######## opb_register_simulink2ppc_snap ########
### Routed clock nets over the placement, opb_register_simulink2ppc_snap

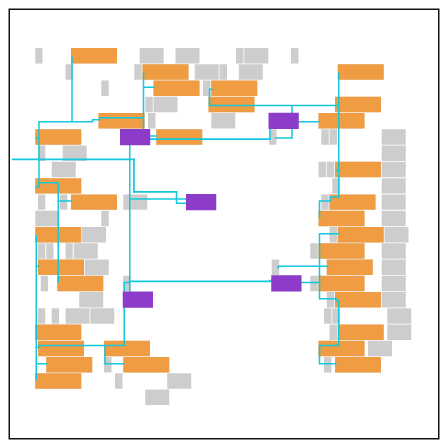
### Cells by drive strength, opb_register_simulink2ppc_snap

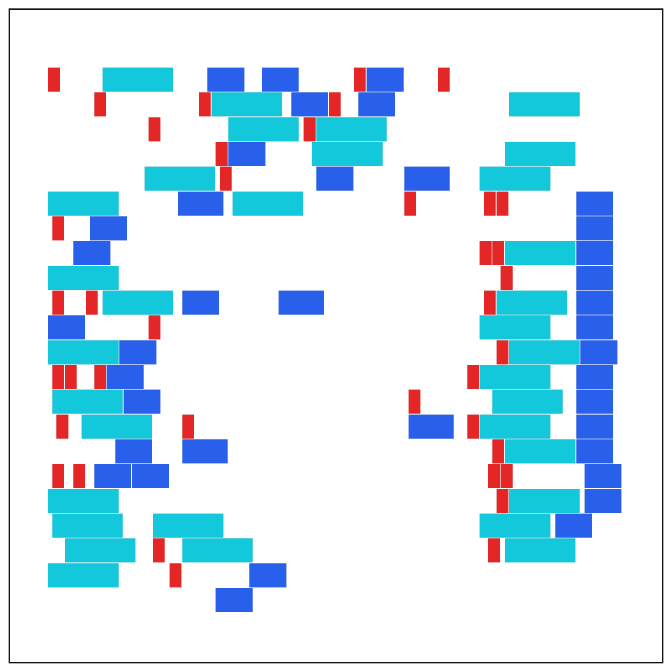
--- config.mk ---
export PLATFORM = sky130hd
export DESIGN_NAME = opb_register_simulink2ppc_snap
export DESIGN_NICKNAME = d
export VERILOG_FILES = /design/src/rtl/opb_register_simulink2ppc_snap.sv
export SDC_FILE = /design/constraint.sdc
export NUM_CORES = 1
export LEC_CHECK = 0
export ABC_CLOCK_PERIOD_IN_PS = 800
export CAP_MARGIN = 20
export CORE_MARGIN = 4
export CORE_UTILIZATION = 17
export CTS_CLUSTER_DIAMETER = 200
export DETAILED_ROUTE_END_ITERATION = 10
export PLACE_DENSITY = 0.75
export RECOVER_POWER = 25
export REMOVE_ABC_BUFFERS = 1
export SETUP_SLACK_MARGIN = 0.1
export SYNTH_ARGS = -nofsm -noshare
export SYNTH_HDL_FRONTEND = slang
export SYNTH_SLANG_ARGS = --single-unit
--- constraint.sdc ---
create_clock -name OPB_Clk -period 0.8 [get_ports OPB_Clk]
set_input_delay 0.12 -clock OPB_Clk [delete_from_list [all_inputs] [get_ports OPB_Clk]]
set_output_delay 0.12 -clock OPB_Clk [all_outputs]
set_load 0.02 [all_outputs]
--- src/rtl/opb_register_simulink2ppc_snap.sv ---
`default_nettype none
// ============================================================================
// Module      : opb_register_simulink2ppc_snap
// Description : OPB slave that snapshots a 32-bit fabric value on each valid
//               strobe and exposes it, plus sticky new-data/overflow flags and
//               a 16-bit capture counter, to the PowerPC.
// Revision    : 1.0 - initial release
// ============================================================================
module opb_register_simulink2ppc_snap #(
    parameter logic [31:0] C_BASEADDR   = 32'hFFFFFFFF,
    parameter logic [31:0] C_HIGHADDR   = 32'h00000000,
    parameter int          C_OPB_AWIDTH = 32,
    parameter int          C_OPB_DWIDTH = 32,
    parameter              C_FAMILY     = "virtex5"
) (
    input  logic                        OPB_Clk,
    input  logic                        OPB_Rst,
    input  logic [0:C_OPB_AWIDTH-1]     OPB_ABus,
    input  logic [0:C_OPB_DWIDTH/8-1]   OPB_BE,
    input  logic [0:C_OPB_DWIDTH-1]     OPB_DBus,
    input  logic                        OPB_RNW,
    input  logic                        OPB_select,
    input  logic                        OPB_seqAddr,
    output logic [0:C_OPB_DWIDTH-1]     Sl_DBus,
    output logic                        Sl_xferAck,
    output logic                        Sl_errAck,
    output logic                        Sl_retry,
    output logic                        Sl_toutSup,
    input  logic [31:0]                 user_data_in,
    input  logic                        user_data_valid
);

    // Snapshot state
    logic [31:0] r_data;
    logic        r_new_data;
    logic        r_overflow;
    logic [15:0] r_cap_cnt;

    // Bus response registers
    logic        r_xfer_ack;
    logic [31:0] r_rd_data;

    // Decode / control
    logic        w_hit;
    logic        w_start;
    logic        w_is_status;
    logic        w_rd_data;
    logic        w_wr_status;
    logic        w_clr_new;
    logic        w_clr_ovf;
    logic [31:0] w_status;

    // The full 32-bit address is compared against the window; ABus[29] picks
    // DATA/STATUS and the two byte-offset bits are don't-care.
    assign w_hit       = OPB_select && (OPB_ABus >= C_BASEADDR) && (OPB_ABus <= C_HIGHADDR);
    // A new transfer may only start when we are not acking this cycle, which
    // forces an idle cycle between back-to-back acks.
    assign w_start     = w_hit && !r_xfer_ack;
    assign w_is_status = OPB_ABus[29];
    assign w_rd_data   = w_start && OPB_RNW && !w_is_status;
    assign w_wr_status = w_start && !OPB_RNW && w_is_status && OPB_BE[3];
    // OPB bit 31 is the LSB: write value 0x1 clears new_data, 0x2 clears overflow.
    assign w_clr_new   = w_rd_data || (w_wr_status && OPB_DBus[31]);
    assign w_clr_ovf   = w_wr_status && OPB_DBus[30];
    assign w_status    = {r_cap_cnt, 14'd0, r_overflow, r_new_data};

    // Acknowledge one cycle after a hit and register the read word for that cycle.
    always_ff @(posedge OPB_Clk) begin
        if (OPB_Rst) begin
            r_xfer_ack <= 1'b0;
            r_rd_data  <= 32'd0;
        end else begin
            r_xfer_ack <= w_start;
            if (w_start && OPB_RNW) begin
                r_rd_data <= w_is_status ? w_status : r_data;
            end else begin
                r_rd_data <= 32'd0;
            end
        end
    end

    // Capture fabric samples; a capture always beats a same-edge clear.
    always_ff @(posedge OPB_Clk) begin
        if (OPB_Rst) begin
            r_data     <= 32'd0;
            r_new_data <= 1'b0;
            r_overflow <= 1'b0;
            r_cap_cnt  <= 16'd0;
        end else if (user_data_valid) begin
            r_data     <= user_data_in;
            r_new_data <= 1'b1;
            r_cap_cnt  <= r_cap_cnt + 16'd1;
            if (r_new_data) begin
                r_overflow <= 1'b1;
            end else if (w_clr_ovf) begin
                r_overflow <= 1'b0;
            end
        end else begin
            if (w_clr_new) begin
                r_new_data <= 1'b0;
            end
            if (w_clr_ovf) begin
                r_overflow <= 1'b0;
            end
        end
    end

    // Fabric MSB lands on OPB bit 0, which is a plain MSB-to-MSB assignment.
    assign Sl_DBus    = r_rd_data;
    assign Sl_xferAck = r_xfer_ack;
    assign Sl_errAck  = 1'b0;
    assign Sl_retry   = 1'b0;
    assign Sl_toutSup = 1'b0;

    // Inputs that carry no meaning for this slave.
    logic w_unused_ok;
    assign w_unused_ok = &{1'b0, OPB_seqAddr, OPB_BE[0:2], OPB_DBus[0:29], C_FAMILY[0]};

endmodule
`default_nettype wire

==> Slide: Implementation Results <==
Flow Results at a Glance

Global route
  – Routing usage on met2: around 7.3%
  – Total congestion overflow: 0

CTS
  – Clock sinks: 33
  – Post-CTS setup buffer count: 0

Synthesis
  – Ys flop type: dfxtp_1
  – Ys Warns: 0
  – Async set-reset flop share out of synthesis: 0%
  – Post-synth top area share: 96.17%
  – Cell count after synthesis: 37
  – Seq share, synth: approximately 96%
  – Netlist Area Pre-Place: ~690 um2

Layout
  – Fin area: 1349 um2

Worst hold path
  – End point of the worst hold path: Sl_DBus[19]
  – Critical hold path startpoint: Sl_DBus[19]

Die
  – IO Pins: about 140
  – Core ar.: around 3800 um2
  – Die Y: approximately 72 um

Status
  – Failing checks: negative setup slack
  – Run status: finished, violations left

Final timing
  – Worst setup margin: -0.03099 ns
  – WHS: between 0.8 and 0.9 ns
  – Setup violators final: 33

Route
  – Vias: 427

Setup path
  – Crit Path Class: flop to output pin
  – Crit-path cells: buf_6

Power
  – P_int: between 2 and 3 mW

Placement
  – GPL Wtd Cong: just under 0.6
Notes on 'Routed clock nets over the placement' of opb_register_simulink2ppc_snap above:
[clock drivers] purple | count: 5
[flip-flops] orange | count: 33
[clock wires] cyan | length: 383 um
flops lie: spread over the die
routed clock nets: 6

Notes on 'Cells by drive strength' of opb_register_simulink2ppc_snap above:
[_0 and _1 cells] red | cells: 39 | most used: conb_1
[_6 and larger] blue | cells: 38 | most used: buf_6
[_2 cells] cyan | cells: 33 | most used: dfxtp_2

placed cells by master, fill, tap and decap left out:
cell / n
buf_6: 33
conb_1: 36
clkbuf_1: 3
dfxtp_2: 33
clkbuf_8: 5
registers in the layout, indices dropped and copies added (netlist names):
| name | count |
|---|---|
| Sl_DBus | 32 |
| Sl_xferAck | 1 |
what timing repair did:
| action | CTS | global route |
|---|---|---|
| hold buffers | 0 | 0 |
| gates resized | 231 | 0 |
| hold endpoints to repair | 0 | 0 |
| setup endpoints to repair | 33 | 33 |
worst max-delay path by stage:
stage	start	end	slack, ns	depth (start not counted)
after global routing	Sl_DBus[24]	Sl_DBus[24]	-0.07	1
after floorplan	Sl_DBus[0]	Sl_DBus[0]	0.28	0
after detailed placement	Sl_DBus[20]	Sl_DBus[20]	-0.22	1
final	Sl_DBus[24]	Sl_DBus[24]	-0.03	1
after CTS	Sl_DBus[24]	Sl_DBus[24]	-0.05	1
after global placement	Sl_DBus[31]	Sl_DBus[31]	-0.21	1
final cells by class:
type	count	area, um2
clock buffer	8	80.08
fill	385	2422
multi-input combinational	36	135.1
sequential	33	701.9
tap	48	60.06
timing repair buffer	33	371.6

######## reg_file_loader_flat ########
### Routed clock nets over the placement, reg_file_loader_flat

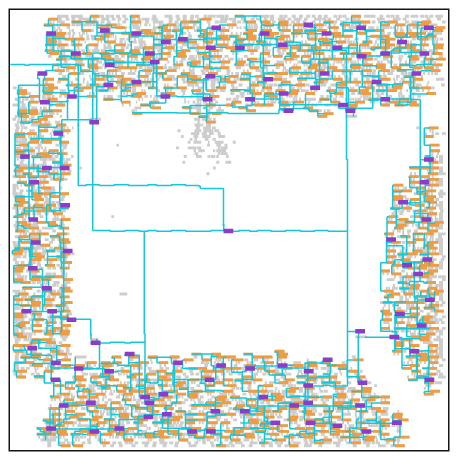
### Metal 1, reg_file_loader_flat

Supply wires on this layer in grey. Cells faint in the background.
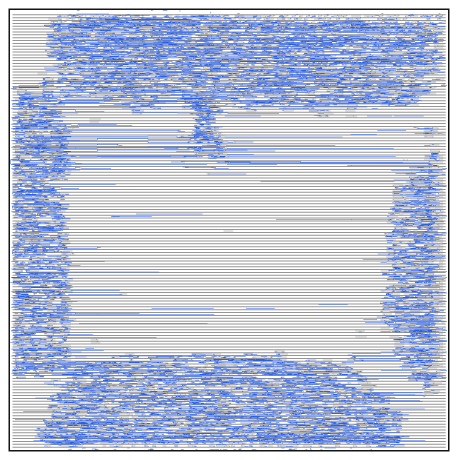
--- src/rtl/reg_file_loader_if.sv ---
// Stream-in / register-file-write bundle for reg_file_loader.
// slave modport: the loader; master modport: the stream source and register file side.
interface reg_file_loader_if #(
   parameter int WORD_W = 32,
   parameter int REG_W  = 512
);
   logic                 start;
   logic [2:0]           dest;
   logic                 in_valid;
   logic                 in_ready;
   logic [WORD_W-1:0]    in_data;
   logic                 busy;
   logic                 done;
   logic                 write;
   logic [2:0]           write_address;
   logic [2*REG_W-1:0]   write_data;

   modport slave (
      input  start, dest, in_valid, in_data,
      output in_ready, busy, done, write, write_address, write_data
   );

   modport master (
      output start, dest, in_valid, in_data,
      input  in_ready, busy, done, write, write_address, write_data
   );
endinterface

--- src/rtl/reg_file_loader.sv ---
// Write-side front end of the 4x512-bit operand register file.
// Assembles WORD_W-bit stream words into a single-register or register-pair
// image and issues one write cycle. Bit 2 of write_address selects a pair
// write in the register file, so it is only ever driven high during COMMIT.
// Optional feature macro: REG_LOADER_ABORT_EN (adds the abort input).
module reg_file_loader #(
   parameter int WORD_W = 32,
   parameter int REG_W  = 512
) (
   input  logic               clk,
   input  logic               rst,
`ifdef REG_LOADER_ABORT_EN
   input  logic               abort,
`endif
   reg_file_loader_if.slave   bus
);
   localparam int N     = REG_W / WORD_W;
   localparam int CNT_W = $clog2(2 * N);
   localparam logic [CNT_W-1:0] LAST_SINGLE = CNT_W'(N - 1);
   localparam logic [CNT_W-1:0] LAST_PAIR   = CNT_W'(2 * N - 1);

   typedef enum logic [1:0] {
      S_IDLE   = 2'd0,
      S_FILL   = 2'd1,
      S_COMMIT = 2'd2
   } state_t;

   state_t               r_state;
   state_t               w_next;
   logic                 r_pair;
   logic [1:0]           r_sel;
   logic [CNT_W-1:0]     r_cnt;
   logic [2*REG_W-1:0]   r_buf;

   logic                 w_abort;
   logic                 w_ready;
   logic                 w_xfer;
   logic                 w_last;

`ifdef REG_LOADER_ABORT_EN
   assign w_abort = abort;
`else
   assign w_abort = 1'b0;
`endif

   assign w_xfer  = w_ready && bus.in_valid;
   assign w_last  = r_pair ? (r_cnt == LAST_PAIR) : (r_cnt == LAST_SINGLE);

   assign bus.in_ready   = w_ready;
   assign bus.write_data = r_buf;

   // State register.
   always_ff @(posedge clk or posedge rst) begin
      if (rst) r_state <= S_IDLE;
      else     r_state <= w_next;
   end

   // Next state and state-decoded outputs; write_address stays 0 outside COMMIT.
   always_comb begin
      w_next            = r_state;
      w_ready           = 1'b0;
      bus.busy          = 1'b0;
      bus.done          = 1'b0;
      bus.write         = 1'b0;
      bus.write_address = 3'b000;
      case (r_state)
         S_IDLE: begin
            if (bus.start) w_next = S_FILL;
         end
         S_FILL: begin
            bus.busy = 1'b1;
            if (w_abort) begin
               w_next = S_IDLE;
            end else begin
               w_ready = 1'b1;
               if (bus.in_valid && w_last) w_next = S_COMMIT;
            end
         end
         S_COMMIT: begin
            bus.busy          = 1'b1;
            bus.done          = 1'b1;
            bus.write         = 1'b1;
            bus.write_address = r_pair ? 3'b100 : {1'b0, r_sel};
            w_next            = S_IDLE;
         end
         default: w_next = S_IDLE;
      endcase
   end

   // Target capture, word counter and image buffer; buffer is cleared on start so
   // a single-register load always leaves the upper half zero.
   always_ff @(posedge clk or posedge rst) begin
      if (rst) begin
         r_pair <= 1'b0;
         r_sel  <= 2'b00;
         r_cnt  <= '0;
         r_buf  <= '0;
      end else if (r_state == S_IDLE && bus.start) begin
         r_pair <= bus.dest[2];
         r_sel  <= bus.dest[1:0];
         r_cnt  <= '0;
         r_buf  <= '0;
      end else if (r_state == S_FILL && w_abort) begin
         r_cnt  <= '0;
         r_buf  <= '0;
      end else if (w_xfer) begin
         for (int k = 0; k < 2 * N; k++) begin
            if (r_cnt == CNT_W'(k)) r_buf[k*WORD_W +: WORD_W] <= bus.in_data;
         end
         r_cnt <= w_last ? '0 : r_cnt + 1'b1;
      end
   end
endmodule
--- src/flat_wrapper.sv ---
// flat-port wrapper written by rule: the top's interface ports become plain ports
module reg_file_loader_flat 
#(
   parameter int WORD_W = 32,
   parameter int REG_W  = 512
)
  (clk, rst, bus_start, bus_dest, bus_in_valid, bus_in_data, bus_in_ready, bus_busy, bus_done, bus_write, bus_write_address, bus_write_data);
  reg_file_loader_if #(.WORD_W(WORD_W), .REG_W(REG_W)) bus_i ();
  input  logic clk;
  input  logic rst;
  input wire logic [$bits(bus_i.start)-1:0] bus_start;
  input wire logic [$bits(bus_i.dest)-1:0] bus_dest;
  input wire logic [$bits(bus_i.in_valid)-1:0] bus_in_valid;
  input wire logic [$bits(bus_i.in_data)-1:0] bus_in_data;
  output wire logic [$bits(bus_i.in_ready)-1:0] bus_in_ready;
  output wire logic [$bits(bus_i.busy)-1:0] bus_busy;
  output wire logic [$bits(bus_i.done)-1:0] bus_done;
  output wire logic [$bits(bus_i.write)-1:0] bus_write;
  output wire logic [$bits(bus_i.write_address)-1:0] bus_write_address;
  output wire logic [$bits(bus_i.write_data)-1:0] bus_write_data;
  assign bus_i.start = bus_start;
  assign bus_i.dest = bus_dest;
  assign bus_i.in_valid = bus_in_valid;
  assign bus_i.in_data = bus_in_data;
  assign bus_in_ready = bus_i.in_ready;
  assign bus_busy = bus_i.busy;
  assign bus_done = bus_i.done;
  assign bus_write = bus_i.write;
  assign bus_write_address = bus_i.write_address;
  assign bus_write_data = bus_i.write_data;
  reg_file_loader #(.WORD_W(WORD_W), .REG_W(REG_W)) u_core (.clk(clk), .rst(rst), .bus(bus_i));
endmodule
--- config.mk ---
export PLATFORM = sky130hd
export DESIGN_NAME = reg_file_loader_flat
export DESIGN_NICKNAME = d
export VERILOG_FILES = /design/src/rtl/reg_file_loader_if.sv /design/src/rtl/reg_file_loader.sv /design/src/flat_wrapper.sv
export SDC_FILE = /design/constraint.sdc
export NUM_CORES = 2
export LEC_CHECK = 0
export ABC_CLOCK_PERIOD_IN_PS = 59300
export CAP_MARGIN = 5
export CORE_AREA = 2 2 414 416
export DETAILED_ROUTE_END_ITERATION = 8
export DIE_AREA = 0 0 416 418
export SYNTH_ARGS = -nofsm -noshare
export SYNTH_HDL_FRONTEND = slang
export SYNTH_SLANG_ARGS = --single-unit
--- constraint.sdc ---
create_clock -name clk -period 59.3 [get_ports clk]
set_clock_uncertainty 0.2 [all_clocks]
set_input_delay 11.86 -clock clk [delete_from_list [all_inputs] [get_ports clk]]
set_output_delay 11.86 -clock clk [all_outputs]
set_load 0.1 [all_outputs]
==> Slide: Implementation Results <==
Flow Results at a Glance

Layout
  – Inverters: 8
  – Diodes inserted: 2
  – Comb/total area: between 20% and 30%
  – Fin util: between 30% and 40%
  – Clock buf/inv share: about 6.9%

CTS
  – Late-Pin Clk Latency: between 0.7 and 0.8 ns
  – Root buf cell: clkbuf_16

Final timing
  – Tightest Pin Transition: about 1.3 ns
  – RSZ-0062 raised after global routing: false

Setup path
  – Worst Reg-to-Reg Cells: 9
  – Critical Path Sink Type: async pin
  – Worst path arrival time: roughly 18 ns
  – CP dominant cell by count: buf_4

Synthesis
  – Synth mux share: less than 1%
  – Adder-cell area share of the yosys netlist: 0.3513%
  – Ys flop type: dfrtp_1

Route
  – Vias: ~32000
  – Vias per cell: about 4.7

Status
  – Run status: complete, no violations

Power
  – Comb pwr share: between 20% and 30%
  – Overall Power: 1.926 mW
  – Peak supply drop: approximately 0.022 mV
  – P_int: 1.205 mW
Notes on 'Routed clock nets over the placement' of reg_file_loader_flat above:
[clock drivers] purple | count: 112
[flip-flops] orange | count: 1034
[clock wires] cyan | length: 14100 um
flops lie: spread over the die
routed clock nets: 113

Notes on 'Metal 1' of reg_file_loader_flat above:
wire length on this layer: 65.9 mm
share of all routed wire: 39%
main direction: horizontal
nets with wire on the layer: 4126
longest straight run: 173 um

-- through the flow --
step | cells | setup WS, ns
floorplan | 3713 | 18.14
global placement | 6649 | 41.03
detailed placement | 6649 | 40.97
CTS | 6858 | 41.84
global route | 6859 | 41.17
finish | 6860 | 41.98
-- layout by cell type, fill, tap and decap left out, types with 4 or more instances in the layout --
cell / n
o21ai_1: 86
nand2_2: 45
nand3_1: 961
o21ai_2: 29
dfrtp_1: 1034
clkbuf_1: 24
inv_6: 4
nand2_1: 147
clkbuf_8: 38
o21ai_0: 848
ha_1: 11
clkinv_2: 18
and4b_1: 4
clkbuf_16: 112
buf_4: 78
a21oi_1: 64
nand3_4: 6
clkdlybuf4s50_1: 1067
inv_1: 7
-- logic make-up after synthesis --
kind of cell / Yosys count
and+or+nand+nor: 1194
buffers and inverters: 438
muxes: 3
DFF: 1034
adders and majority gates: 11
AOI/OAI and AO/OA: 1033
-- layer usage --
metal | part of all wire [%] | global-route usage (%) | vias up
met4 | 4.5 | 9.011 | 0
li1 | - | - | 14650
met1 | 39 | 22.84 | 16200
met5 | 0 | 0 | -
met3 | 6.9 | 4.465 | 345
met2 | 50 | 32.30 | 1244

######## div_16bit ########
### src/rtl/div_16bit.sv
// div_16bit: sequential unsigned restoring divider.
// One quotient bit per clock in RUN; results appear registered in DONE.
// A zero divisor skips iteration and reports div_by_zero with all-ones quotient.
module div_16bit #(
    parameter int WIDTH = 16
) (
    input  logic             clk,
    input  logic             rst_n,
    input  logic             start,
    input  logic [WIDTH-1:0] A,
    input  logic [WIDTH-1:0] B,
    output logic [WIDTH-1:0] Quot,
    output logic [WIDTH-1:0] Rem,
    output logic             busy,
    output logic             done,
    output logic             div_by_zero
);

    localparam int CW = $clog2(WIDTH);

    typedef enum logic [1:0] {
        IDLE,
        RUN,
        DONE
    } state_t;

    state_t           state;
    logic [WIDTH-1:0] dvd;        // dividend bits shifting out, quotient bits shifting in
    logic [WIDTH-1:0] dvs;        // captured divisor
    logic [WIDTH-1:0] prem;       // partial remainder, always < dvs
    logic [CW-1:0]    cnt;

    logic [WIDTH:0]   shifted;
    logic [WIDTH:0]   diff;
    logic             fits;
    logic [WIDTH-1:0] prem_next;
    logic [WIDTH-1:0] dvd_next;

    // One restoring step: shift in next dividend bit, trial-subtract the divisor.
    always_comb begin
        shifted   = {prem, dvd[WIDTH-1]};
        // The trial difference is one bit wider than the operands so a divisor
        // of 16'h8000 or more cannot lose its carry. Because prem < dvs,
        // shifted < 2*dvs, so the top bit of diff is exactly the borrow.
        diff      = shifted - {1'b0, dvs};
        fits      = ~diff[WIDTH];
        prem_next = fits ? diff[WIDTH-1:0] : shifted[WIDTH-1:0];
        dvd_next  = {dvd[WIDTH-2:0], fits};
    end

    // Control FSM, datapath registers and registered outputs.
    // NOTE: reset is synchronous, so it lives inside the clocked block and
    // every state element, datapath included, is cleared with <= like any
    // other sequential update.
    always_ff @(posedge clk) begin
        if (!rst_n) begin
            state       <= IDLE;
            dvd         <= '0;
            dvs         <= '0;
            prem        <= '0;
            cnt         <= '0;
            Quot        <= '0;
            Rem         <= '0;
            busy        <= 1'b0;
            done        <= 1'b0;
            div_by_zero <= 1'b0;
        end else begin
            done <= 1'b0;
            case (state)
                IDLE: begin
                    if (start) begin
                        dvd         <= A;
                        dvs         <= B;
                        prem        <= '0;
                        cnt         <= '0;
                        div_by_zero <= 1'b0;
                        if (B == '0) begin
                            state       <= DONE;
                            done        <= 1'b1;
                            Quot        <= '1;
                            Rem         <= A;
                            div_by_zero <= 1'b1;
                        end else begin
                            state <= RUN;
                            busy  <= 1'b1;
                        end
                    end
                end
                RUN: begin
                    dvd  <= dvd_next;
                    prem <= prem_next;
                    cnt  <= cnt + 1'b1;
                    if (cnt == CW'(WIDTH - 1)) begin
                        state <= DONE;
                        busy  <= 1'b0;
                        done  <= 1'b1;
                        Quot  <= dvd_next;
                        Rem   <= prem_next;
                    end
                end
                DONE: begin
                    state <= IDLE;
                end
                default: begin
                    state <= IDLE;
                end
            endcase
        end
    end

endmodule

### config.mk
export PLATFORM = sky130hd
export DESIGN_NAME = div_16bit
export DESIGN_NICKNAME = d
export VERILOG_FILES = /design/src/rtl/div_16bit.sv
export SDC_FILE = /design/constraint.sdc
export NUM_CORES = 1
export LEC_CHECK = 0
export CORE_MARGIN = 3
export CORE_UTILIZATION = 33
export CTS_BUF_LIST = sky130_fd_sc_hd__clkbuf_8
export CTS_CLUSTER_DIAMETER = 50
export CTS_CLUSTER_SIZE = 40
export DETAILED_ROUTE_END_ITERATION = 6
export PLACE_DENSITY_LB_ADDON = 0.2
export SYNTH_ARGS = -nofsm -noshare
export SYNTH_HDL_FRONTEND = slang
export SYNTH_SLANG_ARGS = --single-unit
### constraint.sdc
create_clock -name clk -period 3.1 [get_ports clk]
set_input_delay 0.465 -clock clk [delete_from_list [all_inputs] [get_ports clk]]
set_output_delay 0.465 -clock clk [all_outputs]
set_load 0.005 [all_outputs]
### Cell classes on the final placement, div_16bit

Scale bar: 20 um.
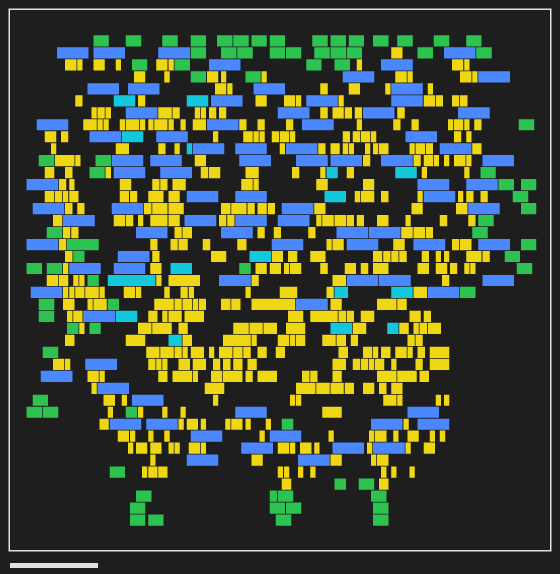
[clock drivers and dummy loads] cyan | cells: 16
[remaining buffers and delay cells] green | cells: 79
[sequential cells] blue | cells: 89
[combinational and other logic] yellow | cells: 432

### Metal 1, div_16bit

Supply wires on this layer in grey. Cells faint in the background.
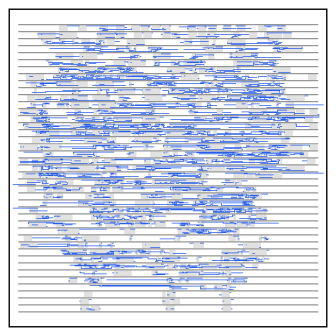
wire length on this layer: 5670 um
main direction: horizontal
share of all routed wire: 46%
longest straight run: 41.4 um
nets with wire on the layer: 614

==> Slide: Implementation Results <==
Flow Results at a Glance

Setup path
  – Crit-path cells: inv_1 > ha_1 > a21o_1 > or3_1 > o211a_1 > a2111o_1 > nand3_4 > mux2_2 > mux2i_1 > o21ai_0
  – Buf/Inv on CP: 1
  – Setup crit end: Rem[2]
  – R2R Setup Slk: approximately 0.12 ns
  – Slowest-stage cell, CP: a2111o_1
  – Critical Path RT: between 3 and 4 ns
  – Crit Path Max Fanout: 7

Layout
  – Layout area overhead: 24.20%
  – Diodes inserted: 0
  – Post-layout nets: 664
  – Share of post-route cells with drive strength above 1: ~6%
  – Dominant logic cell types in the final layout: 89 x dfxtp_1, 75 x nand2_1, 68 x clkdlybuf4s50_1, 46 x nor2_1, 39 x o21ai_0

Global route
  – Routing usage on met2: 28.99%
  – Initial antenna violation count: 0
  – Global-route wire length before repair: a little over 20 mm

CTS
  – CTS H-tree depth: 3
  – Post-CTS setup buffer count: 0

Power
  – Overall Power: 3.093 mW
  – P_leak: 2.060 nW

Route
  – Drt wl/cell: about 16 um
  – Final wirelength: about 12 mm
  – Vias per cell: 5.181

Status
  – Run status: complete, no violations

Final timing
  – Slew HR: 51.74%
  – Setup violators final: 0

Synthesis
  – Mean Syn Cell Area: 8.087 um2

Worst hold path
  – HP Class: input port to flop

Job
  – Tool warnings: 27
### Clock routing, div_16bit

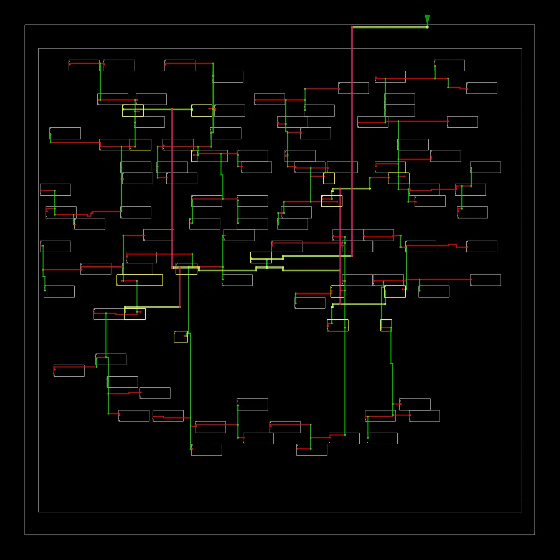
clk_skew: 0.009450 ns
Clk power: 0.842 mW
Late-Pin Clk Latency: 0.37 ns

power breakdown:
| group | total, mW | switching, mW | internal (mW) | leakage [nW] |
|---|---|---|---|---|
| Clock | 0.842 | 0.444 | 0.398 | 0.101 |
| Sequential | 1.26 | 0.0519 | 1.21 | 0.725 |
| Combinational | 0.995 | 0.582 | 0.413 | 1.23 |
| Total | 3.09 | 1.08 | 2.02 | 2.06 |
kinds of logic (layout without fill, tap and decap cells):
| kind of cell | Yosys count | in the layout | share of synthesized area, % |
|---|---|---|---|
| AND-OR/OR-AND | 152 | 152 | 22.16 |
| buffers and inverters | 56 | 115 | 4.962 |
| adder cells (fa/ha/maj) | 18 | 18 | 5.185 |
| AND/OR/NAND/NOR | 220 | 222 | 23.86 |
| XOR/XNOR | 13 | 13 | 2.537 |
| multiplexers | 7 | 7 | 1.589 |
| flip-flops | 89 | 89 | 39.70 |
cell type report:
type	instances	area [um2]
Clock buffer	10	137.6
Multi-Input combinational cell	412	2525
Clock inverter	6	66.31
Timing Repair Buffer	79	773.2
Fill cell	1298	7405
Tap cell	172	215.2
Inverter	20	75.07
Sequential cell	89	1782

######## shared_reg_arbiter ########
[src/rtl/shared_reg_arbiter.sv]
// shared_reg_arbiter: round-robin ownership of one shared register with bounded tenure and a release gap
module shared_reg_arbiter #(
  parameter int N_REQ    = 4,
  parameter int WIDTH    = 8,
  parameter int HOLD_MAX = 4
) (
  input  logic                   clk,
  input  logic                   re,
  input  logic [N_REQ-1:0]       req,
  input  logic [N_REQ*WIDTH-1:0] wdata,
  output logic [N_REQ-1:0]       gnt,
  output logic                   busy,
  output logic [WIDTH-1:0]       q,
  output logic                   q_valid
);
  localparam int PW = $clog2(N_REQ);
  localparam int CW = $clog2(HOLD_MAX) + 1;
  localparam logic [1:0] IDLE    = 2'd0;
  localparam logic [1:0] GRANT   = 2'd1;
  localparam logic [1:0] RELEASE = 2'd2;
  logic [1:0]    state;
  logic [PW-1:0] ptr;
  logic [PW-1:0] owner;
  logic [PW-1:0] pick;
  logic [CW-1:0] cnt;
  logic          found;
  assign busy = state != IDLE;
  // first requester at or after ptr, wrapping around the requester ring
  always_comb begin
    found = 1'b0;
    pick  = '0;
    for (int k = 0; k < N_REQ; k++) begin
      if (!found && req[(int'(ptr) + k) % N_REQ]) begin
        found = 1'b1;
        pick  = PW'((int'(ptr) + k) % N_REQ);
      end
    end
  end
  // ownership FSM; q_valid pulses only on edges where the owner writes
  always_ff @(posedge clk or negedge re) begin
    if (!re) begin
      state   <= IDLE;
      gnt     <= '0;
      q       <= '0;
      q_valid <= 1'b0;
      ptr     <= '0;
      cnt     <= '0;
      owner   <= '0;
    end else begin
      q_valid <= 1'b0;
      case (state)
        IDLE: if (found) begin
          owner <= pick;
          gnt   <= {{(N_REQ-1){1'b0}}, 1'b1} << pick;
          ptr   <= (pick == PW'(N_REQ - 1)) ? '0 : pick + 1'b1;
          cnt   <= '0;
          state <= GRANT;
        end
        GRANT: if (req[owner]) begin
          q       <= wdata[int'(owner)*WIDTH +: WIDTH];
          q_valid <= 1'b1;
          cnt     <= cnt + 1'b1;
          if (cnt == CW'(HOLD_MAX - 1)) begin
            gnt   <= '0;
            state <= RELEASE;
          end
        end else begin
          gnt   <= '0;
          state <= RELEASE;
        end
        default: state <= IDLE;
      endcase
    end
  end
endmodule
[config.mk]
export PLATFORM = sky130hd
export DESIGN_NAME = shared_reg_arbiter
export DESIGN_NICKNAME = d
export VERILOG_FILES = /design/src/rtl/shared_reg_arbiter.sv
export SDC_FILE = /design/constraint.sdc
export NUM_CORES = 1
export LEC_CHECK = 0
export CAP_MARGIN = 30
export CORE_ASPECT_RATIO = 1.1
export CORE_MARGIN = 10
export CORE_UTILIZATION = 45
export CTS_BUF_LIST = sky130_fd_sc_hd__clkbuf_2
export DETAILED_ROUTE_END_ITERATION = 8
export MAX_ROUTING_LAYER = met4
export PLACE_DENSITY_LB_ADDON = 0.2
export SLEW_MARGIN = 20
export SYNTH_ARGS = -nofsm -noshare
export SYNTH_HDL_FRONTEND = slang
export SYNTH_SLANG_ARGS = --single-unit
[constraint.sdc]
create_clock -name clk -period 2.23 [get_ports clk]
set_clock_uncertainty 0.15 [all_clocks]
set_input_delay 0.446 -clock clk [delete_from_list [all_inputs] [get_ports clk]]
set_output_delay 0.446 -clock clk [all_outputs]
set_load 0.005 [all_outputs]
### Clock routing, shared_reg_arbiter

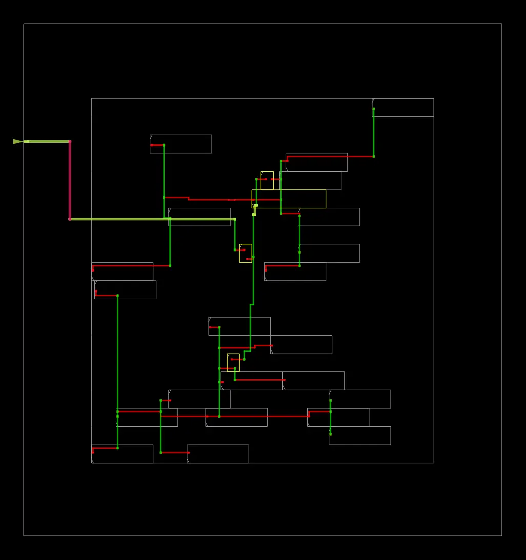
clock sinks: 22
Num CTS Buffers: 3
flop count: 22
Late-Pin Clk Latency: 0.33 ns
clock buf count: 3

### Cell classes on the final placement, shared_reg_arbiter

Scale bar: 20 um.
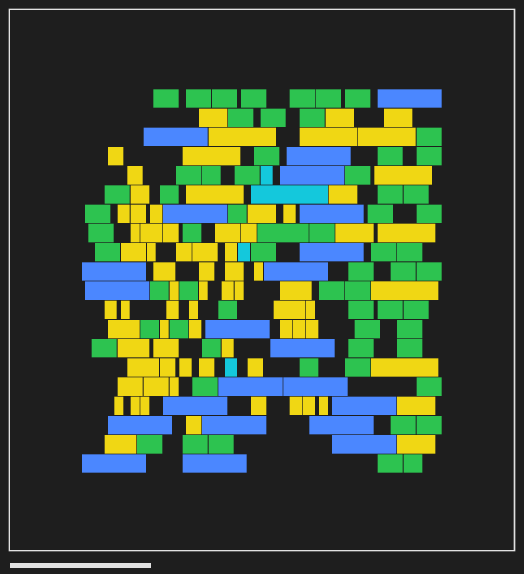
[remaining buffers and delay cells] green | cells: 64
[clock drivers and dummy loads] cyan | cells: 4
[combinational and other logic] yellow | cells: 75
[sequential cells] blue | cells: 22

### Cells by drive strength, shared_reg_arbiter

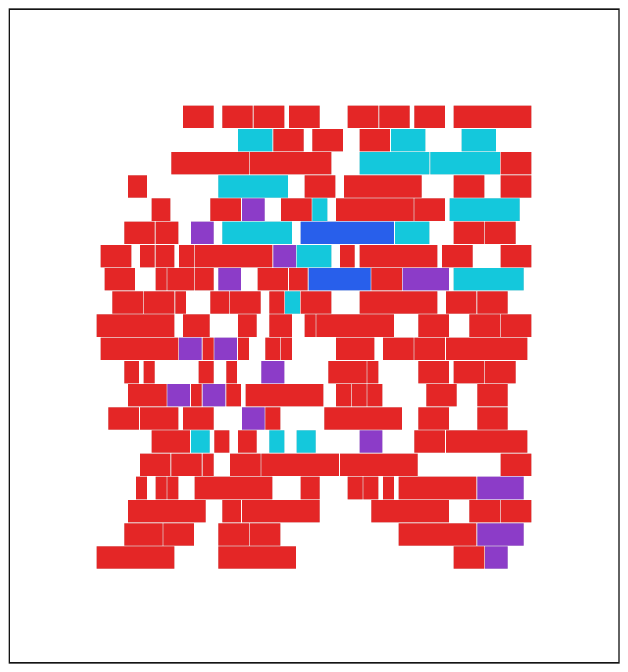
[_0 and _1 cells] red | cells: 132 | most used: clkdlybuf4s50_1
[_6 and larger] blue | cells: 2
[_3 and _4 cells] purple | cells: 15 | most used: buf_4
[_2 cells] cyan | cells: 16 | most used: mux4_2

==> Slide: Implementation Results <==
Flow Results at a Glance

CTS
  – Root buf cell: clkbuf_2
  – Post_cts resized: 0

Placement
  – # placed instances: 194

Setup path
  – Startpoint types: flop
  – Buf/Inv on CP: 1

Global route
  – Total congestion overflow: 0

Power
  – Sw frac: 32.32%
  – Overall Power: 2.254 mW

Synthesis
  – Synth area leader: dfrtp_1
  – Yosys Chip Area: around 1300 um2
  – Adder-cell area share of the yosys netlist: ~5.8%
  – Ys flop type: dfrtp_1

Final timing
  – Final slew viol count: 0

Layout
  – Final Non-Filler Cells: approximately 200
  – Diodes inserted: 0
  – Layout area overhead: 49.33%

Die
  – Core ar.: 2778 um2

Status
  – Run status: complete, no violations
[through the flow]
| stage | setup slack, ns | area [um2] | setup TNS (ns) |
|---|---|---|---|
| 5_1_grt | 0.008980 | 1947 | 0 |
| 2_1_floorplan | 0.2987 | 1304 | 0 |
| 6_report | 0.1167 | 1947 | 0 |
| 3_3_place_gp | -0.1696 | 1902 | -2.228 |
| 3_5_place_dp | -0.2312 | 1902 | -3.123 |
| 4_1_cts | 0.07479 | 1947 | 0 |
[state kept, by name, summed over array words and instances, names as in the netlist]
signal and count:
q 8, q_valid 1, state 2, cnt 3, owner 2, gnt 4, ptr 2
[metal layers]
metal	vias up	share of wire, %	track usage (%)
li1	500	-	-
met1	515	44	14.71
met2	33	52	23.06
met3	2	3.8	3.125
met4	0	0.33	3.488
met5	-	0	-
[power groups by stage]
stage | combinational [mW] | clock, mW | sequential [mW]
floorplan | 0.792 | 0 | 0.693
global placement | 1.25 | 0 | 0.709
detailed placement | 1.29 | 0 | 0.720
CTS | 1.29 | 0.293 | 0.710
global route | 1.40 | 0.310 | 0.742
finish | 1.27 | 0.282 | 0.706

######## id_ex ########
### Cell classes on the final placement, id_ex

Scale bar: 50 um.
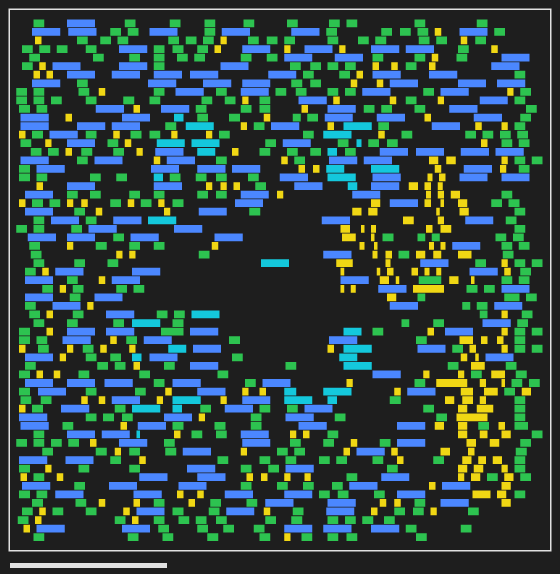
**src/rtl/id_ex_pkg.sv**
```systemverilog
// Shared widths and Tuse/Tnew encodings for the decode-to-execute boundary.
package id_ex_pkg;
    localparam int WIDTH = 32;
    localparam int TW    = 2;

    localparam logic [TW-1:0] T0 = 2'd0;
    localparam logic [TW-1:0] T1 = 2'd1;
    localparam logic [TW-1:0] T2 = 2'd2;
    localparam logic [TW-1:0] T3 = 2'd3;

    // A source with this Tuse is never read, so it can never lose a compare.
    localparam logic [TW-1:0] TUSE_NONE = T3;

    localparam logic [WIDTH-1:0] NOP = 32'h0;
endpackage

```
**src/rtl/id_ex_stall_ctrl.sv**
```systemverilog
// Tuse/Tnew hazard compare between the D-stage sources and the E/M destinations.
module stall_ctrl
    import id_ex_pkg::*;
#(
    parameter int STW = id_ex_pkg::TW
) (
    input  logic [4:0]     rs_D,
    input  logic [4:0]     rt_D,
    input  logic [STW-1:0] tuse_rs_D,
    input  logic [STW-1:0] tuse_rt_D,
    input  logic [4:0]     wa_E,
    input  logic [STW-1:0] tnew_E,
    input  logic [4:0]     wa_M,
    input  logic [STW-1:0] tnew_M,
    output logic           D_stall
);
    logic stall_rs_E;
    logic stall_rs_M;
    logic stall_rt_E;
    logic stall_rt_M;

    // Register 0 is hardwired, so a match on it is never a real dependency.
    assign stall_rs_E = (rs_D != 5'd0) && (rs_D == wa_E) && (tuse_rs_D < tnew_E);
    assign stall_rs_M = (rs_D != 5'd0) && (rs_D == wa_M) && (tuse_rs_D < tnew_M);
    assign stall_rt_E = (rt_D != 5'd0) && (rt_D == wa_E) && (tuse_rt_D < tnew_E);
    assign stall_rt_M = (rt_D != 5'd0) && (rt_D == wa_M) && (tuse_rt_D < tnew_M);

    assign D_stall = stall_rs_E | stall_rs_M | stall_rt_E | stall_rt_M;
endmodule

```
**src/rtl/id_ex.sv**
```systemverilog
// D-to-E pipeline register with bubble insertion on a Tuse/Tnew hazard.
module id_ex #(
    parameter int WIDTH = id_ex_pkg::WIDTH,
    parameter int TW    = id_ex_pkg::TW
) (
    input  logic             clk,
    input  logic             reset,
    input  logic [WIDTH-1:0] pc_D,
    input  logic [WIDTH-1:0] instr_D,
    input  logic [WIDTH-1:0] rs_data_D,
    input  logic [WIDTH-1:0] rt_data_D,
    input  logic [WIDTH-1:0] imm_D,
    input  logic [4:0]       rs_D,
    input  logic [4:0]       rt_D,
    input  logic [4:0]       wa_D,
    input  logic [TW-1:0]    tuse_rs_D,
    input  logic [TW-1:0]    tuse_rt_D,
    input  logic [TW-1:0]    tnew_D,
    input  logic [4:0]       wa_M,
    input  logic [TW-1:0]    tnew_M,
    output logic             D_stall,
    output logic [WIDTH-1:0] pc_E,
    output logic [WIDTH-1:0] instr_E,
    output logic [WIDTH-1:0] rs_data_E,
    output logic [WIDTH-1:0] rt_data_E,
    output logic [WIDTH-1:0] imm_E,
    output logic [4:0]       wa_E,
    output logic [TW-1:0]    tnew_E,
    output logic [TW-1:0]    tnew_EM,
    output logic             valid_E,
    output logic [15:0]      bubble_cnt
);
    import id_ex_pkg::*;

    function automatic logic [TW-1:0] sat_dec(input logic [TW-1:0] t);
        return (t == '0) ? '0 : t - 1'b1;
    endfunction

    function automatic logic [15:0] sat_inc(input logic [15:0] c);
        return (c == 16'hFFFF) ? c : c + 16'd1;
    endfunction

    stall_ctrl #(.STW(TW)) u_stall_ctrl (
        .rs_D      (rs_D),
        .rt_D      (rt_D),
        .tuse_rs_D (tuse_rs_D),
        .tuse_rt_D (tuse_rt_D),
        .wa_E      (wa_E),
        .tnew_E    (tnew_E),
        .wa_M      (wa_M),
        .tnew_M    (tnew_M),
        .D_stall   (D_stall)
    );

    assign tnew_EM = sat_dec(tnew_E);

    // E stage: a stall turns the slot into a bubble but keeps pc for debug.
    always_ff @(posedge clk or negedge reset) begin
        if (!reset) begin
            pc_E       <= '0;
            instr_E    <= '0;
            rs_data_E  <= '0;
            rt_data_E  <= '0;
            imm_E      <= '0;
            wa_E       <= '0;
            tnew_E     <= '0;
            valid_E    <= 1'b0;
            bubble_cnt <= '0;
        end else if (D_stall) begin
            pc_E       <= pc_D;
            instr_E    <= WIDTH'(NOP);
            rs_data_E  <= '0;
            rt_data_E  <= '0;
            imm_E      <= '0;
            wa_E       <= '0;
            tnew_E     <= TW'(T0);
            valid_E    <= 1'b0;
            bubble_cnt <= sat_inc(bubble_cnt);
        end else begin
            pc_E       <= pc_D;
            instr_E    <= instr_D;
            rs_data_E  <= rs_data_D;
            rt_data_E  <= rt_data_D;
            imm_E      <= imm_D;
            wa_E       <= wa_D;
            tnew_E     <= tnew_D;
            valid_E    <= 1'b1;
        end
    end
endmodule
```
**config.mk**
```make
export PLATFORM = sky130hd
export DESIGN_NAME = id_ex
export DESIGN_NICKNAME = d
export VERILOG_FILES = /design/src/rtl/id_ex_pkg.sv /design/src/rtl/id_ex_stall_ctrl.sv /design/src/rtl/id_ex.sv
export SDC_FILE = /design/constraint.sdc
export NUM_CORES = 1
export LEC_CHECK = 0
export CELL_PAD_IN_SITES_DETAIL_PLACEMENT = 2
export CELL_PAD_IN_SITES_GLOBAL_PLACEMENT = 2
export CORE_MARGIN = 1.5
export CORE_UTILIZATION = 22
export DETAILED_ROUTE_END_ITERATION = 12
export HOLD_SLACK_MARGIN = 0.1
export PLACE_DENSITY_LB_ADDON = 0.12
export SLEW_MARGIN = 5
export SYNTH_ARGS = -nofsm -noshare
export SYNTH_HDL_FRONTEND = slang
export SYNTH_HIERARCHICAL = 1
export SYNTH_SLANG_ARGS = --single-unit
```
**constraint.sdc**
```tcl
create_clock -name clk -period 3.2 [get_ports clk]
set_clock_uncertainty 0.2 [all_clocks]
set_input_delay 0.64 -clock clk [delete_from_list [all_inputs] [get_ports clk]]
set_output_delay 0.64 -clock clk [all_outputs]
set_load 0.03 [all_outputs]
```
==> Slide: Implementation Results <==
Flow Results at a Glance

Layout
  – Logic cell area: 1629 um2
  – Fill cell total of the finished layout: approximately 2800
  – Fin area: around 11000 um2
  – Share of post-route cells with drive strength above 1: under 10%

Setup path
  – R2R Setup Slk: 0.64 ns

Power
  – P_leak: 4.629 nW

Status
  – Run status: complete, no violations

Synthesis
  – Synth flops: between 150 and 200
  – AND-OR/OR-AND Cells, Area Fraction: 1.322%
  – Ys Warns: 6
  – Cell count after synthesis: between 400 and 500
  – Largest logic family: simple AND/OR/NAND/NOR gates
  – Synth mux share: 0.2403%

Route
  – DRC: 0
  – DR iter-0 viols: 127
  – Wire length on met2: roughly 12 mm

Global route
  – Total congestion overflow: 0

Placement
  – Post-detail-place hpwl: 16.99 mm

Die
  – IO Pins: ~380

CTS
  – CTS H-tree depth: 4
About 'Cell classes on the final placement' of id_ex:
[clock drivers and dummy loads] cyan | cells: 32
[remaining buffers and delay cells] green | cells: 385
[sequential cells] blue | cells: 184
[combinational and other logic] yellow | cells: 233

[sequential cells by signal, summed over array words and instances (netlist names)]
signal and count:
tnew_E 2, imm_E 32, wa_E 5, instr_E 32, rt_data_E 32, valid_E 1
bubble_cnt 16, pc_E 32, rs_data_E 32
[metrics by stage]
step | setup TNS (ns) | setup slack [ns] | std cells | total power, mW
2_1_floorplan | 0 | 0.3327 | 432 | 3.250
3_3_place_gp | -0.07998 | -0.04025 | 1179 | 4.040
3_5_place_dp | -6.881 | -0.2140 | 1179 | 4.072
4_1_cts | 0 | 0.0006757 | 1212 | 6.223
5_1_grt | -0.0009206 | -0.0009206 | 1212 | 6.385
6_report | 0 | 0.05702 | 1212 | 6.095
[area by class of cell]
cell class,instances,area share [%]
Sequential cell,184,41.21
Timing Repair Buffer,385,34.57
Multi-Input combinational cell,229,14.58
Tap cell,378,4.233
Clock buffer,18,3.841
Clock inverter,14,1.422
Inverter,4,0.1344
[power groups by stage]
stage               combinational [mW]  clock, mW  sequential (mW)
floorplan                        0.206          0             3.04
global placement                  1.39          0             2.65
detailed placement                1.41          0             2.66
CTS                               1.42       2.19             2.61
global route                      1.49       2.27             2.63
finish                            1.40       2.09             2.61

######## id_ex_alu_issue_flat ########
### src/rtl/id_ex_alu_issue_if.sv
// id_ex_alu_issue_if: bundle between ID, the hazard unit and EX around the ID/EX issue register.
//   ID side : id_valid, id_rs1_data, id_rs2_data, id_imm, id_alu_src, id_alu_op, id_funct3,
//             id_funct7_5, id_rd, id_reg_write
//   Hazard  : stall (hold EX registers), flush (insert bubble)
//   EX side : ex_valid, ex_op_a, ex_op_b, ex_alu_signal, ex_rd, ex_reg_write, ex_illegal
// Modports: master = issue stage (consumes ID/hazard, drives EX), slave = the surrounding pipeline.
interface id_ex_alu_issue_if #(
   parameter int unsigned XLEN       = 32,
   parameter int unsigned REG_ADDR_W = 5
);
   logic                  id_valid;
   logic [XLEN-1:0]       id_rs1_data;
   logic [XLEN-1:0]       id_rs2_data;
   logic [XLEN-1:0]       id_imm;
   logic                  id_alu_src;
   logic [1:0]            id_alu_op;
   logic [2:0]            id_funct3;
   logic                  id_funct7_5;
   logic [REG_ADDR_W-1:0] id_rd;
   logic                  id_reg_write;
   logic                  stall;
   logic                  flush;

   logic                  ex_valid;
   logic [XLEN-1:0]       ex_op_a;
   logic [XLEN-1:0]       ex_op_b;
   logic [1:0]            ex_alu_signal;
   logic [REG_ADDR_W-1:0] ex_rd;
   logic                  ex_reg_write;
   logic                  ex_illegal;

   modport master (
      input  id_valid, id_rs1_data, id_rs2_data, id_imm, id_alu_src, id_alu_op, id_funct3,
             id_funct7_5, id_rd, id_reg_write, stall, flush,
      output ex_valid, ex_op_a, ex_op_b, ex_alu_signal, ex_rd, ex_reg_write, ex_illegal
   );

   modport slave (
      output id_valid, id_rs1_data, id_rs2_data, id_imm, id_alu_src, id_alu_op, id_funct3,
             id_funct7_5, id_rd, id_reg_write, stall, flush,
      input  ex_valid, ex_op_a, ex_op_b, ex_alu_signal, ex_rd, ex_reg_write, ex_illegal
   );
endinterface

### src/rtl/id_ex_alu_issue.sv
// id_ex_alu_issue: ID/EX pipeline register and ALU-control issue stage.
// Captures decoded operands, muxes operand B, decodes the 2-bit ALU select
// (00 add, 01 sub, 10 or, 11 and) and presents registered fields to EX.
// Priority per edge: flush (bubble) > stall (hold) > load.
// Ports:
//   clk    : rising-edge clock
//   rst_n  : asynchronous active-low reset, clears every EX output
//   bus_io : id_ex_alu_issue_if.master (ID inputs, stall/flush, EX outputs)
module id_ex_alu_issue #(
   parameter int unsigned XLEN       = 32,
   parameter int unsigned REG_ADDR_W = 5
) (
   input  logic                  clk,
   input  logic                  rst_n,
   id_ex_alu_issue_if.master     bus_io
);

   typedef enum logic [0:0] {StEmpty, StFull} state_e;

   state_e                state_q;
   logic [XLEN-1:0]       op_a_q;
   logic [XLEN-1:0]       op_b_q;
   logic [1:0]            alu_sel_q;
   logic [REG_ADDR_W-1:0] rd_q;
   logic                  reg_write_q;
   logic                  illegal_q;

   logic [1:0]            alu_sel_d;
   logic                  illegal_d;
   logic [XLEN-1:0]       op_b_d;

   assign op_b_d = bus_io.id_alu_src ? bus_io.id_imm : bus_io.id_rs2_data;

   always_comb begin
      alu_sel_d = 2'b00;
      illegal_d = 1'b0;
      unique case (bus_io.id_alu_op)
         2'b00: alu_sel_d = 2'b00;
         2'b01: alu_sel_d = 2'b01;
         2'b10: begin
            unique case (bus_io.id_funct3)
               // Bit 30 of an immediate is part of the immediate, so addi never becomes sub.
               3'b000:  alu_sel_d = (bus_io.id_funct7_5 && !bus_io.id_alu_src) ? 2'b01 : 2'b00;
               3'b110:  alu_sel_d = 2'b10;
               3'b111:  alu_sel_d = 2'b11;
               default: illegal_d = 1'b1;
            endcase
         end
         default: illegal_d = 1'b1;
      endcase
   end

   always_ff @(posedge clk or negedge rst_n) begin
      if (!rst_n) begin
         state_q     <= StEmpty;
         op_a_q      <= '0;
         op_b_q      <= '0;
         alu_sel_q   <= 2'b00;
         rd_q        <= '0;
         reg_write_q <= 1'b0;
         illegal_q   <= 1'b0;
      end else if (bus_io.flush) begin
         state_q     <= StEmpty;
         op_a_q      <= '0;
         op_b_q      <= '0;
         alu_sel_q   <= 2'b00;
         rd_q        <= '0;
         reg_write_q <= 1'b0;
         illegal_q   <= 1'b0;
      end else if (!bus_io.stall) begin
         state_q     <= bus_io.id_valid ? StFull : StEmpty;
         op_a_q      <= bus_io.id_rs1_data;
         op_b_q      <= op_b_d;
         alu_sel_q   <= alu_sel_d;
         rd_q        <= bus_io.id_rd;
         // Non-instructions and undecodable ones must never write the register file.
         reg_write_q <= bus_io.id_valid && bus_io.id_reg_write && !illegal_d;
         illegal_q   <= bus_io.id_valid && illegal_d;
      end
   end

   assign bus_io.ex_valid      = (state_q == StFull);
   assign bus_io.ex_op_a       = op_a_q;
   assign bus_io.ex_op_b       = op_b_q;
   assign bus_io.ex_alu_signal = alu_sel_q;
   assign bus_io.ex_rd         = rd_q;
   assign bus_io.ex_reg_write  = reg_write_q;
   assign bus_io.ex_illegal    = illegal_q;

endmodule
### src/flat_wrapper.sv
// flat-port wrapper written by rule: the top's interface ports become plain ports
module id_ex_alu_issue_flat 
#(
   parameter int unsigned XLEN       = 32,
   parameter int unsigned REG_ADDR_W = 5
)
  (clk, rst_n, bus_io_id_valid, bus_io_id_rs1_data, bus_io_id_rs2_data, bus_io_id_imm, bus_io_id_alu_src, bus_io_id_alu_op, bus_io_id_funct3, bus_io_id_funct7_5, bus_io_id_rd, bus_io_id_reg_write, bus_io_stall, bus_io_flush, bus_io_ex_valid, bus_io_ex_op_a, bus_io_ex_op_b, bus_io_ex_alu_signal, bus_io_ex_rd, bus_io_ex_reg_write, bus_io_ex_illegal);
  id_ex_alu_issue_if #(.XLEN(XLEN), .REG_ADDR_W(REG_ADDR_W)) bus_io_i ();
  input  logic clk;
  input  logic rst_n;
  input wire logic [$bits(bus_io_i.id_valid)-1:0] bus_io_id_valid;
  input wire logic [$bits(bus_io_i.id_rs1_data)-1:0] bus_io_id_rs1_data;
  input wire logic [$bits(bus_io_i.id_rs2_data)-1:0] bus_io_id_rs2_data;
  input wire logic [$bits(bus_io_i.id_imm)-1:0] bus_io_id_imm;
  input wire logic [$bits(bus_io_i.id_alu_src)-1:0] bus_io_id_alu_src;
  input wire logic [$bits(bus_io_i.id_alu_op)-1:0] bus_io_id_alu_op;
  input wire logic [$bits(bus_io_i.id_funct3)-1:0] bus_io_id_funct3;
  input wire logic [$bits(bus_io_i.id_funct7_5)-1:0] bus_io_id_funct7_5;
  input wire logic [$bits(bus_io_i.id_rd)-1:0] bus_io_id_rd;
  input wire logic [$bits(bus_io_i.id_reg_write)-1:0] bus_io_id_reg_write;
  input wire logic [$bits(bus_io_i.stall)-1:0] bus_io_stall;
  input wire logic [$bits(bus_io_i.flush)-1:0] bus_io_flush;
  output wire logic [$bits(bus_io_i.ex_valid)-1:0] bus_io_ex_valid;
  output wire logic [$bits(bus_io_i.ex_op_a)-1:0] bus_io_ex_op_a;
  output wire logic [$bits(bus_io_i.ex_op_b)-1:0] bus_io_ex_op_b;
  output wire logic [$bits(bus_io_i.ex_alu_signal)-1:0] bus_io_ex_alu_signal;
  output wire logic [$bits(bus_io_i.ex_rd)-1:0] bus_io_ex_rd;
  output wire logic [$bits(bus_io_i.ex_reg_write)-1:0] bus_io_ex_reg_write;
  output wire logic [$bits(bus_io_i.ex_illegal)-1:0] bus_io_ex_illegal;
  assign bus_io_i.id_valid = bus_io_id_valid;
  assign bus_io_i.id_rs1_data = bus_io_id_rs1_data;
  assign bus_io_i.id_rs2_data = bus_io_id_rs2_data;
  assign bus_io_i.id_imm = bus_io_id_imm;
  assign bus_io_i.id_alu_src = bus_io_id_alu_src;
  assign bus_io_i.id_alu_op = bus_io_id_alu_op;
  assign bus_io_i.id_funct3 = bus_io_id_funct3;
  assign bus_io_i.id_funct7_5 = bus_io_id_funct7_5;
  assign bus_io_i.id_rd = bus_io_id_rd;
  assign bus_io_i.id_reg_write = bus_io_id_reg_write;
  assign bus_io_i.stall = bus_io_stall;
  assign bus_io_i.flush = bus_io_flush;
  assign bus_io_ex_valid = bus_io_i.ex_valid;
  assign bus_io_ex_op_a = bus_io_i.ex_op_a;
  assign bus_io_ex_op_b = bus_io_i.ex_op_b;
  assign bus_io_ex_alu_signal = bus_io_i.ex_alu_signal;
  assign bus_io_ex_rd = bus_io_i.ex_rd;
  assign bus_io_ex_reg_write = bus_io_i.ex_reg_write;
  assign bus_io_ex_illegal = bus_io_i.ex_illegal;
  id_ex_alu_issue #(.XLEN(XLEN), .REG_ADDR_W(REG_ADDR_W)) u_core (.clk(clk), .rst_n(rst_n), .bus_io(bus_io_i));
endmodule
### config.mk
export PLATFORM = sky130hd
export DESIGN_NAME = id_ex_alu_issue_flat
export DESIGN_NICKNAME = d
export VERILOG_FILES = /design/src/rtl/id_ex_alu_issue_if.sv /design/src/rtl/id_ex_alu_issue.sv /design/src/flat_wrapper.sv
export SDC_FILE = /design/constraint.sdc
export NUM_CORES = 1
export LEC_CHECK = 0
export CAP_MARGIN = 0
export CORE_ASPECT_RATIO = 0.75
export CORE_MARGIN = 2
export CORE_UTILIZATION = 25
export DETAILED_ROUTE_END_ITERATION = 12
export GPL_TIMING_DRIVEN = 0
export RECOVER_POWER = 50
export SYNTH_ARGS = -nofsm -noshare
export SYNTH_HDL_FRONTEND = slang
export SYNTH_SLANG_ARGS = --single-unit
### constraint.sdc
create_clock -name clk -period 0.9 [get_ports clk]
set_input_delay 0.135 -clock clk [delete_from_list [all_inputs] [get_ports clk]]
set_output_delay 0.135 -clock clk [all_outputs]
set_load 0.02 [all_outputs]
### Cells by drive strength, id_ex_alu_issue_flat

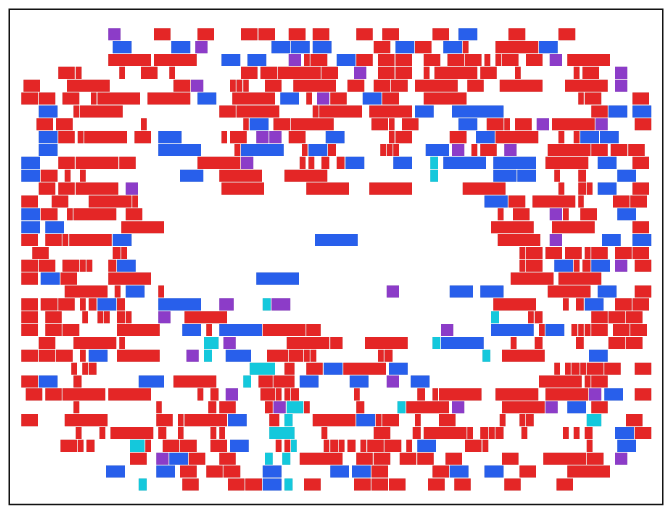
[_6 and larger] blue | cells: 98 | most used: buf_6
[_2 cells] cyan | cells: 21 | most used: clkbuf_2
[_3 and _4 cells] purple | cells: 35 | most used: buf_4
[_0 and _1 cells] red | cells: 403 | most used: nor2_1

==> Slide: Implementation Results <==
Flow Results at a Glance

Synthesis
  – Seq share, synth: between 50 and 60%
  – Xor/xnor share: 0%

Final timing
  – WHS: -0.07163 ns
  – Max Fclk: between 0.8 and 0.9 GHz
  – Worst setup margin: -0.2159 ns
  – Setup violators final: approximately 75
  – Endpoints failing hold: 33

Route
  – M1 WL: ~4.9 mm
  – DR pass1 iterations: 4

Die
  – IO Pins: 188

Setup path
  – Setup crit end: u_core.bus_io.ex_alu_signal[0]

CTS
  – Late-Pin Clk Latency: approximately 0.32 ns

Status
  – Run status: finished, violations left
  – Failing checks: negative hold slack, negative setup slack

Global route
  – Routing usage on met2: between 20% and 30%

Power
  – Comb pwr share: between 20% and 30%
## registers in the layout, summed over array words and instances (netlist names)
signal and count:
u_core.bus_io.ex_alu_signal 2, u_core.bus_io.ex_illegal 1, u_core.bus_io.ex_op_a 32, u_core.bus_io.ex_op_b 32
u_core.bus_io.ex_rd 5, u_core.bus_io.ex_reg_write 1, u_core.bus_io.ex_valid 1
## area by class of cell
| class | count | area (um2) |
|---|---|---|
| fill | 1243 | 6898 |
| timing repair buffer | 214 | 2172 |
| sequential | 74 | 1852 |
| multi-input combinational | 226 | 1411 |
| clock buffer | 12 | 246.5 |
| tap | 171 | 214.0 |
| buffer | 24 | 206.4 |
| clock inverter | 4 | 51.30 |
| inverter | 3 | 11.26 |
## what timing repair did
item                                    4_1_cts  5_1_grt
cloned                                        0        1
hold endpoints to repair                     33       33
endpoints found under the setup margin      148      134
gates resized                               485       20
pin swaps                                     4       11
setup buffers                                13       18
## per-stage QoR
stage                     hold slack [ns]  cell area (um2)  utilization (%)
after floorplan                   -0.1606             3373                -
after global placement             0.4998             5439            41.64
after detailed placement           0.1221             5456            41.77
after CTS                         -0.2399             6017            46.06
after global routing            -0.005432             6165            47.19
final                            -0.07163             6165            47.19

######## muldiv_hilo ########
### Cells by drive strength, muldiv_hilo

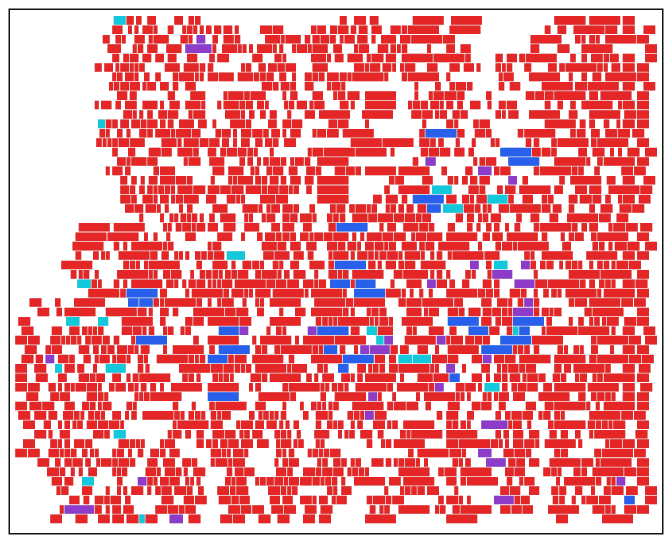
### Metal 1, muldiv_hilo

Supply wires on this layer in grey. Cells faint in the background.
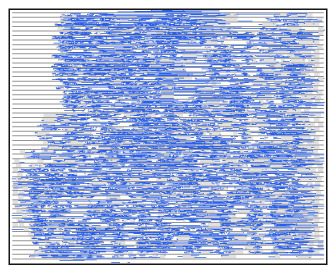
### Routed clock nets over the placement, muldiv_hilo

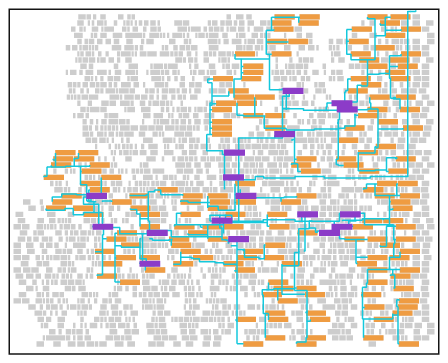
`src/rtl/muldiv_hilo.sv`:
```
// Iterative HI/LO multiply/divide unit (shift-add MUL, restoring DIV), one bit per cycle.
// Latency: WIDTH+1 busy cycles, then a one-cycle done pulse; start/MTHI/MTLO are ignored while busy.
module muldiv_hilo #(
  parameter int WIDTH = 32
) (
  input  logic             clk,
  input  logic             RESET,
  input  logic             start,
  input  logic [1:0]       op,
  input  logic [WIDTH-1:0] a,
  input  logic [WIDTH-1:0] b,
  input  logic             hi_we,
  input  logic             lo_we,
  input  logic [WIDTH-1:0] wdata,
  output logic             busy,
  output logic             done,
  output logic             div_by_zero,
  output logic [WIDTH-1:0] hi,
  output logic [WIDTH-1:0] lo
);

  localparam int CW = (WIDTH > 1) ? $clog2(WIDTH) : 1;

  typedef enum logic [1:0] {IDLE, MUL, DIV, FIX} state_t;

  state_t             state_q, state_d;
  logic [CW-1:0]      cnt_q, cnt_d;
  logic [2*WIDTH-1:0] acc_q, acc_d;
  logic [WIDTH-1:0]   opnd_q, opnd_d;
  logic [WIDTH-1:0]   hi_q, hi_d;
  logic [WIDTH-1:0]   lo_q, lo_d;
  logic               is_div_q, is_div_d;
  logic               neg_res_q, neg_res_d;
  logic               neg_rem_q, neg_rem_d;
  logic               busy_q, busy_d;
  logic               done_q, done_d;
  logic               dbz_q, dbz_d;

  logic               signed_op, sign_a, sign_b;
  logic [WIDTH-1:0]   mag_a, mag_b;
  logic [WIDTH:0]     mul_sum;
  logic [WIDTH+1:0]   div_diff;
  logic               div_ok;
  logic [WIDTH-1:0]   quot, rem;

  assign signed_op = ~op[0];
  assign sign_a    = signed_op & a[WIDTH-1];
  assign sign_b    = signed_op & b[WIDTH-1];
  assign mag_a     = sign_a ? -a : a;
  assign mag_b     = sign_b ? -b : b;

  // acc holds {partial product, remaining multiplier} in MUL and {remainder, dividend/quotient} in DIV.
  assign mul_sum  = {1'b0, acc_q[2*WIDTH-1:WIDTH]} + (acc_q[0] ? {1'b0, opnd_q} : '0);
  assign div_diff = {1'b0, acc_q[2*WIDTH-1:WIDTH-1]} - {2'b00, opnd_q};
  assign div_ok   = ~div_diff[WIDTH+1];
  assign quot     = acc_q[WIDTH-1:0];
  assign rem      = acc_q[2*WIDTH-1:WIDTH];

  always_comb begin
    state_d   = state_q;
    cnt_d     = cnt_q;
    acc_d     = acc_q;
    opnd_d    = opnd_q;
    hi_d      = hi_q;
    lo_d      = lo_q;
    is_div_d  = is_div_q;
    neg_res_d = neg_res_q;
    neg_rem_d = neg_rem_q;
    busy_d    = busy_q;
    done_d    = 1'b0;
    dbz_d     = 1'b0;
    case (state_q)
      IDLE: begin
        if (start) begin
          state_d   = op[1] ? DIV : MUL;
          busy_d    = 1'b1;
          cnt_d     = '0;
          is_div_d  = op[1];
          opnd_d    = op[1] ? mag_b : mag_a;
          acc_d     = op[1] ? {{WIDTH{1'b0}}, mag_a} : {{WIDTH{1'b0}}, mag_b};
          neg_res_d = sign_a ^ sign_b;
          neg_rem_d = sign_a;
        end else begin
          if (hi_we) hi_d = wdata;
          if (lo_we) lo_d = wdata;
        end
      end
      MUL: begin
        acc_d = {mul_sum, acc_q[WIDTH-1:1]};
        cnt_d = cnt_q + CW'(1);
        if (cnt_q == CW'(WIDTH-1)) state_d = FIX;
      end
      DIV: begin
        if (div_ok) acc_d = {div_diff[WIDTH-1:0], acc_q[WIDTH-2:0], 1'b1};
        else        acc_d = {acc_q[2*WIDTH-2:0], 1'b0};
        cnt_d = cnt_q + CW'(1);
        if (cnt_q == CW'(WIDTH-1)) state_d = FIX;
      end
      FIX: begin
        state_d = IDLE;
        busy_d  = 1'b0;
        done_d  = 1'b1;
        if (is_div_q) begin
          // A zero divisor leaves the dividend magnitude in rem, so the sign fix restores the raw a.
          dbz_d = (opnd_q == '0);
          hi_d  = neg_rem_q ? -rem : rem;
          lo_d  = (opnd_q == '0) ? '1 : (neg_res_q ? -quot : quot);
        end else begin
          {hi_d, lo_d} = neg_res_q ? -acc_q : acc_q;
        end
      end
      default: state_d = IDLE;
    endcase
  end

  always_ff @(posedge clk or posedge RESET) begin
    if (RESET) begin
      state_q   <= IDLE;
      cnt_q     <= '0;
      acc_q     <= '0;
      opnd_q    <= '0;
      hi_q      <= '0;
      lo_q      <= '0;
      is_div_q  <= 1'b0;
      neg_res_q <= 1'b0;
      neg_rem_q <= 1'b0;
      busy_q    <= 1'b0;
      done_q    <= 1'b0;
      dbz_q     <= 1'b0;
    end else begin
      state_q   <= state_d;
      cnt_q     <= cnt_d;
      acc_q     <= acc_d;
      opnd_q    <= opnd_d;
      hi_q      <= hi_d;
      lo_q      <= lo_d;
      is_div_q  <= is_div_d;
      neg_res_q <= neg_res_d;
      neg_rem_q <= neg_rem_d;
      busy_q    <= busy_d;
      done_q    <= done_d;
      dbz_q     <= dbz_d;
    end
  end

  assign busy        = busy_q;
  assign done        = done_q;
  assign div_by_zero = dbz_q;
  assign hi          = hi_q;
  assign lo          = lo_q;

endmodule
```
`config.mk`:
```
export PLATFORM = sky130hd
export DESIGN_NAME = muldiv_hilo
export DESIGN_NICKNAME = d
export VERILOG_FILES = /design/src/rtl/muldiv_hilo.sv
export SDC_FILE = /design/constraint.sdc
export NUM_CORES = 1
export LEC_CHECK = 0
export CAP_MARGIN = 20
export CORE_ASPECT_RATIO = 0.8
export CORE_UTILIZATION = 53
export DETAILED_ROUTE_END_ITERATION = 7
export GPL_ROUTABILITY_DRIVEN = 1
export PLACE_DENSITY_LB_ADDON = 0.25
export SETUP_SLACK_MARGIN = 0.05
export SLEW_MARGIN = 20
export SYNTH_ARGS = -nofsm -noshare
export SYNTH_HDL_FRONTEND = slang
export SYNTH_SLANG_ARGS = --single-unit
```
`constraint.sdc`:
```
create_clock -name clk -period 7.5 [get_ports clk]
set_clock_uncertainty 0.2 [all_clocks]
set_input_delay 1.5 -clock clk [delete_from_list [all_inputs] [get_ports clk]]
set_output_delay 1.5 -clock clk [all_outputs]
set_load 0.005 [all_outputs]
```
==> Slide: Implementation Results <==
Flow Results at a Glance

Route
  – DR top layer: met5
  – Vias: 14960
  – Post-DRT Antenna Nets: 0
  – Vias per cell: ~6.3

Setup path
  – Crit-path cells: inv_1 > ha_1 > inv_1 > fa_1 > a21oi_1 > o2bb2ai_1 > o31ai_1 > o31ai_1 > o21ai_0 > nor2_1 > o41a_1 > mux2i_1 > a211o_1
  – Critical Path RT: roughly 7.6 ns
  – Buf/Inv on CP: 2

Global route
  – Met3 Use GR: under 10%
  – Initial antenna violation count: 1

Layout
  – Layout area overhead: 16.86%
  – Comb/total area: a little under three fifths
  – Diodes inserted: 0
  – Flop count: between 150 and 200

CTS
  – Post-CTS setup buffer count: 0
  – Reg clk slew, reported paths: around 0.07 ns
  – Clock sinks: 173
  – Post_cts resized: 0
  – Max clock buf depth: 2
  – Late-Pin Clk Latency: ~0.44 ns
  – CTS tree: done

Status
  – Run status: complete, no violations

Final timing
  – WHS: 0.2784 ns

Synthesis
  – Ys Warns: 0
  – Synth flops: approximately 170
  – Seq share, synth: 29.33%
  – Ys flop type: dfrtp_1

Die
  – IO Pins: ~170
  – Chip Width: around 190 um

Job
  – Tool warnings: 31
  – MaxCap Viol Count: 0
## Picture notes: 'Cells by drive strength' of muldiv_hilo
[_2 cells] cyan | cells: 21 | most used: o41ai_2
[_6 and larger] blue | cells: 30 | most used: clkbuf_16
[_0 and _1 cells] red | cells: 1912
[_3 and _4 cells] purple | cells: 32 | most used: buf_4

## Picture notes: 'Metal 1' of muldiv_hilo
wire length on this layer: 21.9 mm
main direction: horizontal
share of all routed wire: 45%

## Picture notes: 'Routed clock nets over the placement' of muldiv_hilo
[flip-flops] orange | count: 173
[clock wires] cyan | length: 2160 um
[clock drivers] purple | count: 17
flops lie: spread over the die

sequential cells by signal, indices dropped and copies added (netlist names):
signal / flops
lo: 32
state_q: 2
busy: 1
is_div_q: 1
cnt_q: 5
div_by_zero: 1
neg_res_q: 1
opnd_q: 32
done: 1
acc_q: 64
hi: 32
neg_rem_q: 1
path summary, 6_finish.rpt:
check	end	slack, ns	cells past startpoint
hold reg to reg	lo[26]	0.28	2
hold / removal	lo[26]	0.28	2
setup / recovery	acc_q[62]	2.94	13
min in group asynchronous	lo[14]	1.27	2
setup reg to reg	acc_q[62]	2.94	13
max in group asynchronous	acc_q[55]	4.61	3
kinds of logic after synthesis:
| logic type | Yosys count | synth area share, % |
|---|---|---|
| buffers and inverters | 182 | 4.765 |
| multiplexers | 28 | 1.916 |
| AND-OR/OR-AND | 664 | 28.15 |
| XOR/XNOR | 173 | 10.27 |
| adder cells (fa/ha/maj) | 76 | 6.545 |
| AND/OR/NAND/NOR | 593 | 19.02 |
| flip-flops | 173 | 29.33 |
power breakdown:
part,internal (mW),switching (mW),total [mW]
combinational,2.30,3.37,5.67
sequential,1.37,0.640,2.01
clock,0.449,0.440,0.889

######## ssp_serial_receiver ########
$ cat src/rtl/ssp_serial_receiver.sv
// ---------------------------------------------------------------------------
// ssp_serial_receiver
//
// Receive half of the SSP block, TI-style synchronous serial framing.
// A one-cycle frame-sync pulse precedes each word. The word then arrives MSB
// first, one bit per sspclkin edge. Each completed word is parallelised into
// a holding register and flagged with valid_data until the consumer pulses
// rd_ack.
//
// The receiver never stalls. A word that completes while the holding register
// is still unread and not being acknowledged is dropped (overrun). A word that
// completes on the same edge as an acknowledge replaces the acknowledged word.
// ---------------------------------------------------------------------------
module ssp_serial_receiver #(
    parameter int DATA_WIDTH = 8
) (
    input  logic                  sspclkin,
    input  logic                  rst_i,
    input  logic                  sspfssin,
    input  logic                  ssprxd,
    input  logic                  rd_ack,
    output logic [DATA_WIDTH-1:0] ssprxout,
    output logic                  valid_data
);

    // Bit counter only has to index bits 0..DATA_WIDTH-1 within a frame.
    localparam int                CNT_W    = $clog2(DATA_WIDTH);
    localparam logic [CNT_W-1:0]  LAST_BIT = CNT_W'(DATA_WIDTH - 1);

    typedef enum logic {
        ST_IDLE    = 1'b0,
        ST_RECEIVE = 1'b1
    } state_t;

    // Framing state
    state_t                r_state;
    state_t                w_state_next;
    logic [CNT_W-1:0]      r_bit_cnt;
    logic [CNT_W-1:0]      w_bit_cnt_next;
    logic [DATA_WIDTH-1:0] r_shift;
    logic [DATA_WIDTH-1:0] w_shift_next;

    // Word assembled from the shift register plus the bit on the wire now.
    // On the LSB edge this is the completed word.
    logic [DATA_WIDTH-1:0] w_word;
    logic                  w_word_done;

    // Holding register and its valid flag
    logic [DATA_WIDTH-1:0] r_rxout;
    logic [DATA_WIDTH-1:0] w_rxout_next;
    logic                  r_valid;
    logic                  w_valid_next;

    assign w_word = {r_shift[DATA_WIDTH-2:0], ssprxd};

    // Framing FSM: next state, bit counter, shifter and word-complete strobe
    always_comb begin
        w_state_next   = r_state;
        w_bit_cnt_next = r_bit_cnt;
        w_shift_next   = r_shift;
        w_word_done    = 1'b0;

        case (r_state)
            ST_IDLE: begin
                // Serial data is ignored until a frame sync is seen.
                if (sspfssin) begin
                    w_state_next   = ST_RECEIVE;
                    w_bit_cnt_next = '0;
                end
            end

            ST_RECEIVE: begin
                // Shifting continues regardless of the holding-register state.
                w_shift_next = w_word;
                if (r_bit_cnt == LAST_BIT) begin
                    w_word_done    = 1'b1;
                    w_bit_cnt_next = '0;
                    // A sync on the LSB cycle starts the next frame with no gap;
                    // sync during earlier bits is deliberately ignored.
                    w_state_next   = sspfssin ? ST_RECEIVE : ST_IDLE;
                end else begin
                    w_bit_cnt_next = r_bit_cnt + CNT_W'(1);
                end
            end

            default: begin
                w_state_next   = ST_IDLE;
                w_bit_cnt_next = '0;
            end
        endcase
    end

    // Holding register: load on a completed word unless it would overwrite an
    // unread, unacknowledged word; an acknowledge alone clears valid.
    always_comb begin
        w_rxout_next = r_rxout;
        w_valid_next = r_valid;

        if (w_word_done) begin
            if (!r_valid || rd_ack) begin
                w_rxout_next = w_word;
                w_valid_next = 1'b1;
            end
        end else if (rd_ack) begin
            w_valid_next = 1'b0;
        end
    end

    // State registers; reset aborts any frame in progress
    always_ff @(posedge sspclkin) begin
        if (rst_i) begin
            r_state   <= ST_IDLE;
            r_bit_cnt <= '0;
            r_shift   <= '0;
            r_rxout   <= '0;
            r_valid   <= 1'b0;
        end else begin
            r_state   <= w_state_next;
            r_bit_cnt <= w_bit_cnt_next;
            r_shift   <= w_shift_next;
            r_rxout   <= w_rxout_next;
            r_valid   <= w_valid_next;
        end
    end

    assign ssprxout   = r_rxout;
    assign valid_data = r_valid;

endmodule

$ cat config.mk
export PLATFORM = sky130hd
export DESIGN_NAME = ssp_serial_receiver
export DESIGN_NICKNAME = d
export VERILOG_FILES = /design/src/rtl/ssp_serial_receiver.sv
export SDC_FILE = /design/constraint.sdc
export NUM_CORES = 1
export LEC_CHECK = 0
export CORE_MARGIN = 8
export CORE_UTILIZATION = 24
export CTS_CLUSTER_DIAMETER = 80
export CTS_CLUSTER_SIZE = 16
export DETAILED_ROUTE_END_ITERATION = 8
export SLEW_MARGIN = 20
export SYNTH_ARGS = -nofsm -noshare
export SYNTH_HDL_FRONTEND = slang
export SYNTH_SLANG_ARGS = --single-unit
export TNS_END_PERCENT = 10
$ cat constraint.sdc
create_clock -name sspclkin -period 3.4 [get_ports sspclkin]
set_input_delay 0.34 -clock sspclkin [delete_from_list [all_inputs] [get_ports sspclkin]]
set_output_delay 0.34 -clock sspclkin [all_outputs]
set_load 0.03 [all_outputs]
### Routed clock nets over the placement, ssp_serial_receiver

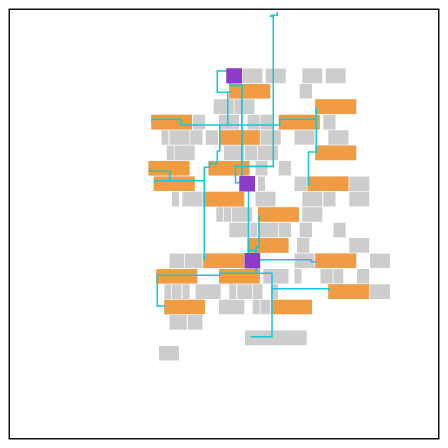
[clock drivers] purple | count: 3
[clock wires] cyan | length: 254 um
[flip-flops] orange | count: 20
routed clock nets: 4

### Cells by drive strength, ssp_serial_receiver

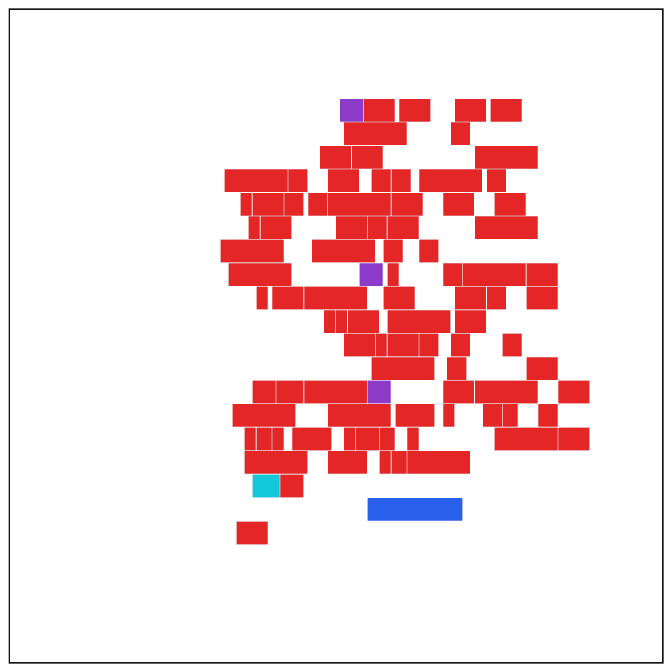
[_6 and larger] blue | cells: 1 | most used: bufinv_16
[_2 cells] cyan | cells: 1 | most used: a21oi_2
[_0 and _1 cells] red | cells: 90 | most used: dfxtp_1
[_3 and _4 cells] purple | cells: 3 | most used: clkbuf_4

==> Slide: Implementation Results <==
Flow Results at a Glance

CTS
  – Clock sinks: 20
  – Hold Buf Count CTS: 0

Synthesis
  – Synth top area cells: dfxtp_1 47%, mux2i_1 18%, nand2b_1 13%, nor2_1 4.9%, ha_1 4.4%
  – Async set-reset flop share out of synthesis: 0%
  – Adder-cell area share of the yosys netlist: 4.412%

Setup path
  – Slowest-stage cell, CP: dfxtp_1
  – Buf/Inv on CP: 0

Status
  – Run status: complete, no violations

Power
  – Comb group: about 0.021 mW
  – Part of the power in registers: a little over half
  – Net switching power: a little under 0.09 mW
  – Pwr top: sequential cells
  – PwrDens: roughly 440 nW/um2

Die
  – Die Y: 75.54 um

Route
  – Drt wl/cell: 10.36 um
[worst min path at each step]
stage             endpoint  slack, ns  cells past startpoint
4_1_cts        ssprxout[2]       0.49                      2
3_3_place_gp   ssprxout[1]       0.46                      2
3_5_place_dp   ssprxout[2]       0.46                      2
5_1_grt        ssprxout[7]       0.51                      2
6_report       ssprxout[6]       0.48                      2
2_1_floorplan  ssprxout[7]       0.45                      2
[metal layers]
layer	part of all wire [%]	wire length (um)	global-route usage (%)
met3	3.6	53	0.7895
met2	45	663	8.629
met1	48	700	6.728
met4	3.0	44	5.117
met5	0	0	0
[cell usage in the layout, fill, tap and decap left out, drive strengths merged]
cell,n
mux2i,15
nor2b,1
ha,3
inv,1
clkbuf,3
bufinv,1
nand2b,17
nor3b,2
a21oi,5
nor2,11
clkdlybuf4s50,13
dfxtp,20
nand2,1
nand3b,1
or3b,1
[layout make-up]
cell class              instances  area [um2]  share of cell area, %
multi-input cells              57       405.4                  38.62
flip-flops and latches         20       400.4                  38.14
repair buffers                 13       130.1                  12.40
clock buffers                   3       22.52                  2.145
clock inverters                 1       30.03                  2.861
well taps                      46       57.56                  5.483
inverters                       1       3.754                 0.3576

######## mul_err_stats ########
<file path="config.mk">
export PLATFORM = sky130hd
export DESIGN_NAME = mul_err_stats
export DESIGN_NICKNAME = d
export VERILOG_FILES = /design/src/rtl/mul_err_stats.sv
export SDC_FILE = /design/constraint.sdc
export NUM_CORES = 1
export LEC_CHECK = 0
export CORE_MARGIN = 2
export CORE_UTILIZATION = 45
export CTS_BUF_LIST = sky130_fd_sc_hd__clkbuf_4
export DETAILED_ROUTE_END_ITERATION = 8
export GPL_ROUTABILITY_DRIVEN = 0
export PLACE_DENSITY = 0.73
export SYNTH_ARGS = -nofsm -noshare
export SYNTH_HDL_FRONTEND = slang
export SYNTH_SLANG_ARGS = --single-unit
</file>
<file path="constraint.sdc">
create_clock -name clk -period 11.25 [get_ports clk]
set_input_delay 1.125 -clock clk [delete_from_list [all_inputs] [get_ports clk]]
set_output_delay 1.125 -clock clk [all_outputs]
set_load 0.01 [all_outputs]
</file>
<file path="src/rtl/mul_err_stats.sv">
// mul_err_stats: three-stage error-statistics collector for an 8x8 multiplier
// under test. Stage 1 captures the operands and the product under test. Stage 2
// computes the exact product and the absolute error. Stage 3 accumulates over
// windows of 2^WINDOW_LOG2 samples and publishes the sum, maximum, nonzero
// count and mean of the error at the end of each window.
// Optional feature macro: MUL_ERR_BIAS_EN adds a signed bias accumulator that
// drives err_bias. When the macro is not defined, err_bias is tied to zero.
module mul_err_stats #(
    parameter int DATA_WIDTH  = 8,
    parameter int OUT_WIDTH   = 16,
    parameter int WINDOW_LOG2 = 10,
    parameter int ACC_WIDTH   = 40
) (
    input  logic                   clk,
    input  logic                   rst,
    input  logic                   clear,
    input  logic                   in_valid,
    input  logic [DATA_WIDTH-1:0]  in_a,
    input  logic [DATA_WIDTH-1:0]  in_b,
    input  logic [OUT_WIDTH-1:0]   in_mul,
    output logic                   out_valid,
    output logic [ACC_WIDTH-1:0]   err_sum,
    output logic [OUT_WIDTH-1:0]   err_max,
    output logic [WINDOW_LOG2:0]   err_cnt,
    output logic [OUT_WIDTH-1:0]   err_mean,
    output logic [ACC_WIDTH-1:0]   err_bias,
    output logic                   busy
);

    // The accumulator width must hold a full window of worst-case errors,
    // and the product width must be exactly twice the operand width.
    if ((OUT_WIDTH != 2 * DATA_WIDTH) || (ACC_WIDTH < OUT_WIDTH + WINDOW_LOG2 + 1)) begin : g_param_check
        $fatal(1, "mul_err_stats: illegal parameter combination");
    end

    localparam logic [WINDOW_LOG2-1:0] SCNT_LAST = {WINDOW_LOG2{1'b1}};

    logic                   v1_q, v1_d, v2_q, v2_d, nz2_q, nz2_d;
    logic [DATA_WIDTH-1:0]  a1_q, a1_d, b1_q, b1_d;
    logic [OUT_WIDTH-1:0]   mul1_q, mul1_d, d2_q, d2_d, exact_s;
    logic [ACC_WIDTH-1:0]   acc_q, acc_d, acc_sum_s, mean_full_s;
    logic [OUT_WIDTH-1:0]   mx_q, mx_d, mx_new_s;
    logic [WINDOW_LOG2:0]   nzc_q, nzc_d, nzc_new_s;
    logic [WINDOW_LOG2-1:0] scnt_q, scnt_d;
    logic                   out_valid_q, out_valid_d;
    logic [ACC_WIDTH-1:0]   err_sum_q, err_sum_d;
    logic [OUT_WIDTH-1:0]   err_max_q, err_max_d, err_mean_q, err_mean_d;
    logic [WINDOW_LOG2:0]   err_cnt_q, err_cnt_d;
    logic                   last_s;

    // The window closes when the sample in stage 3 is the last one of its window.
    assign last_s = v2_q && (scnt_q == SCNT_LAST);

    // Stages 1 and 2: capture the inputs, then form the exact product and |error|.
    always_comb begin
        v1_d    = in_valid;
        a1_d    = in_a;
        b1_d    = in_b;
        mul1_d  = in_mul;
        exact_s = OUT_WIDTH'(a1_q) * OUT_WIDTH'(b1_q);
        if (exact_s >= mul1_q) begin
            d2_d = exact_s - mul1_q;
        end else begin
            d2_d = mul1_q - exact_s;
        end
        v2_d  = v1_q;
        nz2_d = (d2_d != {OUT_WIDTH{1'b0}});
    end

    // Stage 3: accumulate the window, and publish and restart on its last sample.
    always_comb begin
        acc_sum_s   = acc_q + {{(ACC_WIDTH-OUT_WIDTH){1'b0}}, d2_q};
        mx_new_s    = (d2_q > mx_q) ? d2_q : mx_q;
        nzc_new_s   = nzc_q + {{WINDOW_LOG2{1'b0}}, nz2_q};
        mean_full_s = acc_sum_s >> WINDOW_LOG2;
        acc_d       = acc_q;
        mx_d        = mx_q;
        nzc_d       = nzc_q;
        scnt_d      = scnt_q;
        out_valid_d = 1'b0;
        err_sum_d   = err_sum_q;
        err_max_d   = err_max_q;
        err_cnt_d   = err_cnt_q;
        err_mean_d  = err_mean_q;
        if (last_s) begin
            err_sum_d   = acc_sum_s;
            err_max_d   = mx_new_s;
            err_cnt_d   = nzc_new_s;
            err_mean_d  = mean_full_s[OUT_WIDTH-1:0];
            out_valid_d = 1'b1;
            acc_d       = {ACC_WIDTH{1'b0}};
            mx_d        = {OUT_WIDTH{1'b0}};
            nzc_d       = {(WINDOW_LOG2+1){1'b0}};
            scnt_d      = {WINDOW_LOG2{1'b0}};
        end else if (v2_q) begin
            acc_d  = acc_sum_s;
            mx_d   = mx_new_s;
            nzc_d  = nzc_new_s;
            scnt_d = scnt_q + WINDOW_LOG2'(1);
        end else begin
            scnt_d = scnt_q;
        end
    end

    // Pipeline and statistics registers; reset clears everything, while clear
    // flushes the pipeline and partial window but keeps the published results.
    always_ff @(posedge clk) begin
        if (rst) begin
            v1_q        <= 1'b0;
            a1_q        <= {DATA_WIDTH{1'b0}};
            b1_q        <= {DATA_WIDTH{1'b0}};
            mul1_q      <= {OUT_WIDTH{1'b0}};
            v2_q        <= 1'b0;
            d2_q        <= {OUT_WIDTH{1'b0}};
            nz2_q       <= 1'b0;
            acc_q       <= {ACC_WIDTH{1'b0}};
            mx_q        <= {OUT_WIDTH{1'b0}};
            nzc_q       <= {(WINDOW_LOG2+1){1'b0}};
            scnt_q      <= {WINDOW_LOG2{1'b0}};
            out_valid_q <= 1'b0;
            err_sum_q   <= {ACC_WIDTH{1'b0}};
            err_max_q   <= {OUT_WIDTH{1'b0}};
            err_cnt_q   <= {(WINDOW_LOG2+1){1'b0}};
            err_mean_q  <= {OUT_WIDTH{1'b0}};
        end else if (clear) begin
            v1_q        <= 1'b0;
            a1_q        <= a1_d;
            b1_q        <= b1_d;
            mul1_q      <= mul1_d;
            v2_q        <= 1'b0;
            d2_q        <= d2_d;
            nz2_q       <= nz2_d;
            acc_q       <= {ACC_WIDTH{1'b0}};
            mx_q        <= {OUT_WIDTH{1'b0}};
            nzc_q       <= {(WINDOW_LOG2+1){1'b0}};
            scnt_q      <= {WINDOW_LOG2{1'b0}};
            out_valid_q <= 1'b0;
        end else begin
            v1_q        <= v1_d;
            a1_q        <= a1_d;
            b1_q        <= b1_d;
            mul1_q      <= mul1_d;
            v2_q        <= v2_d;
            d2_q        <= d2_d;
            nz2_q       <= nz2_d;
            acc_q       <= acc_d;
            mx_q        <= mx_d;
            nzc_q       <= nzc_d;
            scnt_q      <= scnt_d;
            out_valid_q <= out_valid_d;
            err_sum_q   <= err_sum_d;
            err_max_q   <= err_max_d;
            err_cnt_q   <= err_cnt_d;
            err_mean_q  <= err_mean_d;
        end
    end

`ifdef MUL_ERR_BIAS_EN
    logic [OUT_WIDTH:0]   bias2_q, bias2_d;
    logic [ACC_WIDTH-1:0] bacc_q, bacc_d, bacc_sum_s, err_bias_q, err_bias_d;

    // Signed bias path: per-sample (in_mul - exact), sign-extended and accumulated.
    always_comb begin
        bias2_d    = {1'b0, mul1_q} - {1'b0, exact_s};
        bacc_sum_s = bacc_q + {{(ACC_WIDTH-OUT_WIDTH-1){bias2_q[OUT_WIDTH]}}, bias2_q};
        bacc_d     = bacc_q;
        err_bias_d = err_bias_q;
        if (last_s) begin
            err_bias_d = bacc_sum_s;
            bacc_d     = {ACC_WIDTH{1'b0}};
        end else if (v2_q) begin
            bacc_d = bacc_sum_s;
        end else begin
            bacc_d = bacc_q;
        end
    end

    // Bias registers follow the same reset/clear rules as the error accumulators.
    always_ff @(posedge clk) begin
        if (rst) begin
            bias2_q    <= {(OUT_WIDTH+1){1'b0}};
            bacc_q     <= {ACC_WIDTH{1'b0}};
            err_bias_q <= {ACC_WIDTH{1'b0}};
        end else if (clear) begin
            bias2_q    <= bias2_d;
            bacc_q     <= {ACC_WIDTH{1'b0}};
        end else begin
            bias2_q    <= bias2_d;
            bacc_q     <= bacc_d;
            err_bias_q <= err_bias_d;
        end
    end

    assign err_bias = err_bias_q;
`else
    assign err_bias = {ACC_WIDTH{1'b0}};
`endif

    assign out_valid = out_valid_q;
    assign err_sum   = err_sum_q;
    assign err_max   = err_max_q;
    assign err_cnt   = err_cnt_q;
    assign err_mean  = err_mean_q;
    assign busy      = v1_q | v2_q | (scnt_q != {WINDOW_LOG2{1'b0}});

endmodule

</file>
### Clock routing, mul_err_stats

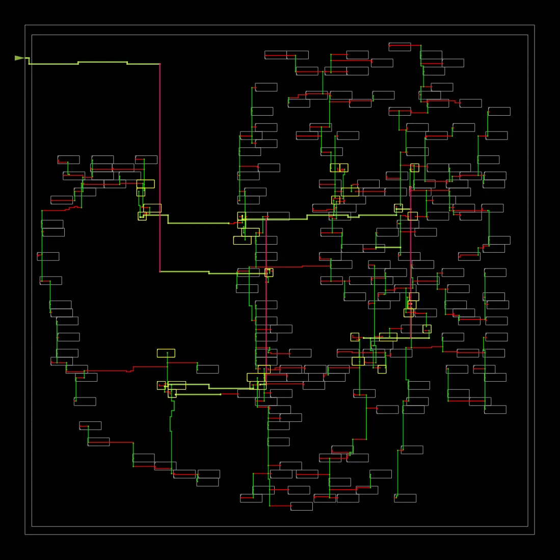
clk_skew: 0.04927 ns
clock buf count: 17

==> Slide: Implementation Results <==
Flow Results at a Glance

Placement
  – Area after DPL: 13860 um2
  – Pre-CTS setup slack: 4.011 ns

Layout
  – Flop area: approximately 4000 um2

Synthesis
  – # Cells Yosys: about 1500
  – Seq share, synth: a little under a third
  – Synth top area cells: dfxtp_1 31%, ha_1 10%, fa_1 6.1%, nor2_1 4.7%, mux2i_1 4.3%

Setup path
  – Startpoint types: flop
  – Worst path arrival time: slightly below 8 ns
  – R2R Setup Slk: 3.96 ns
  – Crit Path Max Fanout: 16

Status
  – Run status: complete, no violations

Global route
  – Total congestion overflow: 0
  – Overall routing resource usage: approximately 18%
  – Global-route wire length before repair: 43.95 mm

Die
  – Row Count: between 60 and 70

CTS
  – Max clock buf depth: 2
  – Reg clk slew, reported paths: 0.18 ns
  – Num CTS Buffers: 17

Route
  – Wire length on met2: 12.88 mm
  – Vias: 9906
  – Vias per cell: 5.165
### Routed clock nets over the placement, mul_err_stats

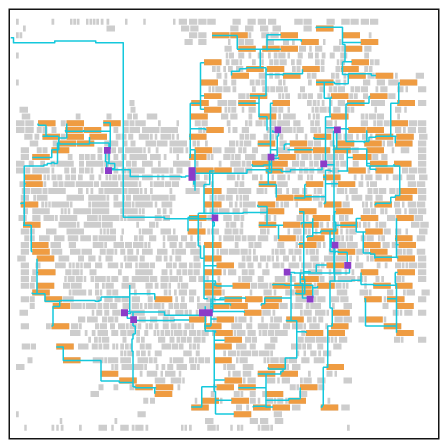
[flip-flops] orange | count: 196
[clock drivers] purple | count: 17
[clock wires] cyan | length: 2320 um
flops lie: spread over the die

==> power by group <==
group / leakage, nW / internal [mW] / switching, mW / total, mW
clock network: 0.172 / 0.114 / 0.297 / 0.411
registers: 1.59 / 0.722 / 0.0414 / 0.763
logic: 3.89 / 0.231 / 0.311 / 0.543
total: 5.65 / 1.07 / 0.650 / 1.72
==> cell usage in the layout (no fill, tap or decap), types with 12 or more instances in the layout <==
cell type	netlist	routed
dfxtp_1	196	195
nor2_1	160	160
inv_1	119	119
clkdlybuf4s50_1	0	119
ha_1	103	103
nand2_1	83	83
a21oi_1	68	68
and2_1	60	60
mux2i_1	55	55
xnor2_1	53	53
a211oi_1	46	46
nor2b_1	46	45
xor2_1	45	45
conb_1	1	40
fa_1	39	39
o21ai_0	32	32
a21o_1	29	29
nand3_1	24	24
or3_1	23	22
nand4_1	17	17
clkbuf_4	0	17
and3_1	15	15
nor3_1	14	14
o21a_1	13	13
a311oi_1	12	12
==> sequential cells by signal (all words and copies together) (netlist names), 11 cells and up <==
register	cells
d2_q	16
mul1_q	16
err_cnt	11
mx_q	16
acc_q	40
err_sum	40
nzc_q	11
err_max	16

######## sr_ignition_sequencer ########
--- config.mk ---
export PLATFORM = sky130hd
export DESIGN_NAME = sr_ignition_sequencer
export DESIGN_NICKNAME = d
export VERILOG_FILES = /design/src/rtl/sr_ignition_sequencer.sv
export SDC_FILE = /design/constraint.sdc
export NUM_CORES = 1
export LEC_CHECK = 0
export CAP_MARGIN = 20
export CORE_MARGIN = 5
export CORE_UTILIZATION = 55
export CTS_CLUSTER_DIAMETER = 40
export DETAILED_ROUTE_END_ITERATION = 16
export PLACE_DENSITY = 0.81
export SKIP_CTS_REPAIR_TIMING = 1
export SYNTH_ARGS = -nofsm -noshare
export SYNTH_HDL_FRONTEND = slang
export SYNTH_SLANG_ARGS = --single-unit
--- constraint.sdc ---
create_clock -name clk -period 7.5 [get_ports clk]
set_input_delay 1.5 -clock clk [delete_from_list [all_inputs] [get_ports clk]]
set_output_delay 1.5 -clock clk [all_outputs]
set_load 0.02 [all_outputs]
--- src/rtl/sr_ignition_sequencer.sv ---
// Schumann-ignition event sequencer: arms on sustained theta-f0 coherence, then
// ramps, holds, decays the SR gain and enforces a refractory period.
module sr_ignition_sequencer #(
  parameter int WIDTH       = 18,
  parameter int FRAC        = 14,
  parameter int COH_ON      = 12288,
  parameter int COH_OFF     = 8192,
  parameter int DWELL       = 8,
  parameter int GAIN_BASE   = 16384,
  parameter int GAIN_MAX    = 24576,
  parameter int RAMP_STEP   = 512,
  parameter int PLATEAU_MAX = 400,
  parameter int REFRACT     = 200,
  parameter int CNT_W       = 12
) (
  input  logic             clk,
  input  logic             rst,
  input  logic             clk_en,
  input  logic             enable,
  input  logic [WIDTH-1:0] sr_coherence,
  input  logic             beta_quiet,
  output logic [WIDTH-1:0] sr_gain,
  output logic             sr_amplification,
  output logic             sie_pulse,
  output logic [2:0]       sie_state,
  output logic [15:0]      sie_count
);

  // Handshake: there is no valid/ready pair; clk_en is the sole update qualifier and
  // every output is a register that changes only on the edge sampling clk_en=1
  // (sie_pulse additionally self-clears on the following clk edge).

  typedef enum logic [2:0] {
    S_IDLE       = 3'd0,
    S_ARMED      = 3'd1,
    S_IGNITE     = 3'd2,
    S_PLATEAU    = 3'd3,
    S_DECAY      = 3'd4,
    S_REFRACTORY = 3'd5
  } state_t;

  localparam logic signed [WIDTH-1:0] COH_ON_V   = WIDTH'(COH_ON);
  localparam logic signed [WIDTH-1:0] COH_OFF_V  = WIDTH'(COH_OFF);
  localparam logic signed [WIDTH:0]   BASE_X     = (WIDTH+1)'(GAIN_BASE);
  localparam logic signed [WIDTH:0]   MAX_X      = (WIDTH+1)'(GAIN_MAX);
  localparam logic signed [WIDTH:0]   STEP_X     = (WIDTH+1)'(RAMP_STEP);
  localparam logic [CNT_W-1:0]        DWELL_LAST = CNT_W'(DWELL - 1);
  localparam logic [CNT_W-1:0]        PLAT_LAST  = CNT_W'(PLATEAU_MAX - 1);
  localparam logic [CNT_W-1:0]        REFR_LAST  = CNT_W'(REFRACT - 1);
  localparam logic [CNT_W-1:0]        CNT_ONE    = CNT_W'(1);

  state_t                  state_q, state_d;
  logic [CNT_W-1:0]        dwell_q, dwell_d;
  logic [CNT_W-1:0]        plat_q, plat_d;
  logic [CNT_W-1:0]        refr_q, refr_d;
  logic signed [WIDTH-1:0] gain_q, gain_d;
  logic                    amp_q, amp_d;
  logic                    pulse_q, pulse_d;
  logic [15:0]             count_q, count_d;

  logic                    qual, rel;
  logic signed [WIDTH:0]   gain_x, gain_up, gain_dn, up_clamp, dn_clamp;

  assign qual = enable && beta_quiet && ($signed(sr_coherence) >= COH_ON_V);
  assign rel  = !enable || !beta_quiet || ($signed(sr_coherence) < COH_OFF_V);

  // One extra bit of headroom so the step can never wrap before clamping.
  assign gain_x   = {gain_q[WIDTH-1], gain_q};
  assign gain_up  = gain_x + STEP_X;
  assign gain_dn  = gain_x - STEP_X;
  assign up_clamp = (gain_up >= MAX_X)  ? MAX_X  : gain_up;
  assign dn_clamp = (gain_dn <= BASE_X) ? BASE_X : gain_dn;

  always_comb begin
    state_d = state_q;
    dwell_d = dwell_q;
    plat_d  = plat_q;
    refr_d  = refr_q;
    gain_d  = gain_q;
    count_d = count_q;
    pulse_d = 1'b0;
    if (clk_en) begin
      case (state_q)
        S_IDLE: begin
          gain_d = BASE_X[WIDTH-1:0];
          plat_d = '0;
          refr_d = '0;
          if (qual) begin
            state_d = S_ARMED;
            dwell_d = CNT_ONE;
          end else begin
            dwell_d = '0;
          end
        end
        S_ARMED: begin
          if (!qual) begin
            state_d = S_IDLE;
            dwell_d = '0;
          end else if (dwell_q >= DWELL_LAST) begin
            state_d = S_IGNITE;
            dwell_d = '0;
            pulse_d = 1'b1;
            count_d = (count_q == 16'hFFFF) ? count_q : count_q + 16'd1;
          end else begin
            dwell_d = dwell_q + CNT_ONE;
          end
        end
        S_IGNITE: begin
          if (rel) begin
            state_d = S_DECAY;
          end else begin
            gain_d = up_clamp[WIDTH-1:0];
            if (up_clamp == MAX_X) begin
              state_d = S_PLATEAU;
              plat_d  = '0;
            end
          end
        end
        S_PLATEAU: begin
          if (rel || (plat_q >= PLAT_LAST)) begin
            state_d = S_DECAY;
            plat_d  = '0;
          end else begin
            plat_d = plat_q + CNT_ONE;
          end
        end
        S_DECAY: begin
          gain_d = dn_clamp[WIDTH-1:0];
          if (dn_clamp == BASE_X) begin
            state_d = S_REFRACTORY;
            refr_d  = '0;
          end
        end
        S_REFRACTORY: begin
          if (refr_q >= REFR_LAST) begin
            state_d = S_IDLE;
            refr_d  = '0;
          end else begin
            refr_d = refr_q + CNT_ONE;
          end
        end
        default: begin
          state_d = S_IDLE;
          gain_d  = BASE_X[WIDTH-1:0];
          dwell_d = '0;
          plat_d  = '0;
          refr_d  = '0;
        end
      endcase
    end
    amp_d = (state_d == S_IGNITE) || (state_d == S_PLATEAU);
  end

  always_ff @(posedge clk or posedge rst) begin
    if (rst) begin
      state_q <= S_IDLE;
      dwell_q <= '0;
      plat_q  <= '0;
      refr_q  <= '0;
      gain_q  <= BASE_X[WIDTH-1:0];
      amp_q   <= 1'b0;
      pulse_q <= 1'b0;
      count_q <= '0;
    end else begin
      state_q <= state_d;
      dwell_q <= dwell_d;
      plat_q  <= plat_d;
      refr_q  <= refr_d;
      gain_q  <= gain_d;
      amp_q   <= amp_d;
      pulse_q <= pulse_d;
      count_q <= count_d;
    end
  end

  assign sr_gain          = gain_q;
  assign sr_amplification = amp_q;
  assign sie_pulse        = pulse_q;
  assign sie_state        = state_q;
  assign sie_count        = count_q;

endmodule

### Metal 1, sr_ignition_sequencer

Supply wires on this layer in grey. Cells faint in the background.
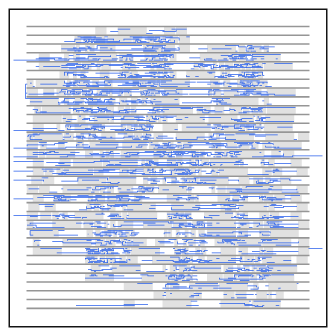
nets with wire on the layer: 450
share of all routed wire: 47%
wire length on this layer: 4350 um
longest straight run: 25.3 um

### Cells by drive strength, sr_ignition_sequencer

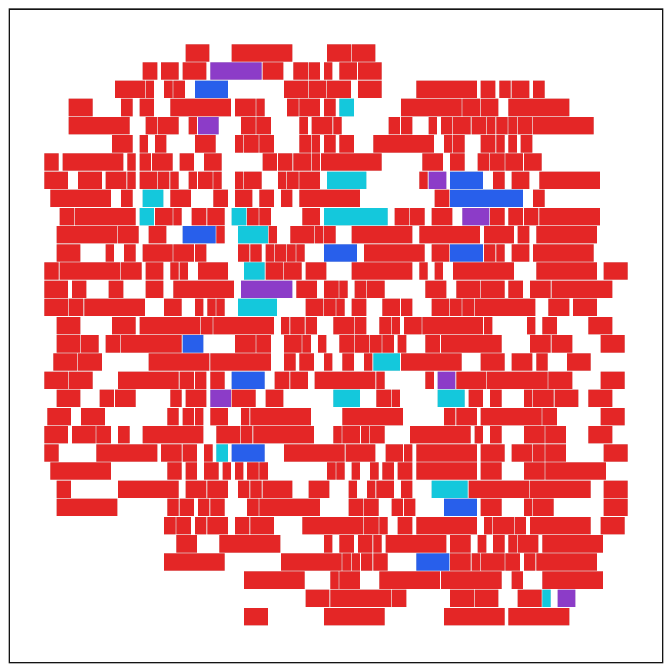
[_2 cells] cyan | cells: 15
[_3 and _4 cells] purple | cells: 8
[_6 and larger] blue | cells: 11 | most used: clkbuf_8
[_0 and _1 cells] red | cells: 456 | most used: dfrtp_1

==> Slide: Implementation Results <==
Flow Results at a Glance

Global route
  – Total congestion overflow: 0
  – Vias in the first global route: approximately 3300
  – M1 GR Usage: around 28%
  – Initial antenna violation count: 0

Route
  – Post-DRT Antenna Nets: 0
  – DRC: 0
  – Metal3 WL: 483 um
  – DR top layer: met4

Setup path
  – Crit-path cells: clkdlybuf4s50_1 > nand3b_1 > or2_1 > or4_1 > or3_4 > o31ai_1
  – CP delay by family, top: simple AND/OR/NAND/NOR gates
  – Crit Path Class: input port to flop
  – Crit Path Max Fanout: 12
  – Critical Path RT: approximately 7.8 ns

Final timing
  – Slew HR: 28.76%
  – RSZ-0062 raised after global routing: false
  – Worst setup margin: about 3.8 ns

Power
  – Clk power: around 0.32 mW
  – PwrDens: 234.1 nW/um2
  – Part of the power in registers: between 40% and 50%

Die
  – Chip Width: just under 100 um
  – Initial Util: between 50% and 60%

Synthesis
  – Ys flop type: dfrtp_1
  – Yosys cell types: just under 70

CTS
  – CTS tree: done

Status
  – Run status: complete, no violations
## layout make-up
cell class                      instances  area (um2)
Inverter                               12       45.04
Fill cell                             630        2699
Timing Repair Buffer                   50       498.0
Multi-Input combinational cell        337        2160
Tap cell                              102       127.6
Sequential cell                        75        1878
Clock inverter                          7       76.32
Clock buffer                            9       123.9
## sequential cells by signal (all words and copies together), names as in the netlist, named ones only
signal / count
sr_amplification: 1
plat_q: 12
sr_gain: 18
sie_count: 16
sie_state: 2
refr_q: 12
dwell_q: 12
sie_pulse: 1
## synth_stat cells (all sizes together), types with 3 or more instances
cell type	number	area, um2
nor2	35	131.4
or4	3	22.52
xor2	5	43.79
nor4	11	68.82
o211ai	6	45.04
clkbuf	10	37.54
or3	9	61.31
buf	13	95.08
nand3	25	125.1
and3	11	68.82
nand2b	10	62.56
o31ai	14	110.1
nand3b	5	37.54
a211oi	3	22.52
o311ai	4	42.55
inv	12	45.04
nand4	5	46.29
nand2	38	145.1
dfrtp	74	1852
o2bb2ai	5	43.79
or2	4	25.03
a211o	5	43.79
ha	7	87.58
o21a	3	22.52
and4	5	43.79
nor2b	8	50.05
o21ai	24	120.1
and2	14	87.59
xnor2	14	122.6
nor3	10	50.05
a21oi	19	98.85

######## buf_port_arbiter ########
### Routed clock nets over the placement, buf_port_arbiter

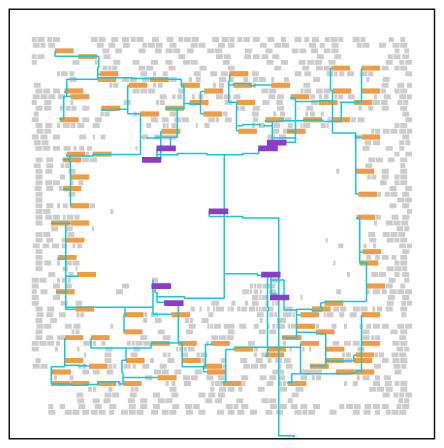
### Cell classes on the final placement, buf_port_arbiter

Scale bar: 50 um.
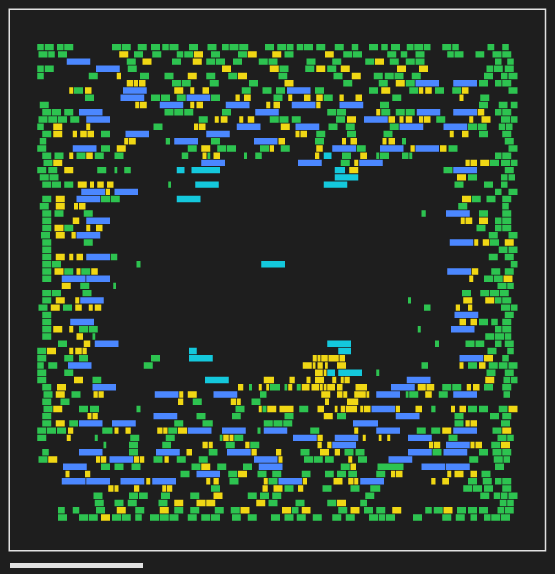
[src/rtl/buf_arb_pkg.sv]
// Shared types and constants for the buffer port arbiter: access-mode encodings,
// the read-return pipeline entry and the default buffer read latency.
package buf_arb_pkg;

  localparam int MAX_REQ            = 8;
  localparam int RD_ID_W            = $clog2(MAX_REQ);
  localparam int DEFAULT_RD_LATENCY = 1;

  localparam logic MODE_BYTE = 1'b0;
  localparam logic MODE_WORD = 1'b1;

  // One slot of the in-flight read tracker; id is wide enough for any legal NumReq.
  typedef struct packed {
    logic               valid;
    logic [RD_ID_W-1:0] id;
  } rd_entry_t;

endpackage

[src/rtl/rr_grant.sv]
// Round-robin grant: a last-grant pointer plus a masked priority search starting at pointer+1.
// An optional override index takes priority over the rotation (used for grant locking).
module rr_grant #(
  parameter int N    = 3,
  parameter int IdxW = $clog2(N)
) (
  input  logic            clk,
  input  logic            rst_n,
  input  logic [N-1:0]    req,
  input  logic            force_valid,
  input  logic [IdxW-1:0] force_idx,
  output logic [N-1:0]    grant,
  output logic [IdxW-1:0] grant_idx,
  output logic            grant_any,
  output logic [IdxW-1:0] last_idx
);

  logic [IdxW-1:0] ptr_reg;
  logic            found;
  logic [IdxW-1:0] sel_idx;
  logic [IdxW-1:0] cand_idx;
  int              cand;

  always_comb begin
    found    = 1'b0;
    sel_idx  = '0;
    cand     = 0;
    cand_idx = '0;
    for (int k = 1; k <= N; k++) begin
      cand     = (int'(ptr_reg) + k) % N;
      cand_idx = IdxW'(cand);
      if (!found && req[cand_idx]) begin
        found   = 1'b1;
        sel_idx = cand_idx;
      end
    end
    if (force_valid) begin
      found   = 1'b1;
      sel_idx = force_idx;
    end
  end

  assign grant_any = found;
  assign grant_idx = sel_idx;
  assign grant     = found ? ({{(N-1){1'b0}}, 1'b1} << sel_idx) : '0;
  assign last_idx  = ptr_reg;

  // Pointer starts at the last index so that requester 0 is searched first.
  always_ff @(posedge clk or negedge rst_n) begin
    if (!rst_n) begin
      ptr_reg <= IdxW'(N - 1);
    end else if (found) begin
      ptr_reg <= sel_idx;
    end
  end

endmodule

[src/rtl/buf_port_arbiter.sv]
// Shares one byte/word buffer between NumReq requesters: round-robin grant, registered
// buffer command, and in-order read return routed by id. Optional grant lock: BUF_ARB_LOCK_EN.
module buf_port_arbiter
  import buf_arb_pkg::*;
#(
  parameter int NumReq    = 3,
  parameter int BuffDepth = 256,
  parameter int ByteAddrW = $clog2(BuffDepth),
  parameter int WordAddrW = $clog2(BuffDepth / 8),
  parameter int RdLatency = DEFAULT_RD_LATENCY,
  parameter int MaxLock   = 4
) (
  input  logic                          clk,
  input  logic                          rst_n,
  input  logic [NumReq-1:0]             req_valid,
  output logic [NumReq-1:0]             req_ready,
  input  logic [NumReq-1:0]             req_write,
  input  logic [NumReq-1:0]             req_mode,
  input  logic [NumReq-1:0]             req_lock,
  input  logic [NumReq*ByteAddrW-1:0]   req_byte_addr,
  input  logic [NumReq*WordAddrW-1:0]   req_word_addr,
  input  logic [NumReq*8-1:0]           req_byte_in,
  input  logic [NumReq*64-1:0]          req_word_in,
  output logic [NumReq-1:0]             rsp_valid,
  output logic [7:0]                    rsp_byte_out,
  output logic [63:0]                   rsp_word_out,
  output logic                          buf_write_en,
  output logic                          buf_read_en,
  output logic                          buf_addr_mode,
  output logic [ByteAddrW-1:0]          buf_byte_addr,
  output logic [WordAddrW-1:0]          buf_word_addr,
  output logic [7:0]                    buf_byte_in,
  output logic [63:0]                   buf_word_in,
  input  logic [7:0]                    buf_byte_out,
  input  logic [63:0]                   buf_word_out
);

  localparam int IdxW = $clog2(NumReq);

  logic [IdxW-1:0]      grant_idx;
  logic                 grant_any;
  logic [IdxW-1:0]      last_idx;
  logic                 force_vld;
  logic [IdxW-1:0]      force_idx;
  logic [RD_ID_W-1:0]   cmd_id_reg;
  rd_entry_t            rd_pipe_reg [RdLatency];

  logic [ByteAddrW-1:0] byte_addr_arr [NumReq];
  logic [WordAddrW-1:0] word_addr_arr [NumReq];
  logic [7:0]           byte_in_arr   [NumReq];
  logic [63:0]          word_in_arr   [NumReq];

  for (genvar gi = 0; gi < NumReq; gi++) begin : g_unpack
    assign byte_addr_arr[gi] = req_byte_addr[gi*ByteAddrW +: ByteAddrW];
    assign word_addr_arr[gi] = req_word_addr[gi*WordAddrW +: WordAddrW];
    assign byte_in_arr[gi]   = req_byte_in[gi*8 +: 8];
    assign word_in_arr[gi]   = req_word_in[gi*64 +: 64];
  end

  rr_grant #(
    .N    (NumReq),
    .IdxW (IdxW)
  ) u_rr_grant (
    .clk         (clk),
    .rst_n       (rst_n),
    .req         (req_valid),
    .force_valid (force_vld),
    .force_idx   (force_idx),
    .grant       (req_ready),
    .grant_idx   (grant_idx),
    .grant_any   (grant_any),
    .last_idx    (last_idx)
  );

`ifdef BUF_ARB_LOCK_EN
  localparam int LockCntW = $clog2(MaxLock + 1);

  logic [LockCntW-1:0] lock_cnt_reg;
  logic                last_vld_reg;

  // lock_cnt_reg counts re-grants beyond the first, so MaxLock-1 re-grants cap the run at MaxLock.
  assign force_vld = last_vld_reg && req_valid[last_idx] && req_lock[last_idx] &&
                     (lock_cnt_reg < LockCntW'(MaxLock - 1));
  assign force_idx = last_idx;

  always_ff @(posedge clk or negedge rst_n) begin
    if (!rst_n) begin
      lock_cnt_reg <= '0;
      last_vld_reg <= 1'b0;
    end else if (grant_any) begin
      last_vld_reg <= 1'b1;
      if (last_vld_reg && (grant_idx == last_idx)) begin
        if (lock_cnt_reg != LockCntW'(MaxLock))
          lock_cnt_reg <= lock_cnt_reg + 1'b1;
      end else begin
        lock_cnt_reg <= '0;
      end
    end
  end
`else
  logic unused_lock;

  assign force_vld   = 1'b0;
  assign force_idx   = '0;
  assign unused_lock = (^req_lock) ^ (MaxLock > 0) ^ (^last_idx);
`endif

  // Enables drop to zero on idle cycles; address and data registers keep their last value.
  always_ff @(posedge clk or negedge rst_n) begin
    if (!rst_n) begin
      buf_write_en  <= 1'b0;
      buf_read_en   <= 1'b0;
      buf_addr_mode <= MODE_BYTE;
      buf_byte_addr <= '0;
      buf_word_addr <= '0;
      buf_byte_in   <= '0;
      buf_word_in   <= '0;
      cmd_id_reg    <= '0;
    end else begin
      buf_write_en <= grant_any &  req_write[grant_idx];
      buf_read_en  <= grant_any & ~req_write[grant_idx];
      if (grant_any) begin
        buf_addr_mode <= (req_mode[grant_idx] == MODE_WORD);
        buf_byte_addr <= byte_addr_arr[grant_idx];
        buf_word_addr <= word_addr_arr[grant_idx];
        buf_byte_in   <= byte_in_arr[grant_idx];
        buf_word_in   <= word_in_arr[grant_idx];
        cmd_id_reg    <= RD_ID_W'(grant_idx);
      end
    end
  end

  // Stage 0 captures the command as the buffer samples it; the last stage lines up with read data.
  always_ff @(posedge clk or negedge rst_n) begin
    if (!rst_n) begin
      for (int k = 0; k < RdLatency; k++)
        rd_pipe_reg[k] <= '0;
    end else begin
      rd_pipe_reg[0] <= '{valid: buf_read_en, id: cmd_id_reg};
      for (int k = 1; k < RdLatency; k++)
        rd_pipe_reg[k] <= rd_pipe_reg[k-1];
    end
  end

  for (genvar gi = 0; gi < NumReq; gi++) begin : g_rsp
    assign rsp_valid[gi] = rd_pipe_reg[RdLatency-1].valid &&
                           (rd_pipe_reg[RdLatency-1].id == RD_ID_W'(gi));
  end

  assign rsp_byte_out = buf_byte_out;
  assign rsp_word_out = buf_word_out;

endmodule

[config.mk]
export PLATFORM = sky130hd
export DESIGN_NAME = buf_port_arbiter
export DESIGN_NICKNAME = d
export VERILOG_FILES = /design/src/rtl/buf_arb_pkg.sv /design/src/rtl/rr_grant.sv /design/src/rtl/buf_port_arbiter.sv
export SDC_FILE = /design/constraint.sdc
export NUM_CORES = 1
export LEC_CHECK = 0
export CORE_AREA = 10 10 191 193
export CTS_CLUSTER_DIAMETER = 40
export DETAILED_ROUTE_END_ITERATION = 7
export DIE_AREA = 0 0 201 203
export GPL_TIMING_DRIVEN = 0
export PLACE_DENSITY = 0.47
export SLEW_MARGIN = 15
export SYNTH_ARGS = -nofsm -noshare
export SYNTH_HDL_FRONTEND = slang
export SYNTH_SLANG_ARGS = --single-unit
[constraint.sdc]
create_clock -name clk -period 7 [get_ports clk]
set_clock_uncertainty 0.2 [all_clocks]
set_input_delay 1.4 -clock clk [delete_from_list [all_inputs] [get_ports clk]]
set_output_delay 1.4 -clock clk [all_outputs]
set_load 0.005 [all_outputs]
==> Slide: Implementation Results <==
Flow Results at a Glance

Power
  – P_leak: ~4.4 nW

Setup path
  – Crit Path Max Fanout: 10
  – Critical Path RT: ~5.4 ns
  – Slowest-stage cell, CP: clkdlybuf4s50_1
  – CP max stage delay: ~0.56 ns
  – Crit path from: req_valid[2]
  – Worst R2R Start: u_rr_grant.last_idx[1]

CTS
  – Max clock buf depth: 2
  – Late-Pin Clk Latency: ~0.34 ns

Status
  – Run status: complete, no violations

Synthesis
  – Netlist Area Pre-Place: about 5400 um2
  – Post-synth top area share: 43.26%
  – Synth mux share: ~17%
  – Syn Nets: approximately 860
  – Ys Warns: 0
  – Async set-reset flop share out of synthesis: 100.0%
  – Mean Syn Cell Area: between 10 and 15 um2
  – Largest logic family: AND-OR/OR-AND gates
  – Synth area leader: dfrtp_1

Final timing
  – WHS: roughly 0.18 ns
  – Tightest Pin Transition: approximately 0.86 ns

Worst hold path
  – HP Class: flop to flop
  – End point of the worst hold path: rd_pipe_reg[3]

Global route
  – Vias in the first global route: roughly 6300
  – Initial antenna violation count: 2

Die
  – Core ar.: between 30000 and 40000 um2

Route
  – DR iter-0 viols: 229

Layout
  – Share of post-route cells with drive strength above 1: between 10% and 20%
About 'Routed clock nets over the placement' of buf_port_arbiter:
[clock drivers] purple | count: 9
[clock wires] cyan | length: 1750 um
[flip-flops] orange | count: 94
flops lie: spread over the die
routed clock nets: 10

About 'Cell classes on the final placement' of buf_port_arbiter:
[clock drivers and dummy loads] cyan | cells: 16
[combinational and other logic] yellow | cells: 312
[sequential cells] blue | cells: 94
[remaining buffers and delay cells] green | cells: 542

[synth_stat cells (2+ instances only)]
cell and count:
dfrtp_1 93, mux2i_1 90, buf_4 80, o21ai_0 64, a22oi_1 61, a21oi_1 29
o22ai_1 25, clkbuf_1 12, buf_2 9, buf_1 6, nor2_1 6, nand2_1 5
ha_1 4, inv_1 4, buf_6 3, and3b_1 2, mux2_2 2, nand2b_1 2
nor3b_1 2
[report_power, final]
part / total [mW] / leakage (nW) / switching (mW) / internal [mW]
Sequential: 1.04 / 1.11 / 0.162 / 0.875
Combinational: 3.38 / 3.16 / 1.77 / 1.61
Clock: 0.546 / 0.156 / 0.251 / 0.295
Total: 4.97 / 4.43 / 2.18 / 2.78
[final cells by class]
cell class	count	area, um2
clock inverter	6	76.32
multi-input combinational	307	2261
fill	3398	21860
timing repair buffer	432	4343
clock buffer	10	239.0
inverter	5	18.77
buffer	110	747.0
sequential	94	2354
tap	442	553.0
[routing by layer]
layer / track usage [%] / share of wire (%) / vias up
met4: 2.353 / 0.60 / 2
met1: 15.66 / 39 / 2737
li1: - / - / 2718
met2: 26.39 / 52 / 280
met3: 4.840 / 8.1 / 10
met5: 0 / 0.042 / -

######## mont_redc16 ########
### Cells by drive strength, mont_redc16

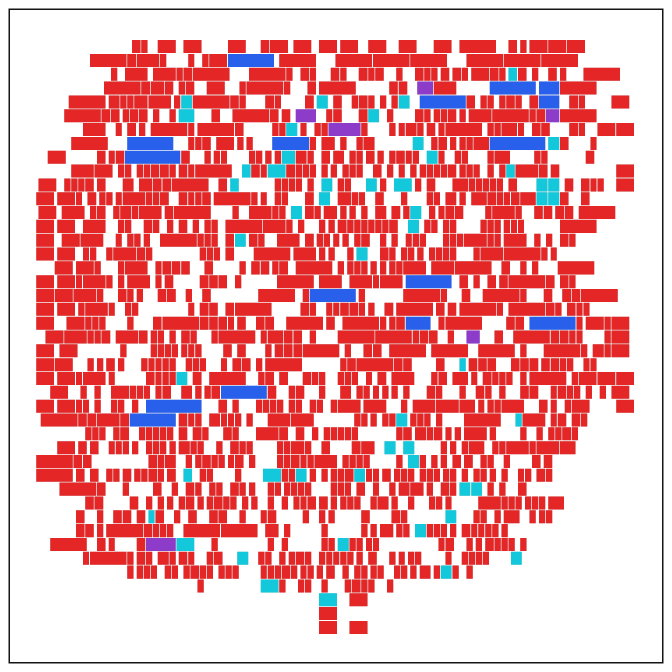
### Clock routing, mont_redc16

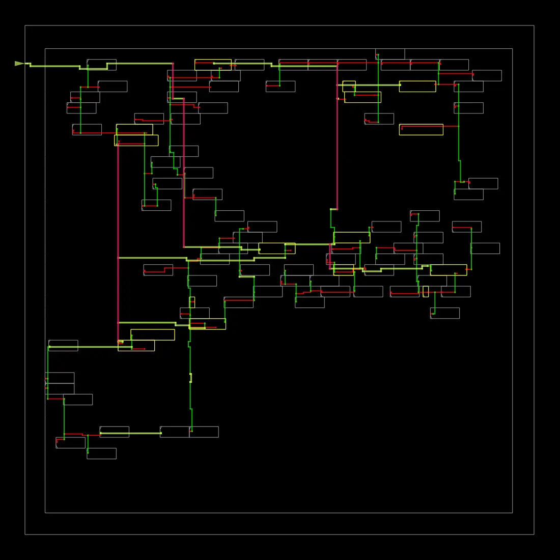
--- config.mk ---
export PLATFORM = sky130hd
export DESIGN_NAME = mont_redc16
export DESIGN_NICKNAME = d
export VERILOG_FILES = /design/src/rtl/mont_pkg.sv /design/src/rtl/mont_redc_step.sv /design/src/rtl/mont_redc16.sv
export SDC_FILE = /design/constraint.sdc
export NUM_CORES = 1
export LEC_CHECK = 0
export ABC_AREA = 1
export CORE_MARGIN = 5
export CORE_UTILIZATION = 50
export CTS_CLUSTER_DIAMETER = 150
export DETAILED_ROUTE_END_ITERATION = 7
export GPL_TIMING_DRIVEN = 0
export MAX_ROUTING_LAYER = met4
export PLACE_DENSITY = 0.78
export SLEW_MARGIN = 10
export SYNTH_ARGS = -nofsm -noshare
export SYNTH_HDL_FRONTEND = slang
export SYNTH_HIERARCHICAL = 1
export SYNTH_SLANG_ARGS = --single-unit
--- constraint.sdc ---
create_clock -name clk -period 4.62 [get_ports clk]
set_input_delay 0.462 -clock clk [delete_from_list [all_inputs] [get_ports clk]]
set_output_delay 0.462 -clock clk [all_outputs]
set_load 0.01 [all_outputs]
--- src/rtl/mont_pkg.sv ---
// Shared constants and state encoding for the Montgomery REDC engine.
package mont_pkg;

  localparam int unsigned DEF_W = 16;
  localparam int unsigned CNT_W = $clog2(DEF_W);

  typedef enum logic [1:0] {
    ST_IDLE = 2'd0,
    ST_RUN  = 2'd1,
    ST_FIX  = 2'd2,
    ST_DONE = 2'd3
  } state_e;

endpackage

--- src/rtl/mont_redc_step.sv ---
// One radix-2 REDC iteration: halve acc, first adding n when acc is odd.
module mont_redc_step
  import mont_pkg::*;
#(
  parameter int unsigned W = DEF_W
) (
  input  logic [2*W:0]   acc_i,
  input  logic [W-1:0]   n_i,
  output logic [2*W:0]   acc_c_o
);

  localparam int unsigned AW = 2 * W + 1;

  // One extra bit so the carry of acc+n survives until after the shift.
  logic [AW:0] sum_c;

  always_comb begin
    sum_c   = (AW + 1)'(acc_i) + (AW + 1)'(n_i);
    acc_c_o = acc_i[0] ? AW'(sum_c >> 1) : (acc_i >> 1);
  end

endmodule

--- src/rtl/mont_redc16.sv ---
// Bit-serial Montgomery reduction: result = t * 2^-W mod n, fully reduced,
// with valid/ready handshakes on input and output.
module mont_redc16
  import mont_pkg::*;
#(
  parameter int unsigned W = DEF_W
) (
  input  logic             clk,
  input  logic             rst_n,
  input  logic             in_valid,
  output logic             in_ready,
  input  logic [2*W-1:0]   t,
  input  logic [W-1:0]     n,
  output logic             out_valid,
  input  logic             out_ready,
  output logic [W-1:0]     result,
  output logic             err
);

  localparam int unsigned AW = 2 * W + 1;
  localparam int unsigned CW = (W > 1) ? $clog2(W) : 1;

  state_e          state_q, state_d;
  logic [AW-1:0]   acc_q, acc_d, acc_step_c;
  logic [W-1:0]    n_q, n_d;
  logic [CW-1:0]   cnt_q, cnt_d;
  logic            bad_q, bad_d;
  logic [W-1:0]    res_q, res_d;
  logic            err_q, err_d;
  logic            vld_q, vld_d;

  mont_redc_step #(.W(W)) u_step (
    .acc_i   (acc_q),
    .n_i     (n_q),
    .acc_c_o (acc_step_c)
  );

  // Next-state and datapath update.
  always_comb begin
    state_d = state_q;
    acc_d   = acc_q;
    n_d     = n_q;
    cnt_d   = cnt_q;
    bad_d   = bad_q;
    res_d   = res_q;
    err_d   = err_q;
    vld_d   = vld_q;
    case (state_q)
      ST_IDLE: begin
        if (in_valid) begin
          n_d     = n;
          acc_d   = AW'(t);
          cnt_d   = '0;
          bad_d   = ~n[0] | (t >= {n, {W{1'b0}}});
          state_d = ST_RUN;
        end
      end
      ST_RUN: begin
        acc_d = acc_step_c;
        cnt_d = cnt_q + CW'(1);
        if (cnt_q == CW'(W - 1)) begin
          state_d = ST_FIX;
        end
      end
      ST_FIX: begin
        // A bad precondition still runs the full sequence; its value is dropped here.
        if (bad_q) begin
          res_d = '0;
          err_d = 1'b1;
        end else begin
          err_d = 1'b0;
          res_d = (acc_q >= AW'(n_q)) ? W'(acc_q - AW'(n_q)) : acc_q[W-1:0];
        end
        vld_d   = 1'b1;
        state_d = ST_DONE;
      end
      ST_DONE: begin
        if (out_ready) begin
          vld_d   = 1'b0;
          state_d = ST_IDLE;
        end
      end
      default: begin
        state_d = ST_IDLE;
      end
    endcase
  end

  always_ff @(posedge clk) begin
    if (!rst_n) begin
      state_q <= ST_IDLE;
      acc_q   <= '0;
      n_q     <= '0;
      cnt_q   <= '0;
      bad_q   <= 1'b0;
      res_q   <= '0;
      err_q   <= 1'b0;
      vld_q   <= 1'b0;
    end else begin
      state_q <= state_d;
      acc_q   <= acc_d;
      n_q     <= n_d;
      cnt_q   <= cnt_d;
      bad_q   <= bad_d;
      res_q   <= res_d;
      err_q   <= err_d;
      vld_q   <= vld_d;
    end
  end

  assign in_ready  = (state_q == ST_IDLE);
  assign out_valid = vld_q;
  assign result    = res_q;
  assign err       = err_q;

endmodule

==> Slide: Implementation Results <==
Flow Results at a Glance

Status
  – Run status: complete, no violations

Power
  – P_leak: roughly 4.2 nW
  – Comb group: 3.26 mW
  – Sw frac: about half
  – Part of the power in registers: a little over a fifth
  – Net switching power: 2.634 mW

Global route
  – Initial antenna violation count: 0

Synthesis
  – Largest logic family: simple AND/OR/NAND/NOR gates
  – Adder-cell area share of the yosys netlist: roughly 10%
  – Xor/xnor share: ~1.6%
  – Async set-reset flop share out of synthesis: 0%
  – Yosys Chip Area: approximately 7000 um2
  – Most frequent cell after synthesis: nand2_1
  – Ys flop type: dfxtp_1
  – Yosys cell types: 39
  – Mean Syn Cell Area: 5.739 um2
  – Netlist Area Pre-Place: roughly 7000 um2

Die
  – Initial Util: approximately half

Setup path
  – Worst R2R Start: acc_q[0]
  – Slowest-stage cell, CP: fa_1

CTS
  – CTS tree: done

Layout
  – Most frequent logic cell in the layout: nand2_1
  – Dominant logic cell types in the final layout: 352 x nand2_1, 218 x inv_1, 123 x a21oi_1, 103 x nor2_1, 88 x nand3_1

Final timing
  – Worst setup margin: around 2.2 ns
  – Setup violators final: 0
  – Final worst path period share: 52.28%
  – Tightest Pin Transition: about 0.57 ns

Route
  – DRC: 0

Placement
  – # placed instances: between 1000 and 1500
About 'Cells by drive strength' of mont_redc16:
[_6 and larger] blue | cells: 16 | most used: clkbuf_16
[_3 and _4 cells] purple | cells: 6 | most used: buf_4
[_2 cells] cyan | cells: 51 | most used: nand2_2
[_0 and _1 cells] red | cells: 1231 | most used: nand2_1

About 'Clock routing' of mont_redc16:
clock sinks: 74
clock buf count: 12
Clk power: 0.824 mW

[routing by layer]
metal	global-route usage [%]	share of wire (%)	wire length (um)	up-vias
li1	-	-	-	3986
met1	35.43	44	9529	3394
met2	42.35	43	9477	367
met3	5.167	8.7	1903	80
met4	12.92	4.4	954	0
met5	-	0	0	-
[worst reg2reg max path: cells and delay by family (launching register included)]
| family | cells | cell delay [ns] |
|---|---|---|
| buffers and inverters | 2 | 0.24 |
| DFF | 1 | 0.32 |
| and+or+nand+nor | 9 | 1.05 |
| adders and majority gates | 1 | 0.44 |
| AOI/OAI and AO/OA | 2 | 0.23 |
[flip-flops by register name, indices dropped and copies added (netlist names)]
register	count
acc_q	33
n_q	16
result	16
cnt_q	4
state_q	2
bad_q	1
err	1
out_valid	1
[cell type report]
class,instances,area share (%)
multi-input cells,886,54.61
repair buffers,70,8.481
clock buffers,12,2.983
inverters,222,10.09
plain buffers,36,1.984
flip-flops and latches,74,17.93
well taps,180,2.726
clock inverters,4,1.196
[final timing paths]
check                   end  slack, ns  cells past startpoint
setup / recovery  acc_q[29]       2.20                     14
hold / removal    result[4]       0.46                      2
setup reg to reg  acc_q[29]       2.20                     14
hold reg to reg   result[4]       0.46                      2

######## demux_bus_handshake ########
### Metal 1, demux_bus_handshake

Supply wires on this layer in grey. Cells faint in the background.
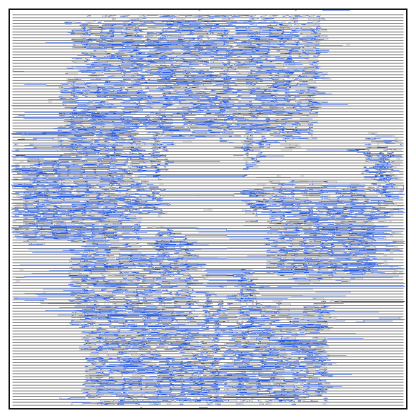
### Cells by drive strength, demux_bus_handshake

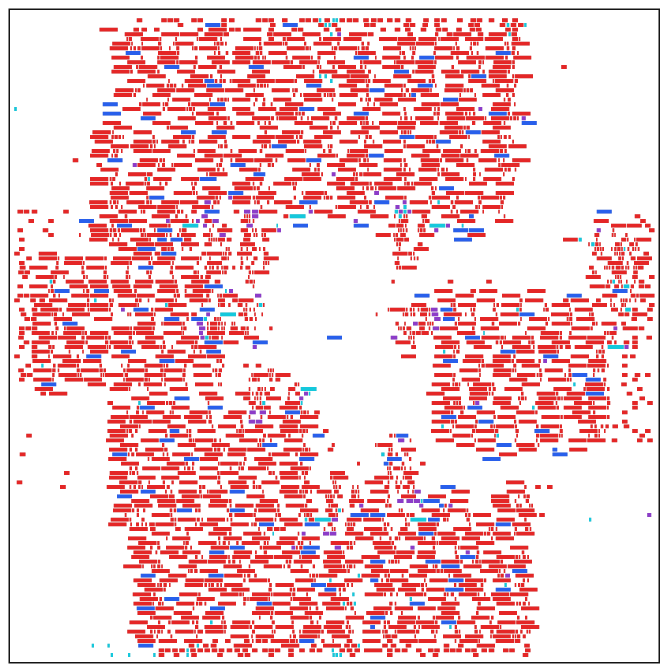
==> src/rtl/demux_bus_pkg.sv <==
// ---------------------------------------------------------------------------
// demux_bus_pkg
// Shared types and helpers for the handshaked one-to-many bus demultiplexer.
//   sel_mode_t     : how sel_in is interpreted (one-hot mask or binary index)
//   sel_decode_t   : decoded target mask plus illegal-select flag
//   decode_sel()   : turns a (zero-extended) select into a target mask
//   DROP_COUNT_WIDTH : width of the saturating dropped-beat counter
// ---------------------------------------------------------------------------
package demux_bus_pkg;

    localparam int DROP_COUNT_WIDTH = 16;

    // Upper bound on channel count; decode_sel works on masks of this width
    // so one function serves every BUS_WIDTH instantiation.
    localparam int MAX_BUS_WIDTH = 64;

    typedef enum logic {
        SEL_ONE_HOT = 1'b0,
        SEL_BINARY  = 1'b1
    } sel_mode_t;

    typedef struct packed {
        logic [MAX_BUS_WIDTH-1:0] mask;
        logic                     illegal;
    } sel_decode_t;

    // sel must be zero-extended by the caller. A beat that targets nothing
    // is always illegal; an illegal beat always carries an empty mask
    // except in the one-hot non-multicast case, where the caller must
    // ignore the mask because illegal is set.
    function automatic sel_decode_t decode_sel(
        input logic [MAX_BUS_WIDTH-1:0] sel,
        input int unsigned              bus_width,
        input sel_mode_t                mode,
        input logic                     multicast
    );
        sel_decode_t r;
        r.mask    = '0;
        r.illegal = 1'b0;
        if (mode == SEL_BINARY) begin
            if (sel >= 64'(bus_width)) begin
                r.illegal = 1'b1;
            end else begin
                r.mask = 64'(1) << sel[5:0];
            end
        end else begin
            r.mask = sel;
            // More than one bit set: sel & (sel-1) clears the lowest set bit.
            if (!multicast && ((sel & (sel - 64'd1)) != '0)) begin
                r.illegal = 1'b1;
            end
        end
        if (r.mask == '0) begin
            r.illegal = 1'b1;
        end
        return r;
    endfunction

endpackage

==> src/rtl/demux_bus_channel_fifo.sv <==
// ---------------------------------------------------------------------------
// demux_bus_channel_fifo
// Per-channel elastic queue with first-word-fall-through head.
//   ap_clk, areset_n : clock, asynchronous active-low reset (pointers only)
//   push, push_data  : write request; ignored while full
//   pop              : read request; ignored while empty
//   full, empty      : status from registered pointers
//   head_data        : oldest entry, valid whenever empty is low
// ---------------------------------------------------------------------------
module demux_bus_channel_fifo #(
    parameter int DATA_WIDTH = 32,
    parameter int FIFO_DEPTH = 4
) (
    input  logic                  ap_clk,
    input  logic                  areset_n,
    input  logic                  push,
    input  logic [DATA_WIDTH-1:0] push_data,
    input  logic                  pop,
    output logic                  full,
    output logic                  empty,
    output logic [DATA_WIDTH-1:0] head_data
);

    localparam int AW = $clog2(FIFO_DEPTH);

    // One extra pointer bit distinguishes full from empty when the
    // address bits coincide.
    logic [AW:0] wr_ptr_q, wr_ptr_d;
    logic [AW:0] rd_ptr_q, rd_ptr_d;

    // Storage is deliberately left unreset; only the pointers define which
    // entries are meaningful.
    logic [DATA_WIDTH-1:0] mem [FIFO_DEPTH];

    logic do_push;
    logic do_pop;

    assign empty = (wr_ptr_q == rd_ptr_q);
    assign full  = (wr_ptr_q[AW] != rd_ptr_q[AW]) &&
                   (wr_ptr_q[AW-1:0] == rd_ptr_q[AW-1:0]);

    // A full queue refuses a push even when it is popped in the same cycle,
    // which keeps full independent of the consumer's ready.
    assign do_push = push & ~full;
    assign do_pop  = pop & ~empty;

    assign head_data = mem[rd_ptr_q[AW-1:0]];

    always_comb begin
        wr_ptr_d = wr_ptr_q;
        rd_ptr_d = rd_ptr_q;
        if (do_push) begin
            wr_ptr_d = wr_ptr_q + 1'b1;
        end
        if (do_pop) begin
            rd_ptr_d = rd_ptr_q + 1'b1;
        end
    end

    always_ff @(posedge ap_clk or negedge areset_n) begin
        if (!areset_n) begin
            wr_ptr_q <= '0;
            rd_ptr_q <= '0;
        end else begin
            wr_ptr_q <= wr_ptr_d;
            rd_ptr_q <= rd_ptr_d;
        end
    end

    always_ff @(posedge ap_clk) begin
        if (do_push) begin
            mem[wr_ptr_q[AW-1:0]] <= push_data;
        end
    end

endmodule

==> src/rtl/demux_bus_handshake.sv <==
// ---------------------------------------------------------------------------
// demux_bus_handshake
// One-to-many demultiplexer with valid/ready on both sides and a queue per
// output channel. Multicast writes are all-or-nothing.
//   ap_clk, areset_n   : clock, asynchronous active-low reset
//   sel_in             : target channel(s), one-hot mask or binary index
//   data_in/_valid/_ready : producer handshake
//   data_out[i]        : head of channel i queue
//   data_out_valid[i]  : channel i queue non-empty
//   data_out_ready[i]  : channel i consumer ready
//   sel_error          : sticky, set when an illegal-select beat is accepted
//   drop_count         : saturating count of illegal-select beats dropped
// ---------------------------------------------------------------------------
module demux_bus_handshake
    import demux_bus_pkg::*;
#(
    parameter int DATA_WIDTH = 32,
    parameter int BUS_WIDTH  = 8,
    parameter int SEL_MODE   = 0,
    parameter int SEL_WIDTH  = (SEL_MODE == 0) ? BUS_WIDTH : $clog2(BUS_WIDTH),
    parameter int FIFO_DEPTH = 4,
    parameter int MULTICAST  = 1
) (
    input  logic                        ap_clk,
    input  logic                        areset_n,
    input  logic [SEL_WIDTH-1:0]        sel_in,
    input  logic [DATA_WIDTH-1:0]       data_in,
    input  logic                        data_in_valid,
    output logic                        data_in_ready,
    output logic [DATA_WIDTH-1:0]       data_out [BUS_WIDTH],
    output logic [BUS_WIDTH-1:0]        data_out_valid,
    input  logic [BUS_WIDTH-1:0]        data_out_ready,
    output logic                        sel_error,
    output logic [DROP_COUNT_WIDTH-1:0] drop_count
);

    localparam sel_mode_t SEL_MODE_E = (SEL_MODE == 1) ? SEL_BINARY : SEL_ONE_HOT;

    logic [MAX_BUS_WIDTH-1:0] sel_ext;
    sel_decode_t              dec;
    logic [BUS_WIDTH-1:0]     target;
    logic [BUS_WIDTH-1:0]     full;
    logic [BUS_WIDTH-1:0]     empty;
    logic [BUS_WIDTH-1:0]     push_vec;
    logic                     accept;
    logic                     drop;

    logic                        sel_error_q, sel_error_d;
    logic [DROP_COUNT_WIDTH-1:0] drop_count_q, drop_count_d;

    // Decode and ready: ready depends only on sel_in and registered full
    // flags, so no path exists from any data_out_ready to data_in_ready.
    always_comb begin
        sel_ext                  = '0;
        sel_ext[SEL_WIDTH-1:0]   = sel_in;
        dec                      = decode_sel(sel_ext, 32'(BUS_WIDTH), SEL_MODE_E,
                                              (MULTICAST != 0));
        target                   = dec.mask[BUS_WIDTH-1:0];
        // Illegal beats are always taken so the producer never wedges on them.
        data_in_ready            = dec.illegal | ~(|(target & full));
        accept                   = data_in_valid & data_in_ready;
        drop                     = accept & dec.illegal;
        push_vec                 = (accept && !dec.illegal) ? target : '0;
    end

    generate
        if (BUS_WIDTH < MAX_BUS_WIDTH) begin : g_unused_mask
            logic unused_mask_bits;
            assign unused_mask_bits = ^dec.mask[MAX_BUS_WIDTH-1:BUS_WIDTH];
        end
    endgenerate

    always_comb begin
        sel_error_d  = sel_error_q | drop;
        drop_count_d = drop_count_q;
        if (drop && (drop_count_q != '1)) begin
            drop_count_d = drop_count_q + 1'b1;
        end
    end

    always_ff @(posedge ap_clk or negedge areset_n) begin
        if (!areset_n) begin
            sel_error_q  <= 1'b0;
            drop_count_q <= '0;
        end else begin
            sel_error_q  <= sel_error_d;
            drop_count_q <= drop_count_d;
        end
    end

    assign sel_error  = sel_error_q;
    assign drop_count = drop_count_q;

    genvar gi;
    generate
        for (gi = 0; gi < BUS_WIDTH; gi++) begin : g_chan
            demux_bus_channel_fifo #(
                .DATA_WIDTH (DATA_WIDTH),
                .FIFO_DEPTH (FIFO_DEPTH)
            ) u_fifo (
                .ap_clk    (ap_clk),
                .areset_n  (areset_n),
                .push      (push_vec[gi]),
                .push_data (data_in),
                .pop       (data_out_ready[gi]),
                .full      (full[gi]),
                .empty     (empty[gi]),
                .head_data (data_out[gi])
            );
            assign data_out_valid[gi] = ~empty[gi];
        end
    endgenerate

endmodule

==> config.mk <==
export PLATFORM = sky130hd
export DESIGN_NAME = demux_bus_handshake
export DESIGN_NICKNAME = d
export VERILOG_FILES = /design/src/rtl/demux_bus_pkg.sv /design/src/rtl/demux_bus_channel_fifo.sv /design/src/rtl/demux_bus_handshake.sv
export SDC_FILE = /design/constraint.sdc
export NUM_CORES = 1
export LEC_CHECK = 0
export ABC_AREA = 1
export CAP_MARGIN = 20
export CORE_AREA = 2 2 376 378
export DETAILED_ROUTE_END_ITERATION = 8
export DIE_AREA = 0 0 378 380
export PLACE_DENSITY = 0.53
export SYNTH_ARGS = -nofsm -noshare
export SYNTH_HDL_FRONTEND = slang
export SYNTH_SLANG_ARGS = --single-unit
==> constraint.sdc <==
create_clock -name ap_clk -period 9.6 [get_ports ap_clk]
set_input_delay 2.88 -clock ap_clk [delete_from_list [all_inputs] [get_ports ap_clk]]
set_output_delay 2.88 -clock ap_clk [all_outputs]
set_load 0.005 [all_outputs]
==> Slide: Implementation Results <==
Flow Results at a Glance

Synthesis
  – Async set-reset flop share out of synthesis: under 10%
  – Netlist Area Pre-Place: ~42000 um2
  – Yosys cell types: 28

Worst hold path
  – HP Class: flop to flop

Die
  – Die Y: 380 um
  – IO Pins: 333
  – Chip Area: approximately 140000 um2

Setup path
  – RR Endpoint: g_chan[6].u_fifo.mem[3][25]
  – Crit Path Max Fanout: 9
  – CP delay by family, top: buffers and inverters

Power
  – P_leak: approximately 17 nW

Route
  – DR pass1 iterations: 5

Layout
  – Clock buf count: around 130

Placement
  – Post-detail-place hpwl: between 60 and 70 mm

Status
  – Run status: complete, no violations
Notes on 'Metal 1' of demux_bus_handshake above:
share of all routed wire: 43%
main direction: horizontal
wire length on this layer: 53.6 mm

Notes on 'Cells by drive strength' of demux_bus_handshake above:
[_3 and _4 cells] purple | cells: 71 | most used: buf_4
[_6 and larger] blue | cells: 152 | most used: clkbuf_16
[_2 cells] cyan | cells: 82 | most used: buf_2
[_0 and _1 cells] red | cells: 3107 | most used: edfxtp_1

## flip-flops by register name, indices dropped and copies added (netlist names)
name,count
drop_count,16
g_chan.u_fifo.wr_ptr_q,24
sel_error,1
g_chan.u_fifo.rd_ptr_q,24
g_chan.u_fifo.mem,1024
## layout by cell type, fill, tap and decap left out, types with 41 or more instances in the layout
| cell type | instances |
|---|---|
| edfxtp_1 | 1024 |
| nor2_1 | 539 |
| o21ai_0 | 516 |
| clkdlybuf4s50_1 | 299 |
| o22ai_1 | 256 |
| nand2_1 | 133 |
| clkbuf_16 | 117 |
| inv_1 | 79 |
| dfrtp_1 | 57 |
| ha_1 | 41 |
## stage by stage
step                cells  hold WS [ns]  util [%]
finish               5292        0.5008     36.61
global route         5288        0.5210     36.61
CTS                  5277        0.5060     36.43
detailed placement   5072        0.4899     33.74
global placement     5072        0.4858     33.74
floorplan            2996        0.4650         -
## power by group
group	leakage, nW	internal [mW]	switching [mW]
sequential	10.1	5.92	0.219
clock	1.81	2.51	1.92
combinational	4.94	2.34	3.59
## layer usage
layer | global-route usage [%] | wire, um
met4 | 5.504 | 3201
met2 | 27.68 | 60220
met5 | 0 | 61
met3 | 3.028 | 6353
met1 | 21.99 | 53590

######## tdc_therm_capture ########
$ cat src/rtl/tdc_therm_capture.sv
// ---------------------------------------------------------------------------
// tdc_therm_capture
//
// Purpose:
//   Captures one snapshot of a TDC delay-line thermometer (meas_i) per arm
//   request, passes it through a two-flop metastability guard, encodes it
//   into a tap count and presents the result with a valid/ready handshake.
//
//   Sequence per measurement:
//     IDLE --arm_i--> CAP  (s1 <= meas_i)
//          --------> SYNC  (s2 <= s1)
//          --------> ENC   (code/ovf <= encode(s2), valid <= 1)
//          --------> HOLD  (wait for valid_o && ready_i)
//   A handshake in HOLD with arm_i high re-enters CAP directly, so
//   back-to-back measurements need no extra IDLE cycle.
//
// Configuration:
//   TDC_BUBBLE_CORR_EN  undefined (default): code = number of contiguous 1s
//                       starting at tap 0 (first 0 ends the count).
//                       defined: code = popcount of the synchronised taps,
//                       which tolerates isolated 0s (bubbles) below the edge.
//
// Parameters:
//   N       delay-line tap count (width of meas_i)
//   CODE_W  width of code_o, large enough to hold 0..N
//
// Ports:
//   clk          clock, all state updates on rising edge
//   rst          synchronous active-high reset
//   arm_i        request one capture (honoured in IDLE, or in HOLD together
//                with the handshake)
//   meas_i       raw thermometer taps, asynchronous to clk, bit 0 = first tap
//   code_o       encoded tap count, holds its value until the next ENC
//   valid_o      code_o / ovf_o are valid
//   ready_i      consumer accepts the result
//   ovf_o        the edge ran past the last tap (s2[N-1])
//   busy_o       high whenever the FSM is not in IDLE
//   state_dbg_o  current FSM state encoding, for observation only
//
// Handshake:
//   valid_o rises when a result is produced and then valid_o, code_o and
//   ovf_o stay frozen until a rising edge where valid_o && ready_i; on that
//   edge the result is consumed and valid_o falls. ready_i is ignored while
//   valid_o is low.
// ---------------------------------------------------------------------------
module tdc_therm_capture #(
  parameter int N      = 64,
  parameter int CODE_W = $clog2(N) + 1
) (
  input  logic              clk,
  input  logic              rst,
  input  logic              arm_i,
  input  logic [N-1:0]      meas_i,
  output logic [CODE_W-1:0] code_o,
  output logic              valid_o,
  input  logic              ready_i,
  output logic              ovf_o,
  output logic              busy_o,
  output logic [2:0]        state_dbg_o
);

  typedef enum logic [2:0] {
    IDLE = 3'd0,
    CAP  = 3'd1,
    SYNC = 3'd2,
    ENC  = 3'd3,
    HOLD = 3'd4
  } state_t;

  state_t              state_q, state_d;
  logic [N-1:0]        s1_q, s1_d;
  logic [N-1:0]        s2_q, s2_d;
  logic [CODE_W-1:0]   code_q, code_d;
  logic                ovf_q, ovf_d;
  logic                valid_q, valid_d;
  logic [CODE_W-1:0]   enc_code;

  // -------------------------------------------------------------------------
  // Encoder: purely combinational on the synchronised sample s2.
  // -------------------------------------------------------------------------
`ifdef TDC_BUBBLE_CORR_EN
  // Popcount: every set tap counts, so a stray 0 below the edge does not
  // truncate the result.
  always_comb begin
    enc_code = '0;
    for (int i = 0; i < N; i++) begin
      enc_code = enc_code + CODE_W'(s2_q[i]);
    end
  end
`else
  // Leading-run count from tap 0: run_ones stays high only while every tap
  // seen so far was 1, so the first 0 stops further increments.
  logic run_ones;

  always_comb begin
    enc_code = '0;
    run_ones = 1'b1;
    for (int i = 0; i < N; i++) begin
      run_ones = run_ones & s2_q[i];
      enc_code = enc_code + CODE_W'(run_ones);
    end
  end
`endif

  // -------------------------------------------------------------------------
  // FSM next-state and datapath
  // -------------------------------------------------------------------------
  always_comb begin
    state_d = state_q;
    s1_d    = s1_q;
    s2_d    = s2_q;
    code_d  = code_q;
    ovf_d   = ovf_q;
    valid_d = valid_q;

    unique case (state_q)
      IDLE: begin
        if (arm_i) begin
          state_d = CAP;
        end
      end

      CAP: begin
        // First synchroniser stage samples the asynchronous taps.
        s1_d    = meas_i;
        state_d = SYNC;
      end

      SYNC: begin
        // Second stage: s2 is considered settled from here on.
        s2_d    = s1_q;
        state_d = ENC;
      end

      ENC: begin
        code_d  = enc_code;
        ovf_d   = s2_q[N-1];
        valid_d = 1'b1;
        state_d = HOLD;
      end

      HOLD: begin
        // code/ovf are left untouched here so they keep the last result
        // after the handshake until the next ENC overwrites them.
        if (valid_q && ready_i) begin
          valid_d = 1'b0;
          state_d = arm_i ? CAP : IDLE;
        end
      end

      default: begin
        state_d = IDLE;
        valid_d = 1'b0;
      end
    endcase
  end

  // -------------------------------------------------------------------------
  // State registers; reset wins over every other input.
  // -------------------------------------------------------------------------
  always_ff @(posedge clk) begin
    if (rst) begin
      state_q <= IDLE;
      s1_q    <= '0;
      s2_q    <= '0;
      code_q  <= '0;
      ovf_q   <= 1'b0;
      valid_q <= 1'b0;
    end else begin
      state_q <= state_d;
      s1_q    <= s1_d;
      s2_q    <= s2_d;
      code_q  <= code_d;
      ovf_q   <= ovf_d;
      valid_q <= valid_d;
    end
  end

  assign code_o      = code_q;
  assign ovf_o       = ovf_q;
  assign valid_o     = valid_q;
  assign busy_o      = (state_q != IDLE);
  assign state_dbg_o = state_q;

endmodule
$ cat config.mk
export PLATFORM = sky130hd
export DESIGN_NAME = tdc_therm_capture
export DESIGN_NICKNAME = d
export VERILOG_FILES = /design/src/rtl/tdc_therm_capture.sv
export SDC_FILE = /design/constraint.sdc
export NUM_CORES = 1
export LEC_CHECK = 0
export ABC_AREA = 1
export CAP_MARGIN = 20
export CORE_MARGIN = 5
export CORE_UTILIZATION = 51
export DETAILED_ROUTE_END_ITERATION = 10
export PLACE_DENSITY_LB_ADDON = 0.3
export SLEW_MARGIN = 40
export SYNTH_ARGS = -nofsm -noshare
export SYNTH_HDL_FRONTEND = slang
export SYNTH_SLANG_ARGS = --single-unit
$ cat constraint.sdc
create_clock -name clk -period 10 [get_ports clk]
set_input_delay 3 -clock clk [delete_from_list [all_inputs] [get_ports clk]]
set_output_delay 3 -clock clk [all_outputs]
set_load 0.03 [all_outputs]
### Cell classes on the final placement, tdc_therm_capture

Scale bar: 50 um.
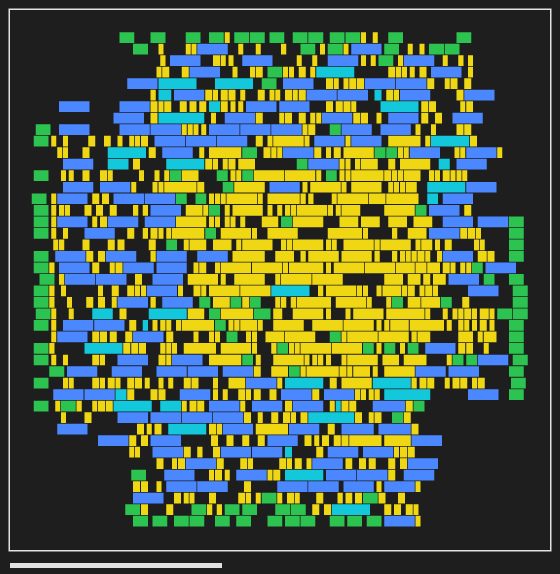
[sequential cells] blue | cells: 140
[clock drivers and dummy loads] cyan | cells: 32
[combinational and other logic] yellow | cells: 640
[remaining buffers and delay cells] green | cells: 118

### Metal 1, tdc_therm_capture

Supply wires on this layer in grey. Cells faint in the background.
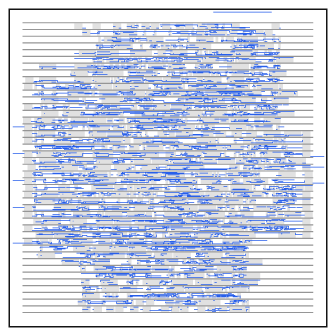
longest straight run: 45.5 um
share of all routed wire: 47%
wire length on this layer: 6800 um
nets with wire on the layer: 991
main direction: horizontal

==> Slide: Implementation Results <==
Flow Results at a Glance

Final timing
  – Final slew viol count: 0
  – Tightest Pin Transition: about 0.7 ns
  – Worst setup margin: ~0.50 ns

Synthesis
  – Yosys simple share: a little under a fifth
  – Adder-cell area share of the yosys netlist: between 10% and 20%
  – AND-OR/OR-AND Cells, Area Fraction: between 10% and 20%
  – Async set-reset flop share out of synthesis: 0%

Setup path
  – Worst path arrival time: ~10 ns
  – Startpoint types: flop
  – RR Endpoint: code_o[4]

Status
  – Run status: complete, no violations

Global route
  – GRT Max-Usage Layer: met2

Layout
  – Dominant logic cell types in the final layout: 178 x nor2_1, 138 x o21ai_0, 137 x dfxtp_1, 121 x inv_1, 80 x clkdlybuf4s50_1
  – Clock buf/inv share: 6.904%
  – Share of post-route cells with drive strength above 1: ~13%

Route
  – M1 WL: between 6 and 7 mm
  – Final wirelength: between 10 and 15 mm

Power
  – Overall Power: ~1.5 mW
  – Comb pwr share: 13.8%
  – Net switching power: between 0.4 and 0.5 mW

Placement
  – Post-detail-place hpwl: just over 10 mm

Worst hold path
  – End point of the worst hold path: s1_q[17]

CTS
  – Late-Pin Clk Latency: ~0.43 ns
### Cells by drive strength, tdc_therm_capture

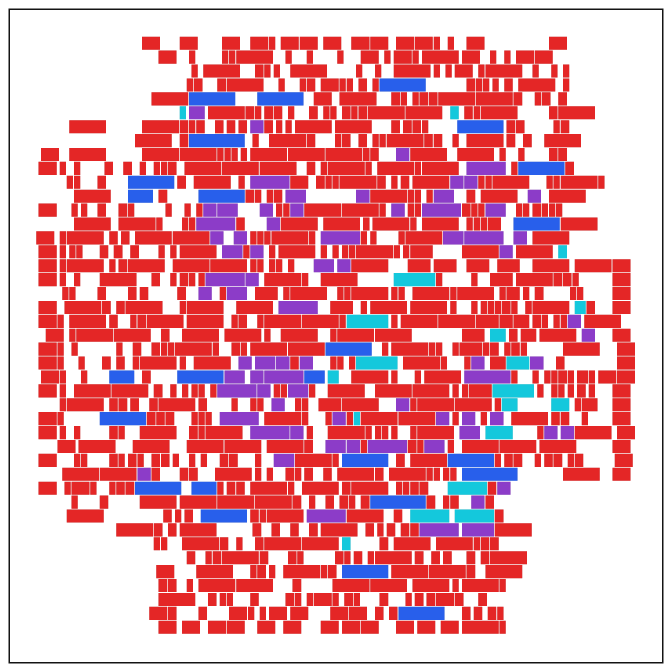
[_6 and larger] blue | cells: 24 | most used: clkbuf_16
[_0 and _1 cells] red | cells: 813 | most used: nor2_1
[_3 and _4 cells] purple | cells: 74 | most used: buf_4
[_2 cells] cyan | cells: 19 | most used: fa_2

==> timing repair <==
item	in CTS	in global routing
pin swaps	13	22
setup endpoints to repair	3	6
buffers inserted	11	16
hold buffers	0	0
resized	4	12
==> critical path, delay by kind of cell, from the launching register on <==
kind / cells / cell delay [ns]
DFF: 1 / 0.36
AOI/OAI and AO/OA: 3 / 0.28
adders and majority gates: 10 / 4.41
buffers and inverters: 7 / 0.42
and+or+nand+nor: 33 / 3.93
==> power by group through the flow <==
| stage | logic, mW | clock network [mW] | registers [mW] |
|---|---|---|---|
| after floorplan | 0.137 | 0 | 0.690 |
| after global placement | 0.208 | 0 | 0.692 |
| after detailed placement | 0.212 | 0 | 0.694 |
| after CTS | 0.215 | 0.654 | 0.684 |
| after global routing | 0.244 | 0.679 | 0.694 |
| final | 0.212 | 0.642 | 0.684 |
==> stage by stage <==
step	cells	utilization [%]	TNS (ns)
after floorplan	821	-	0
after detailed placement	1051	58.38	-0.3310
after global routing	1110	64.72	-0.3930
final	1110	64.72	0
after global placement	1051	58.38	0
after CTS	1094	63.54	0
==> registers in the layout, indices dropped and copies added (netlist names) <==
name	flops
code_o	7
valid_o	1
state_dbg_o	3
ovf_o	1
s2_q	64
s1_q	64

######## note_scheduler ########
File: src/rtl/note_scheduler.sv
// rtl/note_scheduler.sv - command FIFO plus start/release/reset pulse sequencer for one voice
module note_scheduler #(
    parameter int FCW_WIDTH   = 24,
    parameter int DUR_WIDTH   = 24,
    parameter int FIFO_DEPTH  = 8,
    parameter int FIN_TIMEOUT = 1024
) (
    input  logic                          clk,
    input  logic                          rst,
    input  logic                          cmd_valid,
    output logic                          cmd_ready,
    input  logic [FCW_WIDTH-1:0]          cmd_fcw,
    input  logic [DUR_WIDTH-1:0]          cmd_duration,
    input  logic                          sample_tick,
    input  logic                          flush,
    input  logic                          note_finished,
    output logic                          note_start,
    output logic                          note_release,
    output logic                          note_reset,
    output logic                          global_reset,
    output logic [FCW_WIDTH-1:0]          note_fcw,
    output logic                          busy,
    output logic [$clog2(FIFO_DEPTH):0]   fifo_count,
    output logic                          timeout_err
);
    localparam int AW = $clog2(FIFO_DEPTH);
    localparam int TW = (FIN_TIMEOUT > 1) ? $clog2(FIN_TIMEOUT) : 1;
    localparam logic [AW:0]   DEPTH_C = FIFO_DEPTH[AW:0];
    localparam logic [TW-1:0] TO_LAST = TW'(FIN_TIMEOUT - 1);

    typedef enum logic [5:0] {
        S_IDLE     = 6'b000001,
        S_START    = 6'b000010,
        S_PLAY     = 6'b000100,
        S_RELEASE  = 6'b001000,
        S_WAIT_FIN = 6'b010000,
        S_RESET    = 6'b100000
    } state_t;

    state_t                           state;
    logic [FCW_WIDTH+DUR_WIDTH-1:0]   mem [FIFO_DEPTH];
    logic [AW-1:0]                    wr_ptr;
    logic [AW-1:0]                    rd_ptr;
    logic [DUR_WIDTH-1:0]             dur_cnt;
    logic [TW-1:0]                    to_cnt;
    logic                             full;
    logic                             empty;
    logic                             push;
    logic                             pop;
    logic [FCW_WIDTH-1:0]             head_fcw;
    logic [DUR_WIDTH-1:0]             head_dur;

    assign full      = (fifo_count == DEPTH_C);
    assign empty     = (fifo_count == '0);
    assign cmd_ready = !full && !flush;
    assign push      = cmd_valid && cmd_ready;
    assign pop       = (state == S_IDLE) && !empty && !flush;
    assign {head_fcw, head_dur} = mem[rd_ptr];

    // Pulses come straight from the registered state so no input can glitch them.
    assign note_start   = (state == S_START);
    assign note_release = (state == S_RELEASE);
    assign note_reset   = (state == S_RESET);
    assign busy         = (state != S_IDLE);

    always_ff @(posedge clk) begin
        if (push) begin
            mem[wr_ptr] <= {cmd_fcw, cmd_duration};
        end
    end

    always_ff @(posedge clk or posedge rst) begin
        if (rst) begin
            state        <= S_IDLE;
            wr_ptr       <= '0;
            rd_ptr       <= '0;
            fifo_count   <= '0;
            dur_cnt      <= '0;
            to_cnt       <= '0;
            note_fcw     <= '0;
            timeout_err  <= 1'b0;
            global_reset <= 1'b0;
        end else begin
            global_reset <= flush;
            if (flush) begin
                // note_fcw and timeout_err deliberately survive a flush.
                state      <= S_IDLE;
                wr_ptr     <= '0;
                rd_ptr     <= '0;
                fifo_count <= '0;
                dur_cnt    <= '0;
                to_cnt     <= '0;
            end else begin
                if (push) begin
                    wr_ptr <= wr_ptr + AW'(1);
                end
                if (pop) begin
                    rd_ptr <= rd_ptr + AW'(1);
                end
                case ({push, pop})
                    2'b10:   fifo_count <= fifo_count + (AW+1)'(1);
                    2'b01:   fifo_count <= fifo_count - (AW+1)'(1);
                    default: fifo_count <= fifo_count;
                endcase

                case (state)
                    S_IDLE: begin
                        if (!empty) begin
                            note_fcw <= head_fcw;
                            dur_cnt  <= head_dur;
                            state    <= S_START;
                        end
                    end
                    S_START: begin
                        state <= S_PLAY;
                    end
                    S_PLAY: begin
                        if (dur_cnt == '0) begin
                            state <= S_RELEASE;
                        end else if (sample_tick) begin
                            dur_cnt <= dur_cnt - DUR_WIDTH'(1);
                        end
                    end
                    S_RELEASE: begin
                        to_cnt <= '0;
                        state  <= S_WAIT_FIN;
                    end
                    S_WAIT_FIN: begin
                        if (note_finished) begin
                            state <= S_RESET;
                        end else if (to_cnt == TO_LAST) begin
                            timeout_err <= 1'b1;
                            state       <= S_RESET;
                        end else begin
                            to_cnt <= to_cnt + TW'(1);
                        end
                    end
                    S_RESET: begin
                        state <= S_IDLE;
                    end
                    default: begin
                        state <= S_IDLE;
                    end
                endcase
            end
        end
    end
endmodule

File: config.mk
export PLATFORM = sky130hd
export DESIGN_NAME = note_scheduler
export DESIGN_NICKNAME = d
export VERILOG_FILES = /design/src/rtl/note_scheduler.sv
export SDC_FILE = /design/constraint.sdc
export NUM_CORES = 1
export LEC_CHECK = 0
export CAP_MARGIN = 20
export CORE_MARGIN = 1.5
export CORE_UTILIZATION = 44
export CTS_BUF_LIST = sky130_fd_sc_hd__clkbuf_4 sky130_fd_sc_hd__clkbuf_8
export DETAILED_ROUTE_END_ITERATION = 7
export PLACE_DENSITY_LB_ADDON = 0.1
export SETUP_SLACK_MARGIN = 0.02
export SYNTH_ARGS = -nofsm -noshare
export SYNTH_HDL_FRONTEND = slang
export SYNTH_SLANG_ARGS = --single-unit
File: constraint.sdc
create_clock -name clk -period 11.6 [get_ports clk]
set_clock_uncertainty 0.2 [all_clocks]
set_input_delay 1.16 -clock clk [delete_from_list [all_inputs] [get_ports clk]]
set_output_delay 1.16 -clock clk [all_outputs]
set_load 0.1 [all_outputs]
### Clock routing, note_scheduler

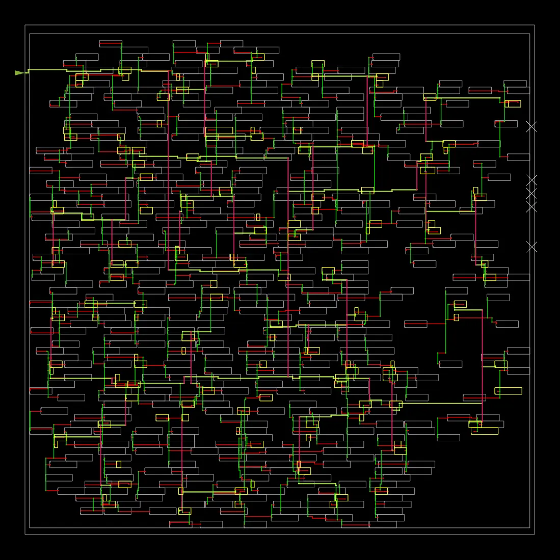
Late-Pin Clk Latency: 0.61 ns
Clk power: 1.43 mW
clock sinks: 460
flop count: 460

==> Slide: Implementation Results <==
Flow Results at a Glance

Status
  – Run status: finished, violations left
  – Failing checks: design-rule violations

Final timing
  – Final slew viol count: 0
  – Final worst path period share: 37.48%
  – Max Fclk: around 0.23 GHz
  – Endpoints failing hold: 0
  – WHS: ~0.26 ns

Job
  – Tool warnings: 27

Route
  – DRC: 5
  – M1 WL: 17.71 mm

Global route
  – Met3 Use GR: between 3 and 4%

Synthesis
  – Ys Warns: 0
  – Yosys cell types: 54
  – Largest logic family: multiplexers
  – Cell count after synthesis: 1047

CTS
  – CTS tree: done
  – Num CTS Buffers: about 77
  – CTS H-tree depth: 3

Layout
  – Final Non-Filler Cells: about 1800

Die
  – Row Count: about 74
  – Die Y: between 200 and 250 um
  – IO Pins: around 89

Setup path
  – WP depth: 3
==> layout make-up <==
cell class,instances,area [um2],share of cell area (%)
clock buffer,99,1262,5.878
multi-input combinational,522,4775,22.23
timing repair buffer,105,1003,4.672
inverter,7,27.53,0.1282
sequential,460,13450,62.60
tap,532,665.6,3.099
clock inverter,44,300.3,1.398
==> metrics by stage <==
step | power (mW) | util [%]
after floorplan | 3.226 | -
after global placement | 3.609 | 48.56
after detailed placement | 3.616 | 48.56
after CTS | 5.069 | 52.37
after global routing | 5.251 | 52.37
final | 5.006 | 52.37
==> power breakdown <==
part | leakage, nW | internal, mW | switching [mW]
clock | 0.820 | 0.787 | 0.647
sequential | 4.42 | 1.93 | 0.151
combinational | 1.76 | 0.525 | 0.967
==> flip-flops by register name, summed over array words and instances (netlist names) <==
signal / flops
rd_ptr: 3
global_reset: 1
fifo_count: 4
mem: 384
note_fcw: 24
state: 6
dur_cnt: 24
wr_ptr: 3
to_cnt: 10
timeout_err: 1
==> worst min-delay path, cell delays in order, from the launching register on <==
cell     delay (ns)
dfrtp_1        0.34
inv_1          0.04
o41ai_1        0.05

######## mio_arbiter ########
### Cells by drive strength, mio_arbiter

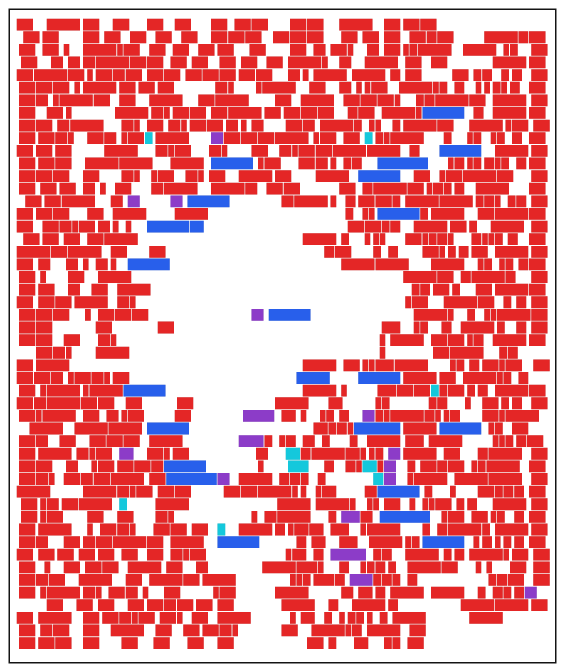
### Routed clock nets over the placement, mio_arbiter

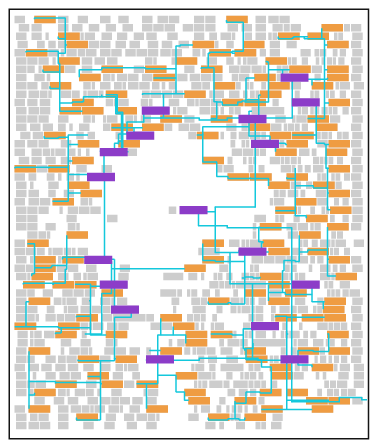
## src/rtl/mio_arb_pkg.sv

```systemverilog
// mio_arbiter shared types and constants.
// State encoding, port indices and the abort fill pattern.
package mio_arb_pkg;

    typedef enum logic [1:0] {
        IDLE   = 2'd0,
        ACCESS = 2'd1,
        DONE   = 2'd2
    } arb_state_t;

    localparam logic PORT_CPU = 1'b0;
    localparam logic PORT_EXT = 1'b1;

    // Sliced down to DATA_W at the point of use.
    localparam logic [255:0] RDATA_ABORT = '1;

endpackage

```

## src/rtl/mio_arbiter_timeout.sv

```systemverilog
// Access watchdog for mio_arbiter.
// Counts stalled ACCESS cycles; expired marks the last allowed one.
module mio_timeout #(
    parameter int unsigned TIMEOUT = 255
) (
    input  logic clk,
    input  logic reset,
    input  logic clear,
    input  logic enable,
    output logic expired
);

    logic [15:0] count;

    always_ff @(posedge clk) begin
        if (reset || clear) begin
            count <= 16'd0;
        end else if (enable) begin
            count <= count + 16'd1;
        end
    end

    assign expired = (count == 16'(TIMEOUT - 1));

endmodule

```

## src/rtl/mio_arbiter.sv

```systemverilog
// Two-port round-robin arbiter for the shared memory/IO bus.
// Port 0 is the CPU (ready0 drives MIO_ready), port 1 an external master.
module mio_arbiter
    import mio_arb_pkg::*;
#(
    parameter int unsigned ADDR_W  = 32,
    parameter int unsigned DATA_W  = 32,
    parameter int unsigned TIMEOUT = 255
) (
    input  logic              clk,
    input  logic              reset,
    input  logic              req0,
    input  logic              req1,
    input  logic              we0,
    input  logic              we1,
    input  logic [ADDR_W-1:0] addr0,
    input  logic [ADDR_W-1:0] addr1,
    input  logic [DATA_W-1:0] wdata0,
    input  logic [DATA_W-1:0] wdata1,
    output logic [DATA_W-1:0] rdata0,
    output logic [DATA_W-1:0] rdata1,
    output logic              ready0,
    output logic              ready1,
    output logic              err,
    output logic              grant,
    output logic              mem_req,
    output logic              mem_we,
    output logic [ADDR_W-1:0] mem_addr,
    output logic [DATA_W-1:0] mem_wdata,
    input  logic [DATA_W-1:0] mem_rdata,
    input  logic              mem_ack
);

    arb_state_t        state_q;
    arb_state_t        state_d;
    logic              last_grant_q;
    logic              grant_q;
    logic              abort_q;
    logic              we_q;
    logic [ADDR_W-1:0] addr_q;
    logic [DATA_W-1:0] wdata_q;
    logic [DATA_W-1:0] rdata0_q;
    logic [DATA_W-1:0] rdata1_q;
    logic              win;
    logic              expired;
    logic              cap;
    logic [DATA_W-1:0] cap_data;

    // On a tie the port that did not own the last transaction wins.
    assign win = (req0 && req1) ? ~last_grant_q : req1;

    assign cap = (state_q == ACCESS) &&
                 ((mem_ack && !we_q) || (!mem_ack && expired));
    assign cap_data = mem_ack ? mem_rdata : RDATA_ABORT[DATA_W-1:0];

    mio_timeout #(
        .TIMEOUT(TIMEOUT)
    ) u_timeout (
        .clk    (clk),
        .reset  (reset),
        .clear  (state_q != ACCESS),
        .enable ((state_q == ACCESS) && !mem_ack),
        .expired(expired)
    );

    always_ff @(posedge clk) begin
        if (reset) begin
            state_q <= IDLE;
        end else begin
            state_q <= state_d;
        end
    end

    always_comb begin
        state_d = state_q;
        unique case (state_q)
            IDLE:    if (req0 || req1) state_d = ACCESS;
            ACCESS:  if (mem_ack || expired) state_d = DONE;
            DONE:    state_d = IDLE;
            default: state_d = IDLE;
        endcase
    end

    always_ff @(posedge clk) begin
        if (reset) begin
            last_grant_q <= PORT_EXT;
            grant_q      <= PORT_CPU;
            abort_q      <= 1'b0;
            we_q         <= 1'b0;
            addr_q       <= '0;
            wdata_q      <= '0;
            rdata0_q     <= '0;
            rdata1_q     <= '0;
        end else begin
            if (state_q == IDLE && (req0 || req1)) begin
                grant_q <= win;
                abort_q <= 1'b0;
                we_q    <= win ? we1 : we0;
                addr_q  <= win ? addr1 : addr0;
                wdata_q <= win ? wdata1 : wdata0;
            end
            if (state_q == ACCESS && !mem_ack && expired) begin
                abort_q <= 1'b1;
            end
            if (state_q == DONE) begin
                last_grant_q <= grant_q;
            end
            if (cap && grant_q == PORT_CPU) begin
                rdata0_q <= cap_data;
            end
            if (cap && grant_q == PORT_EXT) begin
                rdata1_q <= cap_data;
            end
        end
    end

    always_comb begin
        mem_req = (state_q == ACCESS);
        ready0  = (state_q == DONE) && (grant_q == PORT_CPU);
        ready1  = (state_q == DONE) && (grant_q == PORT_EXT);
        err     = (state_q == DONE) && abort_q;
    end

    assign grant     = grant_q;
    assign mem_we    = we_q;
    assign mem_addr  = addr_q;
    assign mem_wdata = wdata_q;
    assign rdata0    = rdata0_q;
    assign rdata1    = rdata1_q;

endmodule

```

## config.mk

```make
export PLATFORM = sky130hd
export DESIGN_NAME = mio_arbiter
export DESIGN_NICKNAME = d
export VERILOG_FILES = /design/src/rtl/mio_arb_pkg.sv /design/src/rtl/mio_arbiter_timeout.sv /design/src/rtl/mio_arbiter.sv
export SDC_FILE = /design/constraint.sdc
export NUM_CORES = 1
export LEC_CHECK = 0
export CAP_MARGIN = 20
export CORE_ASPECT_RATIO = 1.2
export CORE_UTILIZATION = 39
export DETAILED_ROUTE_END_ITERATION = 6
export PLACE_DENSITY = 0.8
export SETUP_SLACK_MARGIN = 0.02
export SLEW_MARGIN = 0
export SYNTH_ARGS = -nofsm -noshare
export SYNTH_HDL_FRONTEND = slang
export SYNTH_SLANG_ARGS = --single-unit
```

## constraint.sdc

```tcl
create_clock -name clk -period 5 [get_ports clk]
set_input_delay 0.75 -clock clk [delete_from_list [all_inputs] [get_ports clk]]
set_output_delay 0.75 -clock clk [all_outputs]
set_load 0.01 [all_outputs]
```

==> Slide: Implementation Results <==
Flow Results at a Glance

Layout
  – Fin util: 63.76%
  – Dominant logic cell types in the final layout: 299 x clkdlybuf4s50_1, 150 x nor2_1, 150 x dfxtp_1, 69 x a21oi_1
  – Layout area overhead: 59.94%
  – Share of post-route cells with drive strength above 1: under 10%
  – Final Non-Filler Cells: approximately 1200

Synthesis
  – Syn Nets: 862
  – Largest logic family: simple AND/OR/NAND/NOR gates
  – # Cells Yosys: a little under 700
  – Synth flops: around 150
  – Yosys cell types: between 40 and 50
  – AND-OR/OR-AND Cells, Area Fraction: 15.75%

Power
  – Overall Power: between 3 and 4 mW
  – Clk network pwr share: around two fifths
  – Net switching power: approximately 0.81 mW
  – Comb pwr share: approximately a fifth

Route
  – Drt wl/cell: ~16 um

Global route
  – Global-route wire length before repair: 29.17 mm
  – Initial antenna violation count: 1

Status
  – Run status: complete, no violations

Placement
  – Pre-CTS setup slack: around 2.1 ns
  – Area after DPL: ~9400 um2

Final timing
  – Max Fclk: ~0.4 GHz
  – Endpoints failing hold: 0
  – Tightest Pin Transition: 0.7426 ns

Worst hold path
  – WHS Path Cells: 2

Die
  – IO Pins: ~300

CTS
  – CTS tree: done
  – Reg clk slew, reported paths: approximately 0.060 ns

Setup path
  – R2R Setup Slk: about 3.0 ns
Notes on 'Cells by drive strength' of mio_arbiter above:
[_0 and _1 cells] red | cells: 931 | most used: clkdlybuf4s50_1
[_2 cells] cyan | cells: 9 | most used: clkinv_2
[_3 and _4 cells] purple | cells: 16 | most used: buf_4
[_6 and larger] blue | cells: 23 | most used: clkbuf_16

Notes on 'Routed clock nets over the placement' of mio_arbiter above:
[clock wires] cyan | length: 1920 um
[clock drivers] purple | count: 17
[flip-flops] orange | count: 150
routed clock nets: 18
flops lie: spread over the die

-- power by group through the flow --
| stage | combinational, mW | sequential (mW) | clock, mW |
|---|---|---|---|
| after floorplan | 0.219 | 1.39 | 0 |
| after global placement | 0.607 | 1.35 | 0 |
| after detailed placement | 0.615 | 1.36 | 0 |
| after CTS | 0.619 | 1.33 | 1.31 |
| after global routing | 0.661 | 1.34 | 1.37 |
| final | 0.613 | 1.33 | 1.29 |
-- final cells by class --
class | instances | area, um2
clock inverter | 13 | 155.1
tap | 208 | 260.3
timing repair buffer | 308 | 3093
inverter | 4 | 15.01
antenna | 1 | 2.502
sequential | 150 | 3003
multi-input combinational | 485 | 3010
fill | 1323 | 5668
clock buffer | 19 | 432.9
-- metal layers --
metal	up-vias	global-route usage, %	part of all wire (%)
met5	-	0	0
met4	0	8.749	2.0
li1	2951	-	-
met3	26	9.121	9.8
met2	246	37.40	48
met1	2704	25.53	41
-- worst max-delay path: stages, from the launching register on --
cell and delay (ns):
dfxtp_1 0.43, nor2b_1 0.19, and2_1 0.19, clkdlybuf4s50_1 0.60

######## div32_seq ########
## src/rtl/div32_seq_pkg.sv

```systemverilog
// Shared definitions for the sequential divider: state encoding, default
// operand width and the iteration-counter width derived from it.
package div32_seq_pkg;

  // Default operand/result width; the divider iterates this many times.
  localparam int DIV_WIDTH = 32;

  // Width of a counter that must hold the values 0 .. width-1.
  function automatic int cnt_width(input int width);
    return (width > 1) ? $clog2(width) : 1;
  endfunction

  localparam int DIV_CNT_W = cnt_width(DIV_WIDTH);

  // Control FSM states. RUN is the only state in which busy is high.
  typedef enum logic [1:0] {
    ST_IDLE = 2'd0,
    ST_RUN  = 2'd1,
    ST_DONE = 2'd2
  } div_state_e;

endpackage

```

## src/rtl/div32_datapath.sv

```systemverilog
// Shift/subtract datapath of the restoring divider. Holds the working
// remainder/quotient pair, the latched divisor, the iteration counter and
// the result registers. It is steered entirely by strobes from the FSM.
module div32_datapath
  import div32_seq_pkg::*;
#(
  parameter int WIDTH = DIV_WIDTH
) (
  input  logic             clock,
  input  logic             reset,
  input  logic             load_op,    // accept a new operation (divisor != 0)
  input  logic             step,       // perform one restoring iteration
  input  logic             wr_result,  // commit the final iteration to outputs
  input  logic             wr_dbz,     // commit the divide-by-zero result
  input  logic [WIDTH-1:0] dividend,
  input  logic [WIDTH-1:0] divisor,
  output logic             last_iter,
  output logic [WIDTH-1:0] quotient,
  output logic [WIDTH-1:0] remainder,
  output logic             div_by_zero
);

  localparam int CNT_W = cnt_width(WIDTH);

  logic [WIDTH-1:0] rem_q, rem_d;
  logic [WIDTH-1:0] quo_q, quo_d;
  logic [WIDTH-1:0] dvs_q, dvs_d;
  logic [CNT_W-1:0] cnt_q, cnt_d;
  logic [WIDTH-1:0] quotient_q, quotient_d;
  logic [WIDTH-1:0] remainder_q, remainder_d;
  logic             dbz_q, dbz_d;

  logic [WIDTH:0]   shifted_s;
  logic [WIDTH:0]   trial_s;
  logic             fits_s;
  logic [WIDTH-1:0] rem_step_s;
  logic [WIDTH-1:0] quo_step_s;

  // One restoring step: shift {rem,quo} left, trial-subtract the divisor in
  // WIDTH+1 bits so divisors above 2^(WIDTH-1) cannot overflow the compare.
  always_comb begin
    shifted_s = {rem_q, quo_q[WIDTH-1]};
    trial_s   = shifted_s - {1'b0, dvs_q};
    fits_s    = ~trial_s[WIDTH];
    if (fits_s) begin
      rem_step_s = trial_s[WIDTH-1:0];
    end else begin
      // Shifted remainder is below the divisor here, so it fits in WIDTH bits.
      rem_step_s = shifted_s[WIDTH-1:0];
    end
    quo_step_s = {quo_q[WIDTH-2:0], fits_s};
  end

  // Next values of the working registers and the iteration counter.
  always_comb begin
    if (load_op) begin
      rem_d = {WIDTH{1'b0}};
      quo_d = dividend;
      dvs_d = divisor;
      cnt_d = {CNT_W{1'b0}};
    end else if (step) begin
      rem_d = rem_step_s;
      quo_d = quo_step_s;
      dvs_d = dvs_q;
      // The counter naturally returns to zero after the final iteration.
      cnt_d = cnt_q + CNT_W'(1);
    end else begin
      rem_d = rem_q;
      quo_d = quo_q;
      dvs_d = dvs_q;
      cnt_d = cnt_q;
    end
  end

  // Next values of the result registers; they move only on completion.
  always_comb begin
    if (wr_result) begin
      quotient_d  = quo_step_s;
      remainder_d = rem_step_s;
      dbz_d       = 1'b0;
    end else if (wr_dbz) begin
      quotient_d  = {WIDTH{1'b1}};
      remainder_d = dividend;
      dbz_d       = 1'b1;
    end else begin
      quotient_d  = quotient_q;
      remainder_d = remainder_q;
      dbz_d       = dbz_q;
    end
  end

  // Datapath state registers with synchronous reset.
  always_ff @(posedge clock) begin
    if (reset) begin
      rem_q       <= {WIDTH{1'b0}};
      quo_q       <= {WIDTH{1'b0}};
      dvs_q       <= {WIDTH{1'b0}};
      cnt_q       <= {CNT_W{1'b0}};
      quotient_q  <= {WIDTH{1'b0}};
      remainder_q <= {WIDTH{1'b0}};
      dbz_q       <= 1'b0;
    end else begin
      rem_q       <= rem_d;
      quo_q       <= quo_d;
      dvs_q       <= dvs_d;
      cnt_q       <= cnt_d;
      quotient_q  <= quotient_d;
      remainder_q <= remainder_d;
      dbz_q       <= dbz_d;
    end
  end

  assign last_iter   = (cnt_q == CNT_W'(WIDTH - 1));
  assign quotient    = quotient_q;
  assign remainder   = remainder_q;
  assign div_by_zero = dbz_q;

endmodule

```

## src/rtl/div32_seq.sv

```systemverilog
// Sequential unsigned restoring divider: one quotient bit per clock with a
// start/busy/done handshake. The FSM here sequences div32_datapath.
module div32_seq
  import div32_seq_pkg::*;
#(
  parameter int WIDTH = DIV_WIDTH
) (
  input  logic             clock,
  input  logic             reset,
  input  logic             start,
  input  logic [WIDTH-1:0] dividend,
  input  logic [WIDTH-1:0] divisor,
  output logic [WIDTH-1:0] quotient,
  output logic [WIDTH-1:0] remainder,
  output logic             busy,
  output logic             done,
  output logic             div_by_zero
);

  div_state_e state_q, state_d;
  logic       busy_q, busy_d;
  logic       done_q, done_d;

  logic       load_op_s;
  logic       step_s;
  logic       wr_result_s;
  logic       wr_dbz_s;
  logic       last_iter_s;

  div32_datapath #(
    .WIDTH(WIDTH)
  ) u_datapath (
    .clock      (clock),
    .reset      (reset),
    .load_op    (load_op_s),
    .step       (step_s),
    .wr_result  (wr_result_s),
    .wr_dbz     (wr_dbz_s),
    .dividend   (dividend),
    .divisor    (divisor),
    .last_iter  (last_iter_s),
    .quotient   (quotient),
    .remainder  (remainder),
    .div_by_zero(div_by_zero)
  );

  // Next state, datapath strobes and next values of the busy/done flags.
  always_comb begin
    state_d     = state_q;
    busy_d      = 1'b0;
    done_d      = 1'b0;
    load_op_s   = 1'b0;
    step_s      = 1'b0;
    wr_result_s = 1'b0;
    wr_dbz_s    = 1'b0;
    case (state_q)
      ST_IDLE, ST_DONE: begin
        if (start) begin
          if (divisor != {WIDTH{1'b0}}) begin
            load_op_s = 1'b1;
            state_d   = ST_RUN;
            busy_d    = 1'b1;
          end else begin
            // Division by zero completes immediately without iterating.
            wr_dbz_s = 1'b1;
            state_d  = ST_DONE;
            done_d   = 1'b1;
          end
        end else begin
          state_d = ST_IDLE;
        end
      end
      ST_RUN: begin
        // start and operand inputs are ignored while iterating.
        step_s = 1'b1;
        if (last_iter_s) begin
          wr_result_s = 1'b1;
          state_d     = ST_DONE;
          done_d      = 1'b1;
        end else begin
          state_d = ST_RUN;
          busy_d  = 1'b1;
        end
      end
      default: begin
        state_d = ST_IDLE;
      end
    endcase
  end

  // Control registers: FSM state and the registered busy/done outputs.
  always_ff @(posedge clock) begin
    if (reset) begin
      state_q <= ST_IDLE;
      busy_q  <= 1'b0;
      done_q  <= 1'b0;
    end else begin
      state_q <= state_d;
      busy_q  <= busy_d;
      done_q  <= done_d;
    end
  end

  assign busy = busy_q;
  assign done = done_q;

endmodule

```

## config.mk

```make
export PLATFORM = sky130hd
export DESIGN_NAME = div32_seq
export DESIGN_NICKNAME = d
export VERILOG_FILES = /design/src/rtl/div32_seq_pkg.sv /design/src/rtl/div32_datapath.sv /design/src/rtl/div32_seq.sv
export SDC_FILE = /design/constraint.sdc
export NUM_CORES = 1
export LEC_CHECK = 0
export ABC_AREA = 1
export CORE_MARGIN = 2
export CORE_UTILIZATION = 40
export CTS_BUF_LIST = sky130_fd_sc_hd__clkbuf_4 sky130_fd_sc_hd__clkbuf_8 sky130_fd_sc_hd__clkbuf_16
export CTS_CLUSTER_SIZE = 20
export DETAILED_ROUTE_END_ITERATION = 8
export GPL_TIMING_DRIVEN = 0
export PLACE_DENSITY = 0.7
export REMOVE_ABC_BUFFERS = 1
export SETUP_SLACK_MARGIN = 0.5
export SLEW_MARGIN = 40
export SYNTH_ARGS = -nofsm -noshare
export SYNTH_HDL_FRONTEND = slang
export SYNTH_SLANG_ARGS = --single-unit
```

## constraint.sdc

```tcl
create_clock -name clock -period 3.3 [get_ports clock]
set_input_delay 0.66 -clock clock [delete_from_list [all_inputs] [get_ports clock]]
set_output_delay 0.66 -clock clock [all_outputs]
set_load 0.01 [all_outputs]
```

### Cells by drive strength, div32_seq

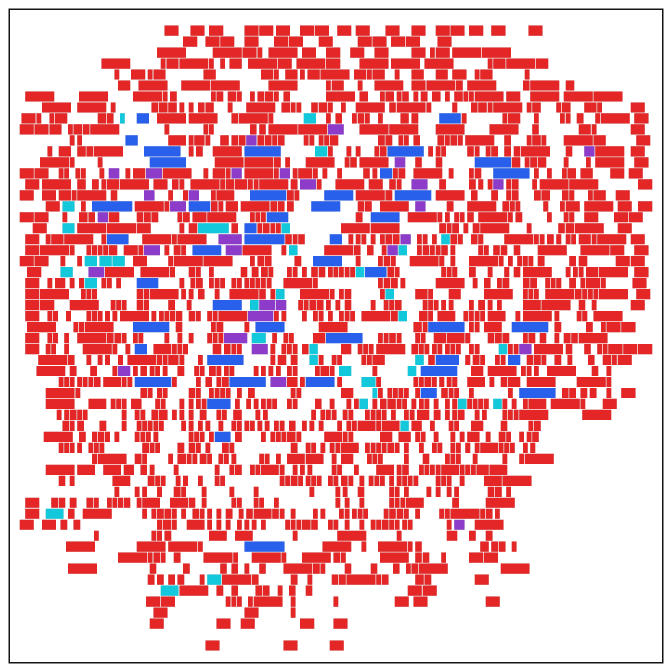
[_3 and _4 cells] purple | cells: 31 | most used: buf_4
[_2 cells] cyan | cells: 36 | most used: nand2_2
[_6 and larger] blue | cells: 45 | most used: clkbuf_16
[_0 and _1 cells] red | cells: 1553 | most used: nand2_1

==> Slide: Implementation Results <==
Flow Results at a Glance

Status
  – Run status: complete, no violations

Synthesis
  – # Cells Yosys: between 1500 and 2000
  – Mean Syn Cell Area: roughly 6.4 um2
  – Synth mux share: 0%
  – AND-OR/OR-AND Cells, Area Fraction: between 10% and 20%
  – Ys Warns: 0
  – Synth area leader: dfxtp_1

Global route
  – M1 GR Usage: ~29%
  – Overall routing resource usage: between 20% and 30%

Route
  – Final wirelength: 29.43 mm
  – DR top layer: met4

Final timing
  – WHS: 0.4546 ns
  – Final slew viol count: 0
  – Clk_skew: 0.01456 ns

Layout
  – Fill cell total of the finished layout: 2452
  – Fin util: a little over 50%
  – Flop share of the area: 27.33%
  – Final Non-Filler Cells: between 1500 and 2000
  – Flop area: approximately 3400 um2
  – Diodes inserted: 0

CTS
  – Hold Buf Count CTS: 0
  – Post-CTS setup buffer count: 4
  – Post_cts resized: 4

Placement
  – GPL Wtd Cong: about 0.94
  – Pre-CTS setup slack: -0.3697 ns

Setup path
  – Worst R2R Start: u_datapath.quo_q[31]
  – WP depth: 16

Power
  – Overall Power: just under 6 mW

Die
  – Chip Width: ~160 um
### Cell classes on the final placement, div32_seq

Scale bar: 50 um.
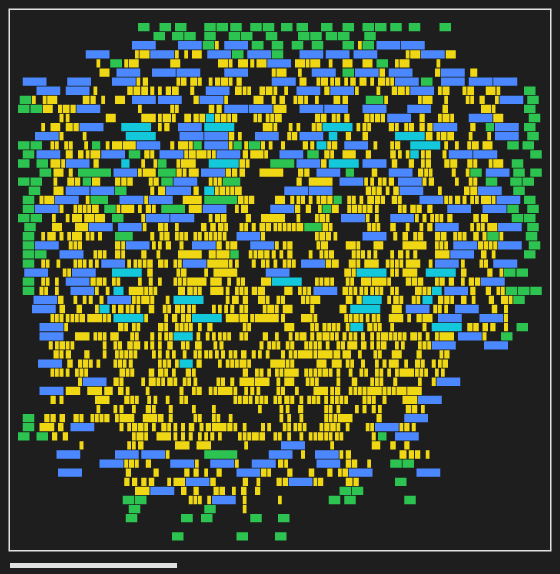
[remaining buffers and delay cells] green | cells: 154
[sequential cells] blue | cells: 168
[combinational and other logic] yellow | cells: 1312
[clock drivers and dummy loads] cyan | cells: 31

-- cell usage in the layout, fill, tap and decap left out, types with 3 or more instances in the layout --
cell type,synthesis,routed
nand2_2,17,17
nor2_4,1,4
o221ai_1,31,31
clkbuf_16,0,17
xnor2_1,6,6
nand3_1,149,148
a21oi_1,93,93
buf_16,0,3
nor2_1,101,100
buf_4,4,11
clkdlybuf4s50_1,0,132
inv_1,271,269
dfxtp_1,168,167
buf_8,0,6
nand3b_1,5,5
nand2_1,462,460
and2_1,4,4
a31oi_1,31,31
ha_1,34,34
nor3_1,4,4
clkinvlp_4,0,4
nand2_8,2,6
inv_6,0,7
nand4_1,8,8
o21ai_0,38,38
xor2_1,12,12
nand2_4,5,7
a21oi_2,10,10
-- tightest hold or removal path, cell delays in order, from the launching register on --
cell     delay (ns)
dfxtp_1        0.31
nand2_1        0.06
nand2_1        0.04
-- report_power, final --
group / switching [mW] / internal [mW]
registers: 0.0630 / 2.12
logic: 1.14 / 0.594
clock network: 0.958 / 0.993

######## bus_arbiter_2m ########
## config.mk

```make
export PLATFORM = sky130hd
export DESIGN_NAME = bus_arbiter_2m
export DESIGN_NICKNAME = d
export VERILOG_FILES = /design/src/rtl/bus_arbiter_2m.sv
export SDC_FILE = /design/constraint.sdc
export NUM_CORES = 1
export LEC_CHECK = 0
export CAP_MARGIN = 10
export CORE_UTILIZATION = 34
export DETAILED_ROUTE_END_ITERATION = 8
export GPL_ROUTABILITY_DRIVEN = 0
export PLACE_DENSITY_LB_ADDON = 0.12
export SYNTH_ARGS = -nofsm -noshare
export SYNTH_HDL_FRONTEND = slang
export SYNTH_SLANG_ARGS = --single-unit
```

## constraint.sdc

```tcl
create_clock -name clk -period 1.7 [get_ports clk]
set_input_delay 0.17 -clock clk [delete_from_list [all_inputs] [get_ports clk]]
set_output_delay 0.17 -clock clk [all_outputs]
set_load 0.02 [all_outputs]
```

## src/rtl/bus_arbiter_2m.sv

```systemverilog
`default_nettype none
// ============================================================================
// Module   : bus_arbiter_2m
// Brief    : Two-master round-robin arbiter/mux for the 8-bit data-memory bus,
//            with a per-grant hold watchdog.
// Revision : 1.0
// ============================================================================
module bus_arbiter_2m #(
    parameter int MAX_HOLD = 64,
    parameter int CNT_W    = 8
) (
    input  logic             clk,
    input  logic             rst,
    input  logic             m0_bus_req,
    output logic             m0_bus_grant,
    input  logic [7:0]       m0_addr,
    input  logic             m0_wr,
    input  logic             m0_rd,
    input  logic [7:0]       m0_wdata,
    input  logic             m1_bus_req,
    output logic             m1_bus_grant,
    input  logic [7:0]       m1_addr,
    input  logic             m1_wr,
    input  logic             m1_rd,
    input  logic [7:0]       m1_wdata,
    output logic [7:0]       s_addr,
    output logic             s_wr,
    output logic             s_rd,
    output logic [7:0]       s_wdata,
    input  logic [7:0]       s_rdata,
    output logic [7:0]       m_rdata,
    output logic             hold_viol,
    output logic             hold_viol_id,
    input  logic             hold_viol_clr
);

    typedef enum logic [1:0] {
        IDLE = 2'd0,
        OWN0 = 2'd1,
        OWN1 = 2'd2
    } state_t;

    localparam logic [CNT_W-1:0] c_max_hold = CNT_W'(MAX_HOLD);
    localparam logic [CNT_W-1:0] c_cnt_sat  = '1;

    state_t           r_state;
    state_t           w_next_state;
    logic             r_last_owner;
    logic [CNT_W-1:0] r_hold_cnt;
    logic             r_hold_viol;
    logic             r_hold_viol_id;
    logic             w_other_req;
    logic             w_fire;

    always_comb begin
        w_next_state = r_state;
        w_other_req  = 1'b0;
        s_addr       = 8'h00;
        s_wr         = 1'b0;
        s_rd         = 1'b0;
        s_wdata      = 8'h00;
        case (r_state)
            IDLE: begin
                if (m0_bus_req && m1_bus_req)
                    w_next_state = r_last_owner ? OWN0 : OWN1;
                else if (m0_bus_req)
                    w_next_state = OWN0;
                else if (m1_bus_req)
                    w_next_state = OWN1;
            end
            OWN0: begin
                w_other_req = m1_bus_req;
                s_addr      = m0_addr;
                s_wr        = m0_wr;
                s_rd        = m0_rd;
                s_wdata     = m0_wdata;
                if (!m0_bus_req)
                    w_next_state = m1_bus_req ? OWN1 : IDLE;
            end
            OWN1: begin
                w_other_req = m0_bus_req;
                s_addr      = m1_addr;
                s_wr        = m1_wr;
                s_rd        = m1_rd;
                s_wdata     = m1_wdata;
                if (!m1_bus_req)
                    w_next_state = m0_bus_req ? OWN0 : IDLE;
            end
            default: w_next_state = IDLE;
        endcase
    end

    // Watchdog only counts contention: the other master must be waiting.
    assign w_fire = w_other_req && (r_hold_cnt == c_max_hold);

    always_ff @(posedge clk) begin
        if (rst) begin
            r_state        <= IDLE;
            r_last_owner   <= 1'b1;
            r_hold_cnt     <= '0;
            r_hold_viol    <= 1'b0;
            r_hold_viol_id <= 1'b0;
        end else begin
            r_state <= w_next_state;

            if (r_state == OWN0 && w_next_state != OWN0)
                r_last_owner <= 1'b0;
            else if (r_state == OWN1 && w_next_state != OWN1)
                r_last_owner <= 1'b1;

            if (w_next_state == IDLE || w_next_state != r_state)
                r_hold_cnt <= '0;
            else if (w_other_req && r_hold_cnt != c_cnt_sat)
                r_hold_cnt <= r_hold_cnt + 1'b1;

            // A new violation takes priority over a simultaneous clear.
            if (w_fire) begin
                r_hold_viol <= 1'b1;
                if (!r_hold_viol)
                    r_hold_viol_id <= (r_state == OWN1);
            end else if (hold_viol_clr) begin
                r_hold_viol    <= 1'b0;
                r_hold_viol_id <= 1'b0;
            end
        end
    end

    assign m0_bus_grant = (r_state == OWN0);
    assign m1_bus_grant = (r_state == OWN1);
    assign m_rdata      = s_rdata;
    assign hold_viol    = r_hold_viol;
    assign hold_viol_id = r_hold_viol_id;

endmodule
`default_nettype wire

```

### Routed clock nets over the placement, bus_arbiter_2m

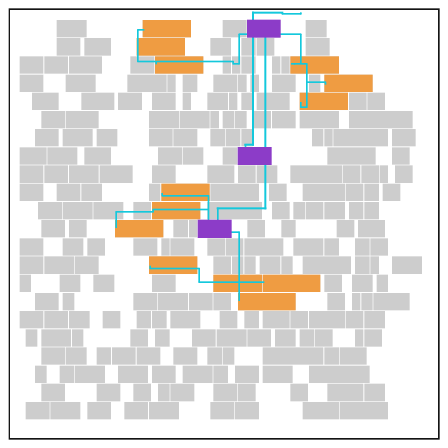
[clock wires] cyan | length: 191 um
[flip-flops] orange | count: 13
[clock drivers] purple | count: 3
routed clock nets: 4

### Cells by drive strength, bus_arbiter_2m

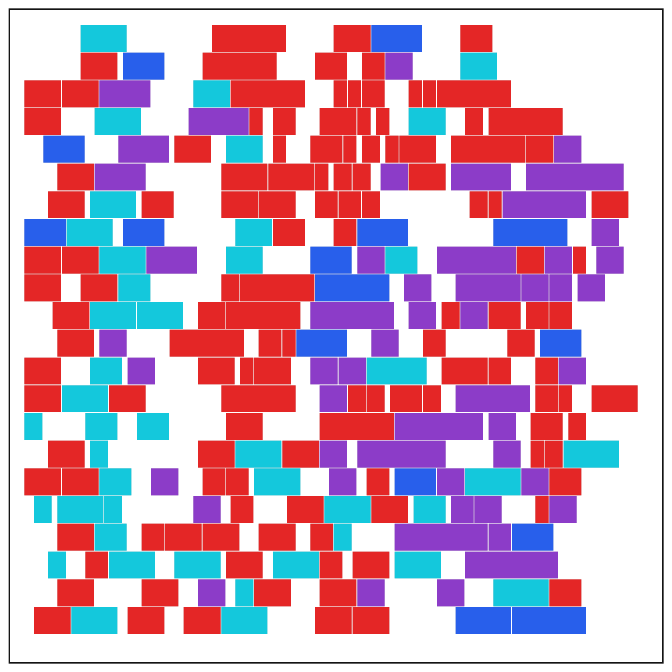
[_3 and _4 cells] purple | cells: 51 | most used: buf_4
[_2 cells] cyan | cells: 43 | most used: a22oi_2
[_0 and _1 cells] red | cells: 129 | most used: clkdlybuf4s50_1
[_6 and larger] blue | cells: 15 | most used: buf_6

==> Slide: Implementation Results <==
Flow Results at a Glance

Synthesis
  – Seq share, synth: around 20%
  – Yosys cell types: 42
  – Ys flop type: dfxtp_1
  – Synth top area cells: dfxtp_1 20%, a22oi_1 11%, nor2b_1 8.6%, ha_1 6.7%, nor3_2 6.1%
  – Mean Syn Cell Area: ~8.4 um2

CTS
  – CTS H-tree depth: 1
  – Hold Buf Count CTS: 0
  – Max clock buf depth: 2
  – Reg clk slew, reported paths: roughly 0.050 ns

Route
  – Post-DRT Antenna Nets: 0
  – Vias per cell: approximately 5.2

Layout
  – Post-layout nets: ~300
  – Share of post-route cells with drive strength above 1: roughly 46%
  – Diodes inserted: 0
  – Largest registers: r_hold_cnt (8), r_state (2)
  – Logic cell area: about 1100 um2
  – Flop area: 267.8 um2
  – Final Non-Filler Cells: around 290

Status
  – Run status: finished, violations left
  – Failing checks: negative setup slack

Setup path
  – CP delay by family, top: AND-OR/OR-AND gates
  – Crit-path cells: inv_4 > ha_4 > buf_6 > buf_6 > inv_4 > o221ai_4 > a211oi_4 > o211ai_4 > buf_12 > nor3_4
  – Crit Path Class: flop to flop

Final timing
  – RSZ-0062 raised after global routing: true
  – Worst setup margin: -0.08786 ns
  – Setup violators final: 8

Power
  – PwrDens: about 830 nW/um2
  – Clk power: ~0.28 mW

Global route
  – Global-route wire length before repair: approximately 6.7 mm
  – Vias in the first global route: roughly 1500
## cells by family (layout without fill, tap and decap cells)
| group | Yosys count | count (layout) |
|---|---|---|
| compound gates | 40 | 40 |
| simple gates | 61 | 61 |
| xor+xnor | 3 | 3 |
| flops | 13 | 13 |
| buf+inv | 25 | 107 |
| mux | 7 | 7 |
| fa+ha+maj | 7 | 7 |
## layer usage
layer | share of wire (%) | vias to the layer above | GRT usage, %
met3 | 6.0 | 5 | 3.750
met4 | 1.1 | 0 | 5.398
li1 | - | 726 | -
met1 | 38 | 699 | 23.54
met2 | 55 | 64 | 38.83
met5 | 0 | - | 0
## final timing paths
| kind | startpoint | to | slack [ns] | depth (start not counted) |
|---|---|---|---|---|
| worst min-delay path | s_rdata[6] | m_rdata[6] | 0.34 | 0 |
| worst min register to register | hold_viol | hold_viol | 0.50 | 2 |
| worst max-delay path | r_state[1] | r_hold_cnt[0] | -0.09 | 10 |
| worst max register to register | r_state[1] | r_hold_cnt[0] | -0.09 | 10 |
## final cells by class
class                           count  share of cell area [%]
Multi-Input combinational cell    118                   46.75
Timing Repair Buffer               95                   36.33
Sequential cell                    13                   11.04
Tap cell                           48                   2.477
Clock buffer                        4                   1.858
Inverter                            8                   1.548

######## ex_burst_tx ########
### Clock routing, ex_burst_tx

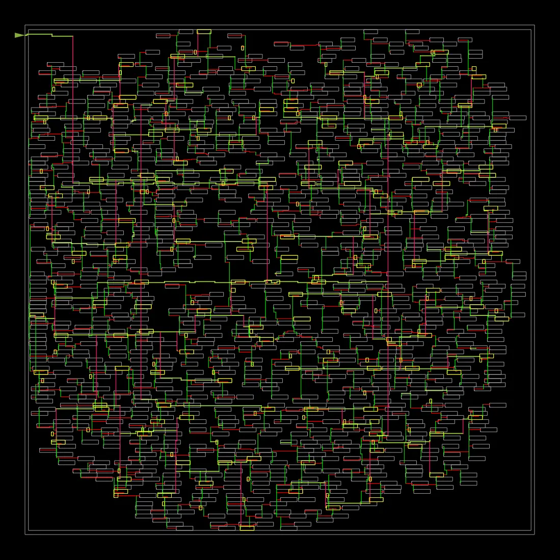
### Metal 1, ex_burst_tx

Supply wires on this layer in grey. Cells faint in the background.
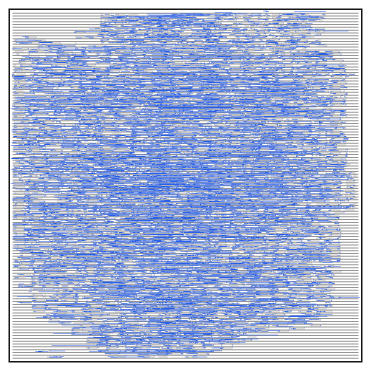
### src/rtl/ex_burst_tx.sv
// ex_burst_tx: buffers bf16 samples and emits them as one data-enable burst, then
// waits for the accumulator's fp32 result and holds it under valid/ready.
module ex_burst_tx #(
  parameter int DEPTH        = 64,
  parameter int CNT_W        = $clog2(DEPTH+1),
  parameter int RESP_TIMEOUT = 16
) (
  input  logic             clk,
  input  logic             rst_n,
  input  logic             enable,
  input  logic             in_valid,
  output logic             in_ready,
  input  logic [15:0]      in_data,
  input  logic             start,
  input  logic [CNT_W-1:0] len,
  output logic             busy,
  output logic             start_err,
  output logic             ex_data_en_o,
  output logic [15:0]      ex_data_o,
  input  logic             ex_data_en_i,
  input  logic [31:0]      ex_data_i,
  output logic             res_valid,
  output logic [31:0]      res_data,
  input  logic             res_ready,
  output logic             err_timeout
);
  localparam int AW = $clog2(DEPTH);
  localparam int TW = $clog2(RESP_TIMEOUT+1);
  typedef enum logic [1:0] {IDLE, SEND, WAIT, HOLD} state_t;
  state_t           state_q, state_d;
  logic [15:0]      mem [DEPTH];
  logic [AW-1:0]    wr_ptr_q, rd_ptr_q;
  logic [CNT_W-1:0] count_q, count_d, rem_q, rem_d;
  logic [TW-1:0]    tmo_q, tmo_d;
  logic             en_o_q, en_o_d, res_valid_q, res_valid_d, start_err_q, start_err_d, err_to_q, err_to_d;
  logic [15:0]      data_o_q, data_o_d;
  logic [31:0]      res_data_q, res_data_d;
  logic             push, pop;
  assign in_ready     = enable && (count_q < CNT_W'(DEPTH));
  assign push         = in_valid && in_ready;
  assign pop          = enable && (state_q == SEND);
  assign busy         = state_q != IDLE;
  assign start_err    = start_err_q;
  assign ex_data_en_o = en_o_q;
  assign ex_data_o    = data_o_q;
  assign res_valid    = res_valid_q;
  assign res_data     = res_data_q;
  assign err_timeout  = err_to_q;
  always_comb begin
    state_d     = state_q;
    rem_d       = rem_q;
    tmo_d       = tmo_q;
    en_o_d      = en_o_q;
    data_o_d    = data_o_q;
    res_valid_d = res_valid_q;
    res_data_d  = res_data_q;
    start_err_d = start_err_q;
    err_to_d    = err_to_q;
    count_d     = count_q + CNT_W'(push) - CNT_W'(pop);
    if (enable) begin
      start_err_d = 1'b0;
      err_to_d    = 1'b0;
      en_o_d      = 1'b0;
      case (state_q)
        IDLE: if (start) begin
          if (len != '0 && len <= count_q) begin
            state_d = SEND;
            rem_d   = len;
          end else start_err_d = 1'b1;
        end
        SEND: begin
          en_o_d   = 1'b1;
          data_o_d = mem[rd_ptr_q];
          rem_d    = rem_q - CNT_W'(1);
          if (rem_q == CNT_W'(1)) begin
            state_d = WAIT;
            tmo_d   = '0;
          end
        end
        // a strobe on the expiry cycle still wins over the timeout
        WAIT: if (ex_data_en_i) begin
          res_valid_d = 1'b1;
          res_data_d  = ex_data_i;
          state_d     = HOLD;
        end else if (tmo_q == TW'(RESP_TIMEOUT)) begin
          err_to_d = 1'b1;
          state_d  = IDLE;
        end else tmo_d = tmo_q + TW'(1);
        HOLD: if (res_ready) begin
          res_valid_d = 1'b0;
          state_d     = IDLE;
        end
        default: state_d = IDLE;
      endcase
    end
  end
  always_ff @(posedge clk or negedge rst_n) begin
    if (!rst_n) begin
      state_q     <= IDLE;
      wr_ptr_q    <= '0;
      rd_ptr_q    <= '0;
      count_q     <= '0;
      rem_q       <= '0;
      tmo_q       <= '0;
      en_o_q      <= 1'b0;
      data_o_q    <= '0;
      res_valid_q <= 1'b0;
      res_data_q  <= '0;
      start_err_q <= 1'b0;
      err_to_q    <= 1'b0;
    end else begin
      state_q     <= state_d;
      wr_ptr_q    <= push ? wr_ptr_q + AW'(1) : wr_ptr_q;
      rd_ptr_q    <= pop ? rd_ptr_q + AW'(1) : rd_ptr_q;
      count_q     <= count_d;
      rem_q       <= rem_d;
      tmo_q       <= tmo_d;
      en_o_q      <= en_o_d;
      data_o_q    <= data_o_d;
      res_valid_q <= res_valid_d;
      res_data_q  <= res_data_d;
      start_err_q <= start_err_d;
      err_to_q    <= err_to_d;
    end
  end
  always_ff @(posedge clk) begin
    if (push) mem[wr_ptr_q] <= in_data;
  end
endmodule

### config.mk
export PLATFORM = sky130hd
export DESIGN_NAME = ex_burst_tx
export DESIGN_NICKNAME = d
export VERILOG_FILES = /design/src/rtl/ex_burst_tx.sv
export SDC_FILE = /design/constraint.sdc
export NUM_CORES = 1
export LEC_CHECK = 0
export ABC_AREA = 1
export ABC_CLOCK_PERIOD_IN_PS = 4210
export CELL_PAD_IN_SITES_DETAIL_PLACEMENT = 1
export CELL_PAD_IN_SITES_GLOBAL_PLACEMENT = 2
export CORE_MARGIN = 2
export CORE_UTILIZATION = 42
export DETAILED_ROUTE_END_ITERATION = 10
export GPL_TIMING_DRIVEN = 0
export PLACE_DENSITY = 0.82
export SETUP_SLACK_MARGIN = 0.05
export SLEW_MARGIN = 20
export SYNTH_ARGS = -nofsm -noshare
export SYNTH_HDL_FRONTEND = slang
export SYNTH_SLANG_ARGS = --single-unit
### constraint.sdc
create_clock -name clk -period 4.21 [get_ports clk]
set_input_delay 0.842 -clock clk [delete_from_list [all_inputs] [get_ports clk]]
set_output_delay 0.842 -clock clk [all_outputs]
set_load 0.005 [all_outputs]
==> Slide: Implementation Results <==
Flow Results at a Glance

Status
  – Run status: complete, no violations

Layout
  – Flop count: 1109
  – Clock buf/inv share: 7.081%
  – Post-layout nets: approximately 4600
  – Dominant logic cell types in the final layout: 1483 x nand2_1, 1024 x edfxtp_1, 567 x nand3_1, 354 x inv_1, 182 x nor2_1
  – Flop area: approximately 33000 um2

Power
  – PwrDens: roughly 690 nW/um2

Placement
  – # placed instances: between 5000 and 6000

Final timing
  – Endpoints failing hold: 0
  – Max Fclk: around 0.25 GHz
  – Post-layout min period: approximately 3.9 ns
  – WHS: roughly 0.019 ns

Route
  – DRC: 0
  – DR pass1 iterations: 5
  – Final wirelength: between 150 and 200 mm

Setup path
  – Buf/Inv on CP: 2
  – R2R Setup Slk: between 0.6 and 0.7 ns
  – Crit Path Class: input port to flop
  – WP depth: 7
  – Startpoint types: input port

Die
  – Row Count: approximately 120
  – IO Pins: between 100 and 150

CTS
  – Hold Buf Count CTS: 0

Global route
  – Total congestion overflow: 0
About 'Clock routing' of ex_burst_tx:
Num CTS Buffers: 119
clock sinks: 1109
Late-Pin Clk Latency: 0.74 ns
clk_skew: 0.04662 ns
Clk power: 10.6 mW

About 'Metal 1' of ex_burst_tx:
wire length on this layer: 70.3 mm
share of all routed wire: 42%
nets with wire on the layer: 4410
main direction: horizontal
longest straight run: 154 um

-- per-layer routing --
layer	wire length (um)	vias up	GRT usage, %
met5	0	-	0
met4	6024	0	10.83
met3	13310	251	4.898
met2	78870	1324	47.28
met1	70300	17500	40.67
li1	-	14910	-
-- sequential cells by signal, indices dropped and copies added, names as in the netlist, 2 cells and up --
name and flops:
mem 1024, rd_ptr_q 6, rem_q 7, wr_ptr_q 6
state_q 2, ex_data_o 16, tmo_q 5, count_q 7
res_data 32
-- kinds of logic (layout without fill, tap and decap cells) --
kind of cell,after synthesis,count (layout),share of synthesized area (%)
and+or+nand+nor,2309,2309,20.19
DFF,1109,1109,70.32
buffers and inverters,586,987,5.465
AOI/OAI and AO/OA,186,186,2.296
muxes,33,33,0.7922
adders and majority gates,21,21,0.5781
xor gates and xnor gates,19,19,0.3560
other,0,1,0
-- report_power, final --
| group | switching (mW) | internal [mW] |
|---|---|---|
| clock network | 4.46 | 6.18 |
| registers | 0.298 | 12.5 |
| logic | 10.6 | 3.87 |
| total | 15.3 | 22.6 |

######## id_ex_pipe_reg ########
### Clock routing, id_ex_pipe_reg

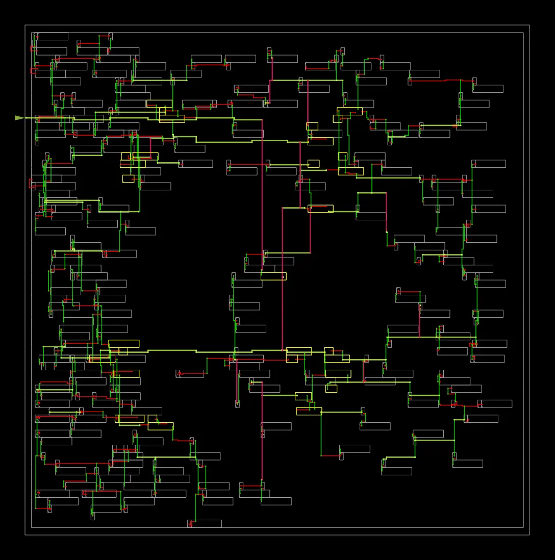
### Routed clock nets over the placement, id_ex_pipe_reg

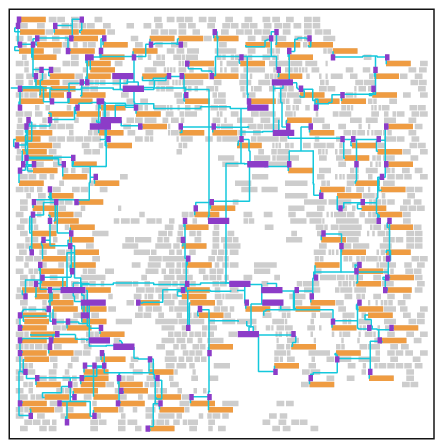
===== src/rtl/id_ex_pipe_reg.sv =====
// ID/EX pipeline register with valid/ready handshake, flush-to-bubble and prioritised operand forwarding.
// Optional performance counters are enabled by defining IDEX_PERF_CNT_EN.
module id_ex_pipe_reg #(
  parameter int XLEN    = 32,
  parameter int CTRL_W  = 12,
  parameter int NUM_OPS = 2,
  parameter int NUM_FWD = 2
) (
  input  logic                      clk,
  input  logic                      rst,
  input  logic                      flush,
  input  logic                      in_valid,
  output logic                      in_ready,
  input  logic [CTRL_W-1:0]         in_ctrl,
  input  logic [XLEN-1:0]           in_pc,
  input  logic [XLEN-1:0]           in_imm,
  input  logic [31:0]               in_inst,
  input  logic [4:0]                in_rd,
  input  logic [NUM_OPS*5-1:0]      in_rs_idx,
  input  logic [NUM_OPS*XLEN-1:0]   in_rs_data,
  input  logic [NUM_FWD-1:0]        fwd_valid,
  input  logic [NUM_FWD*5-1:0]      fwd_rd,
  input  logic [NUM_FWD*XLEN-1:0]   fwd_data,
  output logic                      out_valid,
  input  logic                      out_ready,
  output logic [CTRL_W-1:0]         out_ctrl,
  output logic [XLEN-1:0]           out_pc,
  output logic [XLEN-1:0]           out_imm,
  output logic [2:0]                out_func3,
  output logic [6:0]                out_func7,
  output logic [4:0]                out_rd,
  output logic [NUM_OPS*XLEN-1:0]   out_rs_data
`ifdef IDEX_PERF_CNT_EN
  ,
  output logic [31:0]               stall_cnt,
  output logic [31:0]               bubble_cnt,
  output logic [31:0]               flush_cnt
`endif
);

  logic [CTRL_W-1:0]       ctrl_q;
  logic [NUM_OPS*5-1:0]    rs_idx_q;
  logic [NUM_OPS*XLEN-1:0] cap_data;
  logic [NUM_OPS*XLEN-1:0] held_data;
  logic                    load;
  logic                    hold;
  logic                    unused_inst_bits;

  assign unused_inst_bits = ^{in_inst[24:15], in_inst[11:0]};

  assign in_ready = !rst && !flush && (!out_valid || out_ready);
  assign load     = in_valid && in_ready;
  assign hold     = out_valid && !out_ready && !flush && !rst;
  assign out_ctrl = out_valid ? ctrl_q : '0;

  // Sources are scanned from lowest priority upward so the youngest matching stage wins.
  always_comb begin
    cap_data  = in_rs_data;
    held_data = out_rs_data;
    for (int k = 0; k < NUM_OPS; k++) begin
      for (int j = NUM_FWD - 1; j >= 0; j--) begin
        if (fwd_valid[j] && in_rs_idx[5*k +: 5] != 5'd0 &&
            fwd_rd[5*j +: 5] == in_rs_idx[5*k +: 5]) begin
          cap_data[XLEN*k +: XLEN] = fwd_data[XLEN*j +: XLEN];
        end
        if (fwd_valid[j] && rs_idx_q[5*k +: 5] != 5'd0 &&
            fwd_rd[5*j +: 5] == rs_idx_q[5*k +: 5]) begin
          held_data[XLEN*k +: XLEN] = fwd_data[XLEN*j +: XLEN];
        end
      end
    end
  end

  // A held entry keeps re-forwarding so producers that resolve mid-stall are still picked up.
  always_ff @(negedge clk) begin
    if (load) begin
      out_valid   <= 1'b1;
      ctrl_q      <= in_ctrl;
      out_pc      <= in_pc;
      out_imm     <= in_imm;
      out_func3   <= in_inst[14:12];
      out_func7   <= in_inst[31:25];
      out_rd      <= in_rd;
      rs_idx_q    <= in_rs_idx;
      out_rs_data <= cap_data;
    end else if (hold) begin
      out_rs_data <= held_data;
    end else begin
      out_valid   <= 1'b0;
      ctrl_q      <= '0;
      out_pc      <= '0;
      out_imm     <= '0;
      out_func3   <= '0;
      out_func7   <= '0;
      out_rd      <= '0;
      rs_idx_q    <= '0;
      out_rs_data <= '0;
    end
  end

`ifdef IDEX_PERF_CNT_EN
  always_ff @(negedge clk) begin
    if (rst) begin
      stall_cnt  <= '0;
      bubble_cnt <= '0;
      flush_cnt  <= '0;
    end else begin
      if (hold)              stall_cnt  <= stall_cnt + 32'd1;
      if (!out_valid && !load) bubble_cnt <= bubble_cnt + 32'd1;
      if (flush)             flush_cnt  <= flush_cnt + 32'd1;
    end
  end
`endif

endmodule

===== config.mk =====
export PLATFORM = sky130hd
export DESIGN_NAME = id_ex_pipe_reg
export DESIGN_NICKNAME = d
export VERILOG_FILES = /design/src/rtl/id_ex_pipe_reg.sv
export SDC_FILE = /design/constraint.sdc
export NUM_CORES = 1
export LEC_CHECK = 0
export CAP_MARGIN = 10
export CORE_AREA = 2 2 181 183
export DETAILED_ROUTE_END_ITERATION = 16
export DIE_AREA = 0 0 183 185
export SKIP_LAST_GASP = 1
export SLEW_MARGIN = 20
export SYNTH_ARGS = -nofsm -noshare
export SYNTH_HDL_FRONTEND = slang
export SYNTH_SLANG_ARGS = --single-unit

===== constraint.sdc =====
create_clock -name clk -period 3.7 [get_ports clk]
set_input_delay 0.37 -clock clk [delete_from_list [all_inputs] [get_ports clk]]
set_output_delay 0.37 -clock clk [all_outputs]
set_load 0.005 [all_outputs]

==> Slide: Implementation Results <==
Flow Results at a Glance

Global route
  – Met3 Use GR: 10.76%
  – Vias in the first global route: just over 10000
  – Routing usage on met2: a little over two fifths
  – Global-route wire length before repair: between 60 and 70 mm
  – GRT Max-Usage Layer: met2

Layout
  – Post-layout nets: 1682
  – Flop share of the area: approximately 30%
  – Fill cell total of the finished layout: between 2000 and 3000
  – Comb/total area: about 26%
  – Clock buf/inv share: under 10%

Route
  – DR top layer: met5
  – DR pass1 iterations: 10
  – DR iter-0 viols: 612

Status
  – Failing checks: negative setup slack
  – Run status: finished, violations left

Final timing
  – Worst setup margin: -0.05599 ns
  – RSZ-0062 raised after global routing: true
  – Fin Setup TNS: -0.7075 ns
  – Slew HR: between 60% and 70%
  – Endpoints failing hold: 0
  – Setup violators final: 30

Power
  – Peak supply drop: roughly 0.28 mV
  – P_leak: 7.165 nW
  – Seq group: between 2 and 2.5 mW

Synthesis
  – Post-synth EDFFs: between 150 and 200
  – Most frequent cell after synthesis: edfxtp_1

Placement
  – GPL Wtd Cong: roughly 0.84

Setup path
  – RR Endpoint: out_rs_data[28]

Worst hold path
  – End point of the worst hold path: out_rs_data[60]
About 'Clock routing' of id_ex_pipe_reg:
flop count: 166
Num CTS Buffers: 17
Clk power: 2.58 mW

About 'Routed clock nets over the placement' of id_ex_pipe_reg:
[flip-flops] orange | count: 166
[clock drivers] purple | count: 183
[clock wires] cyan | length: 3440 um
flops lie: spread over the die
routed clock nets: 184

## placed cells by master (no fill, tap or decap), drive strengths merged
master         Yosys  final
clkdlybuf4s50      0    366
and3             101    101
dlymetal6s2s       0      7
nand4              8      8
and2              13     13
nor2b              1      1
dlygate4sd2        0      5
clkbuf            50     22
o21ai             64     64
nor4               4      4
o22ai             64     64
a221oi            64     64
inv                1    177
or4b               2      2
or3                2      2
edfxtp           165    165
buf               35    134
or2                2      2
nor3               1      1
xor2              10     10
diode              0      1
bufinv             0      1
dfxtp              1      1
nand2             33     33
xnor2             30     30
nor2              73     73
clkdlybuf4s15      0      3
clkinv             0      3
mux2i             64     64
o211ai             2      2
or4                4      4
nand2b             1      1
## logic make-up after synthesis
group / Yosys count / synth area share [%]
flops: 166 / 52.73
buf+inv: 86 / 5.172
xor+xnor: 40 / 3.713
compound gates: 194 / 17.72
simple gates: 245 / 13.87
mux: 64 / 6.790
## worst max-delay path, cell delays in order
cell	delay (ns)
buf_6	0.10
buf_12	0.13
xor2_4	0.18
or4b_4	0.62
buf_12	0.18
buf_16	0.15
a221oi_2	0.26
o22ai_1	0.10

######## mem_fill_arbiter ########
## src/rtl/mem_ctrl_pkg.sv

```systemverilog
// rtl/mem_ctrl_pkg.sv - shared types and default sizes for the memory fill engine
package mem_ctrl_pkg;

    localparam int DEF_ADDR_W    = 8;
    localparam int DEF_DATA_W    = 16;
    localparam int DEF_STALL_MAX = 4;

    typedef enum logic [1:0] {
        IDLE  = 2'd0,
        LOAD  = 2'd1,
        WRITE = 2'd2,
        DONE  = 2'd3
    } fill_state_t;

endpackage

```

## src/rtl/fill_datapath.sv

```systemverilog
// rtl/fill_datapath.sv - fill address/data/remaining/stall counters for the fill engine
module fill_datapath #(
    parameter int ADDR_W    = 8,
    parameter int DATA_W    = 16,
    parameter int STALL_MAX = 4
) (
    input  logic              clock,
    input  logic              reset,
    input  logic              load,
    input  logic              step,
    input  logic              stall_inc,
    input  logic [ADDR_W-1:0] base_addr,
    input  logic [ADDR_W:0]   length,
    input  logic [DATA_W-1:0] pattern,
    input  logic              incr_mode,
    output logic [ADDR_W-1:0] cur_addr,
    output logic [DATA_W-1:0] cur_data,
    output logic              last_word,
    output logic              stall_full
);

    localparam int SW = $clog2(STALL_MAX + 1);

    logic [ADDR_W:0] remaining;
    logic [SW-1:0]   stall_cnt;
    logic            mode;

    always_ff @(posedge clock) begin
        if (reset) begin
            cur_addr  <= '0;
            cur_data  <= '0;
            remaining <= '0;
            stall_cnt <= '0;
            mode      <= 1'b0;
        end else if (load) begin
            cur_addr  <= base_addr;
            cur_data  <= pattern;
            remaining <= length;
            stall_cnt <= '0;
            mode      <= incr_mode;
        end else if (step) begin
            // address and data both wrap naturally at their register widths
            cur_addr  <= cur_addr + ADDR_W'(1);
            cur_data  <= cur_data + {{(DATA_W-1){1'b0}}, mode};
            remaining <= remaining - (ADDR_W+1)'(1);
            stall_cnt <= '0;
        end else if (stall_inc) begin
            stall_cnt <= stall_cnt + SW'(1);
        end
    end

    assign last_word  = (remaining == (ADDR_W+1)'(1));
    assign stall_full = (stall_cnt == SW'(STALL_MAX));

endmodule

```

## src/rtl/mem_fill_arbiter.sv

```systemverilog
// rtl/mem_fill_arbiter.sv - memory fill sequencer sharing one port with a prioritised host
module mem_fill_arbiter
    import mem_ctrl_pkg::*;
#(
    parameter int ADDR_W    = DEF_ADDR_W,
    parameter int DATA_W    = DEF_DATA_W,
    parameter int STALL_MAX = DEF_STALL_MAX
) (
    input  logic              clock,
    input  logic              reset,
    input  logic              start,
    input  logic              abort,
    input  logic [ADDR_W-1:0] base_addr,
    input  logic [ADDR_W:0]   length,
    input  logic [DATA_W-1:0] pattern,
    input  logic              incr_mode,
    input  logic              host_req,
    input  logic              host_we,
    input  logic [ADDR_W-1:0] host_addr,
    input  logic [DATA_W-1:0] host_wdata,
    output logic              host_gnt,
    output logic              mem_en,
    output logic              mem_we,
    output logic [ADDR_W-1:0] mem_addr,
    output logic [DATA_W-1:0] mem_wdata,
    output logic              busy,
    output logic              done
);

    fill_state_t       state, state_next;
    logic              load, step, stall_inc, gnt_int;
    logic [ADDR_W-1:0] cur_addr;
    logic [DATA_W-1:0] cur_data;
    logic              last_word, stall_full;

    fill_datapath #(
        .ADDR_W    (ADDR_W),
        .DATA_W    (DATA_W),
        .STALL_MAX (STALL_MAX)
    ) u_datapath (
        .clock      (clock),
        .reset      (reset),
        .load       (load),
        .step       (step),
        .stall_inc  (stall_inc),
        .base_addr  (base_addr),
        .length     (length),
        .pattern    (pattern),
        .incr_mode  (incr_mode),
        .cur_addr   (cur_addr),
        .cur_data   (cur_data),
        .last_word  (last_word),
        .stall_full (stall_full)
    );

    always_ff @(posedge clock) begin
        if (reset) begin
            state <= IDLE;
        end else begin
            state <= state_next;
        end
    end

    always_comb begin
        state_next = state;
        load       = 1'b0;
        step       = 1'b0;
        stall_inc  = 1'b0;
        gnt_int    = 1'b0;
        case (state)
            IDLE: begin
                gnt_int = host_req;
                if (start) begin
                    state_next = (length != '0) ? LOAD : DONE;
                end
            end
            LOAD: begin
                gnt_int = host_req;
                if (abort) begin
                    state_next = IDLE;
                end else begin
                    load       = 1'b1;
                    state_next = WRITE;
                end
            end
            WRITE: begin
                // abort suppresses the engine write; the host may still use the port
                if (abort) begin
                    gnt_int    = host_req;
                    state_next = IDLE;
                end else if (!host_req || stall_full) begin
                    step = 1'b1;
                    if (last_word) begin
                        state_next = DONE;
                    end
                end else begin
                    gnt_int   = 1'b1;
                    stall_inc = 1'b1;
                end
            end
            DONE: begin
                gnt_int    = host_req;
                state_next = IDLE;
            end
            default: state_next = IDLE;
        endcase
    end

    always_comb begin
        mem_en    = 1'b0;
        mem_we    = 1'b0;
        mem_addr  = '0;
        mem_wdata = '0;
        if (!reset) begin
            if (step) begin
                mem_en    = 1'b1;
                mem_we    = 1'b1;
                mem_addr  = cur_addr;
                mem_wdata = cur_data;
            end else if (gnt_int) begin
                mem_en    = 1'b1;
                mem_we    = host_we;
                mem_addr  = host_addr;
                mem_wdata = host_wdata;
            end
        end
    end

    assign host_gnt = gnt_int && !reset;
    assign busy     = !reset && ((state == LOAD) || (state == WRITE));
    assign done     = !reset && (state == DONE);

endmodule

```

## config.mk

```make
export PLATFORM = sky130hd
export DESIGN_NAME = mem_fill_arbiter
export DESIGN_NICKNAME = d
export VERILOG_FILES = /design/src/rtl/mem_ctrl_pkg.sv /design/src/rtl/fill_datapath.sv /design/src/rtl/mem_fill_arbiter.sv
export SDC_FILE = /design/constraint.sdc
export NUM_CORES = 1
export LEC_CHECK = 0
export ABC_CLOCK_PERIOD_IN_PS = 3600
export CELL_PAD_IN_SITES_DETAIL_PLACEMENT = 0
export CELL_PAD_IN_SITES_GLOBAL_PLACEMENT = 2
export CORE_AREA = 2 2 135 84
export CTS_BUF_LIST = sky130_fd_sc_hd__clkbuf_4
export DETAILED_ROUTE_END_ITERATION = 6
export DIE_AREA = 0 0 137 86
export PLACE_DENSITY_LB_ADDON = 0.1
export SETUP_SLACK_MARGIN = 0.1
export SKIP_LAST_GASP = 1
export SLEW_MARGIN = 10
export SYNTH_ARGS = -nofsm -noshare
export SYNTH_HDL_FRONTEND = slang
export SYNTH_SLANG_ARGS = --single-unit
export TNS_END_PERCENT = 100
```

## constraint.sdc

```tcl
create_clock -name clock -period 3.6 [get_ports clock]
set_input_delay 1.08 -clock clock [delete_from_list [all_inputs] [get_ports clock]]
set_output_delay 1.08 -clock clock [all_outputs]
set_load 0.01 [all_outputs]
```

==> Slide: Implementation Results <==
Flow Results at a Glance

Status
  – Run status: complete, no violations

Die
  – # Taps: around 140

Synthesis
  – Seq share, synth: between 20% and 30%
  – Post-synth top area share: 28.90%
  – AND-OR/OR-AND Cells, Area Fraction: between 20 and 30%

Layout
  – Fin util: a little under two fifths
  – Non-clock buffer share: 27.68%
  – Comb gates: about 260
  – Clock buf/inv share: 1.349%
  – Buffers outside the clock class: 119
  – Clock buf count: 6
  – Final Non-Filler Cells: 581
  – Dominant logic cell types in the final layout: 63 x clkdlybuf4s50_1, 39 x dfxtp_1, 27 x nor2_1, 24 x nand2_1, 20 x buf_4
  – Diodes inserted: 0
  – Largest area class, layout: combinational gates
  – Inverters: 14

Setup path
  – Critical Path RT: approximately 2.5 ns
  – Crit-path cells: buf_2 > o311a_1 > and2_4 > buf_12 > a22o_1 > dlygate4sd2_1

Final timing
  – RSZ-0062 raised after global routing: true

Route
  – Vias per cell: 5.201

Global route
  – Overall routing resource usage: about a fifth

Placement
  – Pre-CTS setup slack: -0.4489 ns
  – Post-detail-place hpwl: around 7.8 mm
  – # placed instances: around 570

CTS
  – Max clock buf depth: 2
  – CTS tree: done
  – Num CTS Buffers: 5

Job
  – MaxCap Viol Count: 0

Power
  – PwrDens: ~330 nW/um2
-- registers in the layout (all words and copies together), names as in the netlist --
| register | cells |
|---|---|
| state | 2 |
| u_datapath.cur_addr | 8 |
| u_datapath.cur_data | 16 |
| u_datapath.mode | 1 |
| u_datapath.remaining | 9 |
| u_datapath.stall_cnt | 3 |
-- worst paths after layout --
path                          startpoint                 endpoint  slack [ns]  cells past startpoint
hold / removal           u_datapath.mode          u_datapath.mode        0.47                      2
setup reg to reg  u_datapath.cur_data[0]  u_datapath.cur_data[14]        1.39                      6
hold reg to reg          u_datapath.mode          u_datapath.mode        0.47                      2
setup / recovery                   abort             mem_wdata[1]        0.16                      6
-- metal layers --
metal  routed length, um  track usage [%]
met5                   0                0
met4                  70            4.967
met3                 789            4.137
met2                4088            23.88
met1                5836            30.86
-- repair_timing --
| item | CTS | global route |
|---|---|---|
| buffers inserted | 5 | 0 |
| gates resized | 88 | 9 |
| pin swaps | 3 | 1 |
| gates cloned | 1 | 0 |
| setup endpoints to repair | 29 | 7 |
-- where the power goes --
group          switching (mW)  internal (mW)
clock                   0.159         0.0801
combinational           0.263          0.242
sequential             0.0709          0.486
total                   0.493          0.809
### Cells by drive strength, mem_fill_arbiter

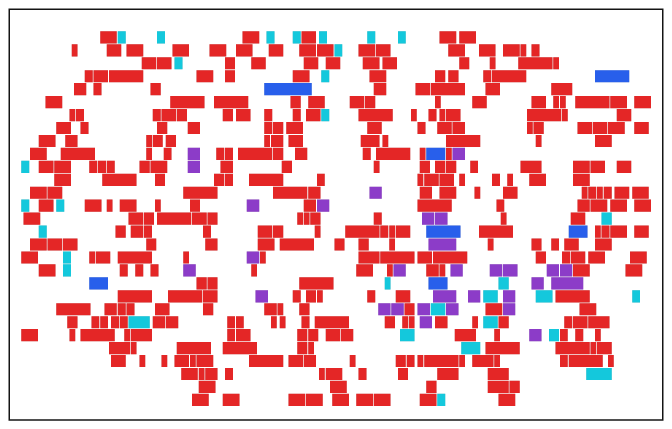
[_2 cells] cyan | cells: 31 | most used: buf_2
[_6 and larger] blue | cells: 7 | most used: buf_6
[_3 and _4 cells] purple | cells: 30 | most used: buf_4
[_0 and _1 cells] red | cells: 374 | most used: clkdlybuf4s50_1

### Cell classes on the final placement, mem_fill_arbiter

Scale bar: 50 um.
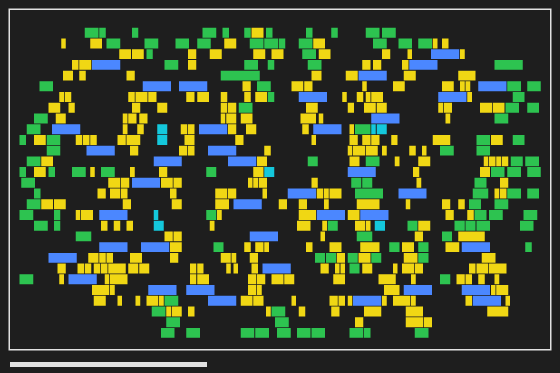
[sequential cells] blue | cells: 39
[remaining buffers and delay cells] green | cells: 119
[clock drivers and dummy loads] cyan | cells: 8
[combinational and other logic] yellow | cells: 276


######## fpu_divsqrt_iter ########
### Routed clock nets over the placement, fpu_divsqrt_iter

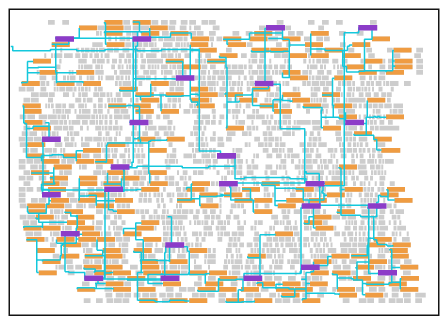
### Metal 1, fpu_divsqrt_iter

Supply wires on this layer in grey. Cells faint in the background.
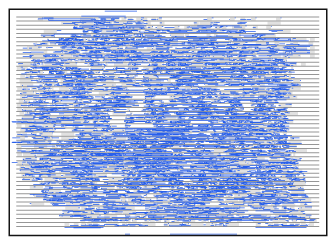
### Cells by drive strength, fpu_divsqrt_iter

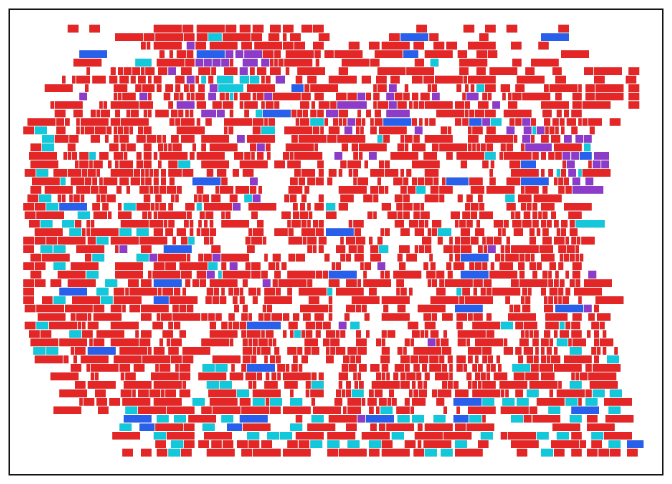
`config.mk`:
```
export PLATFORM = sky130hd
export DESIGN_NAME = fpu_divsqrt_iter
export DESIGN_NICKNAME = d
export VERILOG_FILES = /design/src/rtl/fpu_divsqrt_iter.sv
export SDC_FILE = /design/constraint.sdc
export NUM_CORES = 1
export LEC_CHECK = 0
export CORE_ASPECT_RATIO = 0.7
export CORE_MARGIN = 4
export CORE_UTILIZATION = 54
export CTS_CLUSTER_SIZE = 14
export DETAILED_ROUTE_END_ITERATION = 8
export HOLD_SLACK_MARGIN = 0.1
export PLACE_DENSITY = 0.77
export SETUP_SLACK_MARGIN = 0.4
export SLEW_MARGIN = 20
export SYNTH_ARGS = -nofsm -noshare
export SYNTH_HDL_FRONTEND = slang
export SYNTH_SLANG_ARGS = --single-unit
export TNS_END_PERCENT = 50
```
`constraint.sdc`:
```
create_clock -name clk -period 4.6 [get_ports clk]
set_input_delay 1.15 -clock clk [delete_from_list [all_inputs] [get_ports clk]]
set_output_delay 1.15 -clock clk [all_outputs]
set_load 0.01 [all_outputs]
```
`src/rtl/fpu_divsqrt_iter.sv`:
```
// ---------------------------------------------------------------------------
// fpu_divsqrt_iter
// Iterative IEEE-754 divide / square-root unit. It uses a radix-2
// restoring digit recurrence with one result bit per cycle and rounds to
// nearest-even. Subnormal inputs and results are flushed to zero.
//
// States
//   state   | meaning
//   --------+---------------------------------------------------------------
//   S_IDLE  | waiting for an operation, in_ready=1
//   S_PREP  | unpack registered operands, resolve special cases
//   S_ITER  | one quotient/root bit per cycle, MAN_W+3 cycles
//   S_ROUND | normalise, round to nearest-even, range check, pack
//   S_DONE  | out_valid=1, result held until out_ready
//
// Ports
//   clk, rst_n           clock, asynchronous active-low reset
//   flush                synchronous abort; forces S_IDLE on the next edge
//   in_valid / in_ready  operand handshake (in_ready = state is S_IDLE)
//   op                   0 = rs1/rs2, 1 = sqrt(rs1)
//   rs1, rs2             operands, sampled only on the accepting edge
//   out_valid/out_ready  result handshake
//   fpu_result, fflags   result and {NV,DZ,OF,UF,NX}
// ---------------------------------------------------------------------------
module fpu_divsqrt_iter #(
    parameter int EXP_W = 8,
    parameter int MAN_W = 23,
    localparam int W = 1 + EXP_W + MAN_W
) (
    input  logic         clk,
    input  logic         rst_n,
    input  logic         flush,
    input  logic         in_valid,
    output logic         in_ready,
    input  logic         op,
    input  logic [W-1:0] rs1,
    input  logic [W-1:0] rs2,
    output logic         out_valid,
    input  logic         out_ready,
    output logic [W-1:0] fpu_result,
    output logic [4:0]   fflags
);

    localparam int NB = MAN_W + 3;          // result bits produced
    localparam int RW = MAN_W + 6;          // partial remainder width
    localparam int EW = EXP_W + 3;          // signed working exponent width
    localparam int CW = $clog2(NB + 1);
    localparam logic signed [EW-1:0] BIAS_S = EW'((1 << (EXP_W - 1)) - 1);
    localparam logic signed [EW-1:0] EMAX_S = EW'((1 << EXP_W) - 1);
    localparam logic [W-1:0] QNAN = {1'b0, {EXP_W{1'b1}}, 1'b1, {(MAN_W-1){1'b0}}};

    typedef enum logic [2:0] {S_IDLE, S_PREP, S_ITER, S_ROUND, S_DONE} state_t;

    state_t state_q, state_d;

    logic                 op_q;
    logic [W-1:0]         a_q, b_q;
    logic                 sign_q;
    logic signed [EW-1:0] exp_q;
    logic [RW-1:0]        rem_q;
    logic [MAN_W:0]       dvs_q;
    logic [2*NB-1:0]      rad_q;
    logic [NB-1:0]        quo_q;
    logic [CW-1:0]        cnt_q;
    logic [W-1:0]         res_q;
    logic [4:0]           flg_q;

    logic accept;

    assign in_ready   = (state_q == S_IDLE);
    assign out_valid  = (state_q == S_DONE);
    assign fpu_result = res_q;
    assign fflags     = flg_q;
    assign accept     = in_ready && in_valid && !flush;

    // ---------------- operand unpack ----------------
    logic               a_sgn, b_sgn;
    logic [EXP_W-1:0]   a_exp, b_exp;
    logic [MAN_W-1:0]   a_man, b_man;
    logic               a_zero, a_inf, a_nan, a_snan;
    logic               b_zero, b_inf, b_nan, b_snan;

    assign {a_sgn, a_exp, a_man} = a_q;
    assign {b_sgn, b_exp, b_man} = b_q;

    // exponent 0 is treated as zero regardless of fraction (flush-to-zero)
    assign a_zero = (a_exp == '0);
    assign b_zero = (b_exp == '0);
    assign a_inf  = (&a_exp) && (a_man == '0);
    assign b_inf  = (&b_exp) && (b_man == '0);
    assign a_nan  = (&a_exp) && (a_man != '0);
    assign b_nan  = (&b_exp) && (b_man != '0);
    assign a_snan = a_nan && !a_man[MAN_W-1];
    assign b_snan = b_nan && !b_man[MAN_W-1];

    // ---------------- special-case decode ----------------
    logic         spec_hit;
    logic [W-1:0] spec_res;
    logic [4:0]   spec_flg;
    logic         div_sgn;

    assign div_sgn = a_sgn ^ b_sgn;

    always_comb begin
        spec_hit = 1'b0;
        spec_res = '0;
        spec_flg = '0;
        if (!op_q) begin
            if (a_nan || b_nan) begin
                spec_hit    = 1'b1;
                spec_res    = QNAN;
                spec_flg[4] = a_snan || b_snan;
            end else if ((a_zero && b_zero) || (a_inf && b_inf)) begin
                spec_hit    = 1'b1;
                spec_res    = QNAN;
                spec_flg[4] = 1'b1;
            end else if (a_inf) begin
                spec_hit = 1'b1;
                spec_res = {div_sgn, {EXP_W{1'b1}}, {MAN_W{1'b0}}};
            end else if (b_zero) begin
                spec_hit    = 1'b1;
                spec_res    = {div_sgn, {EXP_W{1'b1}}, {MAN_W{1'b0}}};
                spec_flg[3] = 1'b1;
            end else if (b_inf || a_zero) begin
                spec_hit = 1'b1;
                spec_res = {div_sgn, {(W-1){1'b0}}};
            end
        end else begin
            if (a_nan) begin
                spec_hit    = 1'b1;
                spec_res    = QNAN;
                spec_flg[4] = a_snan;
            end else if (a_zero) begin
                spec_hit = 1'b1;
                spec_res = {a_sgn, {(W-1){1'b0}}};
            end else if (a_sgn) begin
                spec_hit    = 1'b1;
                spec_res    = QNAN;
                spec_flg[4] = 1'b1;
            end else if (a_inf) begin
                spec_hit = 1'b1;
                spec_res = {1'b0, {EXP_W{1'b1}}, {MAN_W{1'b0}}};
            end
        end
    end

    // ---------------- normal-path setup ----------------
    logic [MAN_W:0]       ma, mb;
    logic signed [EW-1:0] e1, e2, u, u_even, prep_exp;
    logic [MAN_W+1:0]     mx;
    logic [RW-1:0]        prep_rem;
    logic [2*NB-1:0]      prep_rad;

    assign ma = {1'b1, a_man};
    assign mb = {1'b1, b_man};
    assign e1 = {3'b000, a_exp};
    assign e2 = {3'b000, b_exp};

    always_comb begin
        // sqrt: make the unbiased exponent even by folding an odd bit into
        // the radicand, so the radicand lies in [1,4) and the root in [1,2)
        u        = e1 - BIAS_S;
        u_even   = {u[EW-1:1], 1'b0};
        mx       = u[0] ? {ma, 1'b0} : {1'b0, ma};
        prep_rad = {mx, {(MAN_W+4){1'b0}}};
        prep_exp = '0;
        prep_rem = '0;
        if (op_q) begin
            prep_exp = (u_even >>> 1) + BIAS_S;
        end else begin
            prep_exp = e1 - e2 + BIAS_S;
            prep_rem = {{(RW-MAN_W-1){1'b0}}, ma};
        end
    end

    // ---------------- recurrence step ----------------
    logic [RW-1:0] d_ext, d_sub, s_sh, s_trial, iter_rem;
    logic          d_ge, s_ge, iter_bit;

    always_comb begin
        d_ext   = {{(RW-MAN_W-1){1'b0}}, dvs_q};
        d_ge    = (rem_q >= d_ext);
        d_sub   = d_ge ? (rem_q - d_ext) : rem_q;
        // sqrt: bring down the next two radicand bits, trial = 4*root + 1
        s_sh    = {rem_q[RW-3:0], rad_q[2*NB-1 -: 2]};
        s_trial = {1'b0, quo_q, 2'b01};
        s_ge    = (s_sh >= s_trial);
        if (op_q) begin
            iter_rem = s_ge ? (s_sh - s_trial) : s_sh;
            iter_bit = s_ge;
        end else begin
            iter_rem = d_sub << 1;
            iter_bit = d_ge;
        end
    end

    // ---------------- normalise / round / pack ----------------
    logic                 norm, grd, stk, rup, carry, inexact;
    logic [MAN_W:0]       mant, mant_r;
    logic signed [EW-1:0] exp_n, exp_f;
    logic [W-1:0]         rnd_res;
    logic [4:0]           rnd_flg;

    always_comb begin
        // quotient MSB has weight 1; if it is clear the result is in
        // [0.5,1) and everything shifts up by one place
        norm    = quo_q[NB-1];
        mant    = norm ? quo_q[NB-1:2] : quo_q[NB-2:1];
        grd     = norm ? quo_q[1] : quo_q[0];
        stk     = (norm && quo_q[0]) || (rem_q != '0);
        exp_n   = exp_q - {{(EW-1){1'b0}}, !norm};
        rup     = grd && (stk || mant[0]);
        // an all-ones mantissa wraps to zero on round-up; the lost hidden
        // bit signals the carry into the exponent
        mant_r  = mant + {{MAN_W{1'b0}}, rup};
        carry   = !mant_r[MAN_W];
        exp_f   = exp_n + {{(EW-1){1'b0}}, carry};
        inexact = grd || stk;
        rnd_res = {sign_q, exp_f[EXP_W-1:0], mant_r[MAN_W-1:0]};
        rnd_flg = {4'b0000, inexact};
        if (exp_f >= EMAX_S) begin
            rnd_res = {sign_q, {EXP_W{1'b1}}, {MAN_W{1'b0}}};
            rnd_flg = 5'b00101;
        end else if (exp_f <= $signed({EW{1'b0}})) begin
            rnd_res = {sign_q, {(W-1){1'b0}}};
            rnd_flg = 5'b00011;
        end
    end

    // ---------------- state machine ----------------
    always_ff @(posedge clk or negedge rst_n) begin
        if (!rst_n) state_q <= S_IDLE;
        else        state_q <= state_d;
    end

    always_comb begin
        state_d = state_q;
        if (flush) begin
            state_d = S_IDLE;
        end else begin
            case (state_q)
                S_IDLE:  if (in_valid) state_d = S_PREP;
                S_PREP:  state_d = spec_hit ? S_DONE : S_ITER;
                S_ITER:  if (cnt_q == CW'(NB - 1)) state_d = S_ROUND;
                S_ROUND: state_d = S_DONE;
                S_DONE:  if (out_ready) state_d = S_IDLE;
                default: state_d = S_IDLE;
            endcase
        end
    end

    // ---------------- datapath ----------------
    always_ff @(posedge clk or negedge rst_n) begin
        if (!rst_n) begin
            op_q   <= 1'b0;
            a_q    <= '0;
            b_q    <= '0;
            sign_q <= 1'b0;
            exp_q  <= '0;
            rem_q  <= '0;
            dvs_q  <= '0;
            rad_q  <= '0;
            quo_q  <= '0;
            cnt_q  <= '0;
            res_q  <= '0;
            flg_q  <= '0;
        end else begin
            if (accept) begin
                op_q <= op;
                a_q  <= rs1;
                b_q  <= rs2;
            end
            if (!flush) begin
                case (state_q)
                    S_PREP: begin
                        if (spec_hit) begin
                            res_q <= spec_res;
                            flg_q <= spec_flg;
                        end else begin
                            sign_q <= op_q ? 1'b0 : div_sgn;
                            exp_q  <= prep_exp;
                            rem_q  <= prep_rem;
                            dvs_q  <= mb;
                            rad_q  <= prep_rad;
                            quo_q  <= '0;
                            cnt_q  <= '0;
                        end
                    end
                    S_ITER: begin
                        rem_q <= iter_rem;
                        quo_q <= {quo_q[NB-2:0], iter_bit};
                        rad_q <= {rad_q[2*NB-3:0], 2'b00};
                        cnt_q <= cnt_q + 1'b1;
                    end
                    S_ROUND: begin
                        res_q <= rnd_res;
                        flg_q <= rnd_flg;
                    end
                    default: ;
                endcase
            end
        end
    end

endmodule

```
==> Slide: Implementation Results <==
Flow Results at a Glance

Global route
  – Total congestion overflow: 0
  – Global-route wire length before repair: between 70 and 80 mm
  – Largest net degree at the start of global routing: around 120

Synthesis
  – Yosys Chip Area: between 15000 and 20000 um2
  – # Cells Yosys: about 1700
  – Top cells by count, synth: 225 x dfrtp_1, 125 x a21oi_1, 123 x nand2_1

Placement
  – IO buf count: around 110

Status
  – Run status: finished, violations left
  – Failing checks: negative setup slack

Route
  – Vias: 13820
  – Final wirelength: about 44 mm

Layout
  – Comb gates: 1251
  – Clock buf count: 32
  – Clock buf/inv share: 4.444%

Die
  – Chip Area: 31120 um2

Final timing
  – Worst setup margin: -0.4140 ns
  – Setup violators final: 34
  – Post-layout min period: around 5 ns

Setup path
  – RR Endpoint: fpu_result[3]

Power
  – P_int: roughly 7.8 mW
  – P_leak: between 7 and 8 nW
Notes on 'Routed clock nets over the placement' of fpu_divsqrt_iter above:
[flip-flops] orange | count: 225
[clock drivers] purple | count: 24
[clock wires] cyan | length: 3130 um
routed clock nets: 25
flops lie: spread over the die

Notes on 'Metal 1' of fpu_divsqrt_iter above:
nets with wire on the layer: 1824
wire length on this layer: 20.1 mm
share of all routed wire: 45%
main direction: horizontal
longest straight run: 91.1 um

Notes on 'Cells by drive strength' of fpu_divsqrt_iter above:
[_6 and larger] blue | cells: 37 | most used: clkbuf_16
[_0 and _1 cells] red | cells: 1558 | most used: dfrtp_1
[_3 and _4 cells] purple | cells: 75 | most used: buf_4
[_2 cells] cyan | cells: 129 | most used: mux2_2

[flip-flops by register name, indices dropped and copies added (netlist names)]
name / count
dvs_q: 24
rad_q: 25
state_q: 3
op_q: 1
sign_q: 1
cnt_q: 5
quo_q: 26
rem_q: 29
a_q: 32
fpu_result: 32
exp_q: 10
fflags: 5
b_q: 32
[kinds of logic (layout without fill, tap and decap cells)]
group                      count (synthesis)  count (layout)  synth area share (%)
AOI/OAI and AO/OA                        496             496                 21.81
xor gates and xnor gates                  88              88                 5.040
muxes                                    130             130                 9.237
buffers and inverters                    206             323                 5.425
adders and majority gates                 81              81                 6.775
and+or+nand+nor                          454             456                 14.90
DFF                                      225             225                 36.82
[routing by layer]
layer | global-route usage, % | up-vias | share of wire (%)
met5 | 0 | - | 0
met4 | 5.575 | 0 | 2.0
met3 | 6.664 | 85 | 8.6
met2 | 42.30 | 537 | 44
met1 | 39.57 | 6812 | 45
li1 | - | 6385 | -
[through the flow]
stage | hold slack (ns) | area (um2) | instances
floorplan | 0.4175 | 15300 | 1680
global placement | 0.4370 | 16890 | 2119
detailed placement | 0.4510 | 16890 | 2119
CTS | 0.4654 | 17740 | 2164
global route | 0.5098 | 17820 | 2170
finish | 0.4696 | 17820 | 2170

######## multicycle_decoder ########
### Metal 1, multicycle_decoder

Supply wires on this layer in grey. Cells faint in the background.
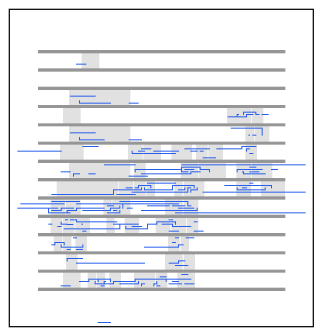
### Cell classes on the final placement, multicycle_decoder

Scale bar: 10 um.
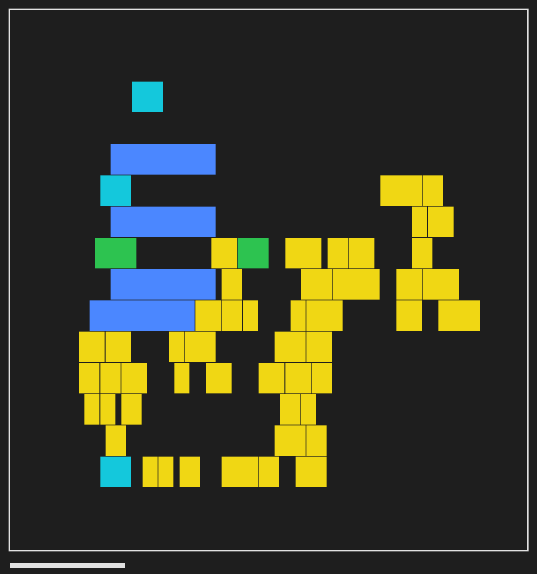
### Cells by drive strength, multicycle_decoder

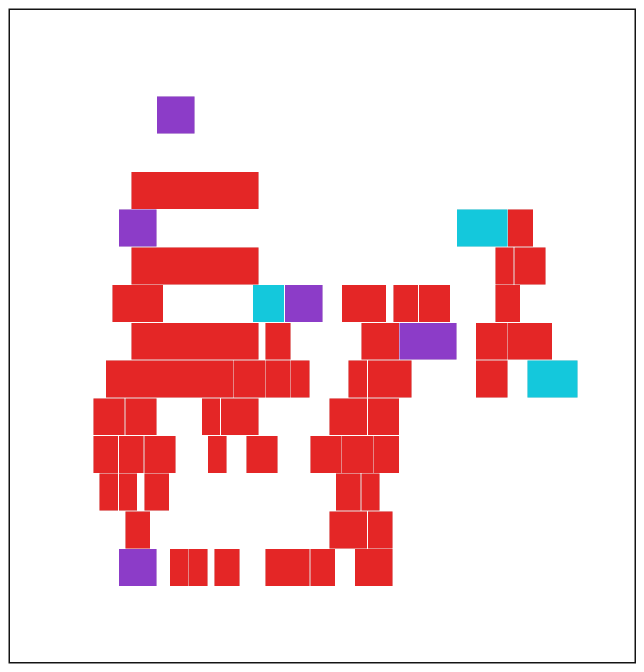
--- src/rtl/multicycle_decoder.sv ---
// -----------------------------------------------------------------------------
// multicycle_decoder
//
// Control unit for a multicycle ARM-subset datapath. A Moore FSM steps each
// instruction through fetch, decode and the execute/memory/writeback phases
// that its class needs. The datapath selects follow the current state only.
// The ALU decoder refines ALUControl, FlagW and NoWrite from Funct whenever
// the state asks for an ALU operation.
//
// Ports
//   clk        : clock; all state changes on the rising edge
//   Reset      : asynchronous active-low reset; forces the FETCH state
//   Op[1:0]    : instruction class (00 DP, 01 memory, 10 branch, 11 none)
//   Funct[5:0] : {I, cmd[3:0], S/L}
//   Rd[3:0]    : destination register number (Rd=15 means a PC write)
//   PCS, RegW, MemW, NoWrite, FlagW[1:0] : to conditional logic
//   IRWrite, NextPC, AdrSrc, ALUSrcA     : datapath enables and selects
//   ALUSrcB, ResultSrc, ALUControl, ImmSrc, RegSrc [1:0] : datapath selects
// -----------------------------------------------------------------------------
module multicycle_decoder (
  input  logic       clk,
  input  logic       Reset,
  input  logic [1:0] Op,
  input  logic [5:0] Funct,
  input  logic [3:0] Rd,
  output logic       PCS,
  output logic       RegW,
  output logic       MemW,
  output logic       NoWrite,
  output logic [1:0] FlagW,
  output logic       IRWrite,
  output logic       NextPC,
  output logic       AdrSrc,
  output logic       ALUSrcA,
  output logic [1:0] ALUSrcB,
  output logic [1:0] ResultSrc,
  output logic [1:0] ALUControl,
  output logic [1:0] ImmSrc,
  output logic [1:0] RegSrc
);

  typedef enum logic [3:0] {
    FETCH    = 4'd0,
    DECODE   = 4'd1,
    MEMADR   = 4'd2,
    MEMREAD  = 4'd3,
    MEMWB    = 4'd4,
    MEMWRITE = 4'd5,
    EXECUTER = 4'd6,
    EXECUTEI = 4'd7,
    ALUWB    = 4'd8,
    BRANCH   = 4'd9
  } state_t;

  state_t state_q;
  state_t state_d;

  logic       alu_op;
  logic       branch;
  logic [3:0] cmd;

  assign cmd = Funct[4:1];

  // ---------------------------------------------------------------------------
  // Next-state logic
  // ---------------------------------------------------------------------------
  always_comb begin
    state_d = FETCH;
    case (state_q)
      FETCH:  state_d = DECODE;
      DECODE: begin
        case (Op)
          2'b00:   state_d = Funct[5] ? EXECUTEI : EXECUTER;
          2'b01:   state_d = MEMADR;
          2'b10:   state_d = BRANCH;
          default: state_d = FETCH;   // undefined class: drop it and refetch
        endcase
      end
      MEMADR:   state_d = Funct[0] ? MEMREAD : MEMWRITE;  // L bit
      MEMREAD:  state_d = MEMWB;
      EXECUTER: state_d = ALUWB;
      EXECUTEI: state_d = ALUWB;
      default:  state_d = FETCH;      // MEMWB, MEMWRITE, ALUWB, BRANCH
    endcase
  end

  // Reset aborts whatever instruction is in flight, without waiting for clk.
  always_ff @(posedge clk or negedge Reset) begin
    if (!Reset) begin
      state_q <= FETCH;
    end else begin
      state_q <= state_d;
    end
  end

  // ---------------------------------------------------------------------------
  // Moore outputs of the main FSM
  // ---------------------------------------------------------------------------
  always_comb begin
    IRWrite   = 1'b0;
    NextPC    = 1'b0;
    AdrSrc    = 1'b0;
    ALUSrcA   = 1'b0;
    ALUSrcB   = 2'b00;
    ResultSrc = 2'b00;
    RegW      = 1'b0;
    MemW      = 1'b0;
    alu_op    = 1'b0;
    branch    = 1'b0;
    case (state_q)
      FETCH: begin
        ALUSrcA   = 1'b1;
        ALUSrcB   = 2'b10;
        ResultSrc = 2'b10;
        IRWrite   = 1'b1;
        NextPC    = 1'b1;
      end
      DECODE: begin
        ALUSrcA   = 1'b1;
        ALUSrcB   = 2'b10;
        ResultSrc = 2'b10;
      end
      MEMADR: begin
        ALUSrcB = 2'b01;
      end
      MEMREAD: begin
        AdrSrc = 1'b1;
      end
      MEMWB: begin
        ResultSrc = 2'b01;
        RegW      = 1'b1;
      end
      MEMWRITE: begin
        AdrSrc = 1'b1;
        MemW   = 1'b1;
      end
      EXECUTER: begin
        alu_op = 1'b1;
      end
      EXECUTEI: begin
        ALUSrcB = 2'b01;
        alu_op  = 1'b1;
      end
      ALUWB: begin
        RegW = 1'b1;
      end
      BRANCH: begin
        ALUSrcB   = 2'b01;
        ResultSrc = 2'b10;
        branch    = 1'b1;
      end
      default: begin
      end
    endcase
  end

  // ---------------------------------------------------------------------------
  // ALU decoder: only active while the FSM requests a data-processing op
  // ---------------------------------------------------------------------------
  always_comb begin
    ALUControl = 2'b00;
    NoWrite    = 1'b0;
    FlagW      = 2'b00;
    if (alu_op) begin
      case (cmd)
        4'b0100: ALUControl = 2'b00;      // ADD
        4'b0010: ALUControl = 2'b01;      // SUB
        4'b0000: ALUControl = 2'b10;      // AND
        4'b1100: ALUControl = 2'b11;      // ORR
        4'b1010: begin                    // CMP: subtract, flags only
          ALUControl = 2'b01;
          NoWrite    = 1'b1;
        end
        default: ALUControl = 2'b00;
      endcase
      // NZ always follow S; CV only for arithmetic commands
      if (Funct[0]) begin
        FlagW[1] = 1'b1;
        FlagW[0] = (cmd == 4'b0100) || (cmd == 4'b0010) || (cmd == 4'b1010);
      end
    end
  end

  // A register write to R15 is a PC write
  assign PCS = ((Rd == 4'b1111) & RegW) | branch;

  assign ImmSrc    = Op;
  assign RegSrc[0] = (Op == 2'b10);
  assign RegSrc[1] = (Op == 2'b01);

endmodule

--- config.mk ---
export PLATFORM = sky130hd
export DESIGN_NAME = multicycle_decoder
export DESIGN_NICKNAME = d
export VERILOG_FILES = /design/src/rtl/multicycle_decoder.sv
export SDC_FILE = /design/constraint.sdc
export NUM_CORES = 1
export LEC_CHECK = 0
export ABC_CLOCK_PERIOD_IN_PS = 1800
export CAP_MARGIN = 0
export CORE_AREA = 4 4 41 43
export DETAILED_ROUTE_END_ITERATION = 7
export DIE_AREA = 0 0 45 47
export DONT_BUFFER_PORTS = 1
export MAX_ROUTING_LAYER = met4
export SYNTH_ARGS = -nofsm -noshare
export SYNTH_HDL_FRONTEND = slang
export SYNTH_SLANG_ARGS = --single-unit
export TNS_END_PERCENT = 20
--- constraint.sdc ---
create_clock -name clk -period 1.8 [get_ports clk]
set_input_delay 0.27 -clock clk [delete_from_list [all_inputs] [get_ports clk]]
set_output_delay 0.27 -clock clk [all_outputs]
set_load 0.005 [all_outputs]
==> Slide: Implementation Results <==
Flow Results at a Glance

Final timing
  – Max Fclk: a little over 0.6 GHz
  – Slew HR: 76.26%
  – Clk_skew: around 0.0016 ns
  – Fin Setup TNS: 0 ns

Route
  – DRC: 0
  – Final wirelength: between 1 and 1.5 mm
  – Metal3 WL: slightly above 100 um

Die
  – Die Y: 47 um
  – Chip Width: between 40 and 50 um

CTS
  – Post_cts resized: 0
  – Late-Pin Clk Latency: between 0.2 and 0.25 ns
  – Num CTS Buffers: 3

Synthesis
  – Synth flops: 4
  – Yosys cell types: 29
  – AND-OR/OR-AND Cells, Area Fraction: 20.52%

Status
  – Run status: complete, no violations

Layout
  – Inverters: 2
Notes on 'Metal 1' of multicycle_decoder above:
longest straight run: 19.3 um
share of all routed wire: 42%
nets with wire on the layer: 59
main direction: horizontal
wire length on this layer: 426 um

Notes on 'Cell classes on the final placement' of multicycle_decoder above:
[remaining buffers and delay cells] green | cells: 2
[clock drivers] cyan | cells: 3
[combinational and other logic] yellow | cells: 49
[sequential cells] blue | cells: 4

Notes on 'Cells by drive strength' of multicycle_decoder above:
[_3 and _4 cells] purple | cells: 5 | most used: clkbuf_4
[_2 cells] cyan | cells: 3 | most used: nor3_2
[_0 and _1 cells] red | cells: 50 | most used: nor2_1

power by group through the flow:
| stage | registers, mW | clock network [mW] | logic [mW] |
|---|---|---|---|
| 2_1_floorplan | 0.163 | 0 | 0.360 |
| 3_3_place_gp | 0.201 | 0 | 0.353 |
| 3_5_place_dp | 0.203 | 0 | 0.357 |
| 4_1_cts | 0.201 | 0.121 | 0.362 |
| 5_1_grt | 0.212 | 0.122 | 0.405 |
| 6_report | 0.201 | 0.113 | 0.353 |
through the flow:
stage	hold WS (ns)	instances	util, %	worst slack [ns]	instance area, um2
finish	0.2140	73	34.71	0.1535	451.7
global route	0.2282	73	34.71	0.01097	451.7
CTS	0.2058	73	34.71	0.1213	451.7
detailed placement	-0.02546	69	32.21	0.3870	419.2
global placement	-0.02544	69	32.21	0.3989	419.2
floorplan	-0.02559	60	-	0.2867	432.9
how the worst max path moves through the flow:
stage / cells past startpoint / from / endpoint
2_1_floorplan: 5 / state_q[3] / NextPC
3_5_place_dp: 2 / state_q[3] / IRWrite
3_3_place_gp: 2 / state_q[3] / IRWrite
6_report: 2 / state_q[3] / IRWrite
4_1_cts: 2 / state_q[3] / IRWrite
5_1_grt: 2 / state_q[3] / IRWrite

######## cond_issue_ctrl ########
### Cells by drive strength, cond_issue_ctrl

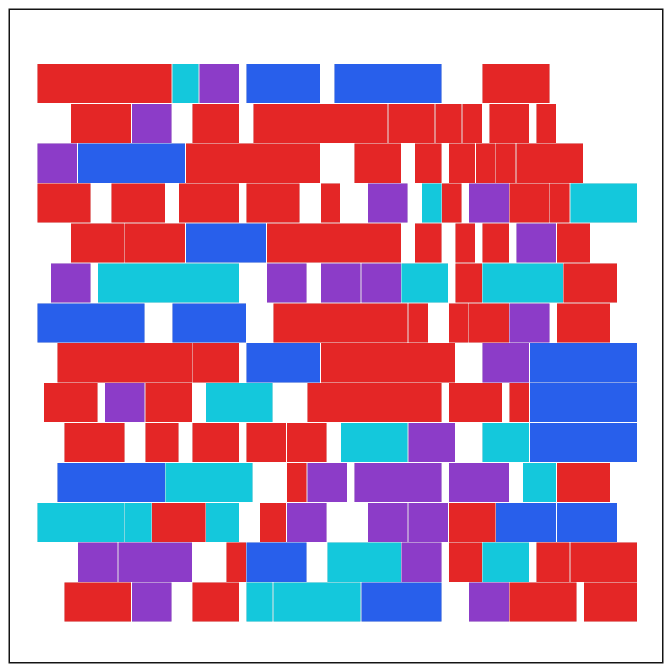
### Cell classes on the final placement, cond_issue_ctrl

Scale bar: 10 um.
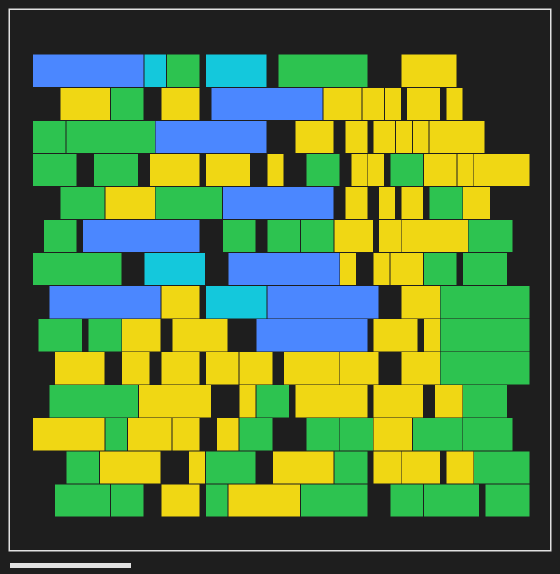
## src/rtl/arm_cond_pkg.sv

```systemverilog
// Shared definitions for ARM condition evaluation and the ID issue controller.
package arm_cond_pkg;

  localparam logic [3:0] COND_EQ = 4'b0000;
  localparam logic [3:0] COND_NE = 4'b0001;
  localparam logic [3:0] COND_CS = 4'b0010;
  localparam logic [3:0] COND_CC = 4'b0011;
  localparam logic [3:0] COND_MI = 4'b0100;
  localparam logic [3:0] COND_PL = 4'b0101;
  localparam logic [3:0] COND_VS = 4'b0110;
  localparam logic [3:0] COND_VC = 4'b0111;
  localparam logic [3:0] COND_HI = 4'b1000;
  localparam logic [3:0] COND_LS = 4'b1001;
  localparam logic [3:0] COND_GE = 4'b1010;
  localparam logic [3:0] COND_LT = 4'b1011;
  localparam logic [3:0] COND_GT = 4'b1100;
  localparam logic [3:0] COND_LE = 4'b1101;
  localparam logic [3:0] COND_AL = 4'b1110;
  localparam logic [3:0] COND_NV = 4'b1111;

  localparam int unsigned FLAG_N = 3;
  localparam int unsigned FLAG_Z = 2;
  localparam int unsigned FLAG_C = 1;
  localparam int unsigned FLAG_V = 0;

  typedef enum logic {
    RUN   = 1'b0,
    FLUSH = 1'b1
  } state_t;

endpackage

```

## src/rtl/cond_eval.sv

```systemverilog
// Combinational ARM condition-code evaluator: (cond, nzcv) -> pass.
module cond_eval
  import arm_cond_pkg::*;
(
  input  logic [3:0] cond,
  input  logic [3:0] nzcv,
  output logic       pass
);

  logic n, z, c, v;

  assign n = nzcv[FLAG_N];
  assign z = nzcv[FLAG_Z];
  assign c = nzcv[FLAG_C];
  assign v = nzcv[FLAG_V];

  // Decode the condition field against the supplied flags.
  always_comb begin
    pass = 1'b1;
    case (cond)
      COND_EQ: pass = z;
      COND_NE: pass = ~z;
      COND_CS: pass = c;
      COND_CC: pass = ~c;
      COND_MI: pass = n;
      COND_PL: pass = ~n;
      COND_VS: pass = v;
      COND_VC: pass = ~v;
      COND_HI: pass = c & ~z;
      COND_LS: pass = ~c | z;
      COND_GE: pass = (n == v);
      COND_LT: pass = (n != v);
      COND_GT: pass = ~z & (n == v);
      COND_LE: pass = z | (n != v);
      default: pass = 1'b1;
    endcase
  end

endmodule

```

## src/rtl/cond_issue_ctrl.sv

```systemverilog
// ID-stage conditional issue controller: NZCV register, flag-dependency stall,
// issue/cancel decision and post-branch flush sequencing.
module cond_issue_ctrl
  import arm_cond_pkg::*;
#(
  parameter int unsigned FLUSH_CYCLES = 2
) (
  input  logic       clk,
  input  logic       rst,
  input  logic       id_valid,
  input  logic [3:0] id_cond,
  input  logic       id_s,
  input  logic       id_needs_c,
  input  logic       id_branch,
  input  logic       exe_flags_valid,
  input  logic [3:0] exe_flags,
  input  logic       mem_stall,
  output logic [3:0] status_reg,
  output logic       issue,
  output logic       cancel,
  output logic       stall_id,
  output logic       flush,
  output logic       branch_taken
);

  state_t     state, state_nxt;
  logic [2:0] cnt, cnt_nxt;
  logic       pending, pending_nxt;
  logic [3:0] status_nxt;
  logic       pass, dep, go;

  cond_eval u_cond_eval (
    .cond (id_cond),
    .nzcv (status_reg),
    .pass (pass)
  );

  // Issue decision; outputs are gated by rst so they drop the moment reset asserts.
  always_comb begin
    dep          = id_valid & ((id_cond < COND_AL) | id_needs_c);
    stall_id     = rst & ((dep & pending & (state == RUN)) | mem_stall);
    go           = rst & (state == RUN) & id_valid & ~stall_id;
    issue        = go & pass;
    cancel       = go & ~pass;
    branch_taken = issue & id_branch;
    flush        = rst & (branch_taken | (state == FLUSH));
  end

  // Next-state for FSM, flush counter, pending flag and status register.
  always_comb begin
    state_nxt   = state;
    cnt_nxt     = cnt;
    pending_nxt = pending;
    status_nxt  = status_reg;
    if (!mem_stall) begin
      if (exe_flags_valid)
        status_nxt = exe_flags;
      if (issue && id_s)
        pending_nxt = 1'b1;
      else if (exe_flags_valid)
        pending_nxt = 1'b0;
      case (state)
        RUN: begin
          if (branch_taken && (FLUSH_CYCLES > 1)) begin
            state_nxt = FLUSH;
            cnt_nxt   = 3'(FLUSH_CYCLES - 1);
          end
        end
        FLUSH: begin
          // The issue cycle already counted as one flush cycle, so the state
          // is left as the counter steps from 1 down to 0.
          cnt_nxt = cnt - 3'd1;
          if (cnt <= 3'd1) begin
            state_nxt = RUN;
            cnt_nxt   = '0;
          end
        end
        default: begin
          state_nxt = RUN;
          cnt_nxt   = '0;
        end
      endcase
    end
  end

  // State registers with asynchronous active-low reset.
  always_ff @(posedge clk or negedge rst) begin
    if (!rst) begin
      state      <= RUN;
      cnt        <= '0;
      pending    <= 1'b0;
      status_reg <= '0;
    end else begin
      state      <= state_nxt;
      cnt        <= cnt_nxt;
      pending    <= pending_nxt;
      status_reg <= status_nxt;
    end
  end

endmodule

```

## config.mk

```make
export PLATFORM = sky130hd
export DESIGN_NAME = cond_issue_ctrl
export DESIGN_NICKNAME = d
export VERILOG_FILES = /design/src/rtl/arm_cond_pkg.sv /design/src/rtl/cond_eval.sv /design/src/rtl/cond_issue_ctrl.sv
export SDC_FILE = /design/constraint.sdc
export NUM_CORES = 1
export LEC_CHECK = 0
export CAP_MARGIN = 10
export CORE_MARGIN = 1.5
export CORE_UTILIZATION = 41
export CTS_BUF_LIST = sky130_fd_sc_hd__clkbuf_8
export DETAILED_ROUTE_END_ITERATION = 7
export PLACE_DENSITY_LB_ADDON = 0.1
export REMOVE_ABC_BUFFERS = 1
export SKIP_CTS_REPAIR_TIMING = 1
export SLEW_MARGIN = 20
export SYNTH_ARGS = -nofsm -noshare
export SYNTH_HDL_FRONTEND = slang
export SYNTH_SLANG_ARGS = --single-unit
```

## constraint.sdc

```tcl
create_clock -name clk -period 1.62 [get_ports clk]
set_input_delay 0.324 -clock clk [delete_from_list [all_inputs] [get_ports clk]]
set_output_delay 0.324 -clock clk [all_outputs]
set_load 0.05 [all_outputs]
```

==> Slide: Implementation Results <==
Flow Results at a Glance

Status
  – Run status: finished, violations left
  – Failing checks: negative setup slack

Setup path
  – Slowest-stage cell, CP: dfrtp_1
  – Crit path from: status_reg[2]
  – Worst path arrival time: between 1.5 and 2 ns
  – Critical Path RT: roughly 1.3 ns
  – R2R Setup Slk: -0.10 ns
  – CP max stage delay: 0.41 ns

Route
  – Final wirelength: ~2.1 mm
  – DR top layer: met3

Final timing
  – Worst setup margin: -0.5091 ns
  – Max Fclk: around 0.47 GHz
  – Setup violators final: 8
  – WHS: 0.3990 ns

Die
  – Row Count: 14
  – Chip Area: approximately 2000 um2

Synthesis
  – Post-synth top area share: a little under a third
  – # Cells Yosys: approximately 76

Power
  – PwrDens: between 900 and 1000 nW/um2

Global route
  – Routing usage on met2: 34.71%

Job
  – Tool warnings: 27

CTS
  – CTS H-tree depth: 1
  – Clock sinks: 9
  – Root buf cell: clkbuf_8
  – Late-Pin Clk Latency: 0.23 ns

Layout
  – Post-layout nets: between 100 and 150
  – Layout area overhead: 85.61%
About 'Cells by drive strength' of cond_issue_ctrl:
[_3 and _4 cells] purple | cells: 25 | most used: buf_4
[_2 cells] cyan | cells: 18 | most used: clkbuf_2
[_6 and larger] blue | cells: 15 | most used: buf_12
[_0 and _1 cells] red | cells: 65

About 'Cell classes on the final placement' of cond_issue_ctrl:
[sequential cells] blue | cells: 9
[clock drivers and dummy loads] cyan | cells: 4
[combinational and other logic] yellow | cells: 65
[remaining buffers and delay cells] green | cells: 45

==> synth_stat cells <==
master / instances
and3_1: 2
o31ai_2: 1
o221ai_1: 1
mux2_1: 4
nand4b_1: 2
o22ai_1: 1
or3b_1: 1
ha_1: 2
and3b_1: 1
a41o_1: 1
o21ai_1: 1
nand2_1: 7
o311ai_1: 1
o21ai_0: 4
and4b_1: 1
a21oi_1: 2
buf_6: 1
o32ai_2: 1
buf_2: 1
o21bai_1: 2
a31o_1: 2
nand3_1: 2
nor2b_1: 4
and2_1: 2
nor2_1: 5
mux2i_1: 2
and2b_1: 1
nand3b_1: 2
xnor2_1: 2
a22oi_2: 1
nor3_2: 1
nand2b_1: 1
inv_2: 1
dfrtp_1: 9
xor2_1: 1
inv_1: 3
==> layout make-up <==
type / instances / area [um2] / share of cell area, %
Timing Repair Buffer: 45 / 481.7 / 36.84
Clock inverter: 1 / 5.005 / 0.3828
Multi-Input combinational cell: 61 / 518.0 / 39.62
Clock buffer: 3 / 41.29 / 3.158
Inverter: 4 / 15.01 / 1.148
Sequential cell: 9 / 226.5 / 17.32
Tap cell: 16 / 20.02 / 1.531


==> notes/layouts.md <==
Pictures saved along the way, in no particular order.

Metal 1.
Supply wires on this layer in grey. Cells faint in the background.
shot_01.png
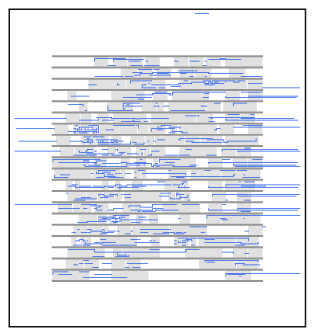
shot_02.png
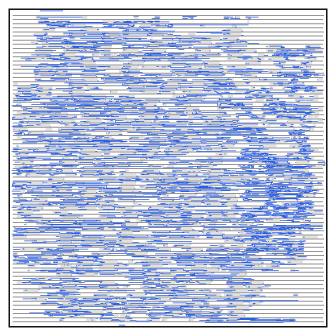
shot_03.png
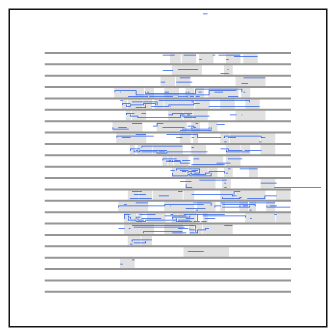
shot_04.png
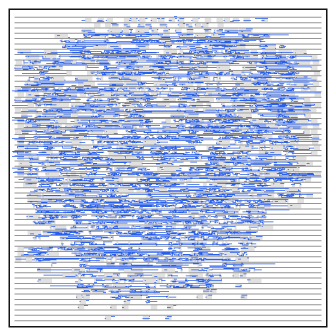
shot_05.png
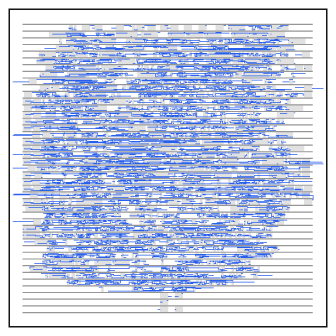
shot_06.png
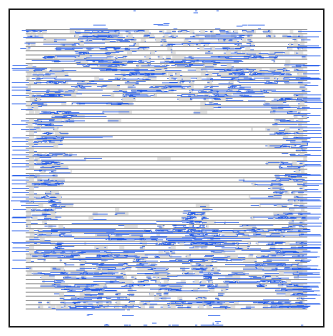
- mont_redc16 = shot_05.png
- div32_seq = shot_04.png
- note_scheduler = shot_02.png
- buf_port_arbiter = shot_06.png
- shared_reg_arbiter = shot_01.png
- ssp_serial_receiver = shot_03.png


==> layout pictures side by side <==
Routed clock nets over the placement.
panel A
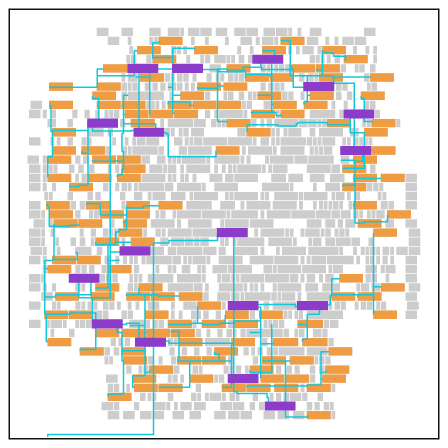
panel B
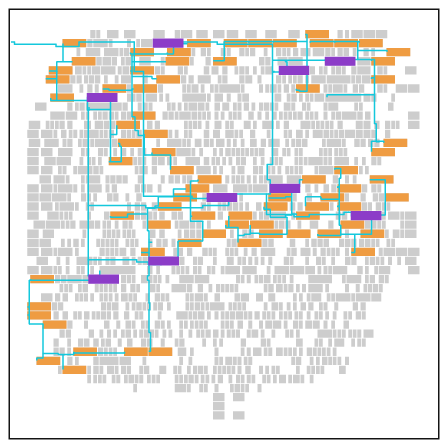
panel C
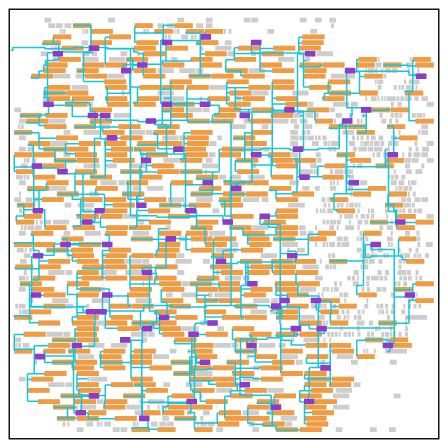
panel D
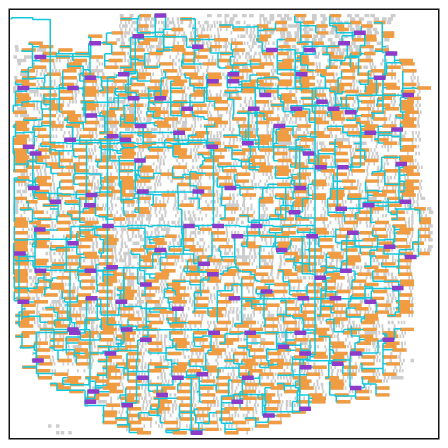
panel E
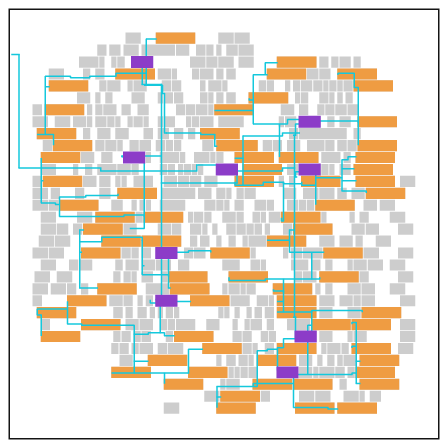
panel F
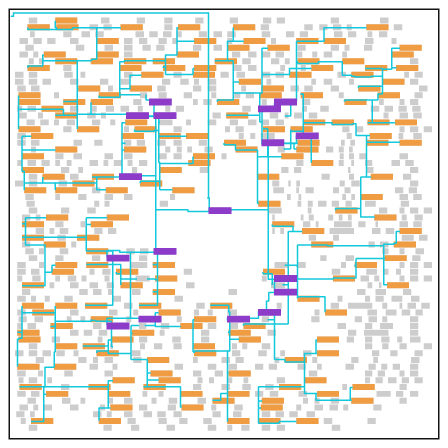
panel E: sr_ignition_sequencer
panel A: tdc_therm_capture
panel C: note_scheduler
panel F: id_ex
panel B: mont_redc16
panel D: ex_burst_tx

Power figures rest on the tool's default switching activity, not on a simulated workload.
